# block 1

Fig. 1: block 1, I/O nets highlighted
The bar under the picture is 20 µm long.
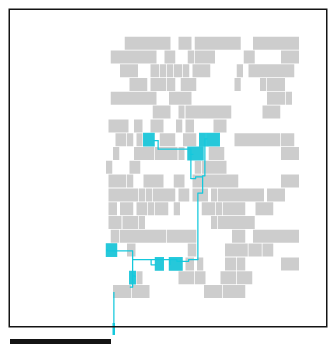
Fig. 2: block 1, gate-type map
The bar under the picture is 20 µm long.
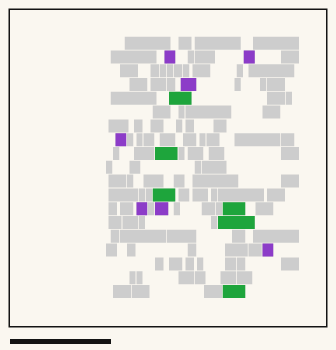
`config.mk`:
```
export PLATFORM = sky130hd
export DESIGN_NAME = vending_machine_param
export DESIGN_NICKNAME = d
export VERILOG_FILES = /design/src/rtl/vm_pkg.sv /design/src/rtl/change_dispenser.sv /design/src/rtl/vending_machine_param.sv
export SDC_FILE = /design/constraint.sdc
export NUM_CORES = 1
export LEC_CHECK = 0
export ABC_CLOCK_PERIOD_IN_PS = 8000
export CORE_MARGIN = 5
export CORE_UTILIZATION = 34
export DETAILED_ROUTE_END_ITERATION = 16
export GPL_ROUTABILITY_DRIVEN = 0
export GPL_TIMING_DRIVEN = 0
export PLACE_DENSITY_LB_ADDON = 0.2
export SETUP_SLACK_MARGIN = 0.4
export SYNTH_ARGS = -nofsm -noshare
export SYNTH_HDL_FRONTEND = slang
export SYNTH_SLANG_ARGS = --single-unit
```
`constraint.sdc`:
```
create_clock -name sys_clk -period 8 [get_ports sys_clk]
set_input_delay 1.2 -clock sys_clk [delete_from_list [all_inputs] [get_ports sys_clk]]
set_output_delay 1.2 -clock sys_clk [all_outputs]
set_load 0.01 [all_outputs]
```
`src/rtl/vm_pkg.sv`:
```
// Shared types and coin constants for the parametrised vending machine.
// Credit and change are counted in half-unit steps.
package vm_pkg;

    typedef enum logic {
        IDLE   = 1'b0,
        CHANGE = 1'b1
    } vm_state_e;

    localparam int COIN_HALF = 1;
    localparam int COIN_ONE  = 2;

endpackage

```
`src/rtl/change_dispenser.sv`:
```
// Loadable down-counter that emits one money pulse per half-unit of change.
// Pulses begin on the cycle after a load and run back-to-back until empty.
module change_dispenser
    import vm_pkg::*;
#(
    parameter int CNT_W = 4
) (
    input  logic             clk,
    input  logic             rst,
    input  logic             load,
    input  logic [CNT_W-1:0] load_val,
    output logic             money,
    output logic             empty
);

    logic [CNT_W-1:0] cnt_q;
    logic [CNT_W-1:0] cnt_d;
    logic             money_q;
    logic             money_d;

    // Next count and pulse: a load always wins over counting down.
    always_comb begin
        cnt_d   = cnt_q;
        money_d = 1'b0;
        if (load) begin
            cnt_d = load_val;
        end else if (cnt_q != {CNT_W{1'b0}}) begin
            cnt_d   = cnt_q - {{(CNT_W-1){1'b0}}, 1'b1};
            money_d = 1'b1;
        end else begin
            cnt_d = cnt_q;
        end
    end

    // Counter and pulse registers.
    always_ff @(posedge clk or posedge rst) begin
        if (rst) begin
            cnt_q   <= {CNT_W{1'b0}};
            money_q <= 1'b0;
        end else begin
            cnt_q   <= cnt_d;
            money_q <= money_d;
        end
    end

    assign money = money_q;
    assign empty = (cnt_q == {CNT_W{1'b0}});

endmodule

```
`src/rtl/vending_machine_param.sv`:
```
// Parametrised vending FSM: accumulates half-unit credit, vends at PRICE,
// and hands change/refunds to the serial change dispenser.
module vending_machine_param
    import vm_pkg::*;
#(
    parameter int PRICE     = 5,
    parameter int CREDIT_W  = 4,
    parameter int CHANGE_EN = 1
) (
    input  logic                sys_clk,
    input  logic                sys_rst,
    input  logic                pi_money_half,
    input  logic                pi_money_one,
    input  logic                pi_cancel,
    output logic                po_cola,
    output logic                po_money,
    output logic                po_busy,
    output logic                po_reject,
    output logic [CREDIT_W-1:0] po_credit
);

    localparam logic [CREDIT_W-1:0] PRICE_C = CREDIT_W'(PRICE);
    localparam logic [CREDIT_W-1:0] HALF_C  = CREDIT_W'(COIN_HALF);
    localparam logic [CREDIT_W-1:0] ONE_C   = CREDIT_W'(COIN_ONE);
    localparam logic [CREDIT_W-1:0] ZERO_C  = {CREDIT_W{1'b0}};

    vm_state_e           state_q;
    vm_state_e           state_d;
    logic [CREDIT_W-1:0] credit_q;
    logic [CREDIT_W-1:0] credit_d;
    logic                cola_q;
    logic                cola_d;
    logic                busy_q;
    logic                busy_d;
    logic                reject_q;
    logic                reject_d;

    logic [CREDIT_W-1:0] add_s;
    logic [CREDIT_W-1:0] sum_s;
    logic [CREDIT_W-1:0] excess_s;
    logic                disp_load_s;
    logic [CREDIT_W-1:0] disp_val_s;
    logic                disp_money_s;
    logic                disp_empty_s;

    // Next-state, credit and pulse outputs; vend takes priority over cancel.
    always_comb begin
        state_d     = state_q;
        credit_d    = credit_q;
        cola_d      = 1'b0;
        reject_d    = 1'b0;
        disp_load_s = 1'b0;
        disp_val_s  = ZERO_C;
        add_s       = (pi_money_half ? HALF_C : ZERO_C) + (pi_money_one ? ONE_C : ZERO_C);
        sum_s       = credit_q + add_s;
        excess_s    = sum_s - PRICE_C;

        case (state_q)
            IDLE: begin
                if (sum_s >= PRICE_C) begin
                    cola_d = 1'b1;
                    if ((CHANGE_EN != 0) && (excess_s != ZERO_C)) begin
                        credit_d    = ZERO_C;
                        disp_load_s = 1'b1;
                        disp_val_s  = excess_s;
                        state_d     = CHANGE;
                    end else begin
                        credit_d = excess_s;
                    end
                end else if (pi_cancel && (sum_s != ZERO_C)) begin
                    credit_d    = ZERO_C;
                    disp_load_s = 1'b1;
                    disp_val_s  = sum_s;
                    state_d     = CHANGE;
                end else begin
                    credit_d = sum_s;
                end
            end
            CHANGE: begin
                // Coins bounce back mechanically while change is paid out.
                reject_d = pi_money_half | pi_money_one;
                if (disp_empty_s) begin
                    state_d = IDLE;
                end else begin
                    state_d = CHANGE;
                end
            end
            default: begin
                state_d  = IDLE;
                credit_d = ZERO_C;
            end
        endcase

        busy_d = (state_d == CHANGE);
    end

    // State and registered outputs.
    always_ff @(posedge sys_clk or posedge sys_rst) begin
        if (sys_rst) begin
            state_q  <= IDLE;
            credit_q <= ZERO_C;
            cola_q   <= 1'b0;
            busy_q   <= 1'b0;
            reject_q <= 1'b0;
        end else begin
            state_q  <= state_d;
            credit_q <= credit_d;
            cola_q   <= cola_d;
            busy_q   <= busy_d;
            reject_q <= reject_d;
        end
    end

    change_dispenser #(
        .CNT_W(CREDIT_W)
    ) u_change_dispenser (
        .clk     (sys_clk),
        .rst     (sys_rst),
        .load    (disp_load_s),
        .load_val(disp_val_s),
        .money   (disp_money_s),
        .empty   (disp_empty_s)
    );

    assign po_cola   = cola_q;
    assign po_money  = disp_money_s;
    assign po_busy   = busy_q;
    assign po_reject = reject_q;
    assign po_credit = credit_q;

endmodule
```
==> Changelog: implementation <==
## Implementation

- Status: complete, no violations
- Postcts setup bufs: 0
- Distinct cells, synth: 44
- Invs w/o clock: 7
- DRT iter0 DRCs: 17
- First-pass DRT Iterations: 4
- Area-dominant class: combinational gates
- Cell row count: 19
- GR Util met2: 19.4%
- Fin area: 1120 µm²
- Reg-to-reg endpoint: u_change_dispenser.cnt_q[0]$_DFFE_PP0P_
- Yosys adder share: 8.88%
- Unrepaired setup endpoints after global routing: no
- Fp_density: 34.6%
- FFs & Latches: 12
- WHS Endpoint: po_credit[0]$_DFFE_PP0N_
- Die width: 62.3 µm
- Top cell by count, worst path: ha_1
- Type of origin of the critical path: input pin
- Mapped Nets: 114
- Slowest stage delay, CP: 0.64 ns
- YS chip area: 930 µm²
- # DRC: 0
- Kind of critical path: in -> reg
- Largest logic family: AND-OR/OR-AND gates
- Tap cell count: 31
Notes on Fig. 1 above:
port	color	bits	direction	end cells	buffers	wire
pi_cancel	cyan	1	input	8	1	80.0 µm
# IOs: 13
IO Port Bufs: 12

Notes on Fig. 2 above:
family	color	cells
adder and majority cells	green	6
AND and OR gates	purple	7

[cell usage after synthesis (2+ instances only)]
master	count	area [µm²]
a21oi_1	5	25.0
a22o_1	2	17.5
a32oi_1	2	17.5
and2_1	2	12.5
clkbuf_1	3	11.3
dfrtp_1	12	300
ha_1	5	62.6
inv_1	7	26.3
mux2_2	2	22.5
mux2i_1	4	40.0
nand2_1	10	37.5
nor2_1	9	33.8
nor2b_1	2	12.5
o211ai_1	2	15.0
o21ai_0	4	20.0
o31ai_1	2	15.0
xnor2_1	3	26.3

# block 2

===== config.mk =====
export PLATFORM = sky130hd
export DESIGN_NAME = dsp_m_pipe
export DESIGN_NICKNAME = d
export VERILOG_FILES = /design/src/rtl/dsp_m_pkg.sv /design/src/rtl/dsp_m_stage.sv /design/src/rtl/dsp_m_pipe.sv
export SDC_FILE = /design/constraint.sdc
export NUM_CORES = 1
export LEC_CHECK = 0
export CAP_MARGIN = 20
export CORE_AREA = 4 4 179 181
export DETAILED_ROUTE_END_ITERATION = 10
export DIE_AREA = 0 0 183 185
export GPL_ROUTABILITY_DRIVEN = 0
export GPL_TIMING_DRIVEN = 1
export PLACE_DENSITY_LB_ADDON = 0.1
export SLEW_MARGIN = 20
export SYNTH_ARGS = -nofsm -noshare
export SYNTH_HDL_FRONTEND = slang
export SYNTH_SLANG_ARGS = --single-unit

===== constraint.sdc =====
create_clock -name CLK_mreg -period 5 [get_ports CLK_mreg]
set_input_delay 1.5 -clock CLK_mreg [delete_from_list [all_inputs] [get_ports CLK_mreg]]
set_output_delay 1.5 -clock CLK_mreg [all_outputs]
set_load 0.005 [all_outputs]

===== src/rtl/dsp_m_pkg.sv =====
// Shared constants and helpers for the DSP slice M-register pipeline.
package dsp_m_pkg;
  localparam int DEPTH_MAX = 4;
  localparam int NCH_MAX   = 4;
  localparam int FILL_W    = 3;
  localparam int RV_W      = 128;

  // Reset word: MSB set, so U+V of two reset words wraps to zero.
  function automatic logic [RV_W-1:0] rst_val(input int width);
    return {{(RV_W-1){1'b0}}, 1'b1} << (width - 1);
  endfunction
endpackage


===== src/rtl/dsp_m_stage.sv =====
// One M register stage: U/V for all channels plus the shared valid bit.
module dsp_m_stage
  import dsp_m_pkg::*;
#(
  parameter int             BW   = 90,
  parameter logic [BW-1:0]  RVAL = '0
) (
  input  logic          CLK_mreg,
  input  logic          RSTM,
  input  logic          CE,
  input  logic          SCLR,
  input  logic [BW-1:0] i_u,
  input  logic [BW-1:0] i_v,
  input  logic          i_vld,
  output logic [BW-1:0] o_u,
  output logic [BW-1:0] o_v,
  output logic          o_vld
);
  logic [BW-1:0] r_u, r_v;
  logic          r_vld;

  always_ff @(posedge CLK_mreg or negedge RSTM) begin
    if (!RSTM) begin
      r_u   <= RVAL;
      r_v   <= RVAL;
      r_vld <= 1'b0;
    end else if (SCLR) begin
      r_u   <= RVAL;
      r_v   <= RVAL;
      r_vld <= 1'b0;
    end else if (CE) begin
      r_u   <= i_u;
      r_v   <= i_v;
      r_vld <= i_vld;
    end
  end

  assign o_u   = r_u;
  assign o_v   = r_v;
  assign o_vld = r_vld;
endmodule


===== src/rtl/dsp_m_pipe.sv =====
// Multiplier-output pipeline: NCH channels of U/V through DEPTH stages,
// with valid tracking, occupancy count and optional per-channel U+V.
module dsp_m_pipe
  import dsp_m_pkg::*;
#(
  parameter int WIDTH  = 45,
  parameter int DEPTH  = 1,
  parameter int NCH    = 2,
  parameter int SUM_EN = 0
) (
  input  logic                  CLK_mreg,
  input  logic                  RSTM,
  input  logic                  CEM,
  input  logic                  SCLR,
  input  logic                  ZERO,
  input  logic                  IN_VALID,
  input  logic [NCH*WIDTH-1:0]  U,
  input  logic [NCH*WIDTH-1:0]  V,
  output logic [NCH*WIDTH-1:0]  U_DATA,
  output logic [NCH*WIDTH-1:0]  V_DATA,
  output logic [NCH*WIDTH-1:0]  SUM_DATA,
  output logic                  OUT_VALID,
  output logic [FILL_W-1:0]     FILL
);
  localparam int                BW      = NCH * WIDTH;
  localparam logic [WIDTH-1:0]  RST_VAL = WIDTH'(rst_val(WIDTH));
  localparam logic [BW-1:0]     RST_BUS = {NCH{RST_VAL}};

  if (DEPTH < 0 || DEPTH > DEPTH_MAX || NCH < 1 || NCH > NCH_MAX) begin : g_bad_param
    $error("dsp_m_pipe: DEPTH=%0d NCH=%0d out of range", DEPTH, NCH);
  end

  logic [BW-1:0] w_u0, w_v0;
  assign w_u0 = ZERO ? RST_BUS : U;
  assign w_v0 = ZERO ? RST_BUS : V;

  if (DEPTH == 0) begin : g_bypass
    logic w_unused;
    assign w_unused  = &{1'b0, CLK_mreg, RSTM, CEM, SCLR};
    assign U_DATA    = w_u0;
    assign V_DATA    = w_v0;
    assign OUT_VALID = IN_VALID;
    assign FILL      = '0;
  end else begin : g_pipe
    logic [DEPTH:0][BW-1:0] w_u, w_v;
    logic [DEPTH:0]         w_vld_pipe;
    logic [FILL_W-1:0]      r_fill;

    assign w_u[0]        = w_u0;
    assign w_v[0]        = w_v0;
    assign w_vld_pipe[0] = IN_VALID;

    for (genvar i = 0; i < DEPTH; i++) begin : g_stg
      dsp_m_stage #(.BW(BW), .RVAL(RST_BUS)) u_stg (
        .CLK_mreg (CLK_mreg),
        .RSTM     (RSTM),
        .CE       (CEM),
        .SCLR     (SCLR),
        .i_u      (w_u[i]),
        .i_v      (w_v[i]),
        .i_vld    (w_vld_pipe[i]),
        .o_u      (w_u[i+1]),
        .o_v      (w_v[i+1]),
        .o_vld    (w_vld_pipe[i+1])
      );
    end

    // In/out valids bound the count to 0..DEPTH by construction.
    always_ff @(posedge CLK_mreg or negedge RSTM) begin
      if (!RSTM)      r_fill <= '0;
      else if (SCLR)  r_fill <= '0;
      else if (CEM)   r_fill <= r_fill + FILL_W'(IN_VALID) - FILL_W'(w_vld_pipe[DEPTH]);
    end

    assign U_DATA    = w_u[DEPTH];
    assign V_DATA    = w_v[DEPTH];
    assign OUT_VALID = w_vld_pipe[DEPTH];
    assign FILL      = r_fill;
  end

  for (genvar k = 0; k < NCH; k++) begin : g_sum
    if (SUM_EN != 0) begin : g_add
      assign SUM_DATA[k*WIDTH +: WIDTH] = U_DATA[k*WIDTH +: WIDTH] + V_DATA[k*WIDTH +: WIDTH];
    end else begin : g_zero
      assign SUM_DATA[k*WIDTH +: WIDTH] = '0;
    end
  end
endmodule

Fig. 3: block 2, congestion heat map
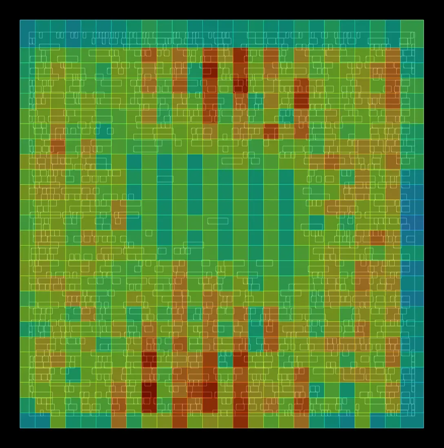
all-layer global routing usage: 16.4%
final core occ: 44.1%
GR Util met2: 26.0%
GR peak layer: met2
Wirelength per Cell: 17.7 µm

==> Changelog: implementation <==
## Implementation

- Met1 Use GR: 21.0%
- Late-Pin Clk Latency: 0.43 ns
- Met3 Track Usage GR: 6.36%
- Switching Power: 0.900 mW
- Final worst path period need: 2.99 ns
- Reg clk slew, reported paths: 0.07 ns
- Post-Syn Area per Cell: 10.2 µm²
- Register area: 4610 µm²
- Warnings from Yosys: 0
- # IOs: 460
- P_clk: 1.54 mW
- CTS max path bufs: 2
- Worst r2r src: g_pipe.g_stg[0].u_stg.o_vld$_DFFE_PN0P_
- Worst path cell trace: clkdlybuf4s50_1
- Worst Setup EP: U_DATA[44]
- Worst path bufs/invs: 1
- Routed via count: 7309
- Fp_density: 30.5%
- Mapped Cells: 913
- Post-DP HPWL: 19.2 mm
- Hold buffers post-CTS: 0
- Dominant logic cell types in the final layout: clkdlybuf4s50_1 (365), dfrtp_1 (180), nand2b_1 (180)
- Maximum vdd drop: 0.174 mV
- Die width: 183 µm
- Sw Ratio: 24.6%
- Synth flops: 184
- Slew HR: 36.7%
- LEAKAGE: 5.34 nW
- Final period utilization: 59.9%
- Type of origin of the critical path: register
- Tool warnings: 32
- Max-cap violations: 0
- First-pass DRT Iterations: 4
- CTS Sinks: 184
- WL met3: 2.65 mm
- Slew @ Worst Pin: 0.950 ns
- Postcts setup bufs: 0
- Share of layout cells above drive strength 1: 4.18%
- Placed Area: 12700 µm²
- Distinct cells, synth: 20
- First-pass GRT wire length: 43.9 mm
- Final nets: 1419
- Pwr Density: 274 nW/µm²
- Critical Path Start: g_pipe.g_stg[0].u_stg.o_u[44]$_DFFE_PN1P_
- Reg2Reg Depth: 8
- Final setup viols: 0
- CTS root buffer: clkbuf_16
- Status: complete, no violations
- Finished Layout Cells: 1639
- Reg-to-reg endpoint: FILL[2]$_DFFE_PN0P_
- Comb area: 3830 µm²
- Worst Skew: 0.00150 ns
- Yosys simple share: 26.8%
- # H-tree levels: 4
- Fin area: 13400 µm²
- Routed wl met2: 13.5 mm
- TritonCTS Buffers: 17
- Hold/Removal Path Class: reg -> reg
- WHS Endpoint: g_pipe.g_stg[0].u_stg.o_u[68]$_DFFE_PN0P_
- Post-DRT Antenna Nets: 0
- GR Overflow Total: 0
- Die H: 185 µm
- Top routing layer in use: met5
- Highest-power group: sequential cells
- Max Fclk: 334 MHz
- Area leader, netlist: dfrtp_1
- Post-Place Cells: 1607
Fig. 4: block 2, metal layers overlaid
The bar under the picture is 50 µm long.
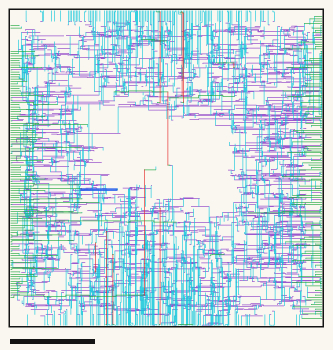
layer	color	wire length
metal 3	green	2650 µm
metal 1	purple	12400 µm
metal 4	red	454 µm
metal 5	blue	20.2 µm
metal 2	cyan	13500 µm

[area by class of cell]
cell class / count / share of cell area, %
Clock buffer: 18 / 3.28
Clock inverter: 14 / 1.62
Inverter: 4 / 0.112
Multi-Input combinational cell: 645 / 28.6
Sequential cell: 184 / 34.4
Tap cell: 396 / 3.70
Timing Repair Buffer: 378 / 28.3
[Yosys cell counts, drive strengths merged]
cell    count
buf       126
nand2b    180
nand3b    176
dfstp       4
dfrtp     180
conb        1
inv         4
or2         2
nor2        8
clkbuf     43
o22ai       2
a21oi     179
fa          1
xor2        1
a31o        1
ha          2
mux2i       3

# block 3

$ cat src/rtl/chunked_serial_adder.sv
// Multi-cycle WIDTH-bit adder/subtractor that ripples CHUNK bits per clock
// through a registered carry, with valid/ready handshakes on both sides.
module chunked_serial_adder #(
    parameter int WIDTH = 16,
    parameter int CHUNK = 4
) (
    input  logic             clk,
    input  logic             reset_n,
    input  logic             in_valid,
    output logic             in_ready,
    input  logic [WIDTH-1:0] A,
    input  logic [WIDTH-1:0] B,
    input  logic             Cin,
    input  logic             sub,
    output logic             res_valid,
    input  logic             res_ready,
    output logic [WIDTH-1:0] S,
    output logic             Cout,
    output logic             ovf,
    output logic             zero
);
    localparam int NCHUNK = WIDTH / CHUNK;
    localparam int CW     = (NCHUNK > 1) ? $clog2(NCHUNK) : 1;

    localparam logic [1:0] ST_IDLE = 2'd0;
    localparam logic [1:0] ST_RUN  = 2'd1;
    localparam logic [1:0] ST_DONE = 2'd2;

    logic [1:0]       state_reg;
    logic [WIDTH-1:0] a_reg;
    logic [WIDTH-1:0] b_reg;
    logic [WIDTH-1:0] acc_reg;
    logic             carry_reg;
    logic [CW-1:0]    cnt_reg;

    logic [CHUNK-1:0] a_chunk;
    logic [CHUNK-1:0] b_chunk;
    logic [CHUNK:0]   chunk_sum;
    logic [WIDTH-1:0] acc_next;
    logic             last_chunk;
    logic             msb_carry_in;

    always_comb begin
        a_chunk   = a_reg[int'(cnt_reg) * CHUNK +: CHUNK];
        b_chunk   = b_reg[int'(cnt_reg) * CHUNK +: CHUNK];
        chunk_sum = {1'b0, a_chunk} + {1'b0, b_chunk} + {{CHUNK{1'b0}}, carry_reg};
        acc_next  = acc_reg;
        acc_next[int'(cnt_reg) * CHUNK +: CHUNK] = chunk_sum[CHUNK-1:0];
        // The MSB sum bit is a^b^cin, so the carry into it falls out of the chunk sum.
        msb_carry_in = chunk_sum[CHUNK-1] ^ a_chunk[CHUNK-1] ^ b_chunk[CHUNK-1];
        last_chunk   = (cnt_reg == CW'(NCHUNK - 1));
    end

    always_ff @(posedge clk or negedge reset_n) begin
        if (!reset_n) begin
            state_reg <= ST_IDLE;
            a_reg     <= '0;
            b_reg     <= '0;
            acc_reg   <= '0;
            carry_reg <= 1'b0;
            cnt_reg   <= '0;
            S         <= '0;
            Cout      <= 1'b0;
            ovf       <= 1'b0;
            zero      <= 1'b0;
        end else begin
            case (state_reg)
                ST_IDLE: begin
                    if (in_valid) begin
                        a_reg     <= A;
                        b_reg     <= sub ? ~B : B;
                        carry_reg <= sub ? 1'b1 : Cin;
                        cnt_reg   <= '0;
                        state_reg <= ST_RUN;
                    end
                end
                ST_RUN: begin
                    acc_reg   <= acc_next;
                    carry_reg <= chunk_sum[CHUNK];
                    cnt_reg   <= cnt_reg + CW'(1);
                    if (last_chunk) begin
                        S         <= acc_next;
                        Cout      <= chunk_sum[CHUNK];
                        ovf       <= msb_carry_in ^ chunk_sum[CHUNK];
                        zero      <= (acc_next == '0);
                        state_reg <= ST_DONE;
                    end
                end
                ST_DONE: begin
                    if (res_ready) begin
                        state_reg <= ST_IDLE;
                    end
                end
                default: state_reg <= ST_IDLE;
            endcase
        end
    end

    assign in_ready  = (state_reg == ST_IDLE);
    assign res_valid = (state_reg == ST_DONE);
endmodule

$ cat config.mk
export PLATFORM = sky130hd
export DESIGN_NAME = chunked_serial_adder
export DESIGN_NICKNAME = d
export VERILOG_FILES = /design/src/rtl/chunked_serial_adder.sv
export SDC_FILE = /design/constraint.sdc
export NUM_CORES = 1
export LEC_CHECK = 0
export CORE_MARGIN = 8
export CORE_UTILIZATION = 31
export CTS_BUF_LIST = sky130_fd_sc_hd__clkbuf_4 sky130_fd_sc_hd__clkbuf_8 sky130_fd_sc_hd__clkbuf_16
export DETAILED_ROUTE_END_ITERATION = 10
export PLACE_DENSITY = 0.6
export SLEW_MARGIN = 15
export SYNTH_ARGS = -nofsm -noshare
export SYNTH_HDL_FRONTEND = slang
export SYNTH_SLANG_ARGS = --single-unit
$ cat constraint.sdc
create_clock -name clk -period 3.2 [get_ports clk]
set_input_delay 0.32 -clock clk [delete_from_list [all_inputs] [get_ports clk]]
set_output_delay 0.32 -clock clk [all_outputs]
set_load 0.02 [all_outputs]
Fig. 5: block 3, zoomed window
The bar under the picture is 5 µm long. Region (52, 77) to (72, 97) µm. Cells in gray, sequential cells in the stronger gray; small squares are vias.
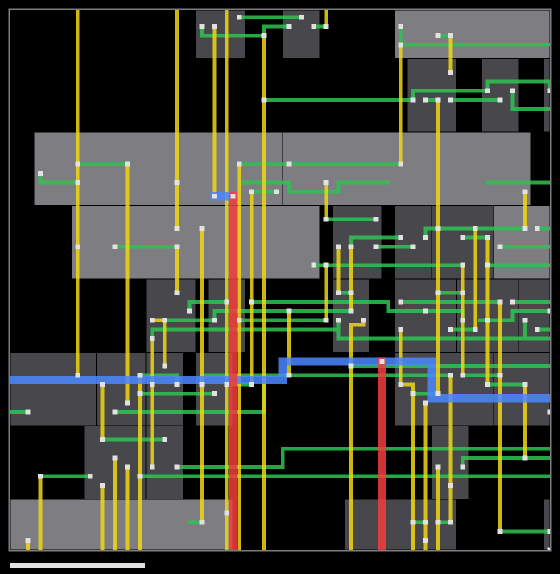
layer	color
metal 2	yellow
metal 4	red
metal 3	blue
metal 1	green
most frequent	nand2_1 (9), dfrtp_1 (5)
cells with their middle in the window	27
sequential cells in the window	5
netlist names of flops here include	acc_reg (3)

Fig. 6: block 3, metal layers overlaid
The bar under the picture is 20 µm long.
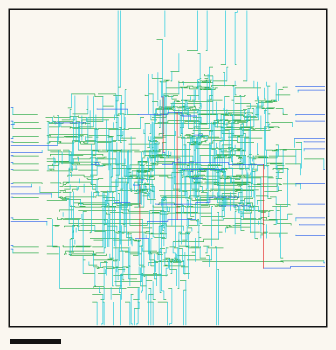
layer	color	wire length
metal 3	blue	431 µm
metal 1	green	3770 µm
metal 4	red	126 µm
metal 2	cyan	4260 µm
all-layer global routing usage: 11.6%
routed via count: 2806
DRT Wirelength: 8.59 mm
Wirelength per Cell: 14.6 µm

==> Changelog: implementation <==
## Implementation

- Reg2Reg Depth: 9
- Invs w/o clock: 12
- Status: complete, no violations
- Cell row count: 39
- Register share after synthesis: 49.5%
- Worst setup margin: 0.276 ns
- Number of fill cells in the layout: 1155
- Combinational share of cell area: 36.0%
- Sw Ratio: 42.1%
- Kind of critical path: reg -> reg
- # IOs: 59
- Worst path bufs/invs: 1
- Synth Area in Compound Gates: 13.2%
- Count leader, synth: nand2_1
- Seq area share: 38.2%
- First-pass GRT wire length: 14.8 mm
- Vias in the first global route: 3025
- Slew HR: 38.0%
- Number of non-clock buffers: 67
- Critical Path Start: cnt_reg[0]$_DFFE_PN0P_
- Largest net degree at the start of global routing: 41
- Cell Area, Synth: 3640 µm²
- CTS max path bufs: 2
- Distinct cells, synth: 43
- TNS Setup: 0 ns
- Area-dominant class: registers
- Clock buf count: 11
- Worst r2r src: cnt_reg[0]$_DFFE_PN0P_
- XOR Share, Synth: 4.33%
- # DRC: 0
- Power in sequential cells: 1.58 mW
- Dominant logic cell types in the final layout: nand2_1 (105), dfrtp_1 (72), clkdlybuf4s50_1 (57)
- Area leader, netlist: dfrtp_1
- Post-synth top cells: nand2_1 (105), dfrtp_1 (72), o21ai_0 (42)
- Worst Setup EP: ovf$_DFFE_PN0P_
- Comb power frac: 51.3%
- Met3 Track Usage GR: 4.43%
- Synth flops: 72
- DRT iter0 DRCs: 127
- Max-cap violations: 0
- GR peak layer: met2
- First-pass DRT Iterations: 4
- Final nets: 490
- Die width: 124 µm
- Final period utilization: 91.4%
- Final worst path period need: 2.92 ns
- Area grow syn2layout: 29.8%
- GR Overflow Total: 0
- Fin area: 4720 µm²
- Worst path cell trace: mux4_2, fa_1, inv_1, fa_1, nor2b_1, o21ai_0, a21boi_1, o22a_1, a2111o_1
- Biggest area cells: dfrtp_1 (50%), nand2_1 (11%), o21ai_0 (5.8%)
- Tap cell count: 143
- Inserted Diodes: 0
Fig. 7: block 3, gate-type map
The bar under the picture is 20 µm long.
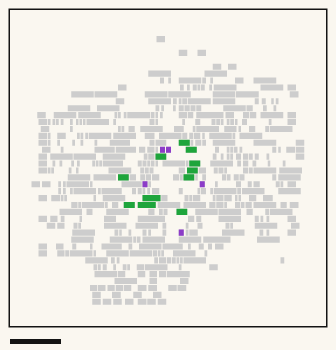
family	color	cells	where
adder and majority cells	green	11	center
AND and OR gates	purple	5	center

## worst min path at each step
stage                                           to  slack, ns
after floorplan                   Cout$_DFFE_PN0P_       0.02
after global placement        a_reg[0]$_DFFE_PN0P_       0.46
after detailed placement      a_reg[7]$_DFFE_PN0P_       0.46
after CTS                     b_reg[3]$_DFFE_PN0P_       0.17
after global routing          b_reg[2]$_DFFE_PN0P_       0.21
final                     state_reg[1]$_DFFE_PN0P_       0.13
## routing by layer
layer	wire length, µm	up-vias	part of all wire [%]
met4	125	0	1.5
met1	3770	1299	44
met5	0	-	0
li1	-	1429	-
met3	430	9	5.0
met2	4260	69	50

# block 4

Fig. 8: block 4, where the registers sit
The bar under the picture is 20 µm long. Other sequential cells in the stronger gray, the rest of the logic in the fainter gray.
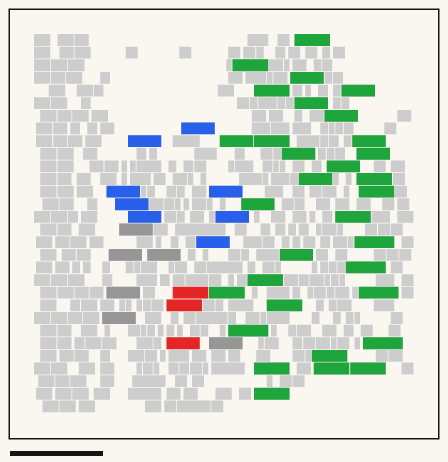
Fig. 9: block 4, gate-type map
The bar under the picture is 20 µm long.
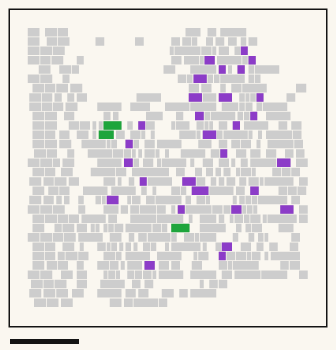
File: config.mk
export PLATFORM = sky130hd
export DESIGN_NAME = phase_sequencer
export DESIGN_NICKNAME = d
export VERILOG_FILES = /design/src/rtl/phase_sequencer.sv
export SDC_FILE = /design/constraint.sdc
export NUM_CORES = 1
export LEC_CHECK = 0
export CAP_MARGIN = 20
export CORE_MARGIN = 5
export CORE_UTILIZATION = 39
export CTS_CLUSTER_SIZE = 16
export DETAILED_ROUTE_END_ITERATION = 10
export PLACE_DENSITY = 0.8
export SETUP_SLACK_MARGIN = 0.02
export SLEW_MARGIN = 40
export SYNTH_ARGS = -nofsm -noshare
export SYNTH_HDL_FRONTEND = slang
export SYNTH_SLANG_ARGS = --single-unit
File: constraint.sdc
create_clock -name clock -period 2.1 [get_ports clock]
set_clock_uncertainty 0.15 [all_clocks]
set_input_delay 0.42 -clock clock [delete_from_list [all_inputs] [get_ports clock]]
set_output_delay 0.42 -clock clock [all_outputs]
set_load 0.05 [all_outputs]
File: src/rtl/phase_sequencer.sv
// Purpose: multicycle IF/DE/EX/WB phase sequencer with run/step/stop debug control, PC breakpoint and retire counter.
// Latency: run/step reaches IF one cycle after the command edge; an unstalled instruction takes 4 cycles.
// Backpressure: mem_busy stretches IF (always) and WB (memory ops only); WAIT_MAX consecutive stalls abort to HALT.
module phase_sequencer #(
  parameter int unsigned WAIT_MAX      = 15,
  parameter bit          START_RUNNING = 1'b0
) (
  input  logic        clock,
  input  logic        reset,
  input  logic        run,
  input  logic        step,
  input  logic        stop,
  input  logic        bp_en,
  input  logic [31:0] bp_addr,
  input  logic [31:0] pc_next,
  input  logic        mem_access,
  input  logic        mem_busy,
  output logic [3:0]  cstate,
  output logic        running,
  output logic        bp_hit,
  output logic        timeout,
  output logic        retire,
  output logic [31:0] icount
);

  typedef enum logic [2:0] {
    ST_HALT = 3'd0,
    ST_IF   = 3'd1,
    ST_DE   = 3'd2,
    ST_EX   = 3'd3,
    ST_WB   = 3'd4
  } state_t;

  // Stall limit as an 8-bit value; WAIT_MAX is confined to 1..255.
  localparam logic [7:0] WAIT_LIM    = 8'(WAIT_MAX);
  localparam state_t     RESET_STATE = START_RUNNING ? ST_IF : ST_HALT;

  state_t      state,     state_nxt;
  logic [31:0] icount_nxt;
  logic        bp_hit_nxt;
  logic        timeout_nxt;
  logic        retire_nxt;
  logic        stop_pend, stop_pend_nxt;
  logic        step_mode, step_mode_nxt;
  logic        skip_bp,   skip_bp_nxt;
  logic [7:0]  wait_cnt,  wait_cnt_nxt;

  logic [7:0]  wait_inc;
  logic        stall;
  logic        bp_match;

  // Breakpoint compare on the address of the instruction about to be fetched.
  assign bp_match = bp_en && (pc_next == bp_addr) && !skip_bp;

  // State and bookkeeping registers; reset abandons any instruction in flight.
  always_ff @(posedge clock) begin
    if (reset) begin
      state     <= RESET_STATE;
      icount    <= 32'd0;
      bp_hit    <= 1'b0;
      timeout   <= 1'b0;
      retire    <= 1'b0;
      stop_pend <= 1'b0;
      step_mode <= 1'b0;
      skip_bp   <= 1'b0;
      wait_cnt  <= 8'd0;
    end else begin
      state     <= state_nxt;
      icount    <= icount_nxt;
      bp_hit    <= bp_hit_nxt;
      timeout   <= timeout_nxt;
      retire    <= retire_nxt;
      stop_pend <= stop_pend_nxt;
      step_mode <= step_mode_nxt;
      skip_bp   <= skip_bp_nxt;
      wait_cnt  <= wait_cnt_nxt;
    end
  end

  // Next-state, stall/timeout handling and debug command decoding.
  always_comb begin
    state_nxt     = state;
    icount_nxt    = icount;
    bp_hit_nxt    = bp_hit;
    timeout_nxt   = timeout;
    retire_nxt    = 1'b0;
    stop_pend_nxt = stop_pend;
    step_mode_nxt = step_mode;
    skip_bp_nxt   = skip_bp;
    wait_cnt_nxt  = 8'd0;
    wait_inc      = wait_cnt + 8'd1;
    stall         = 1'b0;

    case (state)
      ST_HALT: begin
        // step wins over run; either one starts a fresh instruction and
        // arms skip_bp so resuming on a breakpoint address does not re-halt.
        if (step || run) begin
          state_nxt     = ST_IF;
          step_mode_nxt = step;
          bp_hit_nxt    = 1'b0;
          timeout_nxt   = 1'b0;
          skip_bp_nxt   = 1'b1;
        end
      end

      ST_IF: begin
        stall = mem_busy;
        if (!mem_busy) begin
          state_nxt = ST_DE;
        end
      end

      ST_DE: begin
        state_nxt = ST_EX;
      end

      ST_EX: begin
        state_nxt = ST_WB;
      end

      ST_WB: begin
        stall = mem_access && mem_busy;
        if (!stall) begin
          // Instruction boundary: retire and pick the next phase.
          retire_nxt    = 1'b1;
          icount_nxt    = icount + 32'd1;
          stop_pend_nxt = 1'b0;
          skip_bp_nxt   = 1'b0;
          if (stop_pend || step_mode) begin
            state_nxt = ST_HALT;
          end else if (bp_match) begin
            state_nxt  = ST_HALT;
            bp_hit_nxt = 1'b1;
          end else begin
            state_nxt = ST_IF;
          end
        end
      end

      default: begin
        state_nxt = ST_HALT;
      end
    endcase

    // Consecutive-stall counter; it restarts from zero whenever the phase
    // advances, so the limit applies per phase rather than per instruction.
    if (stall) begin
      if (wait_inc == WAIT_LIM) begin
        state_nxt    = ST_HALT;
        timeout_nxt  = 1'b1;
        wait_cnt_nxt = 8'd0;
      end else begin
        wait_cnt_nxt = wait_inc;
      end
    end

    // A stop seen on a completion edge survives the clear above and halts
    // at the following boundary instead.
    if ((state != ST_HALT) && stop) begin
      stop_pend_nxt = 1'b1;
    end
  end

  // One-hot phase decode straight from the state register.
  always_comb begin
    cstate = 4'b0000;
    case (state)
      ST_IF:   cstate = 4'b0001;
      ST_DE:   cstate = 4'b0010;
      ST_EX:   cstate = 4'b0100;
      ST_WB:   cstate = 4'b1000;
      default: cstate = 4'b0000;
    endcase
  end

  assign running = (state != ST_HALT);

endmodule

==> Changelog: implementation <==
## Implementation

- Status: complete, but fails checks
- Failing checks: setup timing
- Fin area: 4240 µm²
- WHS Endpoint: icount[1]$_SDFFE_PP0P_
- Mapped Cells: 311
- XOR Share, Synth: 17.6%
- Slew @ Worst Pin: 0.520 ns
- GR peak layer: met2
- Area-dominant class: combinational gates
- Type of origin of the critical path: register
- Dominant cell area share: 37.3%
- Post-DRT Antenna Nets: 0
- Signal buf overhead: 31.6%
- Tool warnings: 30
- IO Port Bufs: 111
- # DRC: 0
- Die H: 92.1 µm
- Largest net degree at the start of global routing: 26
- Yosys adder share: 1.43%
- GR Overflow Total: 0
- Fp_density: 39.4%
- Tot Pwr: 1.99 mW
- Fin. Hold Viols: 0
- Area leader, netlist: dfxtp_1
- Min-Delay Startpoint: icount[1]$_SDFFE_PP0P_
- Worst setup margin: -0.0195 ns
- Met3 Track Usage GR: 6.15%
- Area grow syn2layout: 61.1%
- Clock buf count: 6
- Vias in the first global route: 2725
- Register area: 1020 µm²
- Max reg flops: 32
- Highest-power group: sequential cells
- Wirelength per Cell: 13.8 µm
- Biggest area cells: dfxtp_1 (37%), xor2_1 (13%), nor2_1 (5.0%)
- Final setup viols: 1
- Post-synth top cells: dfxtp_1 (49), xor2_1 (38), nor2_1 (35)
- Distinct cells, synth: 42
- Routed wl met2: 3.68 mm
- LEAKAGE: 1.68 nW
- Post-CTS sizing: 13
- Register share after synthesis: 37.3%
- CTS root buffer: clkbuf_8
- Share of layout cells above drive strength 1: 26.3%
- Synth flops: 49
- Seq area share: 24.1%
- Max Slew Vio Count: 0
- Top routing layer in use: met4
- Max Fclk: 472 MHz
- CTS tree: done
- DRT iter0 DRCs: 60
- Crit end category: register
- Vias per Instance: 5.14
About Fig. 8:
netlist name	color	placed flops
icount	green	32
state	red	3
wait_cnt	blue	8
not colored	6

About Fig. 9:
family	color	cells
adder and majority cells	green	3
AND and OR gates	purple	29

-- through the flow --
step           std cells  utilization, %  setup slack, ns  hold WS, ns  setup TNS, ns
6_report             532            63.4          -0.0195        0.336        -0.0195
5_1_grt              532            63.4          -0.0840        0.358         -0.471
4_1_cts              529            62.1           0.0120        0.343              0
3_5_place_dp         520            60.1           -0.386        0.325          -3.78
3_3_place_gp         520            60.1           -0.385        0.309          -3.33
2_1_floorplan        311               -           -0.188        0.287         -0.827

# block 5

`src/rtl/irq4_pkg.sv`:
```
// Shared constants, FSM encoding and fixed-priority select for the four-source interrupt responder.
package irq4_pkg;

    localparam int unsigned NUM_SRC = 4;
    localparam int unsigned ID_W    = 2;

    typedef enum logic [1:0] {
        ST_IDLE    = 2'd0,
        ST_REQ     = 2'd1,
        ST_SERVICE = 2'd2
    } state_t;

    // Returns {one_hot, id} of the lowest-index set bit; bit 0 wins.
    function automatic logic [NUM_SRC+ID_W-1:0] prio_sel(input logic [NUM_SRC-1:0] pending);
        logic [NUM_SRC+ID_W-1:0] sel;
        sel = '0;
        for (int i = int'(NUM_SRC) - 1; i >= 0; i--) begin
            if (pending[i]) begin
                sel = {NUM_SRC'(1 << i), ID_W'(i)};
            end
        end
        return sel;
    endfunction

endpackage

```
`src/rtl/irq_sync.sv`:
```
// Single-bit synchroniser chain; resets to 1 so an idle active-low line reads as released.
module irq_sync #(
    parameter int unsigned STAGES = 2
) (
    input  logic i_clk,
    input  logic i_rst_n,
    input  logic i_d,
    output logic o_q
);

    logic [STAGES-1:0] r_chain;

    always_ff @(posedge i_clk or negedge i_rst_n) begin
        if (!i_rst_n) begin
            r_chain <= '1;
        end else begin
            r_chain <= {r_chain[STAGES-2:0], i_d};
        end
    end

    assign o_q = r_chain[STAGES-1];

endmodule

```
`src/rtl/irq4_responder.sv`:
```
// Four-source interrupt responder: synchronise, mask, fixed-priority select and
// KCPSM3 INTERRUPT/INTERRUPT_ACK handshake with a per-source acknowledge pulse.
module irq4_responder
    import irq4_pkg::*;
#(
    parameter int unsigned SYNC_STAGES = 2
) (
    input  logic               i_clk,
    input  logic               i_rst_n,
    input  logic [NUM_SRC-1:0] i_irq_n,
    input  logic [NUM_SRC-1:0] i_mask,
    output logic               o_interrupt,
    input  logic               i_interrupt_ack,
    input  logic               i_done,
    output logic [NUM_SRC-1:0] o_vector,
    output logic [ID_W-1:0]    o_vec_id,
    output logic [NUM_SRC-1:0] o_src_ack,
    output logic [NUM_SRC-1:0] o_pending
);

    logic [NUM_SRC-1:0] w_sync_n;
    logic [NUM_SRC-1:0] w_pending;

    state_t             r_state;
    logic               r_interrupt;
    logic [NUM_SRC-1:0] r_vector;
    logic [ID_W-1:0]    r_vec_id;
    logic [NUM_SRC-1:0] r_src_ack;

    for (genvar g = 0; g < int'(NUM_SRC); g++) begin : g_sync
        irq_sync #(
            .STAGES (SYNC_STAGES)
        ) u_sync (
            .i_clk   (i_clk),
            .i_rst_n (i_rst_n),
            .i_d     (i_irq_n[g]),
            .o_q     (w_sync_n[g])
        );
    end

    assign w_pending = ~w_sync_n & i_mask;

    // A latched selection is never withdrawn; late or spurious requests are settled by software.
    always_ff @(posedge i_clk or negedge i_rst_n) begin
        if (!i_rst_n) begin
            r_state     <= ST_IDLE;
            r_interrupt <= 1'b0;
            r_vector    <= '0;
            r_vec_id    <= '0;
            r_src_ack   <= '0;
        end else begin
            r_src_ack <= '0;
            case (r_state)
                ST_IDLE: begin
                    if (|w_pending) begin
                        {r_vector, r_vec_id} <= prio_sel(w_pending);
                        r_interrupt          <= 1'b1;
                        r_state              <= ST_REQ;
                    end
                end
                ST_REQ: begin
                    if (i_interrupt_ack) begin
                        r_interrupt <= 1'b0;
                        r_src_ack   <= r_vector;
                        r_state     <= ST_SERVICE;
                    end
                end
                ST_SERVICE: begin
                    if (i_done) begin
                        r_vector <= '0;
                        r_vec_id <= '0;
                        r_state  <= ST_IDLE;
                    end
                end
                default: begin
                    r_interrupt <= 1'b0;
                    r_vector    <= '0;
                    r_vec_id    <= '0;
                    r_state     <= ST_IDLE;
                end
            endcase
        end
    end

    assign o_interrupt = r_interrupt;
    assign o_vector    = r_vector;
    assign o_vec_id    = r_vec_id;
    assign o_src_ack   = r_src_ack;
    assign o_pending   = w_pending;

endmodule

```
`config.mk`:
```
export PLATFORM = sky130hd
export DESIGN_NAME = irq4_responder
export DESIGN_NICKNAME = d
export VERILOG_FILES = /design/src/rtl/irq4_pkg.sv /design/src/rtl/irq_sync.sv /design/src/rtl/irq4_responder.sv
export SDC_FILE = /design/constraint.sdc
export NUM_CORES = 1
export LEC_CHECK = 0
export ABC_AREA = 1
export CORE_MARGIN = 2
export CORE_UTILIZATION = 40
export CTS_BUF_LIST = sky130_fd_sc_hd__clkbuf_4 sky130_fd_sc_hd__clkbuf_8
export DETAILED_ROUTE_END_ITERATION = 7
export PLACE_DENSITY = 0.69
export SLEW_MARGIN = 25
export SYNTH_ARGS = -nofsm -noshare
export SYNTH_HDL_FRONTEND = slang
export SYNTH_HIERARCHICAL = 1
export SYNTH_SLANG_ARGS = --single-unit
```
`constraint.sdc`:
```
create_clock -name i_clk -period 1.4 [get_ports i_clk]
set_input_delay 0.14 -clock i_clk [delete_from_list [all_inputs] [get_ports i_clk]]
set_output_delay 0.14 -clock i_clk [all_outputs]
set_load 0.05 [all_outputs]
```
Fig. 10: block 5, congestion heat map
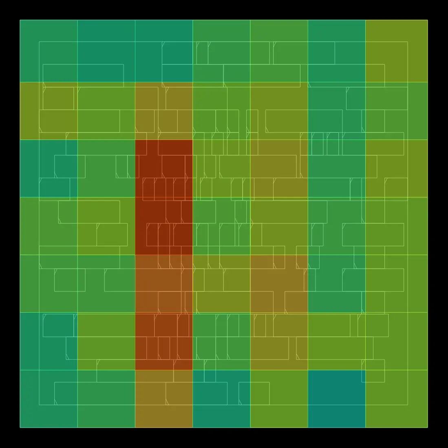
met3 Track Usage GR: 3.37%
GR Util met2: 24.7%
final core occ: 64.7%
met1 Use GR: 16.7%
Wirelength per Cell: 10.2 µm

==> Changelog: implementation <==
## Implementation

- Tool warnings: 26
- Cell row count: 16
- Register with the most flip-flops: g_sync.u_sync/r_chain
- Type of origin of the critical path: register
- Finished Layout Cells: 139
- All-layer global routing usage: 14.3%
- Max reg flops: 8
- Yosys adder share: 0%
- IO Port Bufs: 26
- Fin area: 1240 µm²
- Post-CTS sizing: 0
- Area-dominant class: registers
- Hold/Removal Path Class: in -> async
- Clock power share: 12.5%
- Status: complete, no violations
- Die H: 48.8 µm
- Slowest stage delay, CP: 0.54 ns
- CTS max path bufs: 2
- CTS tree: done
- Number of non-clock buffers: 28
- Kind of critical path: reg -> out
- Dominant logic cell types in the final layout: nand2_1 (31), dfrtp_1 (13), clkdlybuf4s50_1 (11), buf_12 (11), inv_1 (9)
- Final setup viols: 0
- Die width: 48.8 µm
- Register area: 536 µm²
- Post-DRT Antenna Nets: 0
- Clock buf count: 4
- TNS Setup: 0 ns
- Comb_multi_in: 47
- Reg-to-reg endpoint: o_vector[0]$_DFFE_PN0P_
- Vias per Instance: 4.32
- Max-cap violations: 0
- Top routing layer in use: met4
- Final period utilization: 95.6%
- # IOs: 27
- Yosys simple share: 26.4%
- Routed wl met2: 723 µm
- Number of fill cells in the layout: 177
- Final nets: 125
- CP required: 1.26 ns
- Reg2Reg Depth: 8
- FFs & Latches: 21
- Combinational share of cell area: 18.0%
- YS chip area: 805 µm²
- # H-tree levels: 1
- Core area: 1920 µm²
- Synth Area in Compound Gates: 1.40%
## worst reg2reg max path, delay by kind of cell, from the launching register on
| kind | cells | cell delay, ns |
|---|---|---|
| buf+inv | 1 | 0.03 |
| flops | 1 | 0.53 |
| simple gates | 7 | 0.56 |
## power by group through the flow
stage | clock [mW] | combinational [mW] | sequential, mW
2_1_floorplan | 0 | 0.356 | 1.18
6_report | 0.298 | 1.20 | 0.891
3_5_place_dp | 0 | 1.21 | 0.901
5_1_grt | 0.337 | 1.29 | 0.907
4_1_cts | 0.309 | 1.21 | 0.892
3_3_place_gp | 0 | 1.19 | 0.896

# block 6

Fig. 11: block 6, where the registers sit
The bar under the picture is 50 µm long. Other sequential cells in the stronger gray, the rest of the logic in the fainter gray.
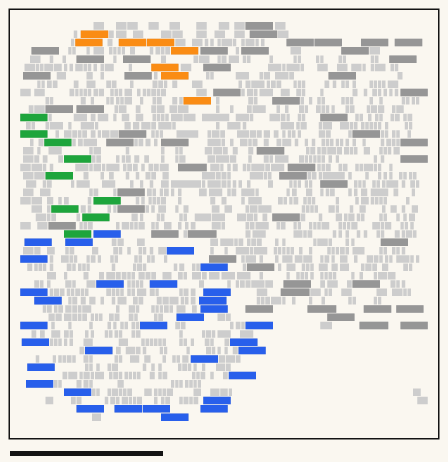
Fig. 12: block 6, gate-type map
The bar under the picture is 50 µm long.
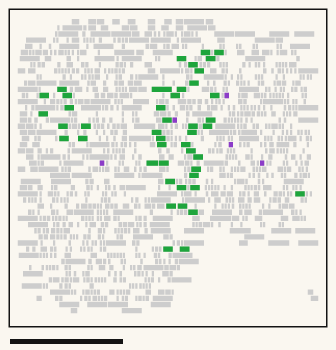
`config.mk`:
```
export PLATFORM = sky130hd
export DESIGN_NAME = melody_sequencer_flat
export DESIGN_NICKNAME = d
export VERILOG_FILES = /design/src/rtl/melody_sequencer_if.sv /design/src/rtl/melody_sequencer.sv /design/src/flat_wrapper.sv
export SDC_FILE = /design/constraint.sdc
export NUM_CORES = 1
export LEC_CHECK = 0
export ABC_AREA = 1
export CORE_MARGIN = 3
export CORE_UTILIZATION = 44
export CTS_BUF_LIST = sky130_fd_sc_hd__clkbuf_2
export DETAILED_ROUTE_END_ITERATION = 10
export PLACE_DENSITY_LB_ADDON = 0.2
export SLEW_MARGIN = 20
export SYNTH_ARGS = -nofsm -noshare
export SYNTH_HDL_FRONTEND = slang
export SYNTH_SLANG_ARGS = --single-unit
```
`constraint.sdc`:
```
create_clock -name clk -period 3.6 [get_ports clk]
set_input_delay 0.36 -clock clk [delete_from_list [all_inputs] [get_ports clk]]
set_output_delay 0.36 -clock clk [all_outputs]
set_load 0.02 [all_outputs]
```
`src/rtl/melody_sequencer_if.sv`:
```
// Bus between the melody sequencer, its song store and the buzzer/LED side.
interface melody_sequencer_if #(
  parameter int ADDR_W = 8
);
  logic              start;
  logic              pause;
  logic              loop_en;
  logic              learn_mode;
  logic              key_match;
  logic [ADDR_W:0]   song_len;
  logic [ADDR_W-1:0] mem_addr;
  logic [6:0]        mem_rdata;
  logic [2:0]        note_pitch;
  logic [1:0]        note_octave;
  logic              sounding;
  logic              hint_valid;
  logic [ADDR_W:0]   note_idx;
  logic              busy;
  logic              done;
  logic              learn_timeout;

  // Sequencer side
  modport slave (
    input  start, pause, loop_en, learn_mode, key_match, song_len, mem_rdata,
    output mem_addr, note_pitch, note_octave, sounding, hint_valid, note_idx,
           busy, done, learn_timeout
  );

  // Controller / song store side
  modport master (
    output start, pause, loop_en, learn_mode, key_match, song_len, mem_rdata,
    input  mem_addr, note_pitch, note_octave, sounding, hint_valid, note_idx,
           busy, done, learn_timeout
  );
endinterface

```
`src/rtl/melody_sequencer.sv`:
```
// Melody sequencer: fetches packed notes from a synchronous song store and
// times each one as a silent gap followed by a sounding phase. Supports auto
// play, learn play (gated by key_match), pause and looping.
module melody_sequencer #(
  parameter int ADDR_W        = 8,
  parameter int UNIT_TICKS    = 12_500_000,
  parameter int GAP_TICKS     = 2_500_000,
  parameter int TIMEOUT_TICKS = 900_000_000,
  parameter int CNT_W         = 32
) (
  input logic               clk,
  input logic               reset,
  melody_sequencer_if.slave sif
);

  typedef enum logic [2:0] {
    S_IDLE, S_ISSUE, S_CAPTURE, S_GAP, S_WAIT_KEY, S_PLAY, S_DONE
  } state_t;

  localparam logic [CNT_W-1:0]  C_UNIT    = CNT_W'(UNIT_TICKS);
  localparam logic [CNT_W-1:0]  C_GAP     = CNT_W'(GAP_TICKS);
  localparam logic [CNT_W-1:0]  C_TMO     = CNT_W'(TIMEOUT_TICKS);
  localparam logic [CNT_W-1:0]  C_ONE     = CNT_W'(1);
  localparam logic [ADDR_W:0]   C_IDX_ONE = (ADDR_W+1)'(1);

  state_t            r_state, w_next_state;
  logic [ADDR_W:0]   r_idx, r_len, w_idx_inc;
  logic [ADDR_W-1:0] r_addr;
  logic [2:0]        r_pitch;
  logic [1:0]        r_oct, r_dur;
  logic [CNT_W-1:0]  r_tick, r_idle, w_tick_inc, w_idle_inc, w_play_len;
  logic              r_timeout, r_done;
  logic              w_gap_end, w_play_end, w_key, w_more;
  logic              w_busy, w_sounding, w_hint;

  // Counter increments and end-of-phase conditions; >= keeps an overrun from hanging
  assign w_tick_inc = r_tick + C_ONE;
  assign w_idle_inc = r_idle + C_ONE;
  assign w_play_len = (C_UNIT << r_dur) - C_GAP;
  assign w_idx_inc  = r_idx + C_IDX_ONE;
  assign w_gap_end  = (r_state == S_GAP)  && !sif.pause && (w_tick_inc >= C_GAP);
  assign w_play_end = (r_state == S_PLAY) && !sif.pause && (w_tick_inc >= w_play_len);
  assign w_key      = (r_state == S_WAIT_KEY) && !sif.pause && sif.key_match;
  assign w_more     = (w_idx_inc < r_len);

  // State register
  always_ff @(posedge clk or negedge reset) begin
    if (!reset) r_state <= S_IDLE;
    else        r_state <= w_next_state;
  end

  // Next-state logic; start overrides every other event
  always_comb begin
    w_next_state = r_state;
    if (sif.start) begin
      w_next_state = (sif.song_len == '0) ? S_DONE : S_ISSUE;
    end else begin
      case (r_state)
        S_ISSUE:    w_next_state = S_CAPTURE;
        S_CAPTURE:  w_next_state = S_GAP;
        S_GAP:      if (w_gap_end) w_next_state = sif.learn_mode ? S_WAIT_KEY : S_PLAY;
        S_WAIT_KEY: if (w_key) w_next_state = S_PLAY;
        S_PLAY:     if (w_play_end) w_next_state = (w_more || sif.loop_en) ? S_ISSUE : S_DONE;
        default:    w_next_state = r_state;
      endcase
    end
  end

  // Datapath: note index, read address, note latch, tick/idle counters, flags
  always_ff @(posedge clk or negedge reset) begin
    if (!reset) begin
      r_idx     <= '0;
      r_len     <= '0;
      r_addr    <= '0;
      r_pitch   <= '0;
      r_oct     <= '0;
      r_dur     <= '0;
      r_tick    <= '0;
      r_idle    <= '0;
      r_timeout <= 1'b0;
      r_done    <= 1'b0;
    end else begin
      r_done <= 1'b0;
      if (sif.start) begin
        r_idx     <= '0;
        r_tick    <= '0;
        r_idle    <= '0;
        r_timeout <= 1'b0;
        r_len     <= sif.song_len;
        // An empty song finishes at once and never touches the memory
        if (sif.song_len == '0) r_done <= 1'b1;
        else                    r_addr <= '0;
      end else begin
        case (r_state)
          S_CAPTURE: begin
            r_pitch <= sif.mem_rdata[2:0];
            r_oct   <= (sif.mem_rdata[4:3] == 2'd3) ? 2'd1 : sif.mem_rdata[4:3];
            r_dur   <= sif.mem_rdata[6:5];
            r_tick  <= '0;
          end
          S_GAP: begin
            if (!sif.pause) r_tick <= w_gap_end ? '0 : w_tick_inc;
          end
          S_WAIT_KEY: begin
            if (!sif.pause) begin
              if (sif.key_match) begin
                r_idle <= '0;
              end else if (r_idle < C_TMO) begin
                r_idle <= w_idle_inc;
                if (w_idle_inc >= C_TMO) r_timeout <= 1'b1;
              end
            end
          end
          S_PLAY: begin
            if (w_play_end) begin
              r_tick <= '0;
              if (w_more) begin
                r_idx  <= w_idx_inc;
                r_addr <= w_idx_inc[ADDR_W-1:0];
              end else if (sif.loop_en) begin
                r_idx  <= '0;
                r_addr <= '0;
              end else begin
                r_idx  <= w_idx_inc;
                r_done <= 1'b1;
              end
            end else if (!sif.pause) begin
              r_tick <= w_tick_inc;
            end
          end
          default: ;
        endcase
      end
    end
  end

  // Output decode from state; pause silences the tone immediately
  always_comb begin
    w_busy     = (r_state != S_IDLE) && (r_state != S_DONE);
    w_sounding = (r_state == S_PLAY) && (r_pitch != 3'd0) && !sif.pause;
    w_hint     = (r_state == S_WAIT_KEY);
  end

  assign sif.mem_addr      = r_addr;
  assign sif.note_pitch    = r_pitch;
  assign sif.note_octave   = r_oct;
  assign sif.sounding      = w_sounding;
  assign sif.hint_valid    = w_hint;
  assign sif.note_idx      = r_idx;
  assign sif.busy          = w_busy;
  assign sif.done          = r_done;
  assign sif.learn_timeout = r_timeout;

endmodule

```
`src/flat_wrapper.sv`:
```
// flat-port wrapper written by rule: the top's interface ports become plain ports
module melody_sequencer_flat 
#(
  parameter int ADDR_W        = 8,
  parameter int UNIT_TICKS    = 12_500_000,
  parameter int GAP_TICKS     = 2_500_000,
  parameter int TIMEOUT_TICKS = 900_000_000,
  parameter int CNT_W         = 32
)
  (clk, reset, sif_start, sif_pause, sif_loop_en, sif_learn_mode, sif_key_match, sif_song_len, sif_mem_rdata, sif_mem_addr, sif_note_pitch, sif_note_octave, sif_sounding, sif_hint_valid, sif_note_idx, sif_busy, sif_done, sif_learn_timeout);
  melody_sequencer_if #(.ADDR_W(ADDR_W)) sif_i ();
  input logic clk;
  input logic reset;
  input wire logic [$bits(sif_i.start)-1:0] sif_start;
  input wire logic [$bits(sif_i.pause)-1:0] sif_pause;
  input wire logic [$bits(sif_i.loop_en)-1:0] sif_loop_en;
  input wire logic [$bits(sif_i.learn_mode)-1:0] sif_learn_mode;
  input wire logic [$bits(sif_i.key_match)-1:0] sif_key_match;
  input wire logic [$bits(sif_i.song_len)-1:0] sif_song_len;
  input wire logic [$bits(sif_i.mem_rdata)-1:0] sif_mem_rdata;
  output wire logic [$bits(sif_i.mem_addr)-1:0] sif_mem_addr;
  output wire logic [$bits(sif_i.note_pitch)-1:0] sif_note_pitch;
  output wire logic [$bits(sif_i.note_octave)-1:0] sif_note_octave;
  output wire logic [$bits(sif_i.sounding)-1:0] sif_sounding;
  output wire logic [$bits(sif_i.hint_valid)-1:0] sif_hint_valid;
  output wire logic [$bits(sif_i.note_idx)-1:0] sif_note_idx;
  output wire logic [$bits(sif_i.busy)-1:0] sif_busy;
  output wire logic [$bits(sif_i.done)-1:0] sif_done;
  output wire logic [$bits(sif_i.learn_timeout)-1:0] sif_learn_timeout;
  assign sif_i.start = sif_start;
  assign sif_i.pause = sif_pause;
  assign sif_i.loop_en = sif_loop_en;
  assign sif_i.learn_mode = sif_learn_mode;
  assign sif_i.key_match = sif_key_match;
  assign sif_i.song_len = sif_song_len;
  assign sif_i.mem_rdata = sif_mem_rdata;
  assign sif_mem_addr = sif_i.mem_addr;
  assign sif_note_pitch = sif_i.note_pitch;
  assign sif_note_octave = sif_i.note_octave;
  assign sif_sounding = sif_i.sounding;
  assign sif_hint_valid = sif_i.hint_valid;
  assign sif_note_idx = sif_i.note_idx;
  assign sif_busy = sif_i.busy;
  assign sif_done = sif_i.done;
  assign sif_learn_timeout = sif_i.learn_timeout;
  melody_sequencer #(.ADDR_W(ADDR_W), .UNIT_TICKS(UNIT_TICKS), .GAP_TICKS(GAP_TICKS), .TIMEOUT_TICKS(TIMEOUT_TICKS), .CNT_W(CNT_W)) u_core (.clk(clk), .reset(reset), .sif(sif_i));
endmodule
```
==> Changelog: implementation <==
## Implementation

- Largest net degree at the start of global routing: 55
- Highest-power group: sequential cells
- Tot Pwr: 3.12 mW
- All-layer global routing usage: 22.2%
- Worst r2r src: u_core.r_dur[1]$_DFFE_PN0P_
- Slew @ Worst Pin: 0.733 ns
- Synth Area in Compound Gates: 8.22%
- Comb area: 4750 µm²
- Fin area: 8860 µm²
- CTS tree: done
- Dominant logic cell types in the final layout: nand2_1 (367), inv_1 (141), nor2_1 (129)
- TNS Setup: 0 ns
- Biggest area cells: dfrtp_1 (32%), nand2_1 (17%), ha_1 (7.1%)
- Invs w/o clock: 148
- Status: complete, no violations
About Fig. 11:
netlist name	color	placed flops
u_core.sif.mem_addr	orange	8
u_core.r_len	green	9
u_core.r_idle	blue	32
not colored	53

About Fig. 12:
family	color	cells
adder and majority cells	green	45
AND and OR gates	purple	5

[routing by layer]
metal,track usage [%],vias to the layer above,part of all wire (%)
li1,-,3886,-
met2,36.1,217,45
met4,6.12,0,2.0
met5,0,-,0
met1,30.8,3488,47
met3,3.57,34,5.1
[repair_timing]
item	in CTS	in global routing
endpoints found under the hold margin	52	0
hold buffers	1	0
buffers inserted	0	4
gates resized	0	13
setup endpoints to repair	0	45

# block 7

Fig. 13: block 7, metal layers overlaid
The bar under the picture is 20 µm long.
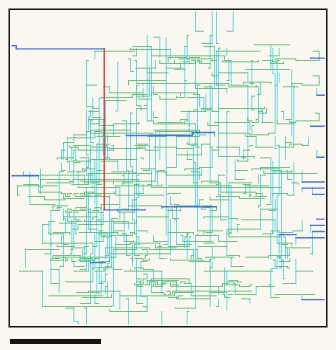
Fig. 14: block 7, gate-type map
The bar under the picture is 20 µm long.
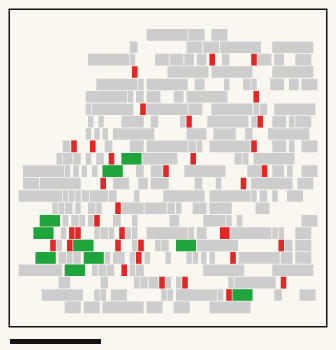
[config.mk]
export PLATFORM = sky130hd
export DESIGN_NAME = adc_spi_reader
export DESIGN_NICKNAME = d
export VERILOG_FILES = /design/src/rtl/adc_pkg.sv /design/src/rtl/adc_sclk_gen.sv /design/src/rtl/adc_spi_reader.sv
export SDC_FILE = /design/constraint.sdc
export NUM_CORES = 1
export LEC_CHECK = 0
export ABC_AREA = 1
export CAP_MARGIN = 20
export CORE_MARGIN = 1.5
export CORE_UTILIZATION = 45
export DETAILED_ROUTE_END_ITERATION = 10
export PLACE_DENSITY = 0.66
export SETUP_SLACK_MARGIN = 0.05
export SLEW_MARGIN = 5
export SYNTH_ARGS = -nofsm -noshare
export SYNTH_HDL_FRONTEND = slang
export SYNTH_HIERARCHICAL = 1
export SYNTH_SLANG_ARGS = --single-unit
[constraint.sdc]
create_clock -name clk -period 2.26 [get_ports clk]
set_clock_uncertainty 0.15 [all_clocks]
set_input_delay 0.226 -clock clk [delete_from_list [all_inputs] [get_ports clk]]
set_output_delay 0.226 -clock clk [all_outputs]
set_load 0.02 [all_outputs]
[src/rtl/adc_pkg.sv]
// Shared definitions for the serial ADC reader: FSM state encoding and
// frame-length / counter-width helpers.
package adc_pkg;

    typedef enum logic [1:0] {
        IDLE,
        SETUP,
        SHIFT,
        HOLD
    } adc_state_e;

    function automatic int total_bits(input int lead_bits, input int data_bits);
        return lead_bits + data_bits;
    endfunction

    function automatic int cnt_width(input int max_count);
        return (max_count < 1) ? 1 : $clog2(max_count + 1);
    endfunction

endpackage

[src/rtl/adc_sclk_gen.sv]
// SPI clock divider: sclk toggles every CLK_DIV cycles while enabled and the
// phase restarts from zero whenever the enable is low.
module adc_sclk_gen
    import adc_pkg::*;
#(
    parameter int CLK_DIV = 4
) (
    input  logic clk,
    input  logic rst_n,
    input  logic en,
    input  logic rise_en,
    output logic sclk,
    output logic rise_tick,
    output logic fall_tick
);

    localparam int               DIV_W    = cnt_width(CLK_DIV);
    localparam logic [DIV_W-1:0] DIV_LAST = DIV_W'(CLK_DIV - 1);

    logic [DIV_W-1:0] div_cnt;
    logic             tick;

    always_comb begin
        tick      = en && (div_cnt == DIV_LAST);
        rise_tick = tick && !sclk;
        fall_tick = tick && sclk;
    end

    always_ff @(posedge clk or negedge rst_n) begin
        if (!rst_n) begin
            div_cnt <= '0;
            sclk    <= 1'b0;
        end else if (!en) begin
            div_cnt <= '0;
            sclk    <= 1'b0;
        end else if (tick) begin
            div_cnt <= '0;
            // With rise_en low the half-period boundary still ticks but sclk stays low.
            sclk    <= sclk ? 1'b0 : rise_en;
        end else begin
            div_cnt <= div_cnt + DIV_W'(1);
        end
    end

endmodule

[src/rtl/adc_spi_reader.sv]
// Reader for MCP3201-class serial ADCs: drives cs_n/sclk, captures NUM_CH
// MISO lines in parallel and hands results over a valid/ready interface.
module adc_spi_reader
    import adc_pkg::*;
#(
    parameter int DATA_BITS = 12,
    parameter int LEAD_BITS = 3,
    parameter int NUM_CH    = 1,
    parameter int CLK_DIV   = 4,
    parameter int CS_IDLE   = 2
) (
    input  logic                        clk,
    input  logic                        rst_n,
    input  logic                        start,
    input  logic                        continuous,
    input  logic [NUM_CH-1:0]           miso,
    output logic                        cs_n,
    output logic                        sclk,
    output logic [NUM_CH*DATA_BITS-1:0] data_out,
    output logic                        data_valid,
    input  logic                        data_ready,
    output logic                        busy,
    output logic                        overrun
);

    localparam int TOTAL = total_bits(LEAD_BITS, DATA_BITS);
    localparam int BC_W  = cnt_width(TOTAL);
    localparam int HC_W  = cnt_width(2 * CS_IDLE);

    localparam logic [BC_W-1:0] BIT_LEAD  = BC_W'(LEAD_BITS);
    localparam logic [BC_W-1:0] BIT_LAST  = BC_W'(TOTAL - 1);
    localparam logic [BC_W-1:0] BIT_DONE  = BC_W'(TOTAL);
    localparam logic [HC_W-1:0] HOLD_LAST = HC_W'(2 * CS_IDLE - 1);

    adc_state_e                  state;
    logic [BC_W-1:0]             bit_cnt;
    logic [HC_W-1:0]             hold_cnt;
    logic                        gen_en;
    logic                        rise_en;
    logic                        rise_tick;
    logic                        fall_tick;
    logic                        sample;
    logic                        frame_done;
    logic                        accept;
    logic [NUM_CH*DATA_BITS-1:0] frame_word;

    always_comb begin
        gen_en     = (state != IDLE);
        rise_en    = (state == SETUP) || ((state == SHIFT) && (bit_cnt != BIT_DONE));
        sample     = (state == SHIFT) && fall_tick;
        frame_done = sample && (bit_cnt == BIT_LAST);
        accept     = data_valid && data_ready;
    end

    adc_sclk_gen #(
        .CLK_DIV(CLK_DIV)
    ) u_sclk_gen (
        .clk      (clk),
        .rst_n    (rst_n),
        .en       (gen_en),
        .rise_en  (rise_en),
        .sclk     (sclk),
        .rise_tick(rise_tick),
        .fall_tick(fall_tick)
    );

    // The last data bit is taken straight from miso so the result lands on the final sclk fall.
    for (genvar i = 0; i < NUM_CH; i++) begin : g_ch
        logic [DATA_BITS-1:0] sh;

        always_ff @(posedge clk or negedge rst_n) begin
            if (!rst_n) begin
                sh <= '0;
            end else if (sample && (bit_cnt >= BIT_LEAD)) begin
                sh <= {sh[DATA_BITS-2:0], miso[i]};
            end
        end

        assign frame_word[i*DATA_BITS +: DATA_BITS] = {sh[DATA_BITS-2:0], miso[i]};
    end

    always_ff @(posedge clk or negedge rst_n) begin
        if (!rst_n) begin
            state    <= IDLE;
            bit_cnt  <= '0;
            hold_cnt <= '0;
            cs_n     <= 1'b1;
            busy     <= 1'b0;
        end else begin
            case (state)
                IDLE: begin
                    if (start || continuous) begin
                        state   <= SETUP;
                        cs_n    <= 1'b0;
                        busy    <= 1'b1;
                        bit_cnt <= '0;
                    end
                end
                SETUP: begin
                    if (rise_tick) begin
                        state <= SHIFT;
                    end
                end
                SHIFT: begin
                    if (fall_tick) begin
                        bit_cnt <= bit_cnt + BC_W'(1);
                        if (bit_cnt == BIT_LAST) begin
                            cs_n <= 1'b1;
                        end
                    end
                    // The trailing sclk low phase runs out here, so a frame spans TOTAL full periods.
                    if (rise_tick && (bit_cnt == BIT_DONE)) begin
                        state    <= HOLD;
                        hold_cnt <= '0;
                    end
                end
                HOLD: begin
                    if (rise_tick) begin
                        if (hold_cnt == HOLD_LAST) begin
                            hold_cnt <= '0;
                            bit_cnt  <= '0;
                            if (continuous) begin
                                state <= SETUP;
                                cs_n  <= 1'b0;
                            end else begin
                                state <= IDLE;
                                busy  <= 1'b0;
                            end
                        end else begin
                            hold_cnt <= hold_cnt + HC_W'(1);
                        end
                    end
                end
                default: state <= IDLE;
            endcase
        end
    end

    always_ff @(posedge clk or negedge rst_n) begin
        if (!rst_n) begin
            data_out   <= '0;
            data_valid <= 1'b0;
            overrun    <= 1'b0;
        end else if (frame_done) begin
            data_out   <= frame_word;
            data_valid <= 1'b1;
            overrun    <= !accept && (overrun || data_valid);
        end else if (accept) begin
            data_valid <= 1'b0;
            overrun    <= 1'b0;
        end
    end

endmodule

==> Changelog: implementation <==
## Implementation

- Status: complete, no violations
- Die width: 69.4 µm
- TritonCTS Buffers: 5
- GR peak layer: met2
- Wirelength per Cell: 11.3 µm
- Synth Area in Compound Gates: 11.4%
- CTS max path bufs: 2
- Cell Area, Synth: 1980 µm²
- Synth flops: 40
- Post-CTS sizing: 0
- Area leader, netlist: dfrtp_1
- Unrepaired setup endpoints after global routing: no
- Critical Path Fanout Max: 11
- Routed via count: 1434
- Initial antenna violation count: 0
- Worst r2r src: state[0]$_DFFE_PN0P_
- FFs & Latches: 40
- Met1 Use GR: 21.7%
- CTS tree: done
- Register with the most flip-flops: data_out
- Hold buffers post-CTS: 1
- Area grow syn2layout: 18.5%
- Fp_density: 48.2%
- Post-Syn Area per Cell: 8.85 µm²
- Die Area: 4810 µm²
- DRT iter0 DRCs: 57
- Biggest area cells: dfrtp_1 (49%), nand2_1 (11%), ha_1 (6.3%)
- Worst Setup EP: g_ch[0].sh[1]$_DFFE_PN0P_
- Ys flop type: dfrtp_1
- Tool warnings: 32
- Comb_multi_in: 145
- Reg clk slew, reported paths: 0.08 ns
- DRT Wirelength: 3.41 mm
- Core area: 4120 µm²
- Clock power share: 24.0%
- Final nets: 268
- First-pass GRT wire length: 5.89 mm
- Comb pwr: 0.693 mW
- Share of layout cells above drive strength 1: 16.2%
- Invs w/o clock: 34
- Slowest CP cell: dfrtp_2
- Synth async-reset ratio: 100%
- Final worst path period need: 2.00 ns
- Mapped Nets: 240
- CTS Sinks: 40
- First-pass DRT Iterations: 4
- Post-synth top cells: nand2_1 (59), dfrtp_1 (39), inv_1 (33)
- Area-dominant class: registers
- Fin area: 2350 µm²
- Top delay family on crit path: simple AND/OR/NAND/NOR gates
- Clock-cell share: 3.99%
- Regs by FF count: data_out: 12 flops, g_ch.sh: 11 flops, bit_cnt: 4 flops
- Comb power frac: 33.7%
- Comb area: 812 µm²
- WL met3: 113 µm
- Crit end category: register
- Reg-to-reg endpoint: g_ch[0].sh[1]$_DFFE_PN0P_
- Switching Power: 0.749 mW
- XOR Share, Synth: 0.442%
- Hold/Removal Path Class: in -> async
- Number of non-clock buffers: 26
- Cell depth of the worst setup path: 10
- Final setup viols: 0
- Number of enable flip-flop cells: 0
Notes on Fig. 13 above:
layer	color	wire length
metal 3	blue	114 µm
metal 1	green	1790 µm
metal 2	cyan	1470 µm
metal 4	red	35.4 µm

Notes on Fig. 14 above:
family	color	cells
adder and majority cells	green	10
inverters	red	34
combinational share of cell area: 34.6%
Finished Layout Cells: 303
most numerous logic cell after layout: nand2_1

-- metrics by stage --
stage / utilization, % / hold slack, ns / instances / worst slack [ns]
5_1_grt: 57.1 / 0.256 / 303 / 0.0727
2_1_floorplan: - / -0.220 / 224 / 0.369
3_5_place_dp: 54.0 / -0.0174 / 292 / 0.0922
3_3_place_gp: 54.0 / -0.0197 / 292 / 0.136
4_1_cts: 56.5 / 0.220 / 301 / 0.0697
6_report: 57.1 / 0.210 / 303 / 0.262

# block 8

## src/rtl/pulse_driver.sv

```systemverilog
// Stretches single-cycle event strobes into fixed-width pulses that survive a
// 5-sample filter, queueing events that arrive while a pulse is in flight.
module pulse_driver #(
    parameter int unsigned HIGH_CYC = 6,
    parameter int unsigned LOW_CYC  = 6,
    parameter int unsigned MAX_PEND = 3,
    parameter int unsigned CNT_W    = 4
) (
    input  logic       clk,
    input  logic       rst_n,
    input  logic       pulse_in,
    output logic       dout,
    output logic       busy,
    output logic [1:0] pend,
    output logic       drop
);

    localparam int unsigned PEND_W = 2;
    localparam logic [CNT_W-1:0]  HIGH_LAST = CNT_W'(HIGH_CYC - 1);
    localparam logic [CNT_W-1:0]  LOW_LAST  = CNT_W'(LOW_CYC - 1);
    localparam logic [PEND_W-1:0] PEND_MAX  = PEND_W'(MAX_PEND);

    typedef enum logic [1:0] {
        IDLE = 2'd0,
        HIGH = 2'd1,
        GAP  = 2'd2
    } state_t;

    state_t           state;
    logic [CNT_W-1:0] cnt;

    logic gap_end_c;
    logic restart_c;
    logic take_queued_c;
    logic enqueue_c;
    logic full_c;

    // A restart with an empty queue consumes the same-cycle pulse_in instead of enqueueing it.
    assign gap_end_c     = (state == GAP) && (cnt == LOW_LAST);
    assign restart_c     = gap_end_c && ((pend != '0) || pulse_in);
    assign take_queued_c = restart_c && (pend != '0);
    assign enqueue_c     = pulse_in && (state != IDLE) && !(restart_c && (pend == '0));
    assign full_c        = (pend == PEND_MAX);

    always_ff @(posedge clk or negedge rst_n) begin
        if (!rst_n) begin
            state <= IDLE;
            cnt   <= '0;
            dout  <= 1'b0;
            busy  <= 1'b0;
            pend  <= '0;
            drop  <= 1'b0;
        end else begin
            drop <= 1'b0;

            // Simultaneous enqueue and consume leaves the count untouched, even when full.
            if (enqueue_c && !take_queued_c) begin
                if (full_c) begin
                    drop <= 1'b1;
                end else begin
                    pend <= pend + PEND_W'(1);
                end
            end else if (!enqueue_c && take_queued_c) begin
                pend <= pend - PEND_W'(1);
            end

            case (state)
                IDLE: begin
                    cnt <= '0;
                    if (pulse_in) begin
                        state <= HIGH;
                        dout  <= 1'b1;
                        busy  <= 1'b1;
                    end
                end
                HIGH: begin
                    if (cnt == HIGH_LAST) begin
                        state <= GAP;
                        dout  <= 1'b0;
                        cnt   <= '0;
                    end else begin
                        cnt <= cnt + CNT_W'(1);
                    end
                end
                GAP: begin
                    if (gap_end_c) begin
                        cnt <= '0;
                        if (restart_c) begin
                            state <= HIGH;
                            dout  <= 1'b1;
                        end else begin
                            state <= IDLE;
                            busy  <= 1'b0;
                        end
                    end else begin
                        cnt <= cnt + CNT_W'(1);
                    end
                end
                default: begin
                    state <= IDLE;
                    cnt   <= '0;
                    dout  <= 1'b0;
                    busy  <= 1'b0;
                end
            endcase
        end
    end

endmodule

```

## config.mk

```make
export PLATFORM = sky130hd
export DESIGN_NAME = pulse_driver
export DESIGN_NICKNAME = d
export VERILOG_FILES = /design/src/rtl/pulse_driver.sv
export SDC_FILE = /design/constraint.sdc
export NUM_CORES = 1
export LEC_CHECK = 0
export CAP_MARGIN = 40
export CORE_MARGIN = 4
export CORE_UTILIZATION = 45
export DETAILED_ROUTE_END_ITERATION = 7
export PLACE_DENSITY = 0.69
export SYNTH_ARGS = -nofsm -noshare
export SYNTH_HDL_FRONTEND = slang
export SYNTH_SLANG_ARGS = --single-unit
export TNS_END_PERCENT = 20
```

## constraint.sdc

```tcl
create_clock -name clk -period 2.8 [get_ports clk]
set_input_delay 0.56 -clock clk [delete_from_list [all_inputs] [get_ports clk]]
set_output_delay 0.56 -clock clk [all_outputs]
set_load 0.005 [all_outputs]
```

==> Changelog: implementation <==
## Implementation

- Status: complete, no violations
- Cell Area, Synth: 627 µm²
- Inserted Diodes: 0
- Pwr Density: 697 nW/µm²
- Post-synth top cells: dfrtp_1 (11), nor2_1 (10), a21oi_1 (9)
- Top routing layer in use: met4
- Share of layout cells above drive strength 1: 8.22%
- First-pass GRT wire length: 1.76 mm
- Reg clk slew, reported paths: 0.07 ns
- Die Area: 2050 µm²
- Tot Pwr: 0.514 mW
- Yosys cell count: 63
- Dominant logic cell types in the final layout: dfrtp_1 (11), nor2_1 (10), a21oi_1 (9)
- LEAKAGE: 0.349 nW
- # H-tree levels: 1
- Worst Hold Slack: 0.497 ns
- Placed Area: 711 µm²
- Wirelength per Cell: 12.1 µm
- # DRC: 0
- Largest net degree at the start of global routing: 12
- Post-DP HPWL: 802 µm
- Unrepaired setup endpoints after global routing: no
- Tool warnings: 30
- Dominant cell area share: 43.9%
- GR Overflow Total: 0
- IO Port Bufs: 7
- Most numerous logic cell after layout: dfrtp_1
- Cell depth of the worst setup path: 1
- R2r setup slk: 1.31 ns
- Max Fclk: 534 MHz
- Critical Path Fanout Max: 9
- Warnings from Yosys: 0
- Max Slew Vio Count: 0
- Slew @ Worst Pin: 0.506 ns
- Maximum vdd drop: 0.370 mV
- M1 WL: 449 µm
- Synth Area in Compound Gates: 13.8%
- GR Util met2: 21.2%
- Yosys adder share: 12.0%
- Sequential share of power: 42.6%
- Die H: 45.3 µm
- Max-cap violations: 0
- Mapped Cells: 63
- Comb power frac: 36.3%
- CTS max path bufs: 2
- Type of origin of the critical path: register
- Cell row count: 13
- Mapped Nets: 72
- Die width: 45.3 µm
- Routed via count: 474
- Vias in the first global route: 419
- Clock power share: 21.1%
- TritonCTS Buffers: 3
- Worst path bufs/invs: 1
- DRT iter0 DRCs: 8
- GR peak layer: met2
- Worst Setup EP: pend[0]
- Pre-CTS setup slack: 0.985 ns
- Biggest area cells: dfrtp_1 (44%), ha_1 (12%), a21oi_1 (7.2%)
- Min-Delay Startpoint: cnt[0]$_DFF_PN0_
==> final cells by class <==
class | count | share of cell area, %
clock buffer | 4 | 3.57
inverter | 3 | 1.53
multi-input combinational | 48 | 45.5
sequential | 11 | 37.4
tap | 15 | 2.55
timing repair buffer | 7 | 9.51
==> power by group through the flow <==
stage | logic [mW] | clock network (mW) | registers [mW]
floorplan | 0.120 | 0 | 0.219
global placement | 0.188 | 0 | 0.221
detailed placement | 0.188 | 0 | 0.223
CTS | 0.189 | 0.115 | 0.220
global route | 0.213 | 0.119 | 0.223
finish | 0.187 | 0.108 | 0.219
Fig. 15: block 8, where the registers sit
The bar under the picture is 10 µm long. Other sequential cells in the stronger gray, the rest of the logic in the fainter gray.
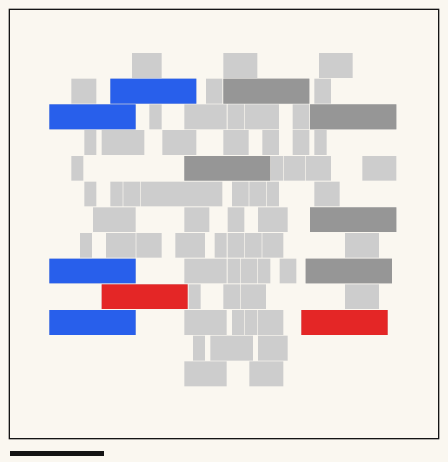
netlist name	color	placed flops
cnt	blue	4
state	red	2
register area: 275 µm²
power in sequential cells: 0.219 mW
Seq area share: 37.4%
final core occ: 56.6%


# block 9

Fig. 16: block 9, where the registers sit
The bar under the picture is 50 µm long. Other sequential cells in the stronger gray, the rest of the logic in the fainter gray.
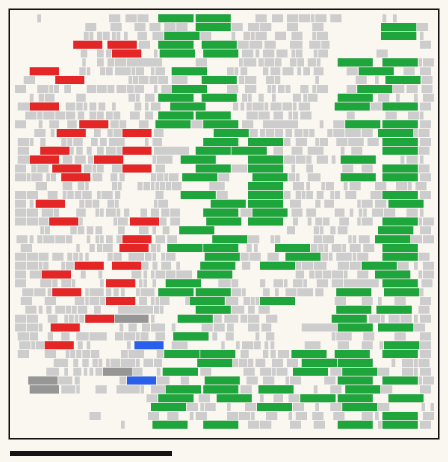
File: src/rtl/fetch_ctrl_pkg.sv
// fetch_ctrl_pkg -- shared types and constants for the instruction fetch controller.
//   XLEN / ILEN   : address and instruction widths
//   fetch_state_e : fetch FSM states
//   buf_entry_t   : one fetched-instruction buffer entry {pc, instr}
package fetch_ctrl_pkg;

   localparam int unsigned XLEN    = 32;
   localparam int unsigned ILEN    = 32;
   localparam int unsigned ENTRY_W = XLEN + ILEN;

   typedef enum logic [1:0] {
      StIdle,   // one cycle after reset release
      StReq,    // request presented, awaiting grant
      StWait,   // granted, awaiting response
      StDrain   // discarding one stale response after a redirect
   } fetch_state_e;

   typedef struct packed {
      logic [XLEN-1:0] pc;
      logic [ILEN-1:0] instr;
   } buf_entry_t;

endpackage

File: src/rtl/fetch_buf.sv
// fetch_buf -- small FIFO of fetched {pc, instr} entries between fetch and decode.
// Ports:
//   clk, rst           : clock, asynchronous active-high reset
//   flush              : drop all entries (takes priority over push/pop)
//   push, push_data    : write one entry
//   pop                : release the head entry
//   head               : head entry (undefined when empty)
//   empty, full, count : occupancy status
// Push and pop in the same cycle on a full buffer is accepted and keeps it full.
module fetch_buf
   import fetch_ctrl_pkg::*;
#(
   parameter int unsigned DEPTH = 2
) (
   input  logic                         clk,
   input  logic                         rst,
   input  logic                         flush,
   input  logic                         push,
   input  buf_entry_t                   push_data,
   input  logic                         pop,
   output buf_entry_t                   head,
   output logic                         empty,
   output logic                         full,
   output logic [$clog2(DEPTH+1)-1:0]   count
);

   localparam int unsigned PtrW = (DEPTH > 1) ? $clog2(DEPTH) : 1;
   localparam int unsigned CntW = $clog2(DEPTH + 1);

   buf_entry_t      mem_q [DEPTH];
   logic [PtrW-1:0] wr_ptr_q, wr_ptr_d;
   logic [PtrW-1:0] rd_ptr_q, rd_ptr_d;
   logic [CntW-1:0] count_q, count_d;
   logic            do_push, do_pop;

   function automatic logic [PtrW-1:0] ptr_inc(input logic [PtrW-1:0] p);
      if (p == PtrW'(DEPTH - 1)) begin
         return '0;
      end
      return p + PtrW'(1);
   endfunction

   assign empty = (count_q == '0);
   assign full  = (count_q == CntW'(DEPTH));
   assign count = count_q;
   assign head  = mem_q[rd_ptr_q];

   assign do_pop  = pop & ~empty;
   // A full buffer can still take a push when the head leaves in the same cycle.
   assign do_push = push & (~full | do_pop);

   always_comb begin
      wr_ptr_d = wr_ptr_q;
      rd_ptr_d = rd_ptr_q;
      count_d  = count_q;
      if (flush) begin
         wr_ptr_d = '0;
         rd_ptr_d = '0;
         count_d  = '0;
      end else begin
         if (do_push) wr_ptr_d = ptr_inc(wr_ptr_q);
         if (do_pop)  rd_ptr_d = ptr_inc(rd_ptr_q);
         count_d = count_q + CntW'(do_push) - CntW'(do_pop);
      end
   end

   always_ff @(posedge clk or posedge rst) begin
      if (rst) begin
         wr_ptr_q <= '0;
         rd_ptr_q <= '0;
         count_q  <= '0;
      end else begin
         wr_ptr_q <= wr_ptr_d;
         rd_ptr_q <= rd_ptr_d;
         count_q  <= count_d;
      end
   end

   // Storage needs no reset: the head is only consumed while count is non-zero.
   always_ff @(posedge clk) begin
      if (do_push && !flush) begin
         mem_q[wr_ptr_q] <= push_data;
      end
   end

endmodule

File: src/rtl/fetch_ctrl.sv
// fetch_ctrl -- instruction fetch controller with one outstanding memory request and a
// small fetched-instruction buffer towards decode.
// Ports:
//   clk, rst                          : clock, asynchronous active-high reset
//   redirect_valid, redirect_pc       : taken branch/jump, refetch from redirect_pc
//   id_ready                          : decode accepts the current if_* entry
//   imem_req, imem_addr               : memory request and word-aligned address
//   imem_gnt                          : request accepted this cycle
//   imem_rvalid, imem_rdata           : memory response
//   if_valid, if_instr, if_pc,
//   if_pc_plus4                       : buffer-head instruction towards decode
//   fetch_misalign                    : sticky misaligned-redirect flag
// Build option: define FETCH_CTRL_MISALIGN_CHECK_EN to flag redirects whose target has
// non-zero low bits; otherwise fetch_misalign is tied low. The low two target bits are
// always dropped from the fetch address.
module fetch_ctrl
   import fetch_ctrl_pkg::*;
#(
   parameter logic [XLEN-1:0] RESET_PC  = 32'h0000_0000,
   parameter int unsigned     BUF_DEPTH = 2
) (
   input  logic            clk,
   input  logic            rst,
   input  logic            redirect_valid,
   input  logic [XLEN-1:0] redirect_pc,
   input  logic            id_ready,
   output logic            imem_req,
   output logic [XLEN-1:0] imem_addr,
   input  logic            imem_gnt,
   input  logic            imem_rvalid,
   input  logic [ILEN-1:0] imem_rdata,
   output logic            if_valid,
   output logic [ILEN-1:0] if_instr,
   output logic [XLEN-1:0] if_pc,
   output logic [XLEN-1:0] if_pc_plus4,
   output logic            fetch_misalign
);

   localparam int unsigned CntW = $clog2(BUF_DEPTH + 1);

   fetch_state_e    state_q, state_d;
   logic [XLEN-1:0] fetch_pc_q, fetch_pc_d;
   logic [XLEN-1:0] redirect_addr;

   buf_entry_t      push_entry, head;
   logic            push, pop, buf_empty, buf_full;
   logic [CntW-1:0] buf_count;
   logic [CntW:0]   occ_next;
   logic            room;

   assign redirect_addr = {redirect_pc[XLEN-1:2], 2'b00};
   assign imem_addr     = fetch_pc_q;

   assign if_valid = ~buf_empty;
   assign pop      = if_valid & id_ready;
   // A response is only kept when it belongs to the current fetch stream.
   assign push     = (state_q == StWait) & imem_rvalid & ~redirect_valid;

   assign push_entry.pc    = fetch_pc_q - XLEN'(4);
   assign push_entry.instr = imem_rdata;

   // Occupancy at the end of this cycle ignores the flush on purpose: a redirect must not
   // raise a request that was not already being presented.
   assign occ_next = {1'b0, buf_count} + (CntW+1)'(push) - (CntW+1)'(pop);
   assign room     = occ_next < (CntW+1)'(BUF_DEPTH);

   always_comb begin
      state_d    = state_q;
      fetch_pc_d = fetch_pc_q;
      imem_req   = 1'b0;

      unique case (state_q)
         StIdle: begin
            state_d = StReq;
         end
         StReq: begin
            // Once raised this stays high: only pops can happen while in StReq.
            imem_req = room;
            if (imem_req && imem_gnt) begin
               state_d = redirect_valid ? StDrain : StWait;
            end
         end
         StWait: begin
            if (redirect_valid) begin
               state_d = imem_rvalid ? StReq : StDrain;
            end else if (imem_rvalid) begin
               // Back-to-back request in the response cycle when the buffer has room;
               // otherwise StReq holds the request back until decode pops.
               imem_req = room;
               state_d  = (imem_req && imem_gnt) ? StWait : StReq;
            end
         end
         StDrain: begin
            if (imem_rvalid) begin
               state_d = StReq;
            end
         end
         default: begin
            state_d = StIdle;
         end
      endcase

      if (redirect_valid) begin
         fetch_pc_d = redirect_addr;
      end else if (imem_req && imem_gnt) begin
         fetch_pc_d = fetch_pc_q + XLEN'(4);
      end
   end

   always_ff @(posedge clk or posedge rst) begin
      if (rst) begin
         state_q    <= StIdle;
         fetch_pc_q <= RESET_PC;
      end else begin
         state_q    <= state_d;
         fetch_pc_q <= fetch_pc_d;
      end
   end

   // In StWait the fetch PC has already advanced past the granted address, so the
   // response belongs to fetch_pc_q - 4.
   fetch_buf #(
      .DEPTH (BUF_DEPTH)
   ) u_fetch_buf (
      .clk       (clk),
      .rst       (rst),
      .flush     (redirect_valid),
      .push      (push),
      .push_data (push_entry),
      .pop       (pop),
      .head      (head),
      .empty     (buf_empty),
      .full      (buf_full),
      .count     (buf_count)
   );

   assign if_instr    = if_valid ? head.instr : '0;
   assign if_pc       = if_valid ? head.pc : '0;
   assign if_pc_plus4 = if_valid ? head.pc + XLEN'(4) : '0;

`ifdef FETCH_CTRL_MISALIGN_CHECK_EN
   logic misalign_q;

   always_ff @(posedge clk or posedge rst) begin
      if (rst) begin
         misalign_q <= 1'b0;
      end else if (redirect_valid && (redirect_pc[1:0] != 2'b00)) begin
         misalign_q <= 1'b1;
      end
   end

   assign fetch_misalign = misalign_q;

   logic unused_buf_full;
   assign unused_buf_full = buf_full;
`else
   assign fetch_misalign = 1'b0;

   logic unused_bits;
   assign unused_bits = (^redirect_pc[1:0]) ^ buf_full;
`endif

endmodule

File: config.mk
export PLATFORM = sky130hd
export DESIGN_NAME = fetch_ctrl
export DESIGN_NICKNAME = d
export VERILOG_FILES = /design/src/rtl/fetch_ctrl_pkg.sv /design/src/rtl/fetch_buf.sv /design/src/rtl/fetch_ctrl.sv
export SDC_FILE = /design/constraint.sdc
export NUM_CORES = 1
export LEC_CHECK = 0
export CAP_MARGIN = 10
export CORE_MARGIN = 1
export CORE_UTILIZATION = 50
export CTS_BUF_LIST = sky130_fd_sc_hd__clkbuf_8
export CTS_CLUSTER_DIAMETER = 100
export DETAILED_ROUTE_END_ITERATION = 12
export PLACE_DENSITY_LB_ADDON = 0.25
export SLEW_MARGIN = 30
export SYNTH_ARGS = -nofsm -noshare
export SYNTH_HDL_FRONTEND = slang
export SYNTH_SLANG_ARGS = --single-unit
File: constraint.sdc
create_clock -name clk -period 8.29 [get_ports clk]
set_clock_uncertainty 0.15 [all_clocks]
set_input_delay 0.829 -clock clk [delete_from_list [all_inputs] [get_ports clk]]
set_output_delay 0.829 -clock clk [all_outputs]
set_load 0.01 [all_outputs]
==> Changelog: implementation <==
## Implementation

- Status: complete, no violations
- Post-Place Cells: 1145
- Warnings from Yosys: 0
- DRT Wirelength: 18.8 mm
- Number of non-clock buffers: 198
- Die H: 132 µm
- Number of fill cells in the layout: 1309
- # IOs: 201
- Reg clk slew, reported paths: 0.08 ns
- Fin. Hold Viols: 0
- Hold path cells: 2
- Clock-cell share: 4.36%
- Area grow syn2layout: 29.7%
- Worst path cell trace: nor2_4, buf_4, inv_1, and2_1, ha_1, inv_1, nand2b_1, fa_1, xor2_1, nand2b_1, nor2_1, clkdlybuf4s50_1
- Worst path bufs/invs: 4
- Final nets: 1024
- First-pass DRT Iterations: 5
- Wirelength per Cell: 16.0 µm
- WL met3: 920 µm
- # DRC: 0
- Late-Pin Clk Latency: 0.44 ns
- Area-dominant class: registers
- Core area: 16500 µm²
- Post-DP HPWL: 13.0 mm
- Slew @ Worst Pin: 0.847 ns
- FFs & Latches: 160
- Final core occ: 66.1%
- Hold/Removal Path Class: reg -> reg
- Postcts setup bufs: 0
- Post-DRT Antenna Nets: 0
- Worst Setup EP: imem_req
About Fig. 16:
netlist name	color	placed flops
u_fetch_buf.mem_q	green	124
u_fetch_buf.count	blue	2
imem_addr	red	30

[cell usage after synthesis (all sizes together), types with 9 or more instances]
master / n
a21oi: 9
and2: 17
buf: 27
clkbuf: 27
dfrtp: 36
edfxtp: 124
ha: 9
inv: 19
mux2i: 61
nand2: 71
nand3: 23
nand3b: 11
nand4: 19
nor2: 97
nor3: 20
nor4: 20
o21ai: 36
o31ai: 13
or3: 9
xnor2: 45
xor2: 12

# block 10

<file path="config.mk">
export PLATFORM = sky130hd
export DESIGN_NAME = seq_right_shifter
export DESIGN_NICKNAME = d
export VERILOG_FILES = /design/src/rtl/seq_right_shifter.sv
export SDC_FILE = /design/constraint.sdc
export NUM_CORES = 1
export LEC_CHECK = 0
export CAP_MARGIN = 20
export CORE_MARGIN = 3
export CORE_UTILIZATION = 39
export CTS_CLUSTER_DIAMETER = 120
export DETAILED_ROUTE_END_ITERATION = 7
export PLACE_DENSITY = 0.79
export SLEW_MARGIN = 15
export SYNTH_ARGS = -nofsm -noshare
export SYNTH_HDL_FRONTEND = slang
export SYNTH_SLANG_ARGS = --single-unit
</file>
<file path="constraint.sdc">
create_clock -name clk -period 1.3 [get_ports clk]
set_input_delay 0.195 -clock clk [delete_from_list [all_inputs] [get_ports clk]]
set_output_delay 0.195 -clock clk [all_outputs]
set_load 0.05 [all_outputs]
</file>
<file path="src/rtl/seq_right_shifter.sv">
// Multi-cycle right shifter (logical/arithmetic, one bit per clock) with a start/busy/done handshake.
// Define ROTATE_EN to honour the rot input (rotate right); otherwise rot is ignored.
module seq_right_shifter #(
   parameter int WIDTH   = 16,
   parameter int SHAMT_W = 4
) (
   input  logic               clk,
   input  logic               rst_n,
   input  logic               start,
   input  logic [WIDTH-1:0]   din,
   input  logic [SHAMT_W-1:0] shamt,
   input  logic               arith,
   input  logic               rot,
   output logic               busy,
   output logic               done,
   output logic [WIDTH-1:0]   dout
);

   typedef enum logic [1:0] {
      IDLE  = 2'd0,
      SHIFT = 2'd1,
      DONE  = 2'd2
   } state_t;

   state_t             state_q;
   logic               busy_q;
   logic               done_q;
   logic [WIDTH-1:0]   dout_q;
   logic [SHAMT_W-1:0] count_q;
   logic               arith_q;
   logic               fill_d;
   logic [WIDTH-1:0]   shift_d;

`ifdef ROTATE_EN
   logic               rot_q;
`else
   logic               unused_rot;
   assign unused_rot = rot;
`endif

   // Rotate takes priority over the arithmetic sign fill.
   always_comb begin
      fill_d = arith_q & dout_q[WIDTH-1];
`ifdef ROTATE_EN
      if (rot_q) begin
         fill_d = dout_q[0];
      end
`endif
      shift_d = {fill_d, dout_q[WIDTH-1:1]};
   end

   always_ff @(posedge clk or negedge rst_n) begin
      if (!rst_n) begin
         state_q <= IDLE;
         busy_q  <= 1'b0;
         done_q  <= 1'b0;
         dout_q  <= '0;
         count_q <= '0;
         arith_q <= 1'b0;
`ifdef ROTATE_EN
         rot_q   <= 1'b0;
`endif
      end else begin
         case (state_q)
            IDLE, DONE: begin
               if (start) begin
                  dout_q  <= din;
                  count_q <= shamt;
                  arith_q <= arith;
`ifdef ROTATE_EN
                  rot_q   <= rot;
`endif
                  if (shamt == '0) begin
                     state_q <= DONE;
                     busy_q  <= 1'b0;
                     done_q  <= 1'b1;
                  end else begin
                     state_q <= SHIFT;
                     busy_q  <= 1'b1;
                     done_q  <= 1'b0;
                  end
               end else begin
                  state_q <= IDLE;
                  busy_q  <= 1'b0;
                  done_q  <= 1'b0;
               end
            end
            SHIFT: begin
               dout_q  <= shift_d;
               count_q <= count_q - SHAMT_W'(1);
               if (count_q == SHAMT_W'(1)) begin
                  state_q <= DONE;
                  busy_q  <= 1'b0;
                  done_q  <= 1'b1;
               end
            end
            default: begin
               state_q <= IDLE;
               busy_q  <= 1'b0;
               done_q  <= 1'b0;
            end
         endcase
      end
   end

   assign busy = busy_q;
   assign done = done_q;
   assign dout = dout_q;

endmodule
</file>
Fig. 17: block 10, zoomed window
The bar under the picture is 5 µm long. Region (20, 32) to (40, 52) µm. Cells in gray, sequential cells in the stronger gray; small squares are vias.
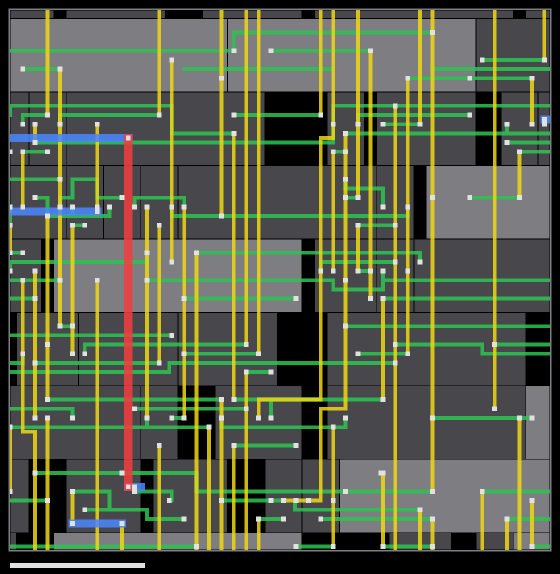
layer	color
metal 4	red
metal 3	blue
metal 1	green
metal 2	yellow
sequential cells in the window	4
netlist names of flops here include	dout (4)
most frequent	nand2_1 (7), nor2_1 (6)
cells with their middle in the window	33

Fig. 18: block 10, metal layers overlaid
The bar under the picture is 20 µm long.
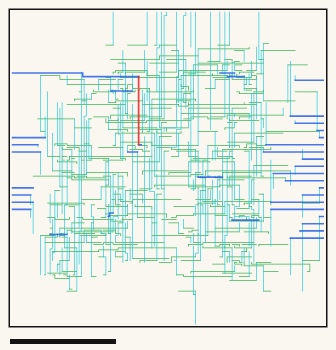
layer	color	wire length
metal 3	blue	188 µm
metal 2	cyan	1570 µm
metal 1	green	1280 µm
metal 4	red	12.9 µm
Wirelength per Cell: 14.8 µm
routed via count: 1098
all-layer global routing usage: 17.6%

==> Changelog: implementation <==
## Implementation

- Status: complete, no violations
- YS chip area: 1130 µm²
- Post-Place Cells: 200
- Synth Area in Compound Gates: 13.6%
- Comb power frac: 65.4%
- Final core occ: 73.3%
- Met3 Track Usage GR: 2.38%
- Hold buffers post-CTS: 0
- TritonCTS Buffers: 3
- Comb pwr: 3.63 mW
- Largest logic family: simple AND/OR/NAND/NOR gates
- # H-tree levels: 1
- Post-DP HPWL: 2.19 mm
- Largest net degree at the start of global routing: 31
- Register share after synthesis: 53.0%
- Vias in the first global route: 1057
- Initial antenna violation count: 0
- Pre-CTS setup slack: -0.210 ns
- Cell depth of the worst setup path: 3
- Final GP Congestion: 0.808
- Final worst path period need: 1.27 ns
- Biggest area cells: dfrtp_1 (53%), nand2_1 (13%), a31oi_1 (8.3%)
- Yosys simple share: 24.8%
- Cell Area, Synth: 1130 µm²
- Critical Path Start: state_q[0]$_DFFE_PN0P_
- First-pass GRT wire length: 4.79 mm
- Tool warnings: 30
- Reg clk slew, reported paths: 0.13 ns
- Slowest stage delay, CP: 0.44 ns
- M1 WL: 1.28 mm
- Postcts setup bufs: 0
- First-pass DRT Iterations: 4
- Fp_density: 43.3%
- Highest-power group: combinational cells
- Inserted Diodes: 0
- Number of enable flip-flop cells: 0
- P_clk: 0.385 mW
- Tot Pwr: 5.56 mW
- Slew @ Worst Pin: 0.313 ns
- Slew HR: 79.1%
- CTS root buffer: clkbuf_4
- Clock power share: 6.9%
- GR Overflow Total: 0
- CTS Sinks: 24
- Hold/Removal Path Class: in -> async
- Kind of critical path: reg -> reg
- MUX area fraction: 1.33%
- Final period utilization: 97.9%
- Critical Path Fanout Max: 7
- Finished Layout Cells: 206
- Die width: 59.9 µm
- DRT Wirelength: 3.05 mm
- Distinct cells, synth: 23
- Worst Skew: 0.00695 ns
- Max Slew Vio Count: 0
- Yosys adder share: 2.21%
- Share of layout cells above drive strength 1: 25.0%
- Sequential share of power: 27.7%
- Mapped Cells: 127
-- cells in the final DEF, fill, tap and decap left out, drive strengths merged, types with 2 or more instances in the layout --
master,count
a221o,2
a31oi,15
and2b,2
buf,29
clkbuf,5
clkdlybuf4s50,23
dfrtp,24
ha,2
inv,3
nand2,38
nand2b,2
nor2,18
nor3,3
-- state kept, by name, summed over array words and instances (netlist names) --
signal,cells
busy,1
arith_q,1
dout,16
count_q,4
state_q,2
-- cell type report --
type                    instances  area [µm²]
clock buffers                   4        36.3
well taps                      30        37.5
flip-flops and latches         24         602
repair buffers                 53         713
inverters                       3        11.3
multi-input cells              92         515
fillers                       195         697

# block 11

[src/rtl/next_sram_ctrl.sv]
// next_sram_ctrl: clear sequencer and write/read arbiter for the 16 x 64b "next" SRAM (4b lanes).
// Define NEXT_SRAM_CTRL_CONFLICT_CNT_EN to add the saturating same-word conflict counter output.

module next_sram_ctrl #(
   parameter int            ADDR_SPACE = 4,
   parameter int            Q          = 16,
   parameter int            BW         = 4,
   parameter logic [BW-1:0] CLEAR_VAL  = 4'hF
) (
   input  logic                            clk,
   input  logic                            rst_n,
   input  logic                            clr_start,
   output logic                            busy,
   output logic                            clr_done,
   input  logic                            wr_valid,
   output logic                            wr_ready,
   input  logic [ADDR_SPACE+$clog2(Q)-1:0] wr_idx,
   input  logic [BW-1:0]                   wr_data,
   input  logic                            rd_valid,
   output logic                            rd_ready,
   input  logic [ADDR_SPACE+$clog2(Q)-1:0] rd_idx,
   output logic                            rd_rsp_valid,
   output logic [BW-1:0]                   rd_rsp_data,
   output logic                            sram_wsb,
   output logic [BW*Q-1:0]                 sram_wdata,
   output logic [Q-1:0]                    sram_bytemask,
   output logic [ADDR_SPACE-1:0]           sram_waddr,
   output logic [ADDR_SPACE-1:0]           sram_raddr,
   input  logic [BW*Q-1:0]                 sram_rdata
`ifdef NEXT_SRAM_CTRL_CONFLICT_CNT_EN
   ,
   output logic [15:0]                     conflict_cnt
`endif
);

   localparam int LW = $clog2(Q);
   localparam int IW = ADDR_SPACE + LW;

   typedef enum logic {
      ST_CLEAR = 1'b0,
      ST_RUN   = 1'b1
   } state_t;

   state_t                r_state;
   state_t                w_state_nxt;
   logic [ADDR_SPACE-1:0] r_clr_cnt;
   logic                  r_clr_done;
   logic                  r_rr;
   logic [ADDR_SPACE-1:0] r_raddr;
   logic                  r_rd_v1;
   logic [LW-1:0]         r_rd_lane1;
   logic                  r_rsp_valid;
   logic [BW-1:0]         r_rsp_data;

   logic [ADDR_SPACE-1:0] w_wr_word;
   logic [ADDR_SPACE-1:0] w_rd_word;
   logic [LW-1:0]         w_wr_lane;
   logic [LW-1:0]         w_rd_lane;
   logic                  w_same_word;
   logic                  w_conflict;
   logic                  w_clr_enter;
   logic                  w_wr_gnt;
   logic                  w_rd_gnt;
   logic [BW-1:0]         w_rsp_lane;

   // Handshake: a request is accepted in the cycle where valid and ready are both high;
   // ready is a pure function of state and this cycle's requests, valid never waits on ready.
   assign w_wr_word   = wr_idx[IW-1:LW];
   assign w_wr_lane   = wr_idx[LW-1:0];
   assign w_rd_word   = rd_idx[IW-1:LW];
   assign w_rd_lane   = rd_idx[LW-1:0];
   assign w_same_word = (w_wr_word == w_rd_word);
   assign w_conflict  = (r_state == ST_RUN) && wr_valid && rd_valid && w_same_word;
   assign w_clr_enter = (r_state == ST_RUN) && clr_start;

   always_ff @(posedge clk or negedge rst_n) begin
      if (!rst_n) begin
         r_state <= ST_CLEAR;
      end else begin
         r_state <= w_state_nxt;
      end
   end

   always_comb begin
      w_state_nxt = r_state;
      case (r_state)
         ST_CLEAR: if (r_clr_cnt == '1) w_state_nxt = ST_RUN;
         ST_RUN:   if (clr_start)       w_state_nxt = ST_CLEAR;
      endcase
   end

   always_comb begin
      w_wr_gnt      = 1'b0;
      w_rd_gnt      = 1'b0;
      busy          = 1'b0;
      sram_wsb      = 1'b1;
      sram_waddr    = '0;
      sram_wdata    = '0;
      sram_bytemask = '0;
      case (r_state)
         ST_CLEAR: begin
            busy = 1'b1;
            // Held in reset the state already reads CLEAR, so the write strobe is gated off.
            if (rst_n) begin
               sram_wsb   = 1'b0;
               sram_waddr = r_clr_cnt;
               sram_wdata = {Q{CLEAR_VAL}};
            end
         end
         ST_RUN: begin
            w_wr_gnt = wr_valid && (!w_conflict || !r_rr);
            w_rd_gnt = rd_valid && (!w_conflict || r_rr);
            if (w_wr_gnt) begin
               sram_wsb      = 1'b0;
               sram_waddr    = w_wr_word;
               sram_wdata    = {Q{wr_data}};
               sram_bytemask = ~(Q'(1) << w_wr_lane);
            end
         end
      endcase
      sram_raddr = w_rd_gnt ? w_rd_word : r_raddr;
   end

   assign wr_ready     = w_wr_gnt;
   assign rd_ready     = w_rd_gnt;
   assign clr_done     = r_clr_done;
   assign rd_rsp_valid = r_rsp_valid;
   assign rd_rsp_data  = r_rsp_data;

   always_ff @(posedge clk or negedge rst_n) begin
      if (!rst_n) begin
         r_clr_cnt  <= '0;
         r_clr_done <= 1'b0;
         r_rr       <= 1'b0;
         r_raddr    <= '0;
      end else begin
         r_clr_done <= (r_state == ST_CLEAR) && (r_clr_cnt == '1);
         if (r_state == ST_CLEAR) begin
            r_clr_cnt <= r_clr_cnt + 1'b1;
         end else if (w_clr_enter) begin
            r_clr_cnt <= '0;
         end
         if (w_conflict) begin
            r_rr <= ~r_rr;
         end
         if (w_rd_gnt) begin
            r_raddr <= w_rd_word;
         end
      end
   end

   always_comb begin
      w_rsp_lane = '0;
      for (int i = 0; i < Q; i++) begin
         if (r_rd_lane1 == LW'(i)) w_rsp_lane = sram_rdata[i*BW +: BW];
      end
   end

   // Two-stage read: lane captured with the grant, SRAM data lane-selected one cycle later.
   always_ff @(posedge clk or negedge rst_n) begin
      if (!rst_n) begin
         r_rd_v1     <= 1'b0;
         r_rd_lane1  <= '0;
         r_rsp_valid <= 1'b0;
         r_rsp_data  <= '0;
      end else begin
         r_rd_v1     <= w_rd_gnt;
         r_rsp_valid <= r_rd_v1;
         if (w_rd_gnt) begin
            r_rd_lane1 <= w_rd_lane;
         end
         if (r_rd_v1) begin
            r_rsp_data <= w_rsp_lane;
         end
      end
   end

`ifdef NEXT_SRAM_CTRL_CONFLICT_CNT_EN
   logic [15:0] r_conflict_cnt;

   always_ff @(posedge clk or negedge rst_n) begin
      if (!rst_n) begin
         r_conflict_cnt <= '0;
      end else if (w_clr_enter) begin
         r_conflict_cnt <= '0;
      end else if (w_conflict && (r_conflict_cnt != 16'hFFFF)) begin
         r_conflict_cnt <= r_conflict_cnt + 16'd1;
      end
   end

   assign conflict_cnt = r_conflict_cnt;
`else
   // Conflict counter not built: arbitration is unchanged.
`endif

   a_no_grant_in_clear : assert property (@(posedge clk) disable iff (!rst_n)
      (r_state == ST_CLEAR) |-> (!wr_ready && !rd_ready));
   a_done_one_cycle : assert property (@(posedge clk) disable iff (!rst_n)
      clr_done |=> !clr_done);
   a_run_mask_single_lane : assert property (@(posedge clk) disable iff (!rst_n)
      ((r_state == ST_RUN) && !sram_wsb) |-> $onehot(~sram_bytemask));

endmodule

[config.mk]
export PLATFORM = sky130hd
export DESIGN_NAME = next_sram_ctrl
export DESIGN_NICKNAME = d
export VERILOG_FILES = /design/src/rtl/next_sram_ctrl.sv
export SDC_FILE = /design/constraint.sdc
export NUM_CORES = 1
export LEC_CHECK = 0
export CORE_UTILIZATION = 36
export CTS_BUF_LIST = sky130_fd_sc_hd__clkbuf_4
export CTS_CLUSTER_SIZE = 40
export DETAILED_ROUTE_END_ITERATION = 12
export PLACE_DENSITY_LB_ADDON = 0.12
export SYNTH_ARGS = -nofsm -noshare
export SYNTH_HDL_FRONTEND = slang
export SYNTH_SLANG_ARGS = --single-unit
[constraint.sdc]
create_clock -name clk -period 5.1 [get_ports clk]
set_input_delay 0.765 -clock clk [delete_from_list [all_inputs] [get_ports clk]]
set_output_delay 0.765 -clock clk [all_outputs]
set_load 0.02 [all_outputs]
==> Changelog: implementation <==
## Implementation

- Pwr Density: 455 nW/µm²
- Hold buffers post-CTS: 0
- Type of origin of the critical path: input pin
- Worst Setup EP: sram_wdata[11]
- R2r setup slk: 2.90 ns
- DRT Wirelength: 6.21 mm
- Routed via count: 2173
- Worst path bufs/invs: 3
- Worst setup margin: 0.857 ns
- XOR Share, Synth: 2.75%
- WHS Endpoint: r_raddr[0]$_DFF_PN0_
- Clock power share: 4.7%
- Sequential share of power: 23.2%
- Post-synth top cells: buf_4 (62), dfrtp_1 (21), a21oi_1 (16)
- Area grow syn2layout: 66.3%
- Most numerous logic cell after layout: clkdlybuf4s50_1
- CTS max path bufs: 2
- Final setup viols: 0
- CTS tree: done
- Worst r2r src: r_rd_lane1[0]$_DFFE_PN0P_
- Status: complete, no violations
- Core area: 5960 µm²
- Sw Ratio: 46.0%
- Switching Power: 0.774 mW
- Die Area: 6500 µm²
- Kind of critical path: in -> out
layer usage:
metal / vias to the layer above / wire length, µm / global-route usage, %
met2: 115 / 2930 / 32.0
met5: - / 0 / 0
li1: 1056 / - / -
met4: 0 / 34 / 4.29
met1: 998 / 2650 / 22.7
met3: 4 / 607 / 3.86
area by class of cell:
class / instances / area, µm² / area share [%]
clock buffers: 3 / 22.5 / 0.609
clock inverters: 1 / 5.00 / 0.135
inverters: 7 / 28.8 / 0.778
multi-input cells: 138 / 1150 / 31.0
flip-flops and latches: 21 / 526 / 14.2
well taps: 75 / 93.8 / 2.54
repair buffers: 188 / 1880 / 50.7
Fig. 19: block 11, zoomed window
The bar under the picture is 5 µm long. Region (30, 46) to (50, 66) µm. Cells in gray, sequential cells in the stronger gray; small squares are vias.
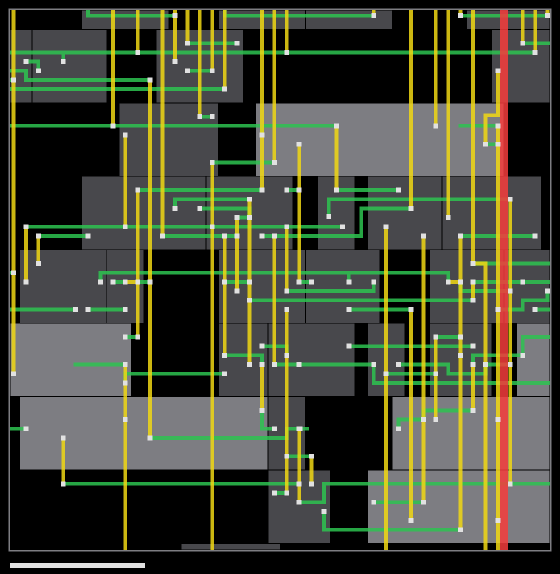
layer	color
metal 2	yellow
metal 4	red
metal 1	green
sequential cells in the window	4
netlist names of flops here include	r_clr_cnt (2)
cells with their middle in the window	25
most frequent	dfrtp_1 (4), nand2_1 (3), clkdlybuf4s50_1 (3)

Fig. 20: block 11, I/O nets highlighted
The bar under the picture is 20 µm long.
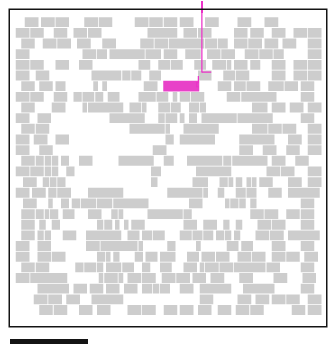
port	color	bits	direction	end cells	buffers	wire
clr_done	magenta	1	output	1	1	21.6 µm

Fig. 21: block 11, congestion heat map
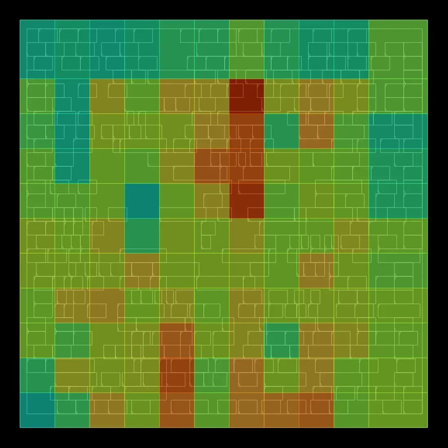
GR peak layer: met2
GR Util met2: 32.0%


# block 12

Fig. 22: block 12, congestion heat map
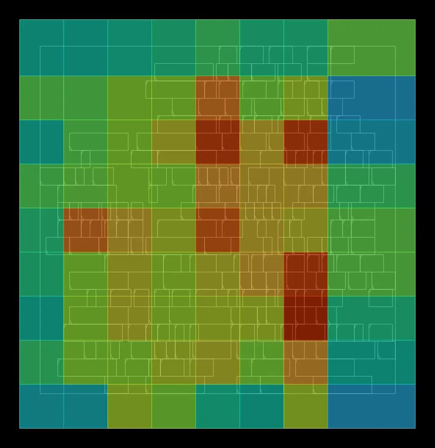
Fig. 23: block 12, metal layers overlaid
The bar under the picture is 20 µm long.
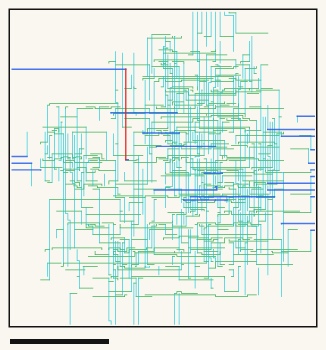
Fig. 24: block 12, gate-type map
The bar under the picture is 20 µm long.
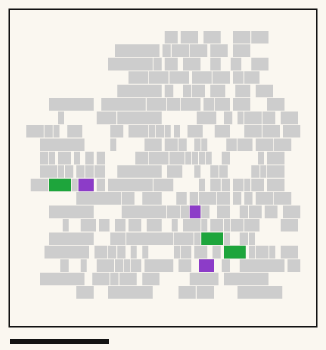
$ cat config.mk
export PLATFORM = sky130hd
export DESIGN_NAME = lab_univ_shift_reg
export DESIGN_NICKNAME = d
export VERILOG_FILES = /design/src/rtl/lab_univ_shift_reg.sv
export SDC_FILE = /design/constraint.sdc
export NUM_CORES = 1
export LEC_CHECK = 0
export CAP_MARGIN = 20
export CORE_AREA = 3 3 59 61
export CTS_CLUSTER_DIAMETER = 40
export DETAILED_ROUTE_END_ITERATION = 12
export DIE_AREA = 0 0 62 64
export PLACE_DENSITY = 0.78
export SLEW_MARGIN = 5
export SYNTH_ARGS = -nofsm -noshare
export SYNTH_HDL_FRONTEND = slang
export SYNTH_SLANG_ARGS = --single-unit
$ cat constraint.sdc
create_clock -name clk -period 2.5 [get_ports clk]
set_input_delay 0.375 -clock clk [delete_from_list [all_inputs] [get_ports clk]]
set_output_delay 0.375 -clock clk [all_outputs]
set_load 0.05 [all_outputs]
$ cat src/rtl/lab_univ_shift_reg.sv
// lab_univ_shift_reg
//   Universal WIDTH-bit shift register with parallel load, logical and
//   arithmetic shifts, rotates and clear. A start/busy/done sequencer repeats
//   one shift/rotate operation a programmable number of times, one position
//   per clock.
//
// Ports
//   clk     - rising-edge clock
//   rst_n   - asynchronous active-low reset
//   en      - enable for single-cycle operations (IDLE only)
//   mode    - 000 hold, 001 load, 010 shl, 011 shr, 100 rotl, 101 rotr,
//             110 asr, 111 clear
//   d       - parallel load data
//   ser_in  - serial fill bit (LSB on shl, MSB on shr), sampled live
//   start   - begin a multi-cycle run of mode (shift/rotate modes only)
//   amt     - number of single-position steps in a run
//   q       - register contents
//   so_msb  - q[WIDTH-1]
//   so_lsb  - q[0]
//   busy    - run in progress (registered)
//   done    - one-cycle pulse when a run completes (registered)
module lab_univ_shift_reg #(
    parameter int               WIDTH     = 8,
    parameter logic [WIDTH-1:0] RESET_VAL = '0,
    parameter int               CW        = $clog2(WIDTH) + 1
) (
    input  logic             clk,
    input  logic             rst_n,
    input  logic             en,
    input  logic [2:0]       mode,
    input  logic [WIDTH-1:0] d,
    input  logic             ser_in,
    input  logic             start,
    input  logic [CW-1:0]    amt,
    output logic [WIDTH-1:0] q,
    output logic             so_msb,
    output logic             so_lsb,
    output logic             busy,
    output logic             done
);

    typedef enum logic [2:0] {
        OP_HOLD  = 3'b000,
        OP_LOAD  = 3'b001,
        OP_SHL   = 3'b010,
        OP_SHR   = 3'b011,
        OP_ROTL  = 3'b100,
        OP_ROTR  = 3'b101,
        OP_ASR   = 3'b110,
        OP_CLEAR = 3'b111
    } op_t;

    typedef enum logic [1:0] {
        S_IDLE,
        S_RUN,
        S_DONE
    } state_t;

    state_t        state;
    op_t           op;
    op_t           mode_op;
    logic [CW-1:0] cnt;

    assign mode_op = op_t'(mode);
    assign so_msb  = q[WIDTH-1];
    assign so_lsb  = q[0];

    // Next value of the register for one application of operation o.
    function automatic logic [WIDTH-1:0] apply_op(
        input op_t              o,
        input logic [WIDTH-1:0] v,
        input logic             si,
        input logic [WIDTH-1:0] ld
    );
        case (o)
            OP_LOAD:  return ld;
            OP_SHL:   return {v[WIDTH-2:0], si};
            OP_SHR:   return {si, v[WIDTH-1:1]};
            OP_ROTL:  return {v[WIDTH-2:0], v[WIDTH-1]};
            OP_ROTR:  return {v[0], v[WIDTH-1:1]};
            OP_ASR:   return {v[WIDTH-1], v[WIDTH-1:1]};
            OP_CLEAR: return '0;
            default:  return v;
        endcase
    endfunction

    function automatic logic is_run_op(input op_t o);
        return o inside {OP_SHL, OP_SHR, OP_ROTL, OP_ROTR, OP_ASR};
    endfunction

    always_ff @(posedge clk or negedge rst_n) begin
        if (!rst_n) begin
            q     <= RESET_VAL;
            cnt   <= '0;
            op    <= OP_HOLD;
            state <= S_IDLE;
            busy  <= 1'b0;
            done  <= 1'b0;
        end else begin
            case (state)
                S_IDLE: begin
                    done <= 1'b0;
                    // start wins over en, but only for shift/rotate modes;
                    // otherwise the cycle falls through to the en path.
                    if (start && is_run_op(mode_op)) begin
                        op    <= mode_op;
                        cnt   <= amt;
                        busy  <= 1'b1;
                        state <= S_RUN;
                    end else if (en) begin
                        q <= apply_op(mode_op, q, ser_in, d);
                    end
                end
                S_RUN: begin
                    if (cnt != '0) begin
                        q   <= apply_op(op, q, ser_in, d);
                        cnt <= cnt - CW'(1);
                    end else begin
                        busy  <= 1'b0;
                        done  <= 1'b1;
                        state <= S_DONE;
                    end
                end
                S_DONE: begin
                    done  <= 1'b0;
                    state <= S_IDLE;
                end
                default: begin
                    busy  <= 1'b0;
                    done  <= 1'b0;
                    state <= S_IDLE;
                end
            endcase
        end
    end

endmodule

==> Changelog: implementation <==
## Implementation

- Status: complete, no violations
- Area-dominant class: combinational gates
- Area grow syn2layout: 24.5%
- MUX area fraction: 16.1%
- Worst Skew: 0.00920 ns
- Vias in the first global route: 1312
- Slew @ Worst Pin: 0.830 ns
- # DRC: 0
- WHS Endpoint: done$_DFFE_PN0P_
- TNS Setup: 0 ns
- Min-Delay Startpoint: done$_DFFE_PN0P_
- Final period utilization: 88.3%
- Yosys adder share: 2.45%
- Inserted Diodes: 0
- Initial antenna violation count: 0
- Invs w/o clock: 13
- Slowest CP cell: clkdlybuf4s50_1
- Number of fill cells in the layout: 261
- Tool warnings: 27
- Final core occ: 63.0%
- CTS max path bufs: 2
- Worst r2r src: state[0]$_DFFE_PN0P_
- GR Overflow Total: 0
Notes on Fig. 22 above:
GR peak layer: met2
met1 Use GR: 26.0%
all-layer global routing usage: 19.1%
met3 Track Usage GR: 2.22%

Notes on Fig. 23 above:
layer	color	wire length
metal 1	green	1610 µm
metal 4	red	18.4 µm
metal 2	cyan	1820 µm
metal 3	blue	161 µm

Notes on Fig. 24 above:
family	color	cells
adder and majority cells	green	3
AND and OR gates	purple	3

[layer usage]
layer	vias up	routed length (µm)	global-route usage (%)	share of wire (%)
met5	-	0	0	0
li1	692	-	-	-
met4	0	18	6.10	0.50
met3	2	160	2.22	4.4
met1	663	1610	26.0	45
met2	31	1820	30.7	50
[critical path: cells and delay by family]
kind                     cells  cell delay, ns
AND-OR/OR-AND                3            0.72
adder cells (fa/ha/maj)      1            0.34
buffers and inverters        2            0.54
multiplexers                 1            0.39
[state kept, by name, summed over array words and instances (netlist names)]
name	cells
q	8
cnt	4
op	3
state	2
busy	1
done	1

# block 13

Fig. 25: block 13, congestion heat map
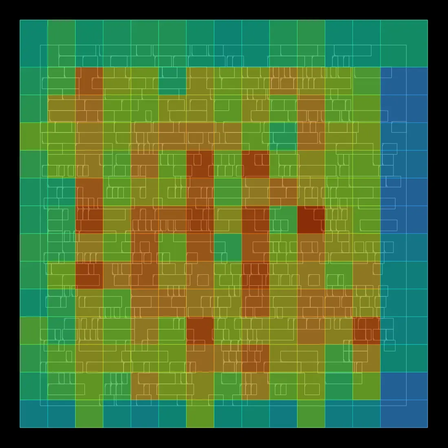
Fig. 26: block 13, metal layers overlaid
The bar under the picture is 20 µm long.
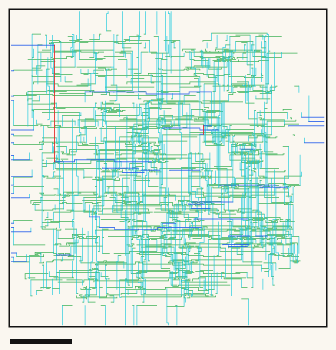
Fig. 27: block 13, gate-type map
The bar under the picture is 20 µm long.
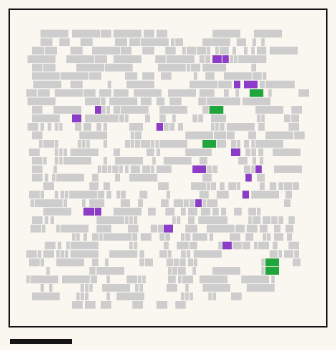
==> src/rtl/i2c_master.sv <==
// I2C master for single-byte register writes and reads.
// SCL is generated from a quarter-period divider; SDA is driven open-drain style
// (oSDA=1 releases the line, oSDA=0 pulls it low). All line levels are registered.
module i2c_master #(
    parameter int CLK_DIV = 4
) (
    input  logic       CLK,
    input  logic       RST,
    input  logic       start,
    input  logic       rw,
    input  logic [6:0] dev_addr,
    input  logic [7:0] reg_addr,
    input  logic [7:0] wdata,
    input  logic       iSDA,
    output logic       SCL,
    output logic       oSDA,
    output logic       busy,
    output logic       done,
    output logic       ack_err,
    output logic [7:0] rdata
);

    localparam logic [9:0] DIV_MAX = 10'(CLK_DIV - 1);

    typedef enum logic [3:0] {
        S_IDLE    = 4'd0,
        S_START   = 4'd1,
        S_TX_BIT  = 4'd2,
        S_TX_ACK  = 4'd3,
        S_RESTART = 4'd4,
        S_RX_BIT  = 4'd5,
        S_RX_NACK = 4'd6,
        S_STOP    = 4'd7,
        S_FIN     = 4'd8
    } state_e;

    state_e     state_q, state_d;
    logic [1:0] qtr_q, qtr_d;       // quarter within the current 4-quarter phase
    logic [2:0] bit_q, bit_d;       // bit index, counts 7 down to 0
    logic [1:0] byte_q, byte_d;     // 0: addr+W, 1: register, 2: data or addr+R
    logic [7:0] tx_q, tx_d;
    logic [7:0] rx_q, rx_d;
    logic       nack_q, nack_d;     // SDA level sampled in the ACK slot
    logic       rw_q, rw_d;
    logic [6:0] dev_q, dev_d;
    logic [7:0] reg_q, reg_d;
    logic [7:0] wdata_q, wdata_d;
    logic [9:0] div_q, div_d;
    logic       scl_q, scl_d;
    logic       sda_q, sda_d;
    logic       busy_q, busy_d;
    logic       done_q, done_d;
    logic       ack_err_q, ack_err_d;
    logic [7:0] rdata_q, rdata_d;

    logic       qtick_s;
    logic       accept_s;

    // Line levels {SCL, SDA} for a given phase and quarter.
    function automatic logic [1:0] line_levels(input state_e st, input logic [1:0] qtr,
                                               input logic tx_bit);
        logic [1:0] lv;
        lv = 2'b11;
        case (st)
            S_START:   lv = (qtr < 2'd2) ? 2'b11 : 2'b10;
            S_TX_BIT:  lv = {qtr[1], tx_bit};
            S_TX_ACK,
            S_RX_BIT,
            S_RX_NACK: lv = {qtr[1], 1'b1};
            S_RESTART: begin
                case (qtr)
                    2'd0:    lv = 2'b01;
                    2'd1:    lv = 2'b11;
                    default: lv = 2'b10;
                endcase
            end
            S_STOP: begin
                case (qtr)
                    2'd0:    lv = 2'b00;
                    2'd1:    lv = 2'b10;
                    default: lv = 2'b11;
                endcase
            end
            default:   lv = 2'b11;
        endcase
        return lv;
    endfunction

    assign qtick_s  = busy_q && (div_q == DIV_MAX);
    assign accept_s = start && !busy_q;

    // Next-state logic: command accept, quarter sequencing and byte scheduling.
    always_comb begin
        state_d   = state_q;
        qtr_d     = qtr_q;
        bit_d     = bit_q;
        byte_d    = byte_q;
        tx_d      = tx_q;
        rx_d      = rx_q;
        nack_d    = nack_q;
        rw_d      = rw_q;
        dev_d     = dev_q;
        reg_d     = reg_q;
        wdata_d   = wdata_q;
        busy_d    = busy_q;
        done_d    = 1'b0;
        ack_err_d = ack_err_q;
        rdata_d   = rdata_q;

        if (busy_q) begin
            div_d = qtick_s ? 10'd0 : div_q + 10'd1;
        end else begin
            div_d = 10'd0;
        end

        if (state_q == S_FIN) begin
            // Single-cycle wrap-up after STOP; read data only commits if every ACK was good.
            state_d = S_IDLE;
            done_d  = 1'b1;
            busy_d  = 1'b0;
            if (rw_q && !ack_err_q) begin
                rdata_d = rx_q;
            end else begin
                rdata_d = rdata_q;
            end
        end else if (accept_s) begin
            rw_d      = rw;
            dev_d     = dev_addr;
            reg_d     = reg_addr;
            wdata_d   = wdata;
            busy_d    = 1'b1;
            ack_err_d = 1'b0;
            div_d     = 10'd0;
            state_d   = S_START;
            qtr_d     = 2'd0;
            bit_d     = 3'd7;
            byte_d    = 2'd0;
            tx_d      = {dev_addr, 1'b0};
        end else if (qtick_s) begin
            qtr_d = qtr_q + 2'd1;
            // End of Q2 is the SCL-high sampling point.
            if (qtr_q == 2'd2) begin
                case (state_q)
                    S_TX_ACK: nack_d = iSDA;
                    S_RX_BIT: rx_d   = {rx_q[6:0], iSDA};
                    default:  nack_d = nack_q;
                endcase
            end else if (qtr_q == 2'd3) begin
                case (state_q)
                    S_START: begin
                        state_d = S_TX_BIT;
                        bit_d   = 3'd7;
                    end
                    S_TX_BIT: begin
                        if (bit_q == 3'd0) begin
                            state_d = S_TX_ACK;
                        end else begin
                            bit_d = bit_q - 3'd1;
                        end
                    end
                    S_TX_ACK: begin
                        bit_d = 3'd7;
                        if (nack_q) begin
                            ack_err_d = 1'b1;
                            state_d   = S_STOP;
                        end else begin
                            case (byte_q)
                                2'd0: begin
                                    tx_d    = reg_q;
                                    byte_d  = 2'd1;
                                    state_d = S_TX_BIT;
                                end
                                2'd1: begin
                                    if (rw_q) begin
                                        state_d = S_RESTART;
                                    end else begin
                                        tx_d    = wdata_q;
                                        byte_d  = 2'd2;
                                        state_d = S_TX_BIT;
                                    end
                                end
                                default: begin
                                    state_d = rw_q ? S_RX_BIT : S_STOP;
                                end
                            endcase
                        end
                    end
                    S_RESTART: begin
                        tx_d    = {dev_q, 1'b1};
                        byte_d  = 2'd2;
                        bit_d   = 3'd7;
                        state_d = S_TX_BIT;
                    end
                    S_RX_BIT: begin
                        if (bit_q == 3'd0) begin
                            state_d = S_RX_NACK;
                        end else begin
                            bit_d = bit_q - 3'd1;
                        end
                    end
                    S_RX_NACK: state_d = S_STOP;
                    S_STOP:    state_d = S_FIN;
                    default:   state_d = S_IDLE;
                endcase
            end else begin
                nack_d = nack_q;
            end
        end else begin
            state_d = state_q;
        end

        {scl_d, sda_d} = line_levels(state_d, qtr_d, tx_d[bit_d]);
    end

    // State and output registers; reset releases both lines immediately.
    always_ff @(posedge CLK or posedge RST) begin
        if (RST) begin
            state_q   <= S_IDLE;
            qtr_q     <= 2'd0;
            bit_q     <= 3'd0;
            byte_q    <= 2'd0;
            tx_q      <= 8'h00;
            rx_q      <= 8'h00;
            nack_q    <= 1'b0;
            rw_q      <= 1'b0;
            dev_q     <= 7'h00;
            reg_q     <= 8'h00;
            wdata_q   <= 8'h00;
            div_q     <= 10'd0;
            scl_q     <= 1'b1;
            sda_q     <= 1'b1;
            busy_q    <= 1'b0;
            done_q    <= 1'b0;
            ack_err_q <= 1'b0;
            rdata_q   <= 8'h00;
        end else begin
            state_q   <= state_d;
            qtr_q     <= qtr_d;
            bit_q     <= bit_d;
            byte_q    <= byte_d;
            tx_q      <= tx_d;
            rx_q      <= rx_d;
            nack_q    <= nack_d;
            rw_q      <= rw_d;
            dev_q     <= dev_d;
            reg_q     <= reg_d;
            wdata_q   <= wdata_d;
            div_q     <= div_d;
            scl_q     <= scl_d;
            sda_q     <= sda_d;
            busy_q    <= busy_d;
            done_q    <= done_d;
            ack_err_q <= ack_err_d;
            rdata_q   <= rdata_d;
        end
    end

    assign SCL     = scl_q;
    assign oSDA    = sda_q;
    assign busy    = busy_q;
    assign done    = done_q;
    assign ack_err = ack_err_q;
    assign rdata   = rdata_q;

endmodule
==> config.mk <==
export PLATFORM = sky130hd
export DESIGN_NAME = i2c_master
export DESIGN_NICKNAME = d
export VERILOG_FILES = /design/src/rtl/i2c_master.sv
export SDC_FILE = /design/constraint.sdc
export NUM_CORES = 1
export LEC_CHECK = 0
export CAP_MARGIN = 15
export CELL_PAD_IN_SITES_DETAIL_PLACEMENT = 0
export CELL_PAD_IN_SITES_GLOBAL_PLACEMENT = 1
export CORE_MARGIN = 5
export CORE_UTILIZATION = 47
export CTS_CLUSTER_DIAMETER = 60
export DETAILED_ROUTE_END_ITERATION = 16
export PLACE_DENSITY_LB_ADDON = 0.1
export SLEW_MARGIN = 10
export SYNTH_ARGS = -nofsm -noshare
export SYNTH_HDL_FRONTEND = slang
export SYNTH_SLANG_ARGS = --single-unit
==> constraint.sdc <==
create_clock -name CLK -period 4.5 [get_ports CLK]
set_input_delay 0.9 -clock CLK [delete_from_list [all_inputs] [get_ports CLK]]
set_output_delay 0.9 -clock CLK [all_outputs]
set_load 0.005 [all_outputs]
==> Changelog: implementation <==
## Implementation

- Status: complete, no violations
- Sw Ratio: 36.8%
- Synth flops: 75
- Post-Syn Area per Cell: 9.40 µm²
- Die H: 101 µm
- Routed via count: 3103
- # H-tree levels: 3
- Final period utilization: 67.3%
- Clock power share: 24.4%
- XOR Share, Synth: 2.01%
- DRT Wirelength: 8.98 mm
- Worst path cell trace: clkdlybuf4s50_1, nand2b_1, a21oi_1, nor3_1, inv_1, a21boi_0, nor2_1, o41a_1, a31oi_1
- LEAKAGE: 2.10 nW
- Type of origin of the critical path: input pin
- Final GP Congestion: 0.836
- Reg-to-reg endpoint: oSDA$_DFF_PP1_
- Dominant logic cell types in the final layout: nand2_1 (88), dfrtp_1 (73), clkdlybuf4s50_1 (40)
- Pwr Density: 510 nW/µm²
- Dominant cell area share: 46.5%
- Hold buffers post-CTS: 0
- Fin. Hold Viols: 0
- Area-dominant class: combinational gates
- WL met3: 362 µm
- P_clk: 0.573 mW
- YS chip area: 3930 µm²
- Die Area: 10300 µm²
- Final setup viols: 0
- Highest-power group: sequential cells
- Critical path arrival: 3.30 ns
- Reg clk slew, reported paths: 0.08 ns
- Comb power frac: 33.1%
- Share of layout cells above drive strength 1: 10.9%
- Synth Area in Compound Gates: 15.5%
- Post-CTS sizing: 0
- Kind of critical path: in -> reg
- Synth async-reset ratio: 100%
- Register area: 1880 µm²
- Die width: 101 µm
- Register with the most flip-flops: div_q
- Routed wl met2: 4.05 mm
- Critical Path Start: start
- Crit end category: register
- Late-Pin Clk Latency: 0.35 ns
- Biggest area cells: dfrtp_1 (46%), nand2_1 (8.4%), mux2_2 (5.7%)
- Max Fclk: 330 MHz
- Worst r2r src: state_q[1]$_DFF_PP0_
- Distinct cells, synth: 61
- Critical Path Fanout Max: 13
- Core area: 8180 µm²
- Post-synth top cells: nand2_1 (88), dfrtp_1 (73), nor2_1 (34)
- First-pass DRT Iterations: 4
- IO Port Bufs: 40
- Top delay family on crit path: AND-OR/OR-AND gates
- # IOs: 41
- GR Util met2: 28.7%
- Post-DP HPWL: 6.13 mm
- Sequential share of power: 42.5%
- M1 WL: 4.53 mm
- Number of enable flip-flop cells: 0
- Cell depth of the worst setup path: 9
- Vias in the first global route: 3044
- Slowest CP cell: clkdlybuf4s50_1
- Maximum vdd drop: 0.252 mV
- Max-cap violations: 0
- Unrepaired setup endpoints after global routing: no
- Seq area share: 40.8%
- TritonCTS Buffers: 9
Notes on Fig. 25 above:
final core occ: 56.3%
all-layer global routing usage: 18.9%
met3 Track Usage GR: 3.93%
GR peak layer: met2
met1 Use GR: 28.1%

Notes on Fig. 26 above:
layer	color	wire length
metal 4	red	40.1 µm
metal 2	cyan	4050 µm
metal 1	green	4530 µm
metal 3	blue	362 µm

Notes on Fig. 27 above:
family	color	cells
AND and OR gates	purple	17
adder and majority cells	green	5
combinational share of cell area: 41.1%
Finished Layout Cells: 562

==> through the flow <==
stage	instances	setup slack (ns)	area, µm²
2_1_floorplan	418	1.69	3930
3_3_place_gp	546	1.20	4390
3_5_place_dp	546	1.19	4390
4_1_cts	562	1.53	4600
5_1_grt	562	1.26	4600
6_report	562	1.47	4600
==> worst reg2reg max path, stage by stage, from the launching register on <==
cell,delay [ns]
dfrtp_1,0.64
nor2_1,0.32
nand3_2,0.17
inv_1,0.41
nor2_2,0.19
buf_4,0.25
a22oi_1,0.18
o21ai_0,0.16
a21o_1,0.22
a2bb2oi_1,0.16
a31oi_1,0.10

# block 14

===== src/rtl/serial_adder_ctrl.sv =====
// Bit-serial WIDTH-bit adder (LSB first, one fulladder); SERIAL_ADDER_OVF_EN adds the signed ovf output.
// Latency: start accepted at edge k -> done pulses in the cycle after edge k+WIDTH.
// Backpressure: none; start is ignored while busy, and a start held high is taken in the next IDLE cycle.
module serial_adder_ctrl #(
  parameter int WIDTH = 8
) (
  input  logic             clk,
  input  logic             reset,
  input  logic             start,
  input  logic [WIDTH-1:0] a_in,
  input  logic [WIDTH-1:0] b_in,
  input  logic             cin_in,
  output logic             busy,
  output logic             done,
  output logic [WIDTH-1:0] sum,
`ifdef SERIAL_ADDER_OVF_EN
  output logic             cout,
  output logic             ovf
`else
  output logic             cout
`endif
);

  localparam int CW = $clog2(WIDTH);
  localparam logic [CW-1:0] LAST = CW'(WIDTH - 1);

  typedef enum logic [1:0] {IDLE, SHIFT, DONE} state_t;

  state_t           state;
  logic [WIDTH-1:0] a_reg;
  logic [WIDTH-1:0] b_reg;
  logic [WIDTH-2:0] sum_sh;
  logic [CW-1:0]    count;
  logic             carry;
  logic             fa_s;
  logic             fa_cout;
  logic [WIDTH-1:0] sum_next;

  fulladder u_fa (
    .a    (a_reg[0]),
    .b    (b_reg[0]),
    .cin  (carry),
    .s    (fa_s),
    .cout (fa_cout)
  );

  // The partial sum only needs WIDTH-1 bits; the last sum bit lands straight in sum.
  assign sum_next = {fa_s, sum_sh};

  always_ff @(posedge clk) begin
    if (reset) begin
      state  <= IDLE;
      busy   <= 1'b0;
      done   <= 1'b0;
      sum    <= '0;
      cout   <= 1'b0;
      a_reg  <= '0;
      b_reg  <= '0;
      sum_sh <= '0;
      count  <= '0;
      carry  <= 1'b0;
`ifdef SERIAL_ADDER_OVF_EN
      ovf    <= 1'b0;
`endif
    end else begin
      case (state)
        IDLE: begin
          done <= 1'b0;
          if (start) begin
            a_reg <= a_in;
            b_reg <= b_in;
            carry <= cin_in;
            count <= '0;
            busy  <= 1'b1;
            state <= SHIFT;
          end
        end
        SHIFT: begin
          sum_sh <= sum_next[WIDTH-1:1];
          carry  <= fa_cout;
          a_reg  <= a_reg >> 1;
          b_reg  <= b_reg >> 1;
          count  <= count + 1'b1;
          if (count == LAST) begin
            sum   <= sum_next;
            cout  <= fa_cout;
`ifdef SERIAL_ADDER_OVF_EN
            // carry here is the carry into the MSB position
            ovf   <= carry ^ fa_cout;
`endif
            done  <= 1'b1;
            state <= DONE;
          end
        end
        DONE: begin
          done  <= 1'b0;
          busy  <= 1'b0;
          state <= IDLE;
        end
        default: begin
          done  <= 1'b0;
          busy  <= 1'b0;
          state <= IDLE;
        end
      endcase
    end
  end

endmodule

// One-bit full adder used by the serial datapath.
module fulladder (
  input  logic a,
  input  logic b,
  input  logic cin,
  output logic s,
  output logic cout
);
  assign s    = a ^ b ^ cin;
  assign cout = (a & b) | (a & cin) | (b & cin);
endmodule


===== config.mk =====
export PLATFORM = sky130hd
export DESIGN_NAME = serial_adder_ctrl
export DESIGN_NICKNAME = d
export VERILOG_FILES = /design/src/rtl/serial_adder_ctrl.sv
export SDC_FILE = /design/constraint.sdc
export NUM_CORES = 1
export LEC_CHECK = 0
export CORE_ASPECT_RATIO = 0.6
export CORE_UTILIZATION = 40
export CTS_CLUSTER_SIZE = 10
export DETAILED_ROUTE_END_ITERATION = 10
export PLACE_DENSITY = 0.61
export SLEW_MARGIN = 0
export SYNTH_ARGS = -nofsm -noshare
export SYNTH_HDL_FRONTEND = slang
export SYNTH_SLANG_ARGS = --single-unit

===== constraint.sdc =====
create_clock -name clk -period 2.9 [get_ports clk]
set_clock_uncertainty 0.1 [all_clocks]
set_input_delay 0.58 -clock clk [delete_from_list [all_inputs] [get_ports clk]]
set_output_delay 0.58 -clock clk [all_outputs]
set_load 0.03 [all_outputs]

Fig. 28: block 14, congestion heat map
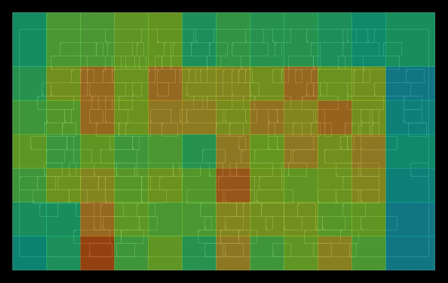
met1 Use GR: 23.5%
all-layer global routing usage: 17.0%
GR peak layer: met2
GR Util met2: 25.4%
final core occ: 54.2%

Fig. 29: block 14, where the registers sit
The bar under the picture is 20 µm long. Other sequential cells in the stronger gray, the rest of the logic in the fainter gray.
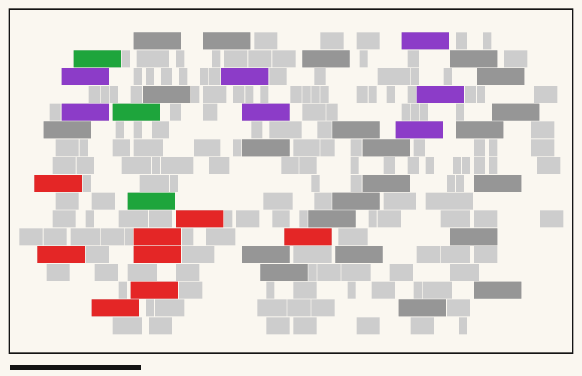
netlist name	color	placed flops
b_reg	red	8
count	green	3
sum_sh	purple	7

==> Changelog: implementation <==
## Implementation

- Status: complete, no violations
- Critical path arrival: 1.32 ns
- Core area: 3850 µm²
- Worst path cell trace: clkdlybuf4s50_1
- Worst path bufs/invs: 1
- M1 WL: 1.81 mm
- Area-dominant class: combinational gates
- Dominant logic cell types in the final layout: dfxtp_1 (40), nand2_1 (32), clkdlybuf4s50_1 (30)
- Top routing layer in use: met4
- Yosys cell count: 175
- Comb power frac: 13.1%
- Post-CTS sizing: 0
- Top delay family on crit path: buffers and inverters
- Die H: 52.3 µm
- CTS max path bufs: 2
- Post-DP HPWL: 2.40 mm
- Initial antenna violation count: 0
- Slew HR: 51.5%
- Comb area: 802 µm²
- MUX area fraction: 8.89%
- Pre-CTS setup slack: 0.755 ns
- Tap cell count: 57
- # IOs: 31
- Hold buffers post-CTS: 0
- Final nets: 224
- IO Port Bufs: 30
- Highest-power group: sequential cells
- Register share after synthesis: 47.4%
- Met3 Track Usage GR: 4.72%
- Pwr Density: 541 nW/µm²
- GR Overflow Total: 0
- Mapped Nets: 198
- Max Fclk: 500 MHz
- Final worst path period need: 2.00 ns
- Switching Power: 0.289 mW
- Combinational share of cell area: 38.5%
- Number of fill cells in the layout: 353
- # H-tree levels: 2
- FFs & Latches: 40
- Warnings from Yosys: 0
- Unrepaired setup endpoints after global routing: no
- Synth flops: 40
- Placed Area: 1990 µm²
- # DRC: 0
- DRT Wirelength: 3.42 mm
- YS chip area: 1690 µm²
- LEAKAGE: 0.745 nW
- WL met3: 137 µm
- Tool warnings: 26
- Slowest CP cell: clkdlybuf4s50_1
==> cell usage after synthesis, drive strengths merged <==
master / n / area [µm²]
a211oi: 16 / 195
a21oi: 17 / 85.1
a22oi: 4 / 30.0
and3b: 1 / 8.76
buf: 10 / 70.1
clkbuf: 3 / 12.5
dfxtp: 40 / 801
fa: 1 / 20.0
ha: 2 / 25.0
inv: 1 / 3.75
mux2i: 15 / 150
nand2: 32 / 120
nand2b: 1 / 6.26
nand3b: 1 / 11.3
nor2: 22 / 82.6
nor2b: 2 / 12.5
nor3: 4 / 20.0
nor3b: 1 / 7.51
o21ba: 1 / 16.3
o21bai: 1 / 11.3

# block 15

<file path="src/rtl/sha256_digest_serializer.sv">
// Captures a wide SHA-256 digest on a load pulse and streams it out as OUT_W words,
// H0 first, over a valid/ready handshake. Every output comes straight from a flop.
module sha256_digest_serializer #(
  parameter  int DIGEST_W = 256,
  parameter  int OUT_W    = 64,
  localparam int NWORDS   = DIGEST_W / OUT_W,
  localparam int IDX_W    = $clog2(NWORDS)
) (
  input  logic                CLK,
  input  logic                RST,
  input  logic                load,
  input  logic [DIGEST_W-1:0] digest_i,
  input  logic                out_ready,
  output logic                out_valid,
  output logic [OUT_W-1:0]    out_data,
  output logic [IDX_W-1:0]    out_idx,
  output logic                out_last,
  output logic                busy_o,
  output logic                overrun_o
);

  localparam logic [IDX_W-1:0] LAST_IDX = IDX_W'(NWORDS - 1);

  if (NWORDS < 2 || (DIGEST_W % OUT_W) != 0) begin : g_param_chk
    $error("DIGEST_W must be a multiple of OUT_W with at least two words");
  end

  typedef enum logic {IDLE, SEND} state_t;
  state_t state;

  // Packed so element NWORDS-1 holds the most-significant word (word 0).
  logic [NWORDS-1:0][OUT_W-1:0] cap;
  logic [OUT_W-1:0]             words [NWORDS];
  logic [IDX_W-1:0]             idx_inc;
  logic [OUT_W-1:0]             word_inc;
  logic [OUT_W-1:0]             head;

  for (genvar k = 0; k < NWORDS; k++) begin : g_word
    assign words[k] = cap[NWORDS-1-k];
  end

  // Output word is registered, so the next word is looked up one index ahead.
  always_comb begin
    idx_inc  = out_idx + IDX_W'(1);
    word_inc = words[idx_inc];
    head     = digest_i[DIGEST_W-1 -: OUT_W];
  end

  always_ff @(posedge CLK or posedge RST) begin
    if (RST) begin
      state     <= IDLE;
      cap       <= '0;
      out_idx   <= '0;
      out_valid <= 1'b0;
      out_data  <= '0;
      out_last  <= 1'b0;
      busy_o    <= 1'b0;
      overrun_o <= 1'b0;
    end else begin
      overrun_o <= 1'b0;
      case (state)
        IDLE: begin
          if (load) begin
            state     <= SEND;
            cap       <= digest_i;
            out_idx   <= '0;
            out_valid <= 1'b1;
            out_data  <= head;
            out_last  <= 1'b0;
            busy_o    <= 1'b1;
          end
        end
        SEND: begin
          // A load is only taken together with the final transfer; otherwise dropped.
          if (load && !(out_ready && out_last))
            overrun_o <= 1'b1;
          if (out_ready) begin
            if (!out_last) begin
              out_idx  <= idx_inc;
              out_data <= word_inc;
              out_last <= (idx_inc == LAST_IDX);
            end else if (load) begin
              cap      <= digest_i;
              out_idx  <= '0;
              out_data <= head;
              out_last <= 1'b0;
            end else begin
              state     <= IDLE;
              out_idx   <= '0;
              out_valid <= 1'b0;
              out_data  <= '0;
              out_last  <= 1'b0;
              busy_o    <= 1'b0;
            end
          end
        end
        default: state <= IDLE;
      endcase
    end
  end

endmodule
</file>
<file path="config.mk">
export PLATFORM = sky130hd
export DESIGN_NAME = sha256_digest_serializer
export DESIGN_NICKNAME = d
export VERILOG_FILES = /design/src/rtl/sha256_digest_serializer.sv
export SDC_FILE = /design/constraint.sdc
export NUM_CORES = 1
export LEC_CHECK = 0
export CORE_UTILIZATION = 46
export DETAILED_ROUTE_END_ITERATION = 10
export GPL_ROUTABILITY_DRIVEN = 0
export PLACE_DENSITY = 0.77
export SETUP_SLACK_MARGIN = 0.3
export SLEW_MARGIN = 5
export SYNTH_ARGS = -nofsm -noshare
export SYNTH_HDL_FRONTEND = slang
export SYNTH_SLANG_ARGS = --single-unit
</file>
<file path="constraint.sdc">
create_clock -name CLK -period 10.21 [get_ports CLK]
set_input_delay 2.042 -clock CLK [delete_from_list [all_inputs] [get_ports CLK]]
set_output_delay 2.042 -clock CLK [all_outputs]
set_load 0.05 [all_outputs]
</file>
Fig. 30: block 15, congestion heat map
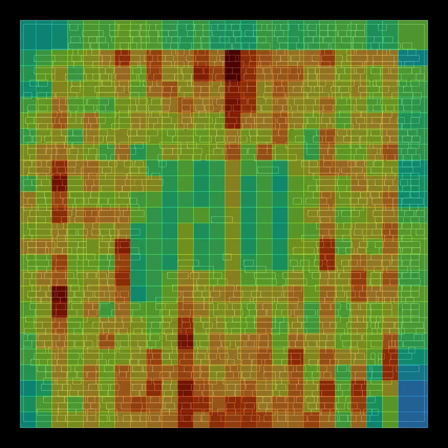
final core occ: 61.7%
all-layer global routing usage: 21.6%
GR Util met2: 35.8%
GR peak layer: met2
met3 Track Usage GR: 6.05%

Fig. 31: block 15, zoomed window
The bar under the picture is 5 µm long. Region (79, 115) to (99, 135) µm. Cells in gray, sequential cells in the stronger gray; small squares are vias.
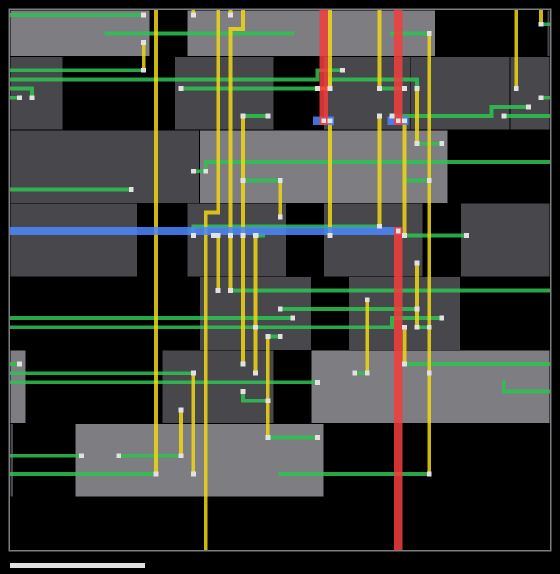
layer	color
metal 1	green
metal 4	red
metal 3	blue
metal 2	yellow
most frequent	dfrtp_1 (5), clkdlybuf4s50_1 (4), mux2_2 (3)
netlist names of flops here include	cap (4), out_data (1)
cells with their middle in the window	16
sequential cells in the window	5

==> Changelog: implementation <==
## Implementation

- Max Slew Vio Count: 0
- Pwr Density: 338 nW/µm²
- M1 WL: 14.1 mm
- Most numerous logic cell after layout: clkdlybuf4s50_1
- Status: complete, no violations
- Top cell by count, worst path: buf_4
- Routed wl met2: 16.8 mm
- DRT iter0 DRCs: 420
- Yosys cell count: 935
- Final nets: 1504
- CP required: 10.59 ns
- Met1 Use GR: 27.2%
- Post-DRT Antenna Nets: 0
- Finished Layout Cells: 1664
- Regs by FF count: cap: 256 flops, out_data: 64 flops, out_idx: 2 flops
- Worst Setup EP: cap[18]$_DFFE_PP0P_
- # IOs: 330
- Kind of critical path: in -> reg
- Die width: 179 µm
Fig. 32: block 15, where the registers sit
The bar under the picture is 50 µm long. Other sequential cells in the stronger gray, the rest of the logic in the fainter gray.
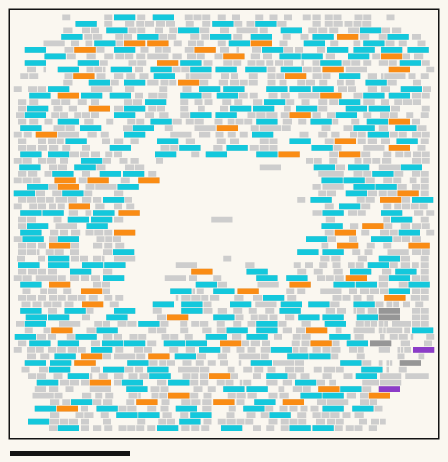
netlist name	color	placed flops
out_idx	purple	2
out_data	orange	64
cap	cyan	256

-- critical path: cells and delay by family --
family | cells | cell delay [ns]
buf+inv | 3 | 2.34
compound gates | 1 | 0.13
mux | 1 | 0.43
simple gates | 1 | 0.13
-- kinds of logic (layout without fill, tap and decap cells) --
| logic type | Yosys count | count (layout) | synth area share (%) |
|---|---|---|---|
| mux | 387 | 387 | 29.8 |
| flops | 326 | 326 | 56.9 |
| compound gates | 133 | 133 | 8.69 |
| buf+inv | 75 | 406 | 3.97 |
| simple gates | 13 | 13 | 0.489 |
| fa+ha+maj | 1 | 1 | 0.0873 |
| other cells | 0 | 2 | 0 |

# block 16

Fig. 33: block 16, congestion heat map
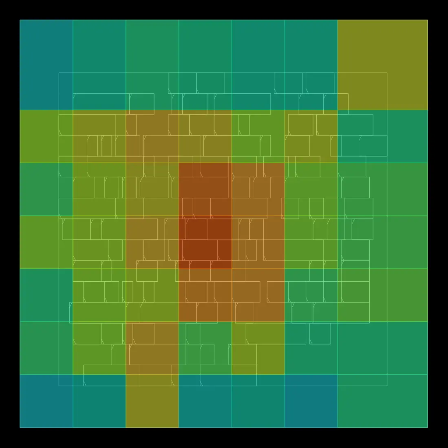
Fig. 34: block 16, where the registers sit
The bar under the picture is 20 µm long. Other sequential cells in the stronger gray, the rest of the logic in the fainter gray.
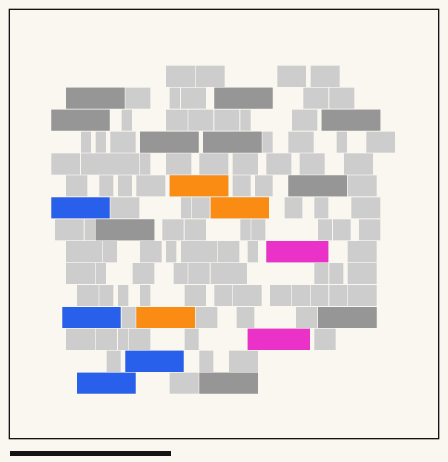
==> src/rtl/arith_pkg.sv <==
// arith_pkg: shared FSM state type and default width for the serial arithmetic blocks
//   (no ports; exports sub_state_t and DEFAULT_WIDTH)
package arith_pkg;
    typedef enum logic [1:0] {IDLE, SHIFT, DONE} sub_state_t;
    localparam int DEFAULT_WIDTH = 4;
endpackage

==> src/rtl/full_sub.sv <==
// full_sub: one-bit full subtractor cell computing a - b - bin
//   in  a, b, bin : minuend bit, subtrahend bit, borrow-in
//   out d, bout   : difference bit, borrow-out
module full_sub (
    input  logic a,
    input  logic b,
    input  logic bin,
    output logic d,
    output logic bout
);
    assign d    = a ^ b ^ bin;
    assign bout = (~a & b) | (~a & bin) | (b & bin);
endmodule

==> src/rtl/serial_subtractor.sv <==
// serial_subtractor: bit-serial a - b - bin, one bit per clock LSB first, start/done handshake
//   in  clk, rst_n (sync, active-low), start, a[WIDTH], b[WIDTH], bin
//   out busy (bits in flight), done (1-cycle result pulse), diff[WIDTH], bout
module serial_subtractor
    import arith_pkg::*;
#(
    parameter int WIDTH = DEFAULT_WIDTH
) (
    input  logic             clk,
    input  logic             rst_n,
    input  logic             start,
    input  logic [WIDTH-1:0] a,
    input  logic [WIDTH-1:0] b,
    input  logic             bin,
    output logic             busy,
    output logic             done,
    output logic [WIDTH-1:0] diff,
    output logic             bout
);
    localparam int CW = $clog2(WIDTH + 1);

    sub_state_t       state_q, state_d;
    logic [WIDTH-1:0] a_q, a_d, b_q, b_d, diff_q, diff_d;
    logic [CW-1:0]    cnt_q, cnt_d;
    logic             br_q, br_d, bout_q, bout_d;
    logic             d_bit, br_next;

    full_sub u_cell (
        .a    (a_q[0]),
        .b    (b_q[0]),
        .bin  (br_q),
        .d    (d_bit),
        .bout (br_next)
    );

    always_comb begin
        state_d = state_q;
        a_d     = a_q;
        b_d     = b_q;
        br_d    = br_q;
        cnt_d   = cnt_q;
        diff_d  = diff_q;
        bout_d  = bout_q;
        unique case (state_q)
            IDLE, DONE: begin
                if (start) begin
                    state_d = SHIFT;
                    a_d     = a;
                    b_d     = b;
                    br_d    = bin;
                    cnt_d   = '0;
                    diff_d  = '0;
                    bout_d  = 1'b0;
                end else begin
                    state_d = IDLE;
                end
            end
            SHIFT: begin
                a_d    = a_q >> 1;
                b_d    = b_q >> 1;
                br_d   = br_next;
                cnt_d  = cnt_q + CW'(1);
                // new bit enters at the MSB so bit i settles at diff[i] after WIDTH shifts
                diff_d = (diff_q >> 1) | (WIDTH'(d_bit) << (WIDTH - 1));
                if (cnt_q == CW'(WIDTH - 1)) begin
                    state_d = DONE;
                    bout_d  = br_next;
                end
            end
            default: state_d = IDLE;
        endcase
    end

    always_ff @(posedge clk) begin
        if (!rst_n) begin
            state_q <= IDLE;
            a_q     <= '0;
            b_q     <= '0;
            br_q    <= 1'b0;
            cnt_q   <= '0;
            diff_q  <= '0;
            bout_q  <= 1'b0;
        end else begin
            state_q <= state_d;
            a_q     <= a_d;
            b_q     <= b_d;
            br_q    <= br_d;
            cnt_q   <= cnt_d;
            diff_q  <= diff_d;
            bout_q  <= bout_d;
        end
    end

    assign busy = (state_q == SHIFT);
    assign done = (state_q == DONE);
    assign diff = diff_q;
    assign bout = bout_q;
endmodule

==> config.mk <==
export PLATFORM = sky130hd
export DESIGN_NAME = serial_subtractor
export DESIGN_NICKNAME = d
export VERILOG_FILES = /design/src/rtl/arith_pkg.sv /design/src/rtl/full_sub.sv /design/src/rtl/serial_subtractor.sv
export SDC_FILE = /design/constraint.sdc
export NUM_CORES = 1
export LEC_CHECK = 0
export CAP_MARGIN = 5
export CORE_MARGIN = 5
export CORE_UTILIZATION = 48
export CTS_CLUSTER_SIZE = 30
export DETAILED_ROUTE_END_ITERATION = 16
export HOLD_SLACK_MARGIN = 0.05
export PLACE_DENSITY = 0.76
export SYNTH_ARGS = -nofsm -noshare
export SYNTH_HDL_FRONTEND = slang
export SYNTH_SLANG_ARGS = --single-unit
export TNS_END_PERCENT = 30
==> constraint.sdc <==
create_clock -name clk -period 1.55 [get_ports clk]
set_input_delay 0.155 -clock clk [delete_from_list [all_inputs] [get_ports clk]]
set_output_delay 0.155 -clock clk [all_outputs]
set_load 0.005 [all_outputs]
==> Changelog: implementation <==
## Implementation

- FFs & Latches: 19
- Pwr Density: 869 nW/µm²
- Top delay family on crit path: buffers and inverters
- Reg-to-reg endpoint: bout$_SDFFE_PN0P_
- Pint: 0.705 mW
- Share of layout cells above drive strength 1: 16.5%
- GR Overflow Total: 0
- Pre-CTS setup slack: 0.0838 ns
- First-pass GRT wire length: 3.09 mm
- Yosys adder share: 5.05%
- Clock-cell share: 2.46%
- Post-Syn Area per Cell: 9.49 µm²
- Max Slew Vio Count: 0
- CTS root buffer: clkbuf_4
- Slowest stage delay, CP: 0.50 ns
- Met3 Track Usage GR: 3.66%
- Yosys simple share: 15.8%
- CTS tree: done
- Status: complete, no violations
- Top routing layer in use: met4
- Synth async-reset ratio: 0%
- Die Area: 2820 µm²
- Fin area: 1120 µm²
- Yosys cell count: 94
- Hold path cells: 2
About Fig. 33:
final core occ: 64.2%
all-layer global routing usage: 14.9%
GR Util met2: 26.9%
met1 Use GR: 16.4%

About Fig. 34:
netlist name	color	placed flops
cnt_q	orange	3
state_q	magenta	2
diff	blue	4
power in sequential cells: 0.538 mW
Seq area share: 34.2%

==> metrics by stage <==
step           hold WS, ns  total power [mW]
2_1_floorplan        0.352             0.672
3_3_place_gp         0.441             0.724
3_5_place_dp         0.450             0.729
4_1_cts              0.468             0.984
5_1_grt              0.484              1.03
6_report             0.467             0.973
==> state kept, by name, summed over array words and instances (netlist names) <==
name,flops
diff,4
a_q,4
cnt_q,3
bout,1
br_q,1
state_q,2
b_q,4
==> repair_timing <==
action | in CTS | in global routing
setup buffers | 1 | 0
cloned | 0 | 0
endpoints found under the setup margin | 1 | 1
hold endpoints to repair | 0 | 0
resized | 2 | 1

# block 17

Fig. 35: block 17, gate-type map
The bar under the picture is 20 µm long.
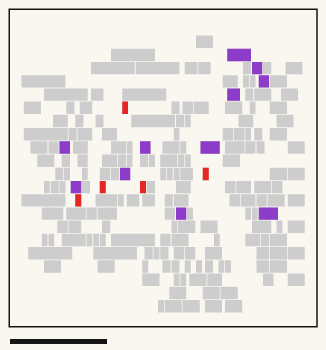
Fig. 36: block 17, zoomed window
The bar under the picture is 5 µm long. Region (22, 36) to (42, 56) µm. Cells in gray, sequential cells in the stronger gray; small squares are vias.
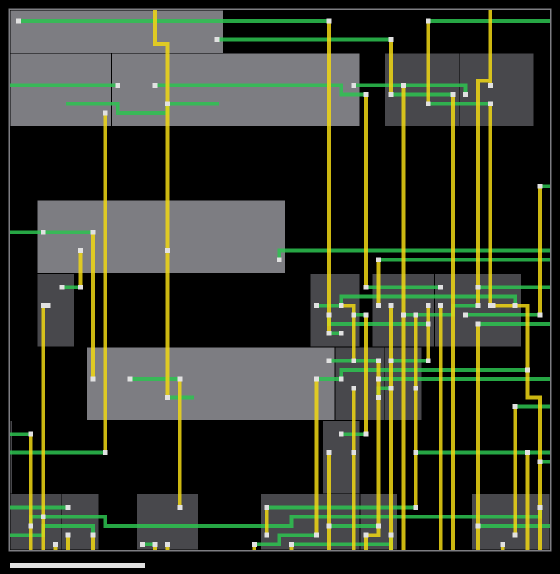
--- src/rtl/alu_ctrl_pkg.sv ---
// Shared encodings for the multicycle ALU source / datapath control FSM.
package alu_ctrl_pkg;

  typedef enum logic [3:0] {
    S_RST      = 4'd0,
    S_FETCH    = 4'd1,
    S_DECODE   = 4'd2,
    S_EXEC_R   = 4'd3,
    S_WB_R     = 4'd4,
    S_EXEC_I   = 4'd5,
    S_WB_I     = 4'd6,
    S_MEM_ADDR = 4'd7,
    S_MEM_RD   = 4'd8,
    S_MEM_WR   = 4'd9,
    S_WB_MEM   = 4'd10,
    S_BRANCH   = 4'd11,
    S_JUMP     = 4'd12,
    S_ILLEGAL  = 4'd13,
    S_ABORT    = 4'd14
  } state_e;

  // ALU source-B select; 3..5 are reserved and never produced here
  localparam logic [2:0] SRCB_REG  = 3'd0;
  localparam logic [2:0] SRCB_FOUR = 3'd1;
  localparam logic [2:0] SRCB_IMM  = 3'd2;

  localparam logic [2:0] ALU_ADD = 3'd0;
  localparam logic [2:0] ALU_SUB = 3'd1;
  localparam logic [2:0] ALU_AND = 3'd2;
  localparam logic [2:0] ALU_OR  = 3'd3;
  localparam logic [2:0] ALU_SLT = 3'd4;

  localparam logic [1:0] PCSRC_ALU    = 2'd0;
  localparam logic [1:0] PCSRC_ALUOUT = 2'd1;
  localparam logic [1:0] PCSRC_JUMP   = 2'd2;

  localparam logic [5:0] OP_RTYPE = 6'h00;
  localparam logic [5:0] OP_ADDI  = 6'h08;
  localparam logic [5:0] OP_LW    = 6'h23;
  localparam logic [5:0] OP_SW    = 6'h2B;
  localparam logic [5:0] OP_BEQ   = 6'h04;
  localparam logic [5:0] OP_J     = 6'h02;

  localparam logic [5:0] FN_ADD = 6'h20;
  localparam logic [5:0] FN_SUB = 6'h22;
  localparam logic [5:0] FN_AND = 6'h24;
  localparam logic [5:0] FN_OR  = 6'h25;
  localparam logic [5:0] FN_SLT = 6'h2A;

  // States that hold mem_req and run the watchdog
  function automatic logic is_wait_state(state_e s);
    return (s == S_FETCH) || (s == S_MEM_RD) || (s == S_MEM_WR);
  endfunction

endpackage

--- src/rtl/alu_op_decode.sv ---
// R-type funct field to ALU operation decoder.
module alu_op_decode
  import alu_ctrl_pkg::*;
(
  input  logic [5:0] funct,
  output logic [2:0] alu_op,
  output logic       valid
);

  // Unknown funct falls back to ADD with valid low; the FSM traps it
  always_comb begin
    alu_op = ALU_ADD;
    valid  = 1'b1;
    case (funct)
      FN_ADD:  alu_op = ALU_ADD;
      FN_SUB:  alu_op = ALU_SUB;
      FN_AND:  alu_op = ALU_AND;
      FN_OR:   alu_op = ALU_OR;
      FN_SLT:  alu_op = ALU_SLT;
      default: valid  = 1'b0;
    endcase
  end

endmodule

--- src/rtl/alu_src_ctrl.sv ---
// Multicycle control FSM: fetch/decode/execute/memory/writeback sequencing,
// ALU operand selects, datapath enables and a memory-wait watchdog.
module alu_src_ctrl
  import alu_ctrl_pkg::*;
#(
  parameter int MEM_TIMEOUT = 255  // must be >= 1
) (
  input  logic       clk,
  input  logic       rst_n,
  input  logic [5:0] opcode,
  input  logic [5:0] funct,
  input  logic       alu_zero,
  input  logic       mem_ready,
  output logic       mem_req,
  output logic       mem_we,
  output logic       ir_write,
  output logic       pc_write,
  output logic [1:0] pc_src,
  output logic       reg_write,
  output logic       reg_dst,
  output logic       mem_to_reg,
  output logic       alu_src_a,
  output logic [2:0] alu_src_b,
  output logic [2:0] alu_op,
  output logic       illegal,
  output logic       timeout,
  output logic [3:0] state_dbg
);

  localparam int CNT_W = $clog2(MEM_TIMEOUT + 1);
  localparam logic [CNT_W-1:0] CNT_LAST = CNT_W'(MEM_TIMEOUT - 1);
  localparam logic [CNT_W-1:0] CNT_MAX  = CNT_W'(MEM_TIMEOUT);

  state_e           state_q, state_d;
  logic [CNT_W-1:0] cnt_q, cnt_d;
  logic             waiting, expire;
  logic [2:0]       r_op;
  logic             r_valid;

  alu_op_decode u_dec (
    .funct  (funct),
    .alu_op (r_op),
    .valid  (r_valid)
  );

  // The cycle that would bring the counter to MEM_TIMEOUT aborts, unless ready
  assign waiting = is_wait_state(state_q);
  assign expire  = waiting && !mem_ready && (cnt_q >= CNT_LAST);

  // State and wait-counter registers
  always_ff @(posedge clk or negedge rst_n) begin
    if (!rst_n) begin
      state_q <= S_RST;
      cnt_q   <= '0;
    end else begin
      state_q <= state_d;
      cnt_q   <= cnt_d;
    end
  end

  // Next-state selection
  always_comb begin
    state_d = state_q;
    case (state_q)
      S_RST:   state_d = S_FETCH;
      S_FETCH: begin
        if (mem_ready)   state_d = S_DECODE;
        else if (expire) state_d = S_ABORT;
      end
      S_DECODE: begin
        case (opcode)
          OP_RTYPE:    state_d = S_EXEC_R;
          OP_ADDI:     state_d = S_EXEC_I;
          OP_LW, OP_SW: state_d = S_MEM_ADDR;
          OP_BEQ:      state_d = S_BRANCH;
          OP_J:        state_d = S_JUMP;
          default:     state_d = S_ILLEGAL;
        endcase
      end
      S_EXEC_R:   state_d = r_valid ? S_WB_R : S_ILLEGAL;
      S_EXEC_I:   state_d = S_WB_I;
      S_MEM_ADDR: state_d = (opcode == OP_SW) ? S_MEM_WR : S_MEM_RD;
      S_MEM_RD: begin
        if (mem_ready)   state_d = S_WB_MEM;
        else if (expire) state_d = S_ABORT;
      end
      S_MEM_WR: begin
        if (mem_ready)   state_d = S_FETCH;
        else if (expire) state_d = S_ABORT;
      end
      S_WB_R, S_WB_I, S_WB_MEM, S_BRANCH, S_JUMP, S_ILLEGAL, S_ABORT:
        state_d = S_FETCH;
      default: state_d = S_RST;
    endcase
  end

  // Wait counter: cleared on entering a wait state or on ready, saturates
  always_comb begin
    cnt_d = cnt_q;
    if ((state_d != state_q) && is_wait_state(state_d))
      cnt_d = '0;
    else if (waiting) begin
      if (mem_ready)
        cnt_d = '0;
      else if (cnt_q != CNT_MAX)
        cnt_d = cnt_q + CNT_W'(1);
    end
  end

  // Output decode: Moore from state, Mealy ir_write/pc_write in FETCH and BRANCH
  always_comb begin
    mem_req    = 1'b0;
    mem_we     = 1'b0;
    ir_write   = 1'b0;
    pc_write   = 1'b0;
    pc_src     = PCSRC_ALU;
    reg_write  = 1'b0;
    reg_dst    = 1'b0;
    mem_to_reg = 1'b0;
    alu_src_a  = 1'b0;
    alu_src_b  = SRCB_REG;
    alu_op     = ALU_ADD;
    illegal    = 1'b0;
    timeout    = 1'b0;
    case (state_q)
      S_FETCH: begin
        mem_req   = 1'b1;
        alu_src_b = SRCB_FOUR;
        ir_write  = mem_ready;
        pc_write  = mem_ready;
      end
      S_DECODE:   alu_src_b = SRCB_IMM;
      S_EXEC_R: begin
        alu_src_a = 1'b1;
        alu_op    = r_op;
      end
      S_WB_R: begin
        reg_write = 1'b1;
        reg_dst   = 1'b1;
      end
      S_EXEC_I, S_MEM_ADDR: begin
        alu_src_a = 1'b1;
        alu_src_b = SRCB_IMM;
      end
      S_WB_I:   reg_write = 1'b1;
      S_MEM_RD: mem_req   = 1'b1;
      S_MEM_WR: begin
        mem_req = 1'b1;
        mem_we  = 1'b1;
      end
      S_WB_MEM: begin
        reg_write  = 1'b1;
        mem_to_reg = 1'b1;
      end
      S_BRANCH: begin
        alu_src_a = 1'b1;
        alu_op    = ALU_SUB;
        pc_src    = PCSRC_ALUOUT;
        pc_write  = alu_zero;
      end
      S_JUMP: begin
        pc_write = 1'b1;
        pc_src   = PCSRC_JUMP;
      end
      S_ILLEGAL: illegal = 1'b1;
      S_ABORT:   timeout = 1'b1;
      default: ;
    endcase
  end

  assign state_dbg = state_q;

endmodule
--- config.mk ---
export PLATFORM = sky130hd
export DESIGN_NAME = alu_src_ctrl
export DESIGN_NICKNAME = d
export VERILOG_FILES = /design/src/rtl/alu_ctrl_pkg.sv /design/src/rtl/alu_op_decode.sv /design/src/rtl/alu_src_ctrl.sv
export SDC_FILE = /design/constraint.sdc
export NUM_CORES = 1
export LEC_CHECK = 0
export ABC_AREA = 0
export CAP_MARGIN = 20
export CORE_AREA = 2 2 61 63
export DETAILED_ROUTE_END_ITERATION = 8
export DIE_AREA = 0 0 63 65
export SLEW_MARGIN = 40
export SYNTH_ARGS = -nofsm -noshare
export SYNTH_HDL_FRONTEND = slang
export SYNTH_SLANG_ARGS = --single-unit
--- constraint.sdc ---
create_clock -name clk -period 3.3 [get_ports clk]
set_input_delay 0.66 -clock clk [delete_from_list [all_inputs] [get_ports clk]]
set_output_delay 0.66 -clock clk [all_outputs]
set_load 0.02 [all_outputs]
==> Changelog: implementation <==
## Implementation

- Max reg flops: 8
- Fin area: 1580 µm²
- Ys flop type: dfrtp_1
- Synth Area in Compound Gates: 20.4%
- Pint: 0.577 mW
- Dominant cell area share: 26.4%
- Top delay family on crit path: buffers and inverters
- Routed wl met2: 1.51 mm
- Warnings from Yosys: 0
- Status: complete, no violations
- Dominant logic cell types in the final layout: clkdlybuf4s50_1 (36), nor2_1 (25), nand2_1 (14)
- Die H: 65 µm
- Post-DP HPWL: 2.44 mm
- Power in sequential cells: 0.265 mW
- Sequential share of power: 23.7%
- CTS max path bufs: 2
- Synth flops: 12
- Postcts setup bufs: 0
- Post-DRT Antenna Nets: 0
- Number of fill cells in the layout: 372
- Reg clk slew, reported paths: 0.07 ns
- Yosys adder share: 2.20%
- WL met3: 123 µm
- # IOs: 38
- Maximum vdd drop: 0.346 mV
- Slowest stage delay, CP: 0.60 ns
- Critical Path Start: funct[3]
- First-pass DRT Iterations: 5
- Post-synth top cells: nor2_1 (25), nand2_1 (14), dfrtp_1 (12)
- Max-cap violations: 0
- GR peak layer: met2
- Count leader, synth: nor2_1
- Area-dominant class: combinational gates
- Area leader, netlist: dfrtp_1
- Die width: 63 µm
- Met1 Use GR: 20.8%
- Met3 Track Usage GR: 2.26%
- Clock power share: 10.4%
- GR Overflow Total: 0
- TritonCTS Buffers: 3
- Final period utilization: 91.1%
- GR Util met2: 29.0%
- Tap cell count: 48
- Vias per Instance: 5.22
- Tool warnings: 27
- LEAKAGE: 0.627 nW
- Cell row count: 22
- CTS Sinks: 12
- Slowest CP cell: clkdlybuf4s50_1
- Worst path cell trace: clkdlybuf4s50_1, or4bb_1, nor2_1, clkdlybuf4s50_1
- IO Port Bufs: 36
- Cell Area, Synth: 1140 µm²
- Pwr Density: 711 nW/µm²
- Mapped Cells: 152
- Switching Power: 0.542 mW
- Highest-power group: combinational cells
- Seq area share: 19.1%
- Area grow syn2layout: 38.4%
- Fp_density: 32.6%
- # DRC: 0
- Slew HR: 63.2%
- Worst path bufs/invs: 2
- Type of origin of the critical path: input pin
- Critical path arrival: 2.35 ns
- XOR Share, Synth: 2.31%
- Pre-CTS setup slack: 0.289 ns
- Synth async-reset ratio: 100%
- MUX area fraction: 3.74%
- Signal buf overhead: 24.3%
- Post-Syn Area per Cell: 7.49 µm²
Notes on Fig. 35 above:
family	color	cells
AND and OR gates	purple	11
inverters	red	5
Finished Layout Cells: 235
combinational share of cell area: 49.3%
most numerous logic cell after layout: clkdlybuf4s50_1

Notes on Fig. 36 above:
layer	color
metal 1	green
metal 2	yellow
sequential cells in the window	4
most frequent	dfrtp_1 (4), nor2_1 (3)
cells with their middle in the window	19
netlist names of flops here include	state_dbg (4)

-- path summary, 6_finish.rpt --
| kind | end | slack, ns | cells past startpoint |
|---|---|---|---|
| worst max-delay path | alu_op[2] | 0.29 | 4 |
| worst min-delay path | cnt_q[7]$_DFFE_PN0P_ | 0.62 | 2 |
| worst max register to register | cnt_q[5]$_DFFE_PN0P_ | 1.11 | 6 |
| worst min register to register | cnt_q[7]$_DFFE_PN0P_ | 0.62 | 2 |
| max in group asynchronous | state_dbg[0]$_DFF_PN0_ | 2.22 | 1 |
| min in group asynchronous | cnt_q[4]$_DFFE_PN0P_ | 0.73 | 1 |

# block 18

Fig. 37: block 18, zoomed window
The bar under the picture is 5 µm long. Region (84, 84) to (104, 104) µm. Cells in gray, sequential cells in the stronger gray; small squares are vias.
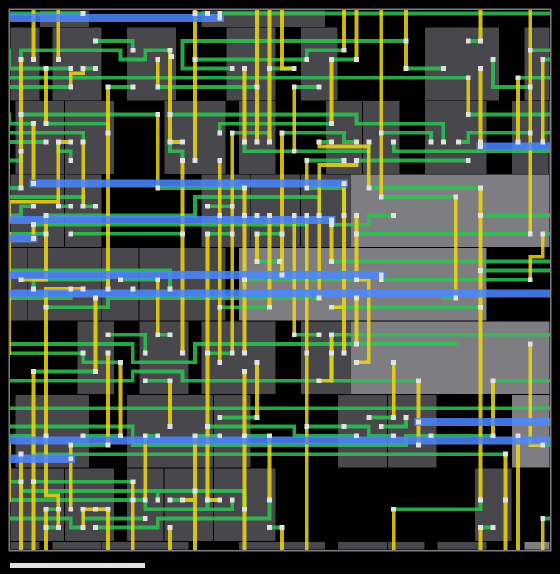
### config.mk
export PLATFORM = sky130hd
export DESIGN_NAME = hilo_mult_seq
export DESIGN_NICKNAME = d
export VERILOG_FILES = /design/src/rtl/hilo_pkg.sv /design/src/rtl/mult_shift_add_dp.sv /design/src/rtl/hilo_mult_seq.sv
export SDC_FILE = /design/constraint.sdc
export NUM_CORES = 1
export LEC_CHECK = 0
export CORE_ASPECT_RATIO = 0.7
export CORE_MARGIN = 5
export CORE_UTILIZATION = 55
export CTS_BUF_LIST = sky130_fd_sc_hd__clkbuf_2
export DETAILED_ROUTE_END_ITERATION = 8
export MAX_ROUTING_LAYER = met4
export PLACE_DENSITY = 0.87
export SKIP_CTS_REPAIR_TIMING = 1
export SLEW_MARGIN = 20
export SYNTH_ARGS = -nofsm -noshare
export SYNTH_HDL_FRONTEND = slang
export SYNTH_SLANG_ARGS = --single-unit
### constraint.sdc
create_clock -name clk -period 8.5 [get_ports clk]
set_input_delay 1.7 -clock clk [delete_from_list [all_inputs] [get_ports clk]]
set_output_delay 1.7 -clock clk [all_outputs]
set_load 0.01 [all_outputs]
### src/rtl/hilo_pkg.sv
// -----------------------------------------------------------------------------
// hilo_pkg : shared types and encodings for the HI/LO multiply sequencer. Rev 1.0
// -----------------------------------------------------------------------------
`default_nettype none

package hilo_pkg;

  typedef enum logic [1:0] {
    S_IDLE = 2'd0,
    S_RUN  = 2'd1,
    S_FIX  = 2'd2
  } mult_state_t;

  localparam logic [3:0] ALU_MULT  = 4'b0110;
  localparam logic [3:0] ALU_MULTU = 4'b0111;

  localparam logic [1:0] REGSEL_HI = 2'b01;
  localparam logic [1:0] REGSEL_LO = 2'b10;

endpackage

`default_nettype wire

### src/rtl/mult_shift_add_dp.sv
// -----------------------------------------------------------------------------
// mult_shift_add_dp : shift-add multiply datapath with final sign fix-up.
// Optional barrel shift in FIX under HILO_MULT_EARLY_EXIT_EN. Rev 1.0
// -----------------------------------------------------------------------------
`default_nettype none

module mult_shift_add_dp
  import hilo_pkg::*;
#(
  parameter int WIDTH = 32,
  parameter int CNT_W = $clog2(WIDTH)
) (
  input  logic               clk,
  input  logic               rst,
  input  logic               load,
  input  logic               step,
  input  logic               is_signed,
  input  logic [WIDTH-1:0]   a,
  input  logic [WIDTH-1:0]   b,
`ifdef HILO_MULT_EARLY_EXIT_EN
  input  logic [CNT_W-1:0]   fix_shift,
  output logic               mplier_last,
`endif
  output logic [2*WIDTH-1:0] product
);

  logic [WIDTH-1:0]   mcand;
  logic [WIDTH-1:0]   mplier;
  logic [2*WIDTH-1:0] acc;
  logic               sign;

  logic [WIDTH-1:0]   a_mag;
  logic [WIDTH-1:0]   b_mag;
  logic [WIDTH-1:0]   addend;
  logic [WIDTH:0]     sum;
  logic [2*WIDTH-1:0] acc_fix;

  // Two's-complement negate of the most negative value is itself, which is
  // exactly the unsigned magnitude we want.
  always_comb begin
    a_mag  = (is_signed && a[WIDTH-1]) ? -a : a;
    b_mag  = (is_signed && b[WIDTH-1]) ? -b : b;
    addend = mplier[0] ? mcand : '0;
    sum    = {1'b0, acc[2*WIDTH-1:WIDTH]} + {1'b0, addend};
  end

  always_ff @(posedge clk or posedge rst) begin
    if (rst) begin
      mcand  <= '0;
      mplier <= '0;
      acc    <= '0;
      sign   <= 1'b0;
    end else if (load) begin
      mcand  <= a_mag;
      mplier <= b_mag;
      acc    <= '0;
      sign   <= is_signed & (a[WIDTH-1] ^ b[WIDTH-1]);
    end else if (step) begin
      acc    <= {sum, acc[WIDTH-1:1]};
      mplier <= mplier >> 1;
    end
  end

`ifdef HILO_MULT_EARLY_EXIT_EN
  // An early exit leaves the product short of its final alignment.
  assign acc_fix     = acc >> fix_shift;
  assign mplier_last = (mplier[WIDTH-1:1] == '0);
`else
  assign acc_fix     = acc;
`endif

  assign product = sign ? -acc_fix : acc_fix;

endmodule

`default_nettype wire

### src/rtl/hilo_mult_seq.sv
// -----------------------------------------------------------------------------
// hilo_mult_seq : iterative mult/multu sequencer owning HI/LO, with pipeline
// interlock. Optional early exit: HILO_MULT_EARLY_EXIT_EN. Rev 1.0
// -----------------------------------------------------------------------------
`default_nettype none

module hilo_mult_seq
  import hilo_pkg::*;
#(
  parameter int WIDTH = 32
) (
  input  logic             clk,
  input  logic             rst,
  input  logic             start,
  input  logic             is_signed,
  input  logic [WIDTH-1:0] a,
  input  logic [WIDTH-1:0] b,
  input  logic             rd_req,
  output logic             stall,
  output logic             busy,
  output logic             done,
  output logic [WIDTH-1:0] hi,
  output logic [WIDTH-1:0] lo
);

  localparam int               CNT_W    = $clog2(WIDTH);
  localparam logic [CNT_W-1:0] CNT_LAST = CNT_W'(WIDTH - 1);

  mult_state_t        state;
  mult_state_t        state_next;
  logic [CNT_W-1:0]   cnt;
  logic               load;
  logic               step;
  logic               run_exit;
  logic [2*WIDTH-1:0] product;

`ifdef HILO_MULT_EARLY_EXIT_EN
  logic               mplier_last;
  logic [CNT_W-1:0]   fix_shift;

  // cnt is frozen on the exit edge, so it indexes the last RUN cycle.
  assign fix_shift = CNT_LAST - cnt;
  assign run_exit  = (cnt == CNT_LAST) | mplier_last;
`else
  assign run_exit  = (cnt == CNT_LAST);
`endif

  mult_shift_add_dp #(
    .WIDTH (WIDTH),
    .CNT_W (CNT_W)
  ) u_dp (
    .clk         (clk),
    .rst         (rst),
    .load        (load),
    .step        (step),
    .is_signed   (is_signed),
    .a           (a),
    .b           (b),
`ifdef HILO_MULT_EARLY_EXIT_EN
    .fix_shift   (fix_shift),
    .mplier_last (mplier_last),
`endif
    .product     (product)
  );

  always_ff @(posedge clk or posedge rst) begin
    if (rst) begin
      state <= S_IDLE;
    end else begin
      state <= state_next;
    end
  end

  always_comb begin
    state_next = state;
    load       = 1'b0;
    step       = 1'b0;
    case (state)
      S_IDLE: begin
        if (start) begin
          load       = 1'b1;
          state_next = S_RUN;
        end
      end
      S_RUN: begin
        step = 1'b1;
        if (run_exit) begin
          state_next = S_FIX;
        end
      end
      S_FIX:   state_next = S_IDLE;
      default: state_next = S_IDLE;
    endcase
    busy  = (state != S_IDLE);
    done  = (state == S_FIX);
    stall = busy & (start | rd_req);
  end

  always_ff @(posedge clk or posedge rst) begin
    if (rst) begin
      cnt <= '0;
    end else if (load) begin
      cnt <= '0;
    end else if (step && !run_exit) begin
      cnt <= cnt + 1'b1;
    end
  end

  always_ff @(posedge clk or posedge rst) begin
    if (rst) begin
      hi <= '0;
      lo <= '0;
    end else if (state == S_FIX) begin
      {hi, lo} <= product;
    end
  end

endmodule

`default_nettype wire

==> Changelog: implementation <==
## Implementation

- Area leader, netlist: dfrtp_1
- Number of enable flip-flop cells: 0
- Tap cell count: 282
- Worst path bufs/invs: 2
- Final nets: 1644
- Met3 Track Usage GR: 5.14%
- Die width: 188 µm
- Synth flops: 200
- Wirelength per Cell: 16.7 µm
- Inserted Diodes: 1
- Largest net degree at the start of global routing: 130
- Critical path arrival: 2.92 ns
- CTS Sinks: 200
- Status: complete, no violations
- Hold path cells: 2
- Comb area: 6830 µm²
- Vias per Instance: 5.92
- Clock-cell share: 1.97%
- Share of layout cells above drive strength 1: 4.19%
- Dominant logic cell types in the final layout: nand2_1 (277), dfrtp_1 (199), o21ai_0 (194)
- Slew @ Worst Pin: 0.824 ns
- Biggest area cells: dfrtp_1 (41%), nand2_1 (8.5%), o21ai_0 (7.9%)
- Cell depth of the worst setup path: 4
- Min-Delay Startpoint: u_dp.mplier[24]$_DFFE_PP0P_
- Slowest stage delay, CP: 0.54 ns
- Invs w/o clock: 30
- Slew HR: 44.4%
- First-pass DRT Iterations: 5
- # DRC: 0
- GR peak layer: met1
- CTS tree: done
- Pwr Density: 328 nW/µm²
- Late-Pin Clk Latency: 0.85 ns
- Reg clk slew, reported paths: 0.35 ns
- Comb_multi_in: 1146
- Pre-CTS setup slack: 3.86 ns
- DRT Wirelength: 30.6 mm
- Max Fclk: 216 MHz
- Routed wl met2: 12.5 mm
- Fin. Hold Viols: 0
- Register area: 5010 µm²
- Tot Pwr: 4.59 mW
- DRT iter0 DRCs: 1262
- Slowest CP cell: clkdlybuf4s50_1
- Worst r2r src: u_dp.mplier[0]$_DFFE_PP0P_
- Max Slew Vio Count: 0
- YS chip area: 12200 µm²
- TritonCTS Buffers: 17
- Combinational share of cell area: 48.8%
- Kind of critical path: in -> out
- Post-synth top cells: nand2_1 (278), dfrtp_1 (200), o21ai_0 (194)
- Finished Layout Cells: 1833
- XOR Share, Synth: 10.4%
- Worst path cell trace: clkdlybuf4s50_1, nor2_1, nor2_1, clkdlybuf4s50_1
- Post-Syn Area per Cell: 8.39 µm²
- Die Area: 25400 µm²
- GR Util met2: 33.5%
- Post-DRT Antenna Nets: 0
- Yosys adder share: 3.94%
- Warnings from Yosys: 0
- All-layer global routing usage: 24.5%
## Picture notes: Fig. 37
layer	color
metal 1	green
metal 2	yellow
metal 3	blue
netlist names of flops here include	u_dp.acc (3)
most frequent	nand2_1 (7), o21ai_0 (7)
sequential cells in the window	3
cells with their middle in the window	41

-- power by group --
part           switching (mW)  internal (mW)
Combinational            1.36          0.979
Clock                   0.394          0.110
Sequential              0.437           1.31
Total                    2.19           2.40
-- state kept, by name, indices dropped and copies added (netlist names) --
| signal | count |
|---|---|
| state | 2 |
| lo | 32 |
| u_dp.mcand | 32 |
| cnt | 5 |
| hi | 32 |
| u_dp.sign | 1 |
| u_dp.mplier | 32 |
| u_dp.acc | 64 |
-- through the flow --
step	util [%]	instance area, µm²
finish	64.3	14000
global route	64.3	14000
CTS	64.2	14000
detailed placement	62.9	13700
global placement	62.9	13700
floorplan	-	12200

# block 19

$ cat src/rtl/i2s_tx.sv
// i2s_tx: I2S transmitter slave. bclk and lrclk come from an external
// master and are sampled in the clk domain. Two 24-bit holding registers
// (left/right) feed a shared shifter that drives sdo MSB first, one bclk
// after each lrclk transition.
// Build option: define I2S_TX_UNDERRUN_ZERO_EN to send 24'h000000 on an
// underrun load. Without it the stale register contents are resent.
`timescale 1ns/100ps

module i2s_tx (
  input  logic        clk,
  input  logic        rst,
  input  logic        en,
  input  logic        bclk,
  input  logic        lrclk,
  output logic        sdo,
  input  logic [23:0] dac_data,
  input  logic        dac_valid_l,
  input  logic        dac_valid_r,
  output logic        dac_req_l,
  output logic        dac_req_r,
  output logic        underrun
);

  // IDLE: no reference lrclk capture yet; LISTEN: watching for a change;
  // ARMED: change seen, load on the next bclk falling edge.
  typedef enum logic [1:0] {
    ST_IDLE   = 2'd0,
    ST_LISTEN = 2'd1,
    ST_ARMED  = 2'd2
  } state_t;

  state_t      st_reg;
  logic [2:0]  bclk_pipe_reg;
  logic [2:0]  lrclk_pipe_reg;
  logic        lr_cap_reg;
  logic        arm_ch_reg;
  logic [23:0] shift_reg;
  logic [4:0]  bit_cnt_reg;
  logic        sdo_reg;
  logic        req_l_reg;
  logic        req_r_reg;
  logic        underrun_reg;
  logic [23:0] hold_l_reg;
  logic [23:0] hold_r_reg;
  logic        fresh_l_reg;
  logic        fresh_r_reg;

  logic        bclk_rise;
  logic        bclk_fall;
  logic        lrclk_s;
  logic        load;
  logic        load_l;
  logic        load_r;
  logic [23:0] sel_word;
  logic        sel_fresh;
  logic [23:0] tx_word;

  // Stages [0],[1] form the synchronizer; [2] is the edge-detect stage.
  assign bclk_rise = bclk_pipe_reg[1] & ~bclk_pipe_reg[2];
  assign bclk_fall = ~bclk_pipe_reg[1] & bclk_pipe_reg[2];
  assign lrclk_s   = lrclk_pipe_reg[2];

  assign load   = en & (st_reg == ST_ARMED) & bclk_fall;
  assign load_l = load & ~arm_ch_reg;
  assign load_r = load & arm_ch_reg;

  assign sdo       = sdo_reg;
  assign dac_req_l = req_l_reg;
  assign dac_req_r = req_r_reg;
  assign underrun  = underrun_reg;

  // Pick the word for the channel being started; a stale register either
  // repeats or is replaced by silence depending on the build option.
  always_comb begin
    sel_word  = arm_ch_reg ? hold_r_reg : hold_l_reg;
    sel_fresh = arm_ch_reg ? fresh_r_reg : fresh_l_reg;
`ifdef I2S_TX_UNDERRUN_ZERO_EN
    tx_word   = sel_fresh ? sel_word : 24'h000000;
`else
    tx_word   = sel_word;
`endif
  end

  // Bring the external bit clock and word select into the clk domain.
  always_ff @(posedge clk or negedge rst) begin
    if (!rst) begin
      bclk_pipe_reg  <= 3'b000;
      lrclk_pipe_reg <= 3'b000;
    end else begin
      bclk_pipe_reg  <= {bclk_pipe_reg[1:0], bclk};
      lrclk_pipe_reg <= {lrclk_pipe_reg[1:0], lrclk};
    end
  end

  // Holding registers: writes always accepted; fresh marks an unsent word.
  // A write landing in the load cycle wins, so the new word stays fresh
  // while the shifter takes the old contents.
  always_ff @(posedge clk or negedge rst) begin
    if (!rst) begin
      hold_l_reg  <= 24'h000000;
      hold_r_reg  <= 24'h000000;
      fresh_l_reg <= 1'b0;
      fresh_r_reg <= 1'b0;
    end else begin
      if (dac_valid_l) hold_l_reg <= dac_data;
      if (dac_valid_r) hold_r_reg <= dac_data;
      fresh_l_reg <= dac_valid_l | (fresh_l_reg & ~load_l);
      fresh_r_reg <= dac_valid_r | (fresh_r_reg & ~load_r);
    end
  end

  // Channel-start FSM, shifter, bit counter and registered outputs.
  always_ff @(posedge clk or negedge rst) begin
    if (!rst) begin
      st_reg       <= ST_IDLE;
      lr_cap_reg   <= 1'b0;
      arm_ch_reg   <= 1'b0;
      shift_reg    <= 24'h000000;
      bit_cnt_reg  <= 5'd0;
      sdo_reg      <= 1'b0;
      req_l_reg    <= 1'b0;
      req_r_reg    <= 1'b0;
      underrun_reg <= 1'b0;
    end else begin
      req_l_reg <= load_l;
      req_r_reg <= load_r;
      if (!en) begin
        // Idle: forget the lrclk reference so no partial word follows enable.
        st_reg       <= ST_IDLE;
        shift_reg    <= 24'h000000;
        bit_cnt_reg  <= 5'd0;
        sdo_reg      <= 1'b0;
        underrun_reg <= 1'b0;
      end else begin
        if (bclk_rise) begin
          lr_cap_reg <= lrclk_s;
          case (st_reg)
            ST_IDLE:   st_reg <= ST_LISTEN;
            ST_LISTEN: begin
              if (lrclk_s != lr_cap_reg) begin
                st_reg     <= ST_ARMED;
                arm_ch_reg <= lrclk_s;
              end
            end
            ST_ARMED:  st_reg <= ST_ARMED;
            default:   st_reg <= ST_IDLE;
          endcase
        end
        if (load) begin
          // MSB goes out on the same falling edge that loads the shifter.
          st_reg      <= ST_LISTEN;
          sdo_reg     <= tx_word[23];
          shift_reg   <= {tx_word[22:0], 1'b0};
          bit_cnt_reg <= 5'd1;
          if (!sel_fresh) underrun_reg <= 1'b1;
        end else if (bclk_fall) begin
          // Bits 1..23 follow; then zeros until the next channel start.
          sdo_reg     <= (bit_cnt_reg < 5'd24) ? shift_reg[23] : 1'b0;
          shift_reg   <= {shift_reg[22:0], 1'b0};
          bit_cnt_reg <= (bit_cnt_reg == 5'd31) ? 5'd31 : bit_cnt_reg + 5'd1;
        end
      end
    end
  end

endmodule

$ cat config.mk
export PLATFORM = sky130hd
export DESIGN_NAME = i2s_tx
export DESIGN_NICKNAME = d
export VERILOG_FILES = /design/src/rtl/i2s_tx.sv
export SDC_FILE = /design/constraint.sdc
export NUM_CORES = 1
export LEC_CHECK = 0
export CORE_MARGIN = 4
export CORE_UTILIZATION = 40
export DETAILED_ROUTE_END_ITERATION = 8
export PLACE_DENSITY = 0.62
export SYNTH_ARGS = -nofsm -noshare
export SYNTH_HDL_FRONTEND = slang
export SYNTH_SLANG_ARGS = --single-unit
$ cat constraint.sdc
create_clock -name clk -period 4.3 [get_ports clk]
set_input_delay 0.86 -clock clk [delete_from_list [all_inputs] [get_ports clk]]
set_output_delay 0.86 -clock clk [all_outputs]
set_load 0.05 [all_outputs]
Fig. 38: block 19, congestion heat map
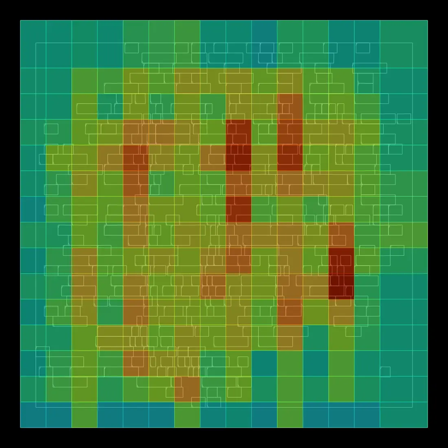
met1 Use GR: 19.5%
GR peak layer: met2
GR Util met2: 23.2%

Fig. 39: block 19, zoomed window
The bar under the picture is 5 µm long. Region (45, 67) to (65, 87) µm. Cells in gray, sequential cells in the stronger gray; small squares are vias.
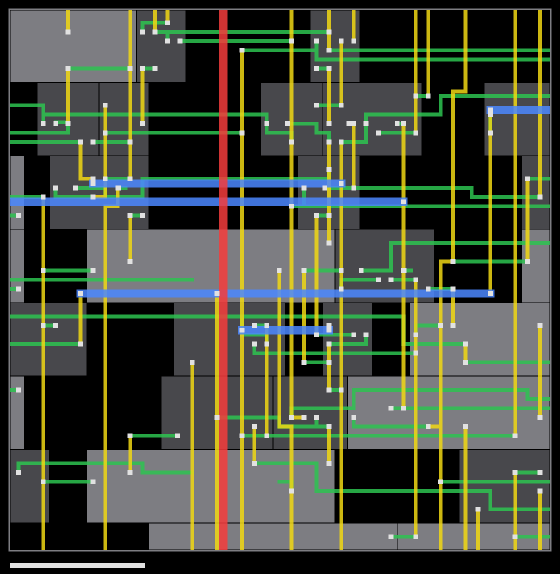
layer	color
metal 1	green
metal 2	yellow
metal 4	red
metal 3	blue
netlist names of flops here include	shift_reg (3)
cells with their middle in the window	21
most frequent	dfrtp_1 (5)
sequential cells in the window	5

==> Changelog: implementation <==
## Implementation

- DRT Wirelength: 8.05 mm
- Post-Syn Area per Cell: 12.9 µm²
- XOR Share, Synth: 0.213%
- Register share after synthesis: 56.0%
- First-pass DRT Iterations: 4
- TNS Setup: 0 ns
- Largest net degree at the start of global routing: 76
- Worst Hold Slack: 0.357 ns
- Kind of critical path: in -> reg
- LEAKAGE: 1.95 nW
- Final core occ: 47.5%
- # IOs: 35
- Core area: 9910 µm²
- Pre-CTS setup slack: 1.36 ns
- Critical Path Start: en
- Yosys adder share: 1.22%
- Status: complete, no violations
- Post-synth top cells: dfrtp_1 (92), mux2_2 (48), a21oi_1 (26)
- Area leader, netlist: dfrtp_1
- MUX area fraction: 14.1%
- Post-DRT Antenna Nets: 0
- # H-tree levels: 3
- Signal buf overhead: 7.97%
- Final period utilization: 60.6%
- GR Overflow Total: 0
- Sequential share of power: 55.6%
- Pwr Density: 363 nW/µm²
- Postcts setup bufs: 0
- Reg clk slew, reported paths: 0.09 ns
- Die H: 109 µm
- Comb power frac: 9.4%
- Met3 Track Usage GR: 4.58%
- Finished Layout Cells: 484
- Placed Area: 4500 µm²
- Routed via count: 2647
- Biggest area cells: dfrtp_1 (56%), mux2_2 (13%), a221o_1 (4.9%)
- Vias per Instance: 5.47
- Fin. Hold Viols: 0
- P_clk: 0.598 mW
- Synth flops: 92
- Min-Delay Startpoint: lrclk_pipe_reg[0]$_DFF_PN0_
- Distinct cells, synth: 45
-- placed cells by master (no fill, tap or decap), drive strengths merged, types with 6 or more instances in the layout --
cell type,synthesis,final
inv,8,10
dfrtp,92,92
nand2b,24,24
a21oi,26,26
nand3,15,15
mux2,48,48
clkdlybuf4s50,0,33
clkbuf,4,10
buf,20,6
a221o,20,20
nand3b,13,13
-- critical path, cell delays in order --
cell and delay, ns:
clkdlybuf4s50_1 0.84, and2_1 0.88, a221o_1 0.30

# block 20

### config.mk
export PLATFORM = sky130hd
export DESIGN_NAME = motion_ctrl_fsm
export DESIGN_NICKNAME = d
export VERILOG_FILES = /design/src/rtl/motion_ctrl_fsm.sv
export SDC_FILE = /design/constraint.sdc
export NUM_CORES = 1
export LEC_CHECK = 0
export ABC_AREA = 1
export CORE_MARGIN = 2
export CORE_UTILIZATION = 61
export DETAILED_ROUTE_END_ITERATION = 7
export HOLD_SLACK_MARGIN = 0.12
export PLACE_DENSITY = 0.79
export SYNTH_ARGS = -nofsm -noshare
export SYNTH_HDL_FRONTEND = slang
export SYNTH_SLANG_ARGS = --single-unit
### constraint.sdc
create_clock -name clk -period 19.3 [get_ports clk]
set_clock_uncertainty 0.2 [all_clocks]
set_input_delay 2.895 -clock clk [delete_from_list [all_inputs] [get_ports clk]]
set_output_delay 2.895 -clock clk [all_outputs]
set_load 0.005 [all_outputs]
### src/rtl/motion_ctrl_fsm.sv
// motion_ctrl_fsm: wheel-speed command sequencer for the two-wheel drive base.
// Accepts stop/straight/curve/spin commands over valid/ready and drives
// registered sign-magnitude speed codes. Spin moves close on encoder ticks.
// Optional feature macro: MC_RAMP_EN (output slew limiting; absent by default).
module motion_ctrl_fsm #(
    parameter int SPD_W         = 3,
    parameter int ANG_W         = 9,
    parameter int TICK_W        = 10,
    parameter int TICKS_PER_360 = 360,
    parameter int CURVE_SHIFT   = 1,
    parameter int RAMP_PERIOD   = 16
) (
    input  logic             clk,
    input  logic             rst,
    input  logic             cmd_valid,
    output logic             cmd_ready,
    input  logic [1:0]       cmd_type,
    input  logic             cmd_dir,
    input  logic [SPD_W-1:0] cmd_speed,
    input  logic [ANG_W-1:0] cmd_angle,
    input  logic             tick_pulse,
    input  logic             abort,
    output logic [SPD_W-1:0] spd_left,
    output logic [SPD_W-1:0] spd_right,
    output logic             busy,
    output logic             done
);

    localparam int MAG_W  = SPD_W - 1;
    localparam int PW0    = ANG_W + $clog2(TICKS_PER_360 + 1);
    localparam int PROD_W = (PW0 > TICK_W) ? PW0 : TICK_W + 1;
    // A non-positive ramp period is a configuration error; refuse commands.
    localparam bit RAMP_OK = (RAMP_PERIOD >= 1);

    typedef enum logic [1:0] {IDLE, DRIVE, CALC, SPIN} state_t;

    state_t            state, state_n;
    logic [SPD_W-1:0]  cl, cr, cl_n, cr_n;          // commanded wheel codes
    logic              done_n;
    logic [TICK_W-1:0] cnt, cnt_n, tgt, tgt_n;
    logic              spin_dir, spin_dir_n;
    logic [MAG_W-1:0]  spin_mag, spin_mag_n;
    logic [ANG_W-1:0]  spin_ang, spin_ang_n;

    logic              settled;
    logic              accept;
    logic [PROD_W-1:0] prod, quot;
    logic [TICK_W-1:0] calc_tgt;
    logic              cnt_hit;
    logic [MAG_W-1:0]  cmd_mag;
    logic [SPD_W-1:0]  inner;

    assign cmd_ready = ((state == IDLE) || (state == DRIVE)) && settled && RAMP_OK;
    assign accept    = cmd_valid & cmd_ready;
    assign busy      = (state == CALC) || (state == SPIN);

    // Spin target in ticks: clamped angle scaled by ticks-per-rev, saturated to counter width.
    always_comb begin
        prod     = PROD_W'(spin_ang) * PROD_W'(TICKS_PER_360);
        quot     = prod / PROD_W'(360);
        calc_tgt = ((quot >> TICK_W) != '0) ? '1 : quot[TICK_W-1:0];
    end

    assign cnt_hit = ({1'b0, cnt} + (TICK_W + 1)'(1)) >= {1'b0, tgt};
    assign cmd_mag = cmd_speed[MAG_W-1:0];
    assign inner   = {cmd_speed[SPD_W-1], cmd_mag >> CURVE_SHIFT};

    // Next-state and next commanded speeds; abort overrides everything.
    always_comb begin
        state_n    = state;
        cl_n       = cl;
        cr_n       = cr;
        done_n     = 1'b0;
        cnt_n      = cnt;
        tgt_n      = tgt;
        spin_dir_n = spin_dir;
        spin_mag_n = spin_mag;
        spin_ang_n = spin_ang;
        if (abort) begin
            state_n = IDLE;
            cl_n    = '0;
            cr_n    = '0;
            cnt_n   = '0;
        end else begin
            case (state)
                IDLE, DRIVE: begin
                    if (accept) begin
                        case (cmd_type)
                            2'b00: begin
                                state_n = IDLE;
                                cl_n    = '0;
                                cr_n    = '0;
                            end
                            2'b01: begin
                                state_n = DRIVE;
                                cl_n    = cmd_speed;
                                cr_n    = cmd_speed;
                            end
                            2'b10: begin
                                state_n = DRIVE;
                                cl_n    = cmd_dir ? inner : cmd_speed;
                                cr_n    = cmd_dir ? cmd_speed : inner;
                            end
                            default: begin
                                state_n    = CALC;
                                spin_dir_n = cmd_dir;
                                spin_mag_n = cmd_mag;
                                spin_ang_n = (32'(cmd_angle) > 32'd359) ? ANG_W'(359) : cmd_angle;
                            end
                        endcase
                    end
                end
                CALC: begin
                    cnt_n = '0;
                    tgt_n = calc_tgt;
                    if (calc_tgt == '0) begin
                        state_n = IDLE;
                        cl_n    = '0;
                        cr_n    = '0;
                        done_n  = 1'b1;
                    end else begin
                        state_n = SPIN;
                        cl_n    = {~spin_dir, spin_mag};
                        cr_n    = { spin_dir, spin_mag};
                    end
                end
                SPIN: begin
                    if (tick_pulse) begin
                        cnt_n = (cnt == '1) ? cnt : cnt + TICK_W'(1);
                        if (cnt_hit) begin
                            state_n = IDLE;
                            cl_n    = '0;
                            cr_n    = '0;
                            done_n  = 1'b1;
                        end
                    end
                end
                default: begin
                    state_n = IDLE;
                    cl_n    = '0;
                    cr_n    = '0;
                end
            endcase
        end
    end

    // State and datapath registers.
    always_ff @(posedge clk) begin
        if (rst) begin
            state    <= IDLE;
            cl       <= '0;
            cr       <= '0;
            done     <= 1'b0;
            cnt      <= '0;
            tgt      <= '0;
            spin_dir <= 1'b0;
            spin_mag <= '0;
            spin_ang <= '0;
        end else begin
            state    <= state_n;
            cl       <= cl_n;
            cr       <= cr_n;
            done     <= done_n;
            cnt      <= cnt_n;
            tgt      <= tgt_n;
            spin_dir <= spin_dir_n;
            spin_mag <= spin_mag_n;
            spin_ang <= spin_ang_n;
        end
    end

`ifdef MC_RAMP_EN
    localparam int RC_W = (RAMP_PERIOD > 1) ? $clog2(RAMP_PERIOD) : 1;

    logic [RC_W-1:0]  rcnt;
    logic [SPD_W-1:0] out_l, out_r;

    // One slew step toward the commanded code. On a direction mismatch the
    // magnitude winds down first and the MSB adopts the target sign as it reaches 0.
    function automatic logic [SPD_W-1:0] ramp_step(input logic [SPD_W-1:0] cur,
                                                   input logic [SPD_W-1:0] cmd);
        logic [MAG_W-1:0] m;
        m = cur[MAG_W-1:0];
        if (cur == cmd) begin
            ramp_step = cur;
        end else if (cur[SPD_W-1] != cmd[SPD_W-1]) begin
            m = (m == '0) ? m : m - MAG_W'(1);
            ramp_step = (m == '0) ? {cmd[SPD_W-1], m} : {cur[SPD_W-1], m};
        end else if (m < cmd[MAG_W-1:0]) begin
            ramp_step = {cur[SPD_W-1], m + MAG_W'(1)};
        end else begin
            ramp_step = {cur[SPD_W-1], m - MAG_W'(1)};
        end
    endfunction

    assign settled   = (out_l == cl) && (out_r == cr);
    assign spd_left  = out_l;
    assign spd_right = out_r;

    // Slew timer: step both wheels once per RAMP_PERIOD clocks while unsettled.
    always_ff @(posedge clk) begin
        if (rst) begin
            out_l <= '0;
            out_r <= '0;
            rcnt  <= '0;
        end else if (settled) begin
            rcnt <= '0;
        end else if (rcnt == RC_W'(RAMP_PERIOD - 1)) begin
            out_l <= ramp_step(out_l, cl);
            out_r <= ramp_step(out_r, cr);
            rcnt  <= '0;
        end else begin
            rcnt <= rcnt + RC_W'(1);
        end
    end
`else
    assign settled   = 1'b1;
    assign spd_left  = cl;
    assign spd_right = cr;
`endif

endmodule

Fig. 40: block 20, gate-type map
The bar under the picture is 20 µm long.
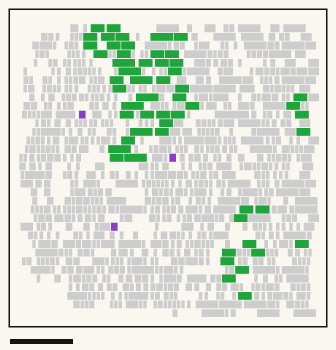
family	color	cells
adder and majority cells	green	55
AND and OR gates	purple	3

==> Changelog: implementation <==
## Implementation

- Most numerous logic cell after layout: nand2_1
- Worst r2r src: spin_ang[2]$_SDFFE_PP0P_
- TritonCTS Buffers: 5
- Worst Setup EP: spd_right[1]$_SDFFE_PP0P_
- LEAKAGE: 3.29 nW
- Pwr Density: 141 nW/µm²
- Yosys adder share: 13.6%
- Inserted Diodes: 0
- Worst setup margin: 10.36 ns
- Reg clk slew, reported paths: 0.08 ns
- Cell depth of the worst setup path: 65
- Area leader, netlist: nand2_1
- Ys flop type: dfxtp_1
- Kind of critical path: reg -> reg
- Share of layout cells above drive strength 1: 13.3%
- Top delay family on crit path: simple AND/OR/NAND/NOR gates
- Hold buffers post-CTS: 0
- R2r setup slk: 10.36 ns
- DRT Wirelength: 13.0 mm
- Worst path bufs/invs: 4
- Area grow syn2layout: 8.98%
- Cell row count: 34
- Synth async-reset ratio: 0%
- Comb power frac: 81.8%
- Post-DP HPWL: 10.7 mm
- Status: complete, no violations
- P_clk: 0.0675 mW
- Pint: 0.351 mW
- Largest net degree at the start of global routing: 17
- Mapped Cells: 897
- Hold/Removal Path Class: reg -> reg
- Critical Path Fanout Max: 10
- Late-Pin Clk Latency: 0.29 ns
- Postcts setup bufs: 0
- Fp_density: 63.3%
- Dominant cell area share: 15.0%
- CTS tree: done
- Slowest stage delay, CP: 0.46 ns
- Post-Syn Area per Cell: 6.22 µm²
Fig. 41: block 20, congestion heat map
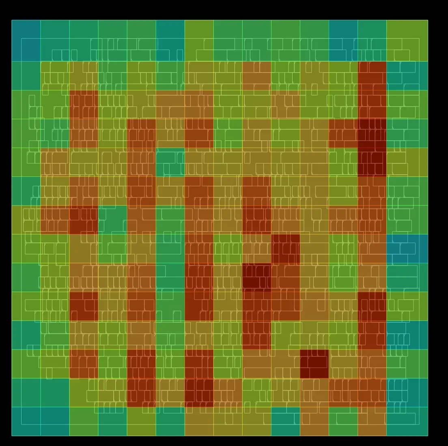
final core occ: 69.0%
GR Util met2: 49.0%
GR peak layer: met2

layout make-up:
cell class	count	area, µm²	area share (%)
clock buffer	5	68.8	1.13
clock inverter	2	35.0	0.577
inverter	171	644	10.6
multi-input combinational	678	4080	67.2
sequential	41	821	13.5
tap	108	135	2.22
timing repair buffer	29	288	4.74
tightest hold or removal path, delay by kind of cell (launching register included):
family	cells	cell delay [ns]
AND-OR/OR-AND	1	0.05
flip-flops	1	0.31
AND/OR/NAND/NOR	1	0.06

# block 21

Fig. 42: block 21, where the registers sit
The bar under the picture is 10 µm long. Other sequential cells in the stronger gray, the rest of the logic in the fainter gray.
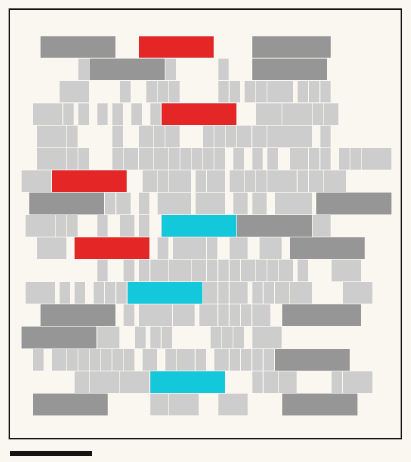
Fig. 43: block 21, gate-type map
The bar under the picture is 10 µm long.
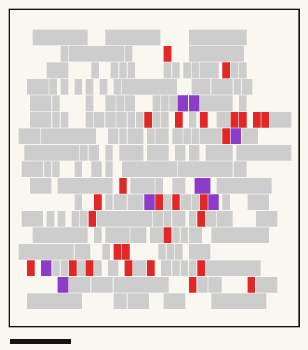
Fig. 44: block 21, zoomed window
The bar under the picture is 5 µm long. Region (14, 26) to (34, 46) µm. Cells in gray, sequential cells in the stronger gray; small squares are vias.
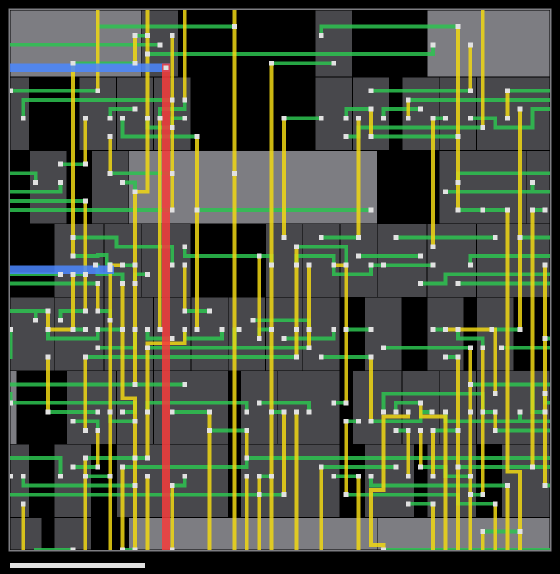
[config.mk]
export PLATFORM = sky130hd
export DESIGN_NAME = aibnd_dcc_mux_ctrl
export DESIGN_NICKNAME = d
export VERILOG_FILES = /design/src/rtl/aibnd_dcc_pkg.sv /design/src/rtl/aibnd_dcc_dly_cnt.sv /design/src/rtl/aibnd_dcc_mux_ctrl.sv
export SDC_FILE = /design/constraint.sdc
export NUM_CORES = 1
export LEC_CHECK = 0
export ABC_AREA = 1
export CAP_MARGIN = 40
export CORE_ASPECT_RATIO = 1.1
export CORE_UTILIZATION = 53
export DETAILED_ROUTE_END_ITERATION = 6
export GPL_ROUTABILITY_DRIVEN = 0
export PLACE_DENSITY = 0.87
export SLEW_MARGIN = 25
export SYNTH_ARGS = -nofsm -noshare
export SYNTH_HDL_FRONTEND = slang
export SYNTH_HIERARCHICAL = 1
export SYNTH_SLANG_ARGS = --single-unit
export TNS_END_PERCENT = 50
[constraint.sdc]
create_clock -name clk -period 2.4 [get_ports clk]
set_input_delay 0.36 -clock clk [delete_from_list [all_inputs] [get_ports clk]]
set_output_delay 0.36 -clock clk [all_outputs]
set_load 0.005 [all_outputs]
[src/rtl/aibnd_dcc_pkg.sv]
`default_nettype none
// ============================================================================
// Module : aibnd_dcc_pkg
// Brief  : Shared types and helpers for the DCC clock-mux select sequencer.
// Rev    : 1.0 - initial release
// ============================================================================
package aibnd_dcc_pkg;

    localparam int DCC_CNT_W = 4;

    typedef enum logic [2:0] {
        ST_INIT   = 3'd0,
        ST_IDLE   = 3'd1,
        ST_GATE   = 3'd2,
        ST_SWITCH = 3'd3,
        ST_UNGATE = 3'd4,
        ST_DONE   = 3'd5
    } dcc_state_t;

    // A zero dwell request still spends one cycle in the phase.
    function automatic logic [31:0] dwell_clamp(input logic [31:0] x);
        return (x == 32'd0) ? 32'd1 : x;
    endfunction

endpackage
`default_nettype wire

[src/rtl/aibnd_dcc_dly_cnt.sv]
`default_nettype none
// ============================================================================
// Module : aibnd_dcc_dly_cnt
// Brief  : Loadable dwell down-counter; clamps 0 to 1 on load, holds at 1.
// Rev    : 1.0 - initial release
// ============================================================================
module aibnd_dcc_dly_cnt
    import aibnd_dcc_pkg::*;
#(
    parameter int CNT_W   = DCC_CNT_W,
    parameter int RST_VAL = 1
) (
    input  logic             clk,
    input  logic             rst,
    input  logic             load,
    input  logic [CNT_W-1:0] load_val,
    output logic             term
);

    localparam logic [CNT_W-1:0] c_one = CNT_W'(1);

    logic [CNT_W-1:0] r_cnt;

    always_ff @(posedge clk or posedge rst) begin
        if (rst) begin
            r_cnt <= CNT_W'(dwell_clamp(32'(RST_VAL)));
        end else if (load) begin
            r_cnt <= CNT_W'(dwell_clamp(32'(load_val)));
        end else if (!term) begin
            r_cnt <= r_cnt - c_one;
        end
    end

    // Terminal on the last cycle of the dwell; the phase exits on this edge.
    assign term = (r_cnt <= c_one);

endmodule
`default_nettype wire

[src/rtl/aibnd_dcc_mux_ctrl.sv]
`default_nettype none
// ============================================================================
// Module : aibnd_dcc_mux_ctrl
// Brief  : Glitch-free DCC clock-mux select sequencer with 4-phase handshake.
// Rev    : 1.0 - initial release
// ============================================================================
module aibnd_dcc_mux_ctrl
    import aibnd_dcc_pkg::*;
#(
    parameter int   CNT_W    = DCC_CNT_W,
    parameter int   INIT_CYC = 8,
    parameter logic RST_SEL  = 1'b0
) (
    input  logic             clk,
    input  logic             rst,
    input  logic             sw_req,
    input  logic             sw_sel,
    input  logic [CNT_W-1:0] gate_dly,
    input  logic [CNT_W-1:0] settle_dly,
    output logic             sw_ack,
    output logic             mux_s,
    output logic             gate_en,
    output logic             busy
);

    dcc_state_t       r_state;
    dcc_state_t       w_state_nxt;
    logic             r_sel;
    logic [CNT_W-1:0] r_gate_dly;
    logic [CNT_W-1:0] r_settle_dly;
    logic             r_req_q;
    logic             w_accept;
    logic             w_load;
    logic [CNT_W-1:0] w_load_val;
    logic             w_term;
    logic             w_mux_nxt;
    logic             w_gate_nxt;
    logic             w_ack_nxt;
    logic             w_busy_nxt;

    assign w_accept = (r_state == ST_IDLE) && sw_req;

    aibnd_dcc_dly_cnt #(
        .CNT_W   (CNT_W),
        .RST_VAL (INIT_CYC)
    ) u_dly_cnt (
        .clk      (clk),
        .rst      (rst),
        .load     (w_load),
        .load_val (w_load_val),
        .term     (w_term)
    );

    // Outputs are decoded from the current state and registered, so each
    // output lags its state by one edge.
    always_ff @(posedge clk or posedge rst) begin
        if (rst) begin
            r_state      <= ST_INIT;
            mux_s        <= RST_SEL;
            gate_en      <= 1'b0;
            sw_ack       <= 1'b0;
            busy         <= 1'b1;
            r_sel        <= RST_SEL;
            r_gate_dly   <= '0;
            r_settle_dly <= '0;
            r_req_q      <= 1'b0;
        end else begin
            r_state <= w_state_nxt;
            mux_s   <= w_mux_nxt;
            gate_en <= w_gate_nxt;
            sw_ack  <= w_ack_nxt;
            busy    <= w_busy_nxt;
            r_req_q <= sw_req;
            if (w_accept) begin
                r_sel        <= sw_sel;
                r_gate_dly   <= gate_dly;
                r_settle_dly <= settle_dly;
            end
        end
    end

    always_comb begin
        w_state_nxt = r_state;
        case (r_state)
            ST_INIT:   if (w_term) w_state_nxt = ST_IDLE;
            ST_IDLE:   if (sw_req) w_state_nxt = (sw_sel == mux_s) ? ST_DONE : ST_GATE;
            ST_GATE:   if (w_term) w_state_nxt = ST_SWITCH;
            ST_SWITCH: if (w_term) w_state_nxt = ST_UNGATE;
            ST_UNGATE: if (w_term) w_state_nxt = ST_DONE;
            ST_DONE:   if (!sw_req) w_state_nxt = ST_IDLE;
            default:   w_state_nxt = ST_INIT;
        endcase

        // GATE entry happens on the accept edge, so its dwell comes from the port.
        w_load     = (w_state_nxt != r_state) &&
                     (w_state_nxt inside {ST_GATE, ST_SWITCH, ST_UNGATE});
        w_load_val = '0;
        case (w_state_nxt)
            ST_GATE:   w_load_val = gate_dly;
            ST_SWITCH: w_load_val = r_settle_dly;
            ST_UNGATE: w_load_val = r_gate_dly;
            default:   w_load_val = '0;
        endcase
    end

    always_comb begin
        w_busy_nxt = (r_state != ST_IDLE);
        w_mux_nxt  = (r_state == ST_SWITCH) ? r_sel : mux_s;
        // r_req_q masks the ack when the request was dropped before DONE.
        w_ack_nxt  = (r_state == ST_DONE) && r_req_q;
        case (r_state)
            ST_IDLE, ST_UNGATE, ST_DONE: w_gate_nxt = 1'b1;
            default:                     w_gate_nxt = 1'b0;
        endcase
    end

endmodule
`default_nettype wire

==> Changelog: implementation <==
## Implementation

- Status: complete, no violations
- Max Slew Vio Count: 0
- Worst Skew: 0.00115 ns
- Tool warnings: 27
- Reg2Reg Depth: 19
- Share of layout cells above drive strength 1: 19.6%
- Area-dominant class: combinational gates
- Largest net degree at the start of global routing: 18
- Mapped Nets: 182
- CTS tree: done
- CTS max path bufs: 2
- Pwr Density: 1350 nW/µm²
- Met1 Use GR: 29.2%
- Cell row count: 17
- Ys flop type: dfrtp_1
- Tot Pwr: 1.97 mW
- Number of enable flip-flop cells: 0
- Worst Setup EP: u_dly_cnt/r_cnt[0]$_DFFE_PP0P_
- # H-tree levels: 1
- GR Overflow Total: 0
- Final worst path period need: 2.25 ns
- Area grow syn2layout: 20.4%
- Clock-cell share: 1.80%
- Vias in the first global route: 1068
- DRT Wirelength: 2.51 mm
- P_clk: 0.175 mW
- Clock power share: 8.9%
- DRT iter0 DRCs: 35
- Invs w/o clock: 28
- IO Port Bufs: 15
- Slowest stage delay, CP: 0.41 ns
- First-pass DRT Iterations: 4
- WL met3: 94 µm
- Fin area: 1460 µm²
- Fin. Hold Viols: 0
- Routed via count: 1097
- Distinct cells, synth: 22
About Fig. 42:
netlist name	color	placed flops
r_gate_dly	red	4
r_state	cyan	3
Seq area share: 36.3%
final core occ: 69.9%
register area: 528 µm²
power in sequential cells: 0.632 mW

About Fig. 43:
family	color	cells
inverters	red	28
inverting AOI/OAI gates	purple	8
combinational share of cell area: 40.5%
most numerous logic cell after layout: nand2_1

About Fig. 44:
layer	color
metal 3	blue
metal 1	green
metal 2	yellow
metal 4	red
most frequent	nand2_1 (22), nand3_1 (9)
sequential cells in the window	2
cells with their middle in the window	49
netlist names of flops here include	r_gate_dly (1), r_settle_dly (1)

[kinds of logic after synthesis]
family / count (synthesis) / share of synthesized area [%]
adders and majority gates: 2 / 2.07
buffers and inverters: 29 / 9.10
DFF: 21 / 43.6
and+or+nand+nor: 107 / 41.0
AOI/OAI and AO/OA: 8 / 3.52
xor gates and xnor gates: 1 / 0.724
[cell usage after synthesis, types with 3 or more instances]
library cell,count,share of area [%]
nand3_2,4,3.3
inv_1,20,6.2
nor2_1,7,2.2
nor2_2,3,1.6
o21ai_0,3,1.2
nand3_1,19,7.9
inv_2,8,2.5
nand2_1,66,20
dfrtp_1,19,39

# block 22

--- src/rtl/seq_det_pkg.sv ---
// Shared types and helpers for the programmable Mealy sequence detector.
// Holds the FSM state enum, the pattern-length clamp and the default counter width.
package seq_det_pkg;

    typedef enum logic {
        ST_IDLE = 1'b0,
        ST_RUN  = 1'b1
    } state_t;

    localparam int CNT_W_DEF = 16;

    // A zero length behaves as a one-bit pattern; oversize lengths saturate at max_len.
    function automatic int clamp_len(input int len, input int max_len);
        if (len == 0)
            return 1;
        else if (len > max_len)
            return max_len;
        else
            return len;
    endfunction

endpackage

--- src/rtl/seq_det_match.sv ---
// Combinational masked compare of the newest len bits of {history, din} against the pattern.
// Only bits below len take part; len is expected to already be clamped to 1..MAX_LEN.
module seq_det_match #(
    parameter int MAX_LEN = 8,
    parameter int LEN_W   = $clog2(MAX_LEN + 1)
) (
    input  logic [MAX_LEN-2:0] i_hist,
    input  logic               i_din,
    input  logic [MAX_LEN-1:0] i_pat,
    input  logic [LEN_W-1:0]   i_len,
    output logic               o_match
);

    logic [MAX_LEN-1:0] w_window;
    logic [MAX_LEN-1:0] w_mask;

    assign w_window = {i_hist, i_din};

    always_comb begin
        w_mask = '0;
        for (int i = 0; i < MAX_LEN; i++) begin
            w_mask[i] = (i < int'(i_len));
        end
    end

    assign o_match = (((w_window ^ i_pat) & w_mask) == '0);

endmodule

--- src/rtl/seq_det_prog_mealy.sv ---
// Programmable Mealy sequence detector with run-time pattern, length and overlap mode.
// Define SEQ_DET_HIT_CNT_EN to build the saturating hit counter; otherwise hit_cnt is tied to 0.
module seq_det_prog_mealy
    import seq_det_pkg::*;
#(
    parameter int MAX_LEN = 8,
    parameter int LEN_W   = $clog2(MAX_LEN + 1),
    parameter int CNT_W   = CNT_W_DEF
) (
    input  logic               clk,
    input  logic               rstn,
    input  logic               din,
    input  logic               din_vld,
    input  logic               cfg_load,
    input  logic [MAX_LEN-1:0] cfg_pattern,
    input  logic [LEN_W-1:0]   cfg_len,
    input  logic               cfg_overlap,
    output logic               hit,
    output logic [CNT_W-1:0]   hit_cnt,
    output logic               armed
);

    state_t             r_state;
    state_t             w_state_nxt;
    logic [MAX_LEN-1:0] r_pat;
    logic [LEN_W-1:0]   r_len;
    logic               r_ovl;
    logic [MAX_LEN-2:0] r_hist;
    logic [LEN_W-1:0]   r_fill;
    logic [MAX_LEN-1:0] w_shift;
    logic               w_run;
    logic               w_match;
    logic               w_fill_ok;
    logic               w_hit;

    always_ff @(posedge clk or negedge rstn) begin
        if (!rstn)
            r_state <= ST_IDLE;
        else
            r_state <= w_state_nxt;
    end

    always_comb begin
        w_state_nxt = r_state;
        if (cfg_load)
            w_state_nxt = ST_RUN;
    end

    assign w_run = (r_state == ST_RUN);
    assign armed = w_run;

    seq_det_match #(
        .MAX_LEN (MAX_LEN),
        .LEN_W   (LEN_W)
    ) u_match (
        .i_hist  (r_hist),
        .i_din   (din),
        .i_pat   (r_pat),
        .i_len   (r_len),
        .o_match (w_match)
    );

    // r_len is never below 1, so len-1 cannot wrap.
    assign w_fill_ok = (r_fill >= (r_len - LEN_W'(1)));
    assign w_hit     = w_run & din_vld & ~cfg_load & w_fill_ok & w_match;
    assign hit       = w_hit;
    assign w_shift   = {r_hist, din};

    always_ff @(posedge clk or negedge rstn) begin
        if (!rstn) begin
            r_pat  <= '0;
            r_len  <= LEN_W'(MAX_LEN);
            r_ovl  <= 1'b1;
            r_hist <= '0;
            r_fill <= '0;
        end else if (cfg_load) begin
            r_pat  <= cfg_pattern;
            r_len  <= LEN_W'(clamp_len(int'(cfg_len), MAX_LEN));
            r_ovl  <= cfg_overlap;
            r_hist <= '0;
            r_fill <= '0;
        end else if (w_run && din_vld) begin
            if (w_hit && !r_ovl) begin
                // Non-overlap: consumed bits are discarded; history content no longer matters.
                r_fill <= '0;
            end else begin
                r_hist <= w_shift[MAX_LEN-2:0];
                if (r_fill != LEN_W'(MAX_LEN - 1))
                    r_fill <= r_fill + LEN_W'(1);
            end
        end
    end

`ifdef SEQ_DET_HIT_CNT_EN
    logic [CNT_W-1:0] r_hit_cnt;

    always_ff @(posedge clk or negedge rstn) begin
        if (!rstn)
            r_hit_cnt <= '0;
        else if (cfg_load)
            r_hit_cnt <= '0;
        else if (w_hit && (r_hit_cnt != {CNT_W{1'b1}}))
            r_hit_cnt <= r_hit_cnt + CNT_W'(1);
    end

    assign hit_cnt = r_hit_cnt;
`else
    assign hit_cnt = '0;
`endif

endmodule

--- config.mk ---
export PLATFORM = sky130hd
export DESIGN_NAME = seq_det_prog_mealy
export DESIGN_NICKNAME = d
export VERILOG_FILES = /design/src/rtl/seq_det_pkg.sv /design/src/rtl/seq_det_match.sv /design/src/rtl/seq_det_prog_mealy.sv
export SDC_FILE = /design/constraint.sdc
export NUM_CORES = 1
export LEC_CHECK = 0
export CORE_MARGIN = 2
export CORE_UTILIZATION = 49
export DETAILED_ROUTE_END_ITERATION = 10
export PLACE_DENSITY = 0.84
export RECOVER_POWER = 25
export SYNTH_ARGS = -nofsm -noshare
export SYNTH_HDL_FRONTEND = slang
export SYNTH_SLANG_ARGS = --single-unit
--- constraint.sdc ---
create_clock -name clk -period 2.8 [get_ports clk]
set_input_delay 0.7 -clock clk [delete_from_list [all_inputs] [get_ports clk]]
set_output_delay 0.7 -clock clk [all_outputs]
set_load 0.005 [all_outputs]
Fig. 45: block 22, where the registers sit
The bar under the picture is 20 µm long. Other sequential cells in the stronger gray, the rest of the logic in the fainter gray.
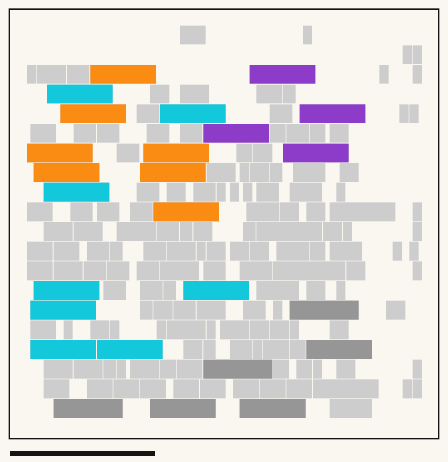
netlist name	color	placed flops
r_fill	purple	4
r_hist	orange	7
r_pat	cyan	8
not colored	6
register area: 629 µm²
power in sequential cells: 0.404 mW

Fig. 46: block 22, metal layers overlaid
The bar under the picture is 20 µm long.
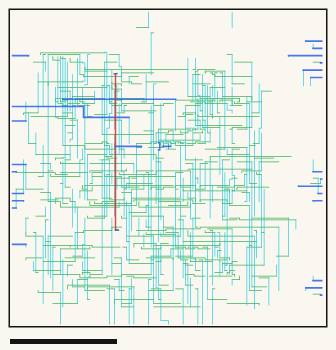
layer	color	wire length
metal 3	blue	99.5 µm
metal 1	green	1240 µm
metal 4	red	29.2 µm
metal 2	cyan	1580 µm
Wirelength per Cell: 14.5 µm
all-layer global routing usage: 19.5%
DRT Wirelength: 2.95 mm

==> Changelog: implementation <==
## Implementation

- Register with the most flip-flops: r_pat
- Core area: 2980 µm²
- Comb power frac: 27.8%
- GR peak layer: met2
- Worst setup margin: -0.0962 ns
- Max-cap violations: 0
- Register share after synthesis: 42.0%
- TNS Setup: -0.0962 ns
- Final nets: 198
- Cell depth of the worst setup path: 9
- Biggest area cells: dfrtp_1 (39%), buf_4 (8.5%), mux2_2 (6.8%)
- Number of fill cells in the layout: 237
- Slew @ Worst Pin: 1.33 ns
- Kind of critical path: reg -> out
- Crit end category: output port
- Failing checks: setup timing
- CTS tree: done
- Tot Pwr: 0.785 mW
- # IOs: 36
- Cell row count: 20
- Fin. Hold Viols: 0
- Late-Pin Clk Latency: 0.32 ns
- Die width: 59.2 µm
- Distinct cells, synth: 39
- Hold path cells: 2
- Ys flop type: dfrtp_1
- Dominant logic cell types in the final layout: dfrtp_1 (22), clkdlybuf4s50_1 (17), conb_1 (16), buf_4 (16)
- Type of origin of the critical path: register
- Postcts setup bufs: 3
- Sequential share of power: 51.5%
- Share of layout cells above drive strength 1: 32.2%
- Hold/Removal Path Class: reg -> reg
- Worst Hold Slack: 0.545 ns
- Die H: 59.2 µm
- CP required: 2.10 ns
- TritonCTS Buffers: 3
- Maximum vdd drop: 0.309 mV
- GR Util met2: 35.0%
- First-pass DRT Iterations: 4
- Vias per Instance: 5.35
- Max Slew Vio Count: 0
- GR Overflow Total: 0
- Final setup viols: 1
- Hold buffers post-CTS: 0
- Critical Path Start: r_len[1]$_DFFE_PN0P_
- Comb pwr: 0.219 mW
- Worst path bufs/invs: 4
- Pre-CTS setup slack: -0.347 ns
- Max reg flops: 8
- Number of enable flip-flop cells: 0
- Initial antenna violation count: 0
- Slew HR: 11.1%
- Min-Delay Startpoint: r_ovl$_DFFE_PN1P_
- Warnings from Yosys: 0
- CTS max path bufs: 2
- Synth Area in Compound Gates: 16.4%
- Post-synth top cells: dfrtp_1 (23), buf_4 (17), a22o_1 (9), mux2_2 (9)
- YS chip area: 1490 µm²
- Fin area: 1880 µm²
- R2r setup slk: 0.45 ns
- Final GP Congestion: 0.842
- Critical Path Fanout Max: 3
- CTS Sinks: 25
- Status: complete, but fails checks
- Final core occ: 63.1%
- Cell Area, Synth: 1490 µm²
- Critical path arrival: 2.20 ns
Fig. 47: block 22, zoomed window
The bar under the picture is 5 µm long. Region (20, 31) to (40, 51) µm. Cells in gray, sequential cells in the stronger gray; small squares are vias.
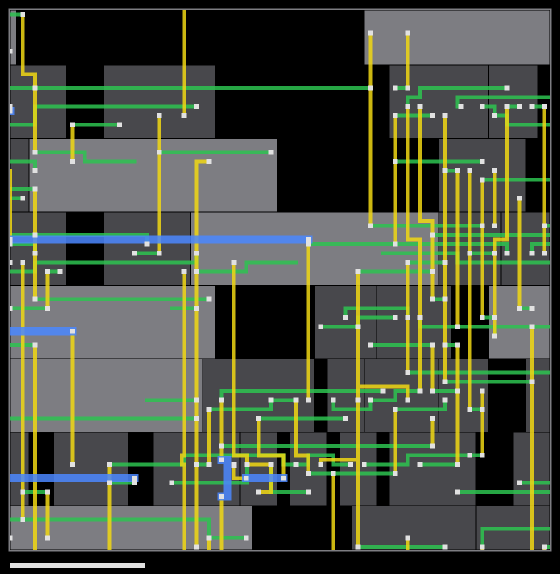
layer	color
metal 2	yellow
metal 1	green
metal 3	blue
cells with their middle in the window	29
sequential cells in the window	6
most frequent	dfrtp_1 (6), a22o_1 (3), nand2_1 (3)
netlist names of flops here include	r_hist (3), r_fill (2)

cells by family after synthesis:
group / after synthesis
flops: 25
compound gates: 31
other cells: 1
mux: 9
buf+inv: 28
xor+xnor: 10
fa+ha+maj: 8
simple gates: 24
area by class of cell:
type | count | area [µm²] | share of cell area [%]
Clock buffer | 3 | 22.5 | 1.20
Tap cell | 33 | 41.3 | 2.20
Sequential cell | 25 | 629 | 33.5
Clock inverter | 1 | 5.00 | 0.266
Inverter | 8 | 30.0 | 1.60
Multi-Input combinational cell | 98 | 836 | 44.5
Timing Repair Buffer | 36 | 315 | 16.8

# block 23

Fig. 48: block 23, zoomed window
The bar under the picture is 5 µm long. Region (44, 65) to (64, 85) µm. Cells in gray, sequential cells in the stronger gray; small squares are vias.
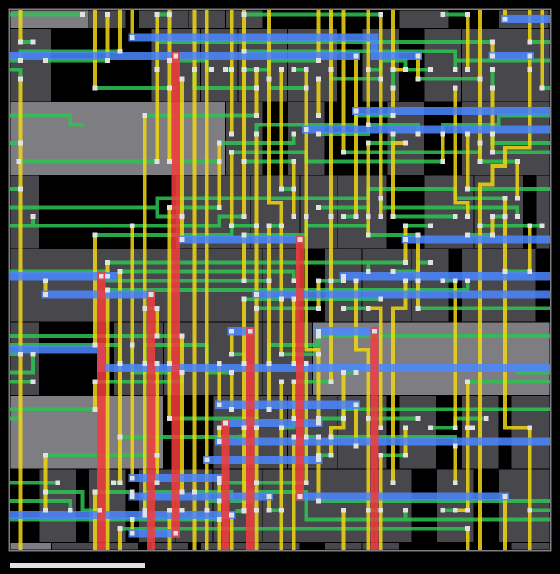
Fig. 49: block 23, congestion heat map
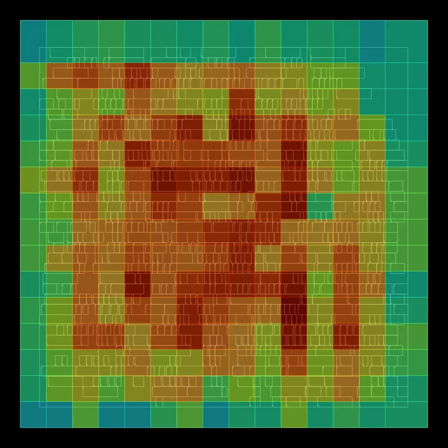
==> config.mk <==
export PLATFORM = sky130hd
export DESIGN_NAME = alu_writeback
export DESIGN_NICKNAME = d
export VERILOG_FILES = /design/src/rtl/alu_writeback.sv
export SDC_FILE = /design/constraint.sdc
export NUM_CORES = 1
export LEC_CHECK = 0
export ABC_AREA = 1
export CAP_MARGIN = 20
export CORE_MARGIN = 5
export CORE_UTILIZATION = 56
export CTS_CLUSTER_DIAMETER = 50
export CTS_CLUSTER_SIZE = 30
export DETAILED_ROUTE_END_ITERATION = 10
export PLACE_DENSITY = 0.8
export SYNTH_ARGS = -nofsm -noshare
export SYNTH_HDL_FRONTEND = slang
export SYNTH_SLANG_ARGS = --single-unit
export TNS_END_PERCENT = 1
==> constraint.sdc <==
create_clock -name Clk -period 2.57 [get_ports Clk]
set_input_delay 0.771 -clock Clk [delete_from_list [all_inputs] [get_ports Clk]]
set_output_delay 0.771 -clock Clk [all_outputs]
set_load 0.02 [all_outputs]
==> src/rtl/alu_writeback.sv <==
`default_nettype none
// ============================================================================
//  Module   : alu_writeback
//  Purpose  : One-entry EX/WB latch behind the ALU. It commits results to the
//             register file and flag register, serves two bypassed read ports,
//             and counts retired register writes.
//  Revision : 1.0  initial release
// ============================================================================
module alu_writeback #(
    parameter int W    = 8,
    parameter int NREG = 8,
    parameter int AW   = $clog2(NREG),
    parameter int CW   = 16
) (
    input  logic          Clk,
    input  logic          Reset,
    input  logic          ExValid,
    input  logic          ExWrEn,
    input  logic          ExFlagEn,
    input  logic [AW-1:0] ExWrAddr,
    input  logic [W-1:0]  ExData,
    input  logic          ExZero,
    input  logic          ExParity,
    input  logic          ExOdd,
    input  logic          Flush,
    input  logic [AW-1:0] RdAddrA,
    input  logic [AW-1:0] RdAddrB,
    output logic [W-1:0]  RdDatA,
    output logic [W-1:0]  RdDatB,
    output logic          ZeroFlag,
    output logic          ParityFlag,
    output logic          OddFlag,
    output logic          WbValid,
    output logic [CW-1:0] RetireCnt
);

    logic [W-1:0]  regs [NREG];
    logic          lat_valid;
    logic          lat_wr;
    logic          lat_flag_en;
    logic [AW-1:0] lat_addr;
    logic [W-1:0]  lat_data;
    logic          lat_zero;
    logic          lat_parity;
    logic          lat_odd;
    logic          zero_flag;
    logic          parity_flag;
    logic          odd_flag;
    logic [CW-1:0] retire_cnt;
    logic          commit_wr;
    logic          commit_flags;

    // The latch reloads on every edge, so an entry lives for exactly one cycle.
    always_ff @(posedge Clk or negedge Reset) begin
        if (!Reset) begin
            lat_valid   <= 1'b0;
            lat_wr      <= 1'b0;
            lat_flag_en <= 1'b0;
            lat_addr    <= '0;
            lat_data    <= '0;
            lat_zero    <= 1'b0;
            lat_parity  <= 1'b0;
            lat_odd     <= 1'b0;
        end else begin
            lat_valid   <= ExValid & ~Flush & (ExWrEn | ExFlagEn);
            lat_wr      <= ExWrEn;
            lat_flag_en <= ExFlagEn;
            lat_addr    <= ExWrAddr;
            lat_data    <= ExData;
            lat_zero    <= ExZero;
            lat_parity  <= ExParity;
            lat_odd     <= ExOdd;
        end
    end

    assign commit_wr    = lat_valid & lat_wr;
    assign commit_flags = lat_valid & lat_flag_en;

    always_ff @(posedge Clk or negedge Reset) begin
        if (!Reset) begin
            for (int i = 0; i < NREG; i++) begin
                regs[i] <= '0;
            end
            retire_cnt <= '0;
        end else if (commit_wr) begin
            regs[lat_addr] <= lat_data;
            retire_cnt     <= retire_cnt + CW'(1);
        end
    end

    always_ff @(posedge Clk or negedge Reset) begin
        if (!Reset) begin
            zero_flag   <= 1'b0;
            parity_flag <= 1'b0;
            odd_flag    <= 1'b0;
        end else if (commit_flags) begin
            zero_flag   <= lat_zero;
            parity_flag <= lat_parity;
            odd_flag    <= lat_odd;
        end
    end

    // Bypass only from the latch, never from the live Ex* inputs.
    assign RdDatA = (commit_wr && (RdAddrA == lat_addr)) ? lat_data : regs[RdAddrA];
    assign RdDatB = (commit_wr && (RdAddrB == lat_addr)) ? lat_data : regs[RdAddrB];

    assign ZeroFlag   = zero_flag;
    assign ParityFlag = parity_flag;
    assign OddFlag    = odd_flag;
    assign WbValid    = lat_valid;
    assign RetireCnt  = retire_cnt;

endmodule
`default_nettype wire
==> Changelog: implementation <==
## Implementation

- Status: complete, no violations
- Slowest stage delay, CP: 0.16 ns
- Slew HR: 51.5%
- CTS max path bufs: 2
- Post-Place Cells: 942
- Largest logic family: simple AND/OR/NAND/NOR gates
- LEAKAGE: 3.50 nW
- Die Area: 11600 µm²
- FFs & Latches: 100
- Area-dominant class: registers
- Top delay family on crit path: buffers and inverters
- Mapped Cells: 748
- Share of layout cells above drive strength 1: 15.1%
- Post-DP HPWL: 10.6 mm
- Top cell by count, worst path: buf_8
- Most numerous logic cell after layout: nand2_1
- Post-Syn Area per Cell: 7.16 µm²
- Post-CTS sizing: 134
- XOR Share, Synth: 1.47%
- Distinct cells, synth: 24
- Unrepaired setup endpoints after global routing: yes
- Combinational share of cell area: 36.2%
- CTS Sinks: 100
- Placed Area: 6260 µm²
- Synth async-reset ratio: 100%
- Finished Layout Cells: 964
- Number of non-clock buffers: 101
- IO Port Bufs: 61
- Cell Area, Synth: 5360 µm²
- Critical Path Start: RdAddrA[0]
- Reg clk slew, reported paths: 0.10 ns
- Dominant logic cell types in the final layout: nand2_1 (281), dfrtp_1 (100), nand3_1 (98)
- Pre-CTS setup slack: -0.867 ns
- Max Fclk: 393 MHz
- YS chip area: 5360 µm²
- Worst r2r src: WbValid$_DFF_PN0_
- GR Util met2: 47.9%
- Max-cap violations: 0
About Fig. 48:
layer	color
metal 2	yellow
metal 1	green
metal 4	red
metal 3	blue
netlist names of flops here include	regs (3)
sequential cells in the window	3
cells with their middle in the window	46
most frequent	nand2_1 (18), nand3_1 (12)

About Fig. 49:
met3 Track Usage GR: 5.34%
GR peak layer: met2
met1 Use GR: 37.9%
final core occ: 73.1%

[state kept, by name (all words and copies together) (netlist names)]
| signal | cells |
|---|---|
| lat_addr | 3 |
| lat_flag_en | 1 |
| lat_data | 8 |
| lat_zero | 1 |
| lat_odd | 1 |
| RetireCnt | 16 |
| ParityFlag | 1 |
| ZeroFlag | 1 |
| regs | 64 |
| lat_parity | 1 |
| WbValid | 1 |
| lat_wr | 1 |
| OddFlag | 1 |
[power by group]
| group | switching [mW] | internal, mW |
|---|---|---|
| logic | 0.629 | 0.448 |
| clock network | 0.571 | 0.553 |
| registers | 0.152 | 1.79 |

# block 24

Fig. 50: block 24, gate-type map
The bar under the picture is 20 µm long.
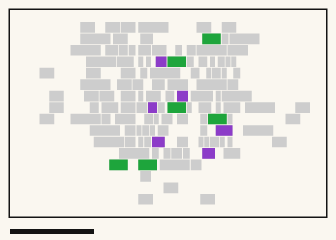
Fig. 51: block 24, metal layers overlaid
The bar under the picture is 20 µm long.
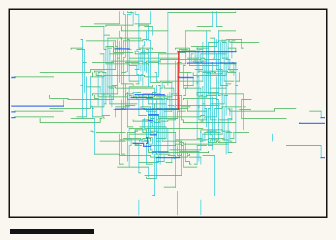
File: config.mk
export PLATFORM = sky130hd
export DESIGN_NAME = uni_bus_arbiter_flat
export DESIGN_NICKNAME = d
export VERILOG_FILES = /design/src/rtl/uni_bus_arbiter_if.sv /design/src/rtl/uni_bus_arbiter.sv /design/src/flat_wrapper.sv
export SDC_FILE = /design/constraint.sdc
export NUM_CORES = 1
export LEC_CHECK = 0
export CAP_MARGIN = 10
export CORE_AREA = 2 2 73 47
export CTS_CLUSTER_DIAMETER = 80
export DETAILED_ROUTE_END_ITERATION = 8
export DIE_AREA = 0 0 75 49
export GPL_TIMING_DRIVEN = 0
export PLACE_DENSITY = 0.83
export SLEW_MARGIN = 0
export SYNTH_ARGS = -nofsm -noshare
export SYNTH_HDL_FRONTEND = slang
export SYNTH_SLANG_ARGS = --single-unit
File: constraint.sdc
create_clock -name clk -period 2.4 [get_ports clk]
set_input_delay 0.48 -clock clk [delete_from_list [all_inputs] [get_ports clk]]
set_output_delay 0.48 -clock clk [all_outputs]
set_load 0.05 [all_outputs]
File: src/rtl/uni_bus_arbiter_if.sv
// Bus bundle between the two masters, the arbiter and the slave-side muxes.
//   req1/req2   : master bus requests (master 1 has priority)
//   addr1/addr2 : master addresses, top two bits pick the slave
//   done        : one-cycle completion pulse from the addressed slave
//   ack         : grant code / master-mux select (00 none, 01 M1, 10 M2)
//   slv_sel     : latched target slave, response-mux select
//   slv_en      : one-hot slave enable while the bus is owned
//   busy        : bus owned
//   timeout     : one-cycle pulse when the watchdog forcibly releases the bus
// The master modport is the requester/slave side.
// The slave modport is the arbiter side.
interface uni_bus_arbiter_if #(
  parameter int ADDR_WIDTH = 32
);
  logic                  req1;
  logic                  req2;
  logic [ADDR_WIDTH-1:0] addr1;
  logic [ADDR_WIDTH-1:0] addr2;
  logic                  done;
  logic [1:0]            ack;
  logic [1:0]            slv_sel;
  logic [3:0]            slv_en;
  logic                  busy;
  logic                  timeout;

  modport master (
    output req1, req2, addr1, addr2, done,
    input  ack, slv_sel, slv_en, busy, timeout
  );

  modport slave (
    input  req1, req2, addr1, addr2, done,
    output ack, slv_sel, slv_en, busy, timeout
  );
endinterface

File: src/rtl/uni_bus_arbiter.sv
// Two-master / four-slave bus arbiter and transaction sequencer.
//
// Master 1 has fixed priority. A fairness counter lets master 2 in after
// MAX_CONSEC back-to-back master 1 grants while req2 waits. A watchdog
// releases the bus after TIMEOUT owned cycles without done. Every release
// goes through at least one idle cycle. All outputs are registered.
//
// Ports:
//   clk   : clock, rising edge
//   rst_n : synchronous active-low reset
//   bus   : uni_bus_arbiter_if.slave (requests in; grant/select/enables out)
module uni_bus_arbiter #(
  parameter int ADDR_WIDTH = 32,
  parameter int TIMEOUT    = 15,
  parameter int MAX_CONSEC = 4
) (
  input  logic               clk,
  input  logic               rst_n,
  uni_bus_arbiter_if.slave   bus
);
  localparam int WD_W = $clog2(TIMEOUT + 1);
  localparam int CC_W = (MAX_CONSEC < 1) ? 1 : $clog2(MAX_CONSEC + 1);
  localparam logic [WD_W-1:0] WD_LAST = WD_W'(TIMEOUT - 1);
  localparam logic [CC_W-1:0] CC_MAX  = CC_W'(MAX_CONSEC);

  typedef enum logic [1:0] {IDLE, OWN1, OWN2} state_t;

  state_t          state;
  logic [WD_W-1:0] wdog;
  logic [CC_W-1:0] consec;

  logic [1:0] sel1, sel2;
  logic       owner_req;
  logic       wd_fire;
  logic       m1_wins;

  assign sel1 = bus.addr1[ADDR_WIDTH-1 -: 2];
  assign sel2 = bus.addr2[ADDR_WIDTH-1 -: 2];

  // Only the slave-select bits of the addresses are consumed here.
  logic unused_addr;
  assign unused_addr = &{1'b0, bus.addr1[ADDR_WIDTH-3:0], bus.addr2[ADDR_WIDTH-3:0]};

  assign owner_req = (state == OWN1) ? bus.req1 : bus.req2;
  // done on the last allowed cycle takes precedence over the watchdog.
  assign wd_fire   = (wdog == WD_LAST) && !bus.done;
  // M1 loses a simultaneous request only once it has used up its streak.
  assign m1_wins   = bus.req1 && !(bus.req2 && consec == CC_MAX);

  function automatic logic [3:0] onehot(input logic [1:0] s);
    return 4'b0001 << s;
  endfunction

  always_ff @(posedge clk) begin
    if (!rst_n) begin
      state       <= IDLE;
      wdog        <= '0;
      consec      <= '0;
      bus.ack     <= 2'b00;
      bus.slv_sel <= 2'b00;
      bus.slv_en  <= 4'b0000;
      bus.busy    <= 1'b0;
      bus.timeout <= 1'b0;
    end else begin
      bus.timeout <= 1'b0;
      case (state)
        IDLE: begin
          if (m1_wins) begin
            state       <= OWN1;
            bus.ack     <= 2'b01;
            bus.busy    <= 1'b1;
            bus.slv_sel <= sel1;
            bus.slv_en  <= onehot(sel1);
            wdog        <= '0;
            // consec < CC_MAX here whenever req2 is high, so +1 cannot overflow.
            consec      <= bus.req2 ? consec + 1'b1 : '0;
          end else if (bus.req2) begin
            state       <= OWN2;
            bus.ack     <= 2'b10;
            bus.busy    <= 1'b1;
            bus.slv_sel <= sel2;
            bus.slv_en  <= onehot(sel2);
            wdog        <= '0;
            consec      <= '0;
          end else begin
            consec      <= '0;
          end
        end
        OWN1, OWN2: begin
          if (bus.done || !owner_req || wd_fire) begin
            // slv_sel deliberately keeps its value through idle.
            state       <= IDLE;
            bus.ack     <= 2'b00;
            bus.busy    <= 1'b0;
            bus.slv_en  <= 4'b0000;
            bus.timeout <= wd_fire;
          end else begin
            wdog        <= wdog + 1'b1;
          end
        end
        default: begin
          state       <= IDLE;
          bus.ack     <= 2'b00;
          bus.busy    <= 1'b0;
          bus.slv_en  <= 4'b0000;
        end
      endcase
    end
  end
endmodule

File: src/flat_wrapper.sv
// flat-port wrapper written by rule: the top's interface ports become plain ports
module uni_bus_arbiter_flat 
#(
  parameter int ADDR_WIDTH = 32,
  parameter int TIMEOUT    = 15,
  parameter int MAX_CONSEC = 4
)
  (clk, rst_n, bus_req1, bus_req2, bus_addr1, bus_addr2, bus_done, bus_ack, bus_slv_sel, bus_slv_en, bus_busy, bus_timeout);
  uni_bus_arbiter_if #(.ADDR_WIDTH(ADDR_WIDTH)) bus_i ();
  input  logic clk;
  input  logic rst_n;
  input wire logic [$bits(bus_i.req1)-1:0] bus_req1;
  input wire logic [$bits(bus_i.req2)-1:0] bus_req2;
  input wire logic [$bits(bus_i.addr1)-1:0] bus_addr1;
  input wire logic [$bits(bus_i.addr2)-1:0] bus_addr2;
  input wire logic [$bits(bus_i.done)-1:0] bus_done;
  output wire logic [$bits(bus_i.ack)-1:0] bus_ack;
  output wire logic [$bits(bus_i.slv_sel)-1:0] bus_slv_sel;
  output wire logic [$bits(bus_i.slv_en)-1:0] bus_slv_en;
  output wire logic [$bits(bus_i.busy)-1:0] bus_busy;
  output wire logic [$bits(bus_i.timeout)-1:0] bus_timeout;
  assign bus_i.req1 = bus_req1;
  assign bus_i.req2 = bus_req2;
  assign bus_i.addr1 = bus_addr1;
  assign bus_i.addr2 = bus_addr2;
  assign bus_i.done = bus_done;
  assign bus_ack = bus_i.ack;
  assign bus_slv_sel = bus_i.slv_sel;
  assign bus_slv_en = bus_i.slv_en;
  assign bus_busy = bus_i.busy;
  assign bus_timeout = bus_i.timeout;
  uni_bus_arbiter #(.ADDR_WIDTH(ADDR_WIDTH), .TIMEOUT(TIMEOUT), .MAX_CONSEC(MAX_CONSEC)) u_core (.clk(clk), .rst_n(rst_n), .bus(bus_i));
endmodule
==> Changelog: implementation <==
## Implementation

- # H-tree levels: 1
- Die H: 49 µm
- Tot Pwr: 0.743 mW
- # DRC: 0
- Fp_density: 30.6%
- Share of layout cells above drive strength 1: 11.3%
- Cell Area, Synth: 938 µm²
- Vias in the first global route: 883
- Pint: 0.503 mW
- Seq area share: 27.9%
- M1 WL: 1.05 mm
- Cell depth of the worst setup path: 5
- YS chip area: 938 µm²
- Max-cap violations: 0
- Tool warnings: 89
- Unrepaired setup endpoints after global routing: no
- Final core occ: 39.8%
- Worst path cell trace: clkdlybuf4s50_1, nor2_1, nor3b_1, nor2_1, a311o_1
- Worst setup margin: 0.336 ns
- Top delay family on crit path: simple AND/OR/NAND/NOR gates
- Largest logic family: simple AND/OR/NAND/NOR gates
- Post-DRT Antenna Nets: 0
- Mapped Nets: 177
- Kind of critical path: in -> reg
- Largest net degree at the start of global routing: 11
- Synth Area in Compound Gates: 19.1%
- Top routing layer in use: met4
- Routed via count: 873
- Worst Setup EP: u_core.wdog[2]$_SDFFE_PN0P_
- Cell row count: 16
- Vias per Instance: 5.17
- CTS max path bufs: 2
- Synth async-reset ratio: 0%
- Synth flops: 17
- Highest-power group: sequential cells
- First-pass DRT Iterations: 4
- Post-synth top cells: dfxtp_1 (17), inv_1 (7), nand3_1 (7)
- Max Fclk: 484 MHz
- TNS Setup: 0 ns
- Combinational share of cell area: 44.7%
- Switching Power: 0.240 mW
- Most numerous logic cell after layout: clkdlybuf4s50_1
- Sw Ratio: 32.3%
- Status: complete, no violations
- Slew @ Worst Pin: 0.503 ns
- Hold path cells: 1
- Comb power frac: 28.6%
- Worst Hold Slack: 0.483 ns
- Core area: 3060 µm²
- Met1 Use GR: 17.1%
- Reg-to-reg endpoint: u_core.bus.ack[1]$_SDFFE_PN0P_
- First-pass GRT wire length: 3.86 mm
- Pwr Density: 609 nW/µm²
- CP required: 2.54 ns
- Die width: 75 µm
- Hold/Removal Path Class: reg -> reg
- LEAKAGE: 0.459 nW
- Wirelength per Cell: 13.4 µm
- Routed wl met2: 1.10 mm
- Critical path arrival: 2.21 ns
- IO Port Bufs: 18
- GR Overflow Total: 0
- Final period utilization: 86.0%
- Inserted Diodes: 0
- Postcts setup bufs: 0
- Mapped Cells: 102
- Area grow syn2layout: 30.0%
- Post-CTS sizing: 0
- Post-DP HPWL: 1.72 mm
- GR Util met2: 21.9%
## Picture notes: Fig. 50
family	color	cells
adder and majority cells	green	6
AND and OR gates	purple	6

## Picture notes: Fig. 51
layer	color	wire length
metal 2	cyan	1100 µm
metal 4	red	13.6 µm
metal 1	green	1050 µm
metal 3	blue	101 µm

-- metrics by stage --
step           cell area (µm²)  instances
4_1_cts                   1220        169
3_3_place_gp              1170        165
2_1_floorplan              938        102
6_report                  1220        169
5_1_grt                   1220        169
3_5_place_dp              1170        165
-- registers in the layout, indices dropped and copies added, names as in the netlist --
signal / cells
u_core.bus.slv_sel: 2
u_core.bus.ack: 2
u_core.bus.busy: 1
u_core.wdog: 4
u_core.bus.slv_en: 4
u_core.consec: 3
u_core.bus.timeout: 1

# block 25

--- src/rtl/fifo_uart_tx.sv ---
// FIFO drain stage: pops one byte per frame and serializes it as 8N1 UART.
// Define FIFO_UART_TX_PARITY_EN to add an even-parity bit (8E1 framing).
module fifo_uart_tx #(
   parameter int DATA_WIDTH   = 8,
   parameter int CLKS_PER_BIT = 16
) (
   input  logic                  clk,
   input  logic                  rst_n,
   input  logic                  fifo_empty,
   input  logic [DATA_WIDTH-1:0] fifo_data,
   output logic                  fifo_rd_en,
   output logic                  tx,
   output logic                  busy,
   output logic                  tx_done
);

   localparam int BAUD_W = $clog2(CLKS_PER_BIT);
   localparam int BIT_W  = $clog2(DATA_WIDTH + 1);

   localparam logic [BAUD_W-1:0] BAUD_LAST = BAUD_W'(CLKS_PER_BIT - 1);
   localparam logic [BIT_W-1:0]  BIT_LAST  = BIT_W'(DATA_WIDTH - 1);

   typedef enum logic [2:0] {
      IDLE,
      FETCH,
      LOAD,
      START,
      DATA,
`ifdef FIFO_UART_TX_PARITY_EN
      PARITY,
`endif
      STOP
   } state_t;

   state_t                state;
   logic [BAUD_W-1:0]     baud_cnt;
   logic [BIT_W-1:0]      bit_cnt;
   logic [DATA_WIDTH-1:0] shift;
`ifdef FIFO_UART_TX_PARITY_EN
   logic                  parity_bit;
`endif

   wire baud_last = (baud_cnt == BAUD_LAST);

   // NOTE: every register here uses <= so all of them update from the same
   // pre-edge values; a blocking '=' would let later statements see new state.
   always_ff @(posedge clk or negedge rst_n) begin
      if (!rst_n) begin
         state      <= IDLE;
         baud_cnt   <= '0;
         bit_cnt    <= '0;
         shift      <= '0;
`ifdef FIFO_UART_TX_PARITY_EN
         parity_bit <= 1'b0;
`endif
         fifo_rd_en <= 1'b0;
         tx         <= 1'b1;
         busy       <= 1'b0;
         tx_done    <= 1'b0;
      end else begin
         fifo_rd_en <= 1'b0;
         tx_done    <= 1'b0;
         case (state)
            IDLE: begin
               tx       <= 1'b1;
               baud_cnt <= '0;
               if (!fifo_empty) begin
                  state      <= FETCH;
                  fifo_rd_en <= 1'b1;
                  busy       <= 1'b1;
               end
            end
            FETCH: state <= LOAD;
            LOAD: begin
               // The FIFO presents the popped byte during this cycle.
               shift      <= fifo_data;
`ifdef FIFO_UART_TX_PARITY_EN
               parity_bit <= ^fifo_data;
`endif
               bit_cnt    <= '0;
               baud_cnt   <= '0;
               tx         <= 1'b0;
               state      <= START;
            end
            START: begin
               if (baud_last) begin
                  baud_cnt <= '0;
                  tx       <= shift[0];
                  state    <= DATA;
               end else begin
                  baud_cnt <= baud_cnt + 1'b1;
               end
            end
            DATA: begin
               if (baud_last) begin
                  baud_cnt <= '0;
                  shift    <= shift >> 1;
                  bit_cnt  <= bit_cnt + 1'b1;
                  if (bit_cnt == BIT_LAST) begin
`ifdef FIFO_UART_TX_PARITY_EN
                     tx    <= parity_bit;
                     state <= PARITY;
`else
                     tx    <= 1'b1;
                     state <= STOP;
`endif
                  end else begin
                     // shift[1] becomes shift[0] after this edge's right shift.
                     tx <= shift[1];
                  end
               end else begin
                  baud_cnt <= baud_cnt + 1'b1;
               end
            end
`ifdef FIFO_UART_TX_PARITY_EN
            PARITY: begin
               if (baud_last) begin
                  baud_cnt <= '0;
                  tx       <= 1'b1;
                  state    <= STOP;
               end else begin
                  baud_cnt <= baud_cnt + 1'b1;
               end
            end
`endif
            STOP: begin
               if (baud_last) begin
                  baud_cnt <= '0;
                  busy     <= 1'b0;
                  tx_done  <= 1'b1;
                  state    <= IDLE;
               end else begin
                  baud_cnt <= baud_cnt + 1'b1;
               end
            end
            default: begin
               tx    <= 1'b1;
               busy  <= 1'b0;
               state <= IDLE;
            end
         endcase
      end
   end

endmodule
--- config.mk ---
export PLATFORM = sky130hd
export DESIGN_NAME = fifo_uart_tx
export DESIGN_NICKNAME = d
export VERILOG_FILES = /design/src/rtl/fifo_uart_tx.sv
export SDC_FILE = /design/constraint.sdc
export NUM_CORES = 1
export LEC_CHECK = 0
export ABC_CLOCK_PERIOD_IN_PS = 1700
export CAP_MARGIN = 20
export CORE_ASPECT_RATIO = 1.25
export CORE_MARGIN = 3
export CORE_UTILIZATION = 45
export CTS_CLUSTER_SIZE = 30
export DETAILED_ROUTE_END_ITERATION = 6
export GPL_ROUTABILITY_DRIVEN = 0
export PLACE_DENSITY_LB_ADDON = 0.2
export SETUP_SLACK_MARGIN = 0.5
export SLEW_MARGIN = 20
export SYNTH_ARGS = -nofsm -noshare
export SYNTH_HDL_FRONTEND = slang
export SYNTH_SLANG_ARGS = --single-unit
--- constraint.sdc ---
create_clock -name clk -period 1.7 [get_ports clk]
set_input_delay 0.255 -clock clk [delete_from_list [all_inputs] [get_ports clk]]
set_output_delay 0.255 -clock clk [all_outputs]
set_load 0.05 [all_outputs]
Fig. 52: block 25, metal layers overlaid
The bar under the picture is 20 µm long.
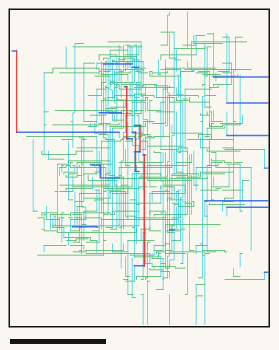
layer	color	wire length
metal 2	cyan	1580 µm
metal 4	red	64.6 µm
metal 3	blue	108 µm
metal 1	green	1260 µm
routed via count: 1112
Wirelength per Cell: 15.6 µm

Fig. 53: block 25, zoomed window
The bar under the picture is 5 µm long. Region (17, 36) to (37, 56) µm. Cells in gray, sequential cells in the stronger gray; small squares are vias.
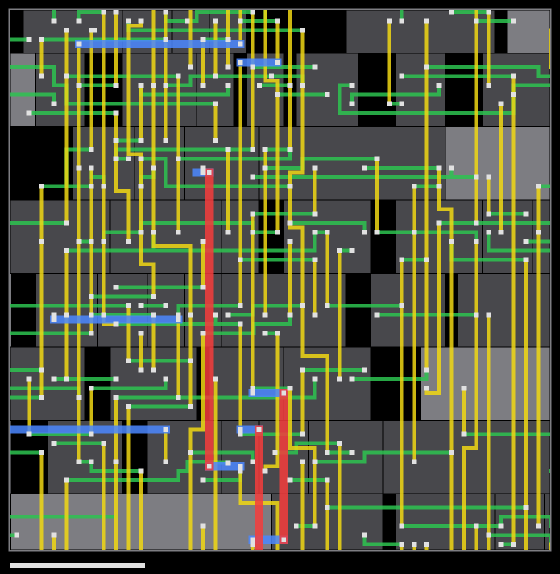
layer	color
metal 3	blue
metal 2	yellow
metal 4	red
metal 1	green
sequential cells in the window	2
most frequent	nand2_1 (5), a21oi_1 (3), buf_4 (3)
cells with their middle in the window	43
netlist names of flops here include	shift (1), state (1)

Fig. 54: block 25, gate-type map
The bar under the picture is 20 µm long.
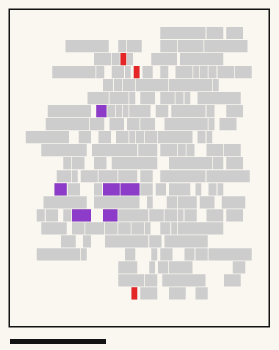
family	color	cells
inverters	red	3
AND and OR gates	purple	6
most numerous logic cell after layout: buf_4
Finished Layout Cells: 193
combinational share of cell area: 43.0%

cell usage after synthesis, drive strengths merged (2+ instances only):
| master | count |
|---|---|
| a22oi | 3 |
| inv | 3 |
| buf | 8 |
| nand3 | 3 |
| o21ai | 14 |
| ha | 2 |
| a21oi | 8 |
| mux2i | 8 |
| dfrtp | 22 |
| a31oi | 2 |
| nor4 | 2 |
| nand2b | 3 |
| a2bb2oi | 2 |
| nor2 | 8 |
| nand2 | 15 |
| o22ai | 3 |
| a22o | 2 |
| and3 | 2 |
| a221oi | 2 |
==> Changelog: implementation <==
## Implementation

- Yosys simple share: 17.7%
- Post-CTS sizing: 21
- Sw Ratio: 22.6%
- Slowest stage delay, CP: 0.45 ns
- Max-cap violations: 0
- Area grow syn2layout: 33.6%
- Critical Path Start: baud_cnt[0]$_DFFE_PN0P_
- Status: complete, no violations
- Tool warnings: 29
- Core area: 2710 µm²
- Pwr Density: 510 nW/µm²
- Critical Path Fanout Max: 6
- Register with the most flip-flops: shift
- Critical path arrival: 1.57 ns
- Maximum vdd drop: 0.314 mV
- Routed wl met2: 1.58 mm
- Regs by FF count: shift: 8 flops, baud_cnt: 4 flops, bit_cnt: 4 flops
- Cell Area, Synth: 1300 µm²
- # IOs: 15
- Worst setup margin: 0.342 ns
- Dominant logic cell types in the final layout: buf_4 (18), dfrtp_1 (17), nand2_1 (13)
- Warnings from Yosys: 0
- Largest net degree at the start of global routing: 24
- First-pass DRT Iterations: 5
- CP required: 1.91 ns
- Final worst path period need: 1.36 ns
- First-pass GRT wire length: 5.06 mm
- Reg2Reg Depth: 4
- Number of non-clock buffers: 34
- Largest logic family: AND-OR/OR-AND gates
- GR peak layer: met2
- Max Slew Vio Count: 0
- Top routing layer in use: met4
- GR Util met2: 31.5%
- MUX area fraction: 7.34%
- Vias per Instance: 5.76

# block 26

Fig. 55: block 26, where the registers sit
The bar under the picture is 20 µm long. Other sequential cells in the stronger gray, the rest of the logic in the fainter gray.
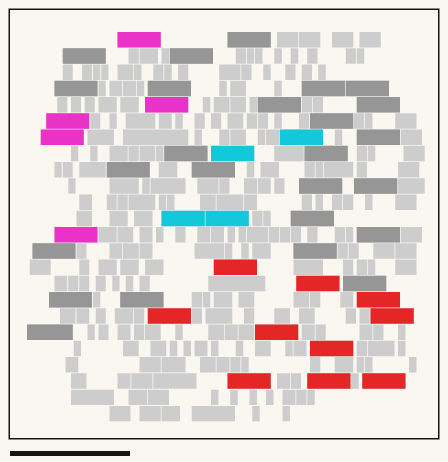
===== config.mk =====
export PLATFORM = sky130hd
export DESIGN_NAME = fault_campaign_ctrl
export DESIGN_NICKNAME = d
export VERILOG_FILES = /design/src/rtl/fault_campaign_ctrl.sv
export SDC_FILE = /design/constraint.sdc
export NUM_CORES = 1
export LEC_CHECK = 0
export CAP_MARGIN = 5
export CORE_MARGIN = 2
export CORE_UTILIZATION = 45
export CTS_BUF_LIST = sky130_fd_sc_hd__clkbuf_8
export CTS_CLUSTER_DIAMETER = 120
export DETAILED_ROUTE_END_ITERATION = 10
export PLACE_DENSITY = 0.7
export RECOVER_POWER = 25
export SLEW_MARGIN = 20
export SYNTH_ARGS = -nofsm -noshare
export SYNTH_HDL_FRONTEND = slang
export SYNTH_SLANG_ARGS = --single-unit

===== constraint.sdc =====
create_clock -name clk -period 1.9 [get_ports clk]
set_input_delay 0.38 -clock clk [delete_from_list [all_inputs] [get_ports clk]]
set_output_delay 0.38 -clock clk [all_outputs]
set_load 0.05 [all_outputs]

===== src/rtl/fault_campaign_ctrl.sv =====
// Stuck-at fault campaign sequencer: walks vector x node x stuck value, compares faulted vs golden
// outputs and streams detections. Define FAULT_DROP_EN to skip faults already detected in a run.
module fault_campaign_ctrl #(
    parameter int unsigned N_VEC  = 16,
    parameter int unsigned VEC_W  = 4,
    parameter int unsigned N_NODE = 16,
    parameter int unsigned SEL_W  = 5,
    parameter int unsigned OUT_W  = 2,
    parameter int unsigned SETTLE = 2
) (
    input  logic             clk,
    input  logic             rst_n,
    input  logic             start,
    output logic             busy,
    output logic             done,
    output logic [VEC_W-1:0] vec,
    output logic [SEL_W-1:0] fault_sel,
    output logic             fault_val,
    input  logic [OUT_W-1:0] dut_o,
    input  logic [OUT_W-1:0] gold_o,
    output logic             det_valid,
    input  logic             det_ready,
    output logic [VEC_W-1:0] det_vec,
    output logic [SEL_W-1:0] det_node,
    output logic             det_sa,
    output logic [9:0]       det_cnt
);

    localparam int unsigned CNT_W = (SETTLE > 1) ? $clog2(SETTLE) : 1;

    typedef enum logic [2:0] {
        StIdle,
        StApply,
        StCompare,
        StReport,
        StNext,
        StDone
    } state_e;

    state_e             state_q, state_d;
    logic [CNT_W-1:0]   cnt_q, cnt_d;
    // Campaign indices; they run ahead of the stimulus registers while skipping dropped faults.
    logic [VEC_W-1:0]   ivec_q, ivec_d;
    logic [SEL_W-1:0]   inode_q, inode_d;
    logic               isa_q, isa_d;
    logic [VEC_W-1:0]   vec_q, vec_d;
    logic [SEL_W-1:0]   sel_q, sel_d;
    logic               val_q, val_d;
    logic [VEC_W-1:0]   dvec_q, dvec_d;
    logic [SEL_W-1:0]   dnode_q, dnode_d;
    logic               dsa_q, dsa_d;
    logic [9:0]         dcnt_q, dcnt_d;

    logic               last;
    logic [VEC_W-1:0]   nvec;
    logic [SEL_W-1:0]   nnode;
    logic               nsa;
    logic               skip;

`ifdef FAULT_DROP_EN
    localparam int unsigned BIT_W = $clog2(2 * N_NODE);
    logic [2*N_NODE-1:0] drop_q, drop_d;
    logic [BIT_W-1:0]    cur_bit, nxt_bit;

    assign cur_bit = BIT_W'({inode_q - SEL_W'(1), isa_q});
    assign nxt_bit = BIT_W'({nnode - SEL_W'(1), nsa});
    assign skip    = drop_q[nxt_bit];
`else
    assign skip = 1'b0;
`endif

    assign last = (ivec_q == VEC_W'(N_VEC - 1)) && (inode_q == SEL_W'(N_NODE)) && isa_q;

    always_comb begin
        nvec  = ivec_q;
        nnode = inode_q;
        nsa   = 1'b1;
        if (isa_q) begin
            nsa = 1'b0;
            if (inode_q == SEL_W'(N_NODE)) begin
                nnode = SEL_W'(1);
                nvec  = ivec_q + VEC_W'(1);
            end else begin
                nnode = inode_q + SEL_W'(1);
            end
        end
    end

    always_comb begin
        state_d = state_q;
        cnt_d   = cnt_q;
        ivec_d  = ivec_q;
        inode_d = inode_q;
        isa_d   = isa_q;
        vec_d   = vec_q;
        sel_d   = sel_q;
        val_d   = val_q;
        dvec_d  = dvec_q;
        dnode_d = dnode_q;
        dsa_d   = dsa_q;
        dcnt_d  = dcnt_q;
`ifdef FAULT_DROP_EN
        drop_d  = drop_q;
`endif
        unique case (state_q)
            StIdle: begin
                if (start) begin
                    state_d = StApply;
                    cnt_d   = '0;
                    ivec_d  = '0;
                    inode_d = SEL_W'(1);
                    isa_d   = 1'b0;
                    vec_d   = '0;
                    sel_d   = SEL_W'(1);
                    val_d   = 1'b0;
`ifdef FAULT_DROP_EN
                    drop_d  = '0;
`endif
                end
            end
            StApply: begin
                if (cnt_q == CNT_W'(SETTLE - 1)) begin
                    state_d = StCompare;
                end else begin
                    cnt_d = cnt_q + CNT_W'(1);
                end
            end
            StCompare: begin
                if (dut_o != gold_o) begin
                    dvec_d  = vec_q;
                    dnode_d = sel_q;
                    dsa_d   = val_q;
                    state_d = StReport;
                end else begin
                    state_d = StNext;
                end
            end
            StReport: begin
                if (det_ready) begin
                    if (dcnt_q != 10'h3ff) begin
                        dcnt_d = dcnt_q + 10'd1;
                    end
`ifdef FAULT_DROP_EN
                    drop_d[cur_bit] = 1'b1;
`endif
                    state_d = StNext;
                end
            end
            StNext: begin
                if (last) begin
                    state_d = StDone;
                    vec_d   = '0;
                    sel_d   = '0;
                    val_d   = 1'b0;
                end else begin
                    ivec_d  = nvec;
                    inode_d = nnode;
                    isa_d   = nsa;
                    // A dropped fault only advances the indices; we stay here for one cycle.
                    if (!skip) begin
                        state_d = StApply;
                        cnt_d   = '0;
                        vec_d   = nvec;
                        sel_d   = nnode;
                        val_d   = nsa;
                    end
                end
            end
            StDone: begin
                state_d = StIdle;
            end
            default: begin
                state_d = StIdle;
            end
        endcase
    end

    always_ff @(posedge clk) begin
        if (!rst_n) begin
            state_q <= StIdle;
            cnt_q   <= '0;
            ivec_q  <= '0;
            inode_q <= '0;
            isa_q   <= 1'b0;
            vec_q   <= '0;
            sel_q   <= '0;
            val_q   <= 1'b0;
            dvec_q  <= '0;
            dnode_q <= '0;
            dsa_q   <= 1'b0;
            dcnt_q  <= '0;
`ifdef FAULT_DROP_EN
            drop_q  <= '0;
`endif
        end else begin
            state_q <= state_d;
            cnt_q   <= cnt_d;
            ivec_q  <= ivec_d;
            inode_q <= inode_d;
            isa_q   <= isa_d;
            vec_q   <= vec_d;
            sel_q   <= sel_d;
            val_q   <= val_d;
            dvec_q  <= dvec_d;
            dnode_q <= dnode_d;
            dsa_q   <= dsa_d;
            dcnt_q  <= dcnt_d;
`ifdef FAULT_DROP_EN
            drop_q  <= drop_d;
`endif
        end
    end

    assign busy      = (state_q == StApply) || (state_q == StCompare) ||
                       (state_q == StReport) || (state_q == StNext);
    assign done      = (state_q == StDone);
    assign det_valid = (state_q == StReport);
    assign vec       = vec_q;
    assign fault_sel = sel_q;
    assign fault_val = val_q;
    assign det_vec   = dvec_q;
    assign det_node  = dnode_q;
    assign det_sa    = dsa_q;
    assign det_cnt   = dcnt_q;

endmodule


==> Changelog: implementation <==
## Implementation

- Hold buffers post-CTS: 0
- CP required: 1.52 ns
- Post-CTS sizing: 0
- Initial antenna violation count: 0
- Area leader, netlist: dfxtp_1
- Worst Hold Slack: 0.457 ns
- Pwr Density: 736 nW/µm²
- Status: complete, no violations
- Post-DP HPWL: 3.40 mm
- Signal buf overhead: 16.4%
- Top routing layer in use: met4
- Final GP Congestion: 0.826
- Maximum vdd drop: 0.438 mV
- TNS Setup: 0 ns
- Fin area: 2610 µm²
- Die width: 71.6 µm
- Reg2Reg Depth: 5
- Pre-CTS setup slack: -0.00183 ns
- Type of origin of the critical path: register
- Final nets: 308
- Max Fclk: 540 MHz
- Worst r2r src: inode_q[0]$_SDFFE_PN0P_
- Clock-cell share: 4.65%
- Tot Pwr: 1.92 mW
- Vias in the first global route: 1705
- Kind of critical path: reg -> out
- Met3 Track Usage GR: 4.22%
- Late-Pin Clk Latency: 0.30 ns
- Slowest stage delay, CP: 0.81 ns
## Picture notes: Fig. 55
netlist name	color	placed flops
inode_q	magenta	5
det_cnt	red	10
ivec_q	cyan	4
not colored	25
final core occ: 59.5%
register area: 882 µm²
Seq area share: 33.8%

flip-flops by register name (all words and copies together), names as in the netlist:
signal,flops
det_sa,1
cnt_q,1
det_cnt,10
vec,4
det_node,5
fault_sel,5
fault_val,1
isa_q,1
state_q,3
ivec_q,4
inode_q,5
det_vec,4
kinds of logic after synthesis:
| kind of cell | after synthesis | share of synthesized area [%] |
|---|---|---|
| xor+xnor | 10 | 4.26 |
| buf+inv | 23 | 4.74 |
| simple gates | 99 | 24.6 |
| mux | 1 | 0.487 |
| flops | 44 | 42.8 |
| compound gates | 69 | 20.6 |
| fa+ha+maj | 4 | 2.43 |


==> layout pictures side by side <==
Zoomed window.
Plate I
The bar under the picture is 5 µm long. Region (17, 27) to (37, 47) µm. Cells in gray, sequential cells in the stronger gray; small squares are vias.
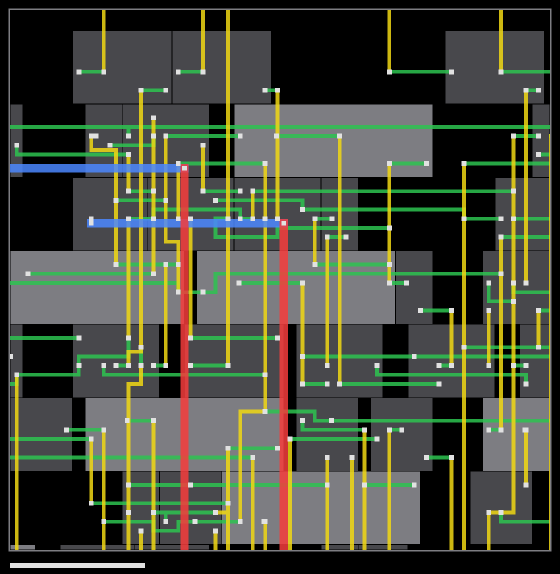
Plate II
The bar under the picture is 5 µm long. Region (56, 82) to (76, 102) µm. Cells in gray, sequential cells in the stronger gray; small squares are vias.
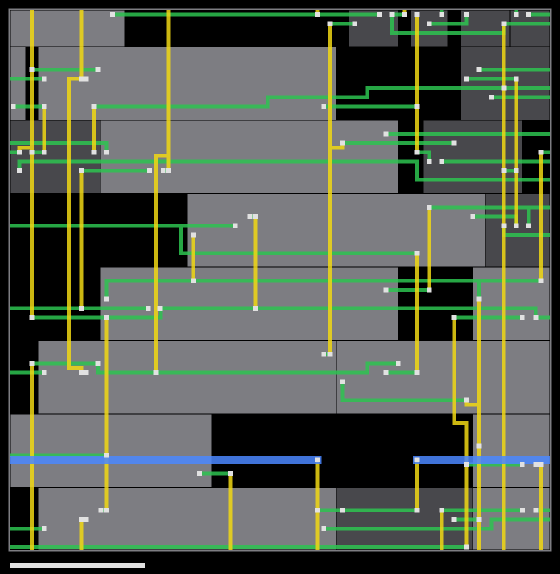
Plate III
The bar under the picture is 5 µm long. Region (21, 34) to (41, 54) µm. Cells in gray, sequential cells in the stronger gray; small squares are vias.
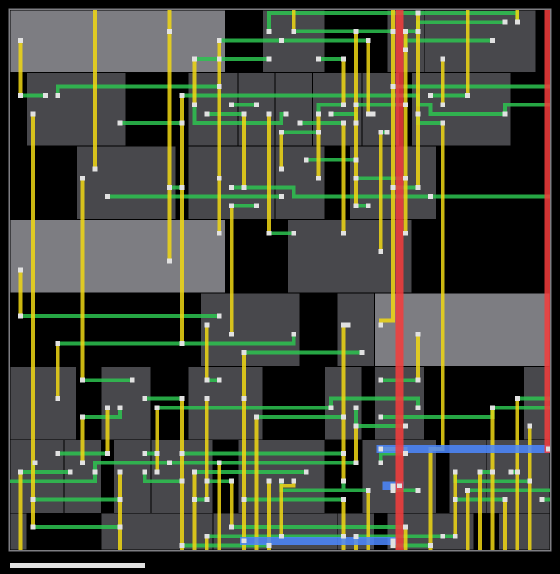
Plate IV
The bar under the picture is 5 µm long. Region (14, 24) to (34, 44) µm. Cells in gray, sequential cells in the stronger gray; small squares are vias.
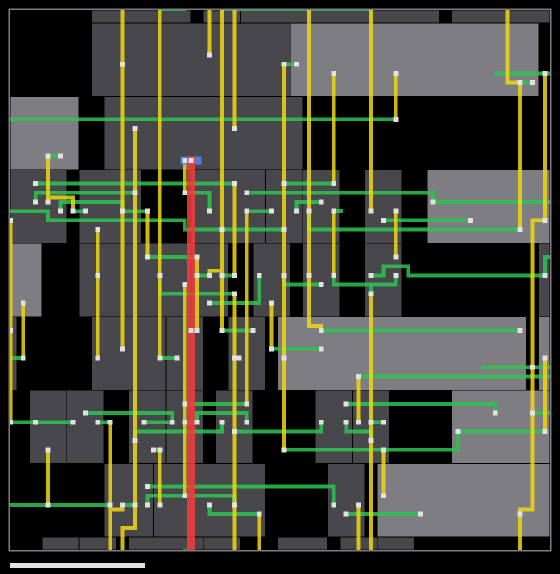
Plate V
The bar under the picture is 5 µm long. Region (21, 35) to (41, 55) µm. Cells in gray, sequential cells in the stronger gray; small squares are vias.
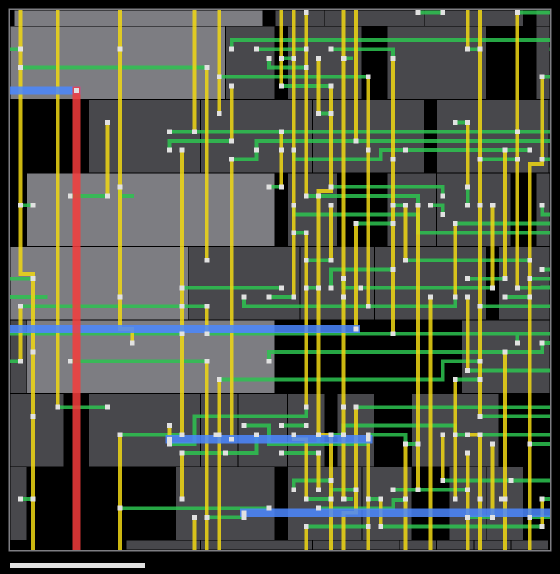
Plate VI
The bar under the picture is 5 µm long. Region (36, 54) to (56, 74) µm. Cells in gray, sequential cells in the stronger gray; small squares are vias.
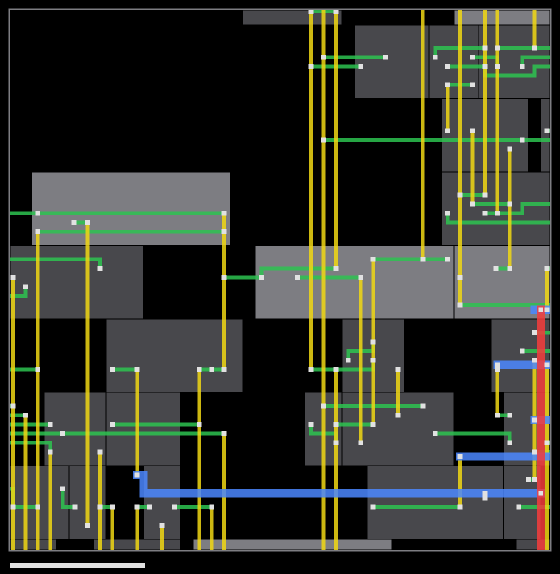
For block 4, see Plate VI.
For block 1, see Plate III.
For block 9, see Plate II.
For block 5, see Plate IV.
For block 16, see Plate I.
For block 12, see Plate V.
The one with the largest die is Plate II.
The one with the smallest die is Plate IV.


## Gallery

Zoomed window.
image #1
The bar under the picture is 5 µm long. Region (13, 22) to (33, 42) µm. Cells in gray, sequential cells in the stronger gray; small squares are vias.
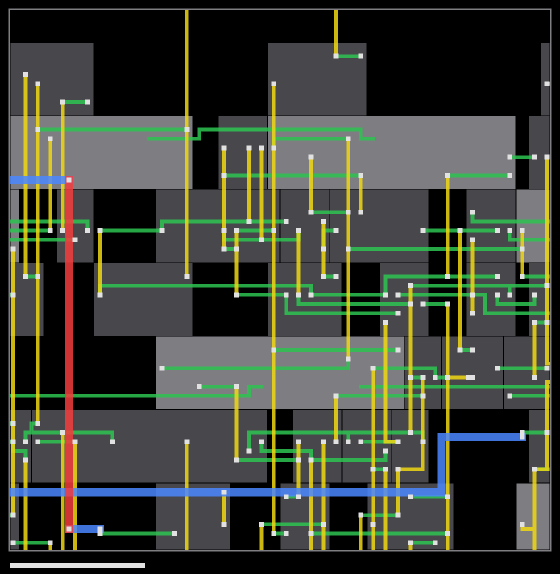
image #2
The bar under the picture is 5 µm long. Region (26, 40) to (46, 60) µm. Cells in gray, sequential cells in the stronger gray; small squares are vias.
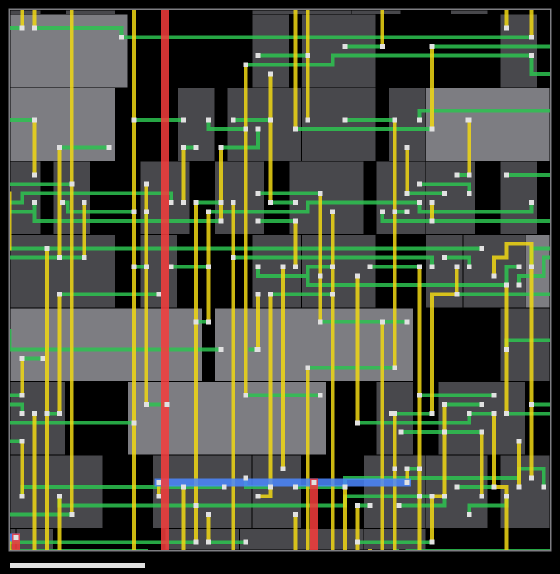
image #3
The bar under the picture is 5 µm long. Region (40, 60) to (60, 80) µm. Cells in gray, sequential cells in the stronger gray; small squares are vias.
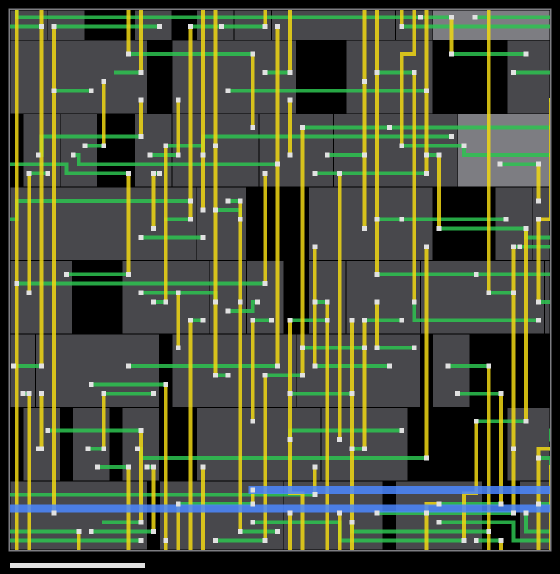
- image #1 = block 8
- image #3 = block 20
- image #2 = block 26
The one with the smallest die is image #1.
The one with the largest die is image #3.

Power is estimated from default activity; no workload was simulated.
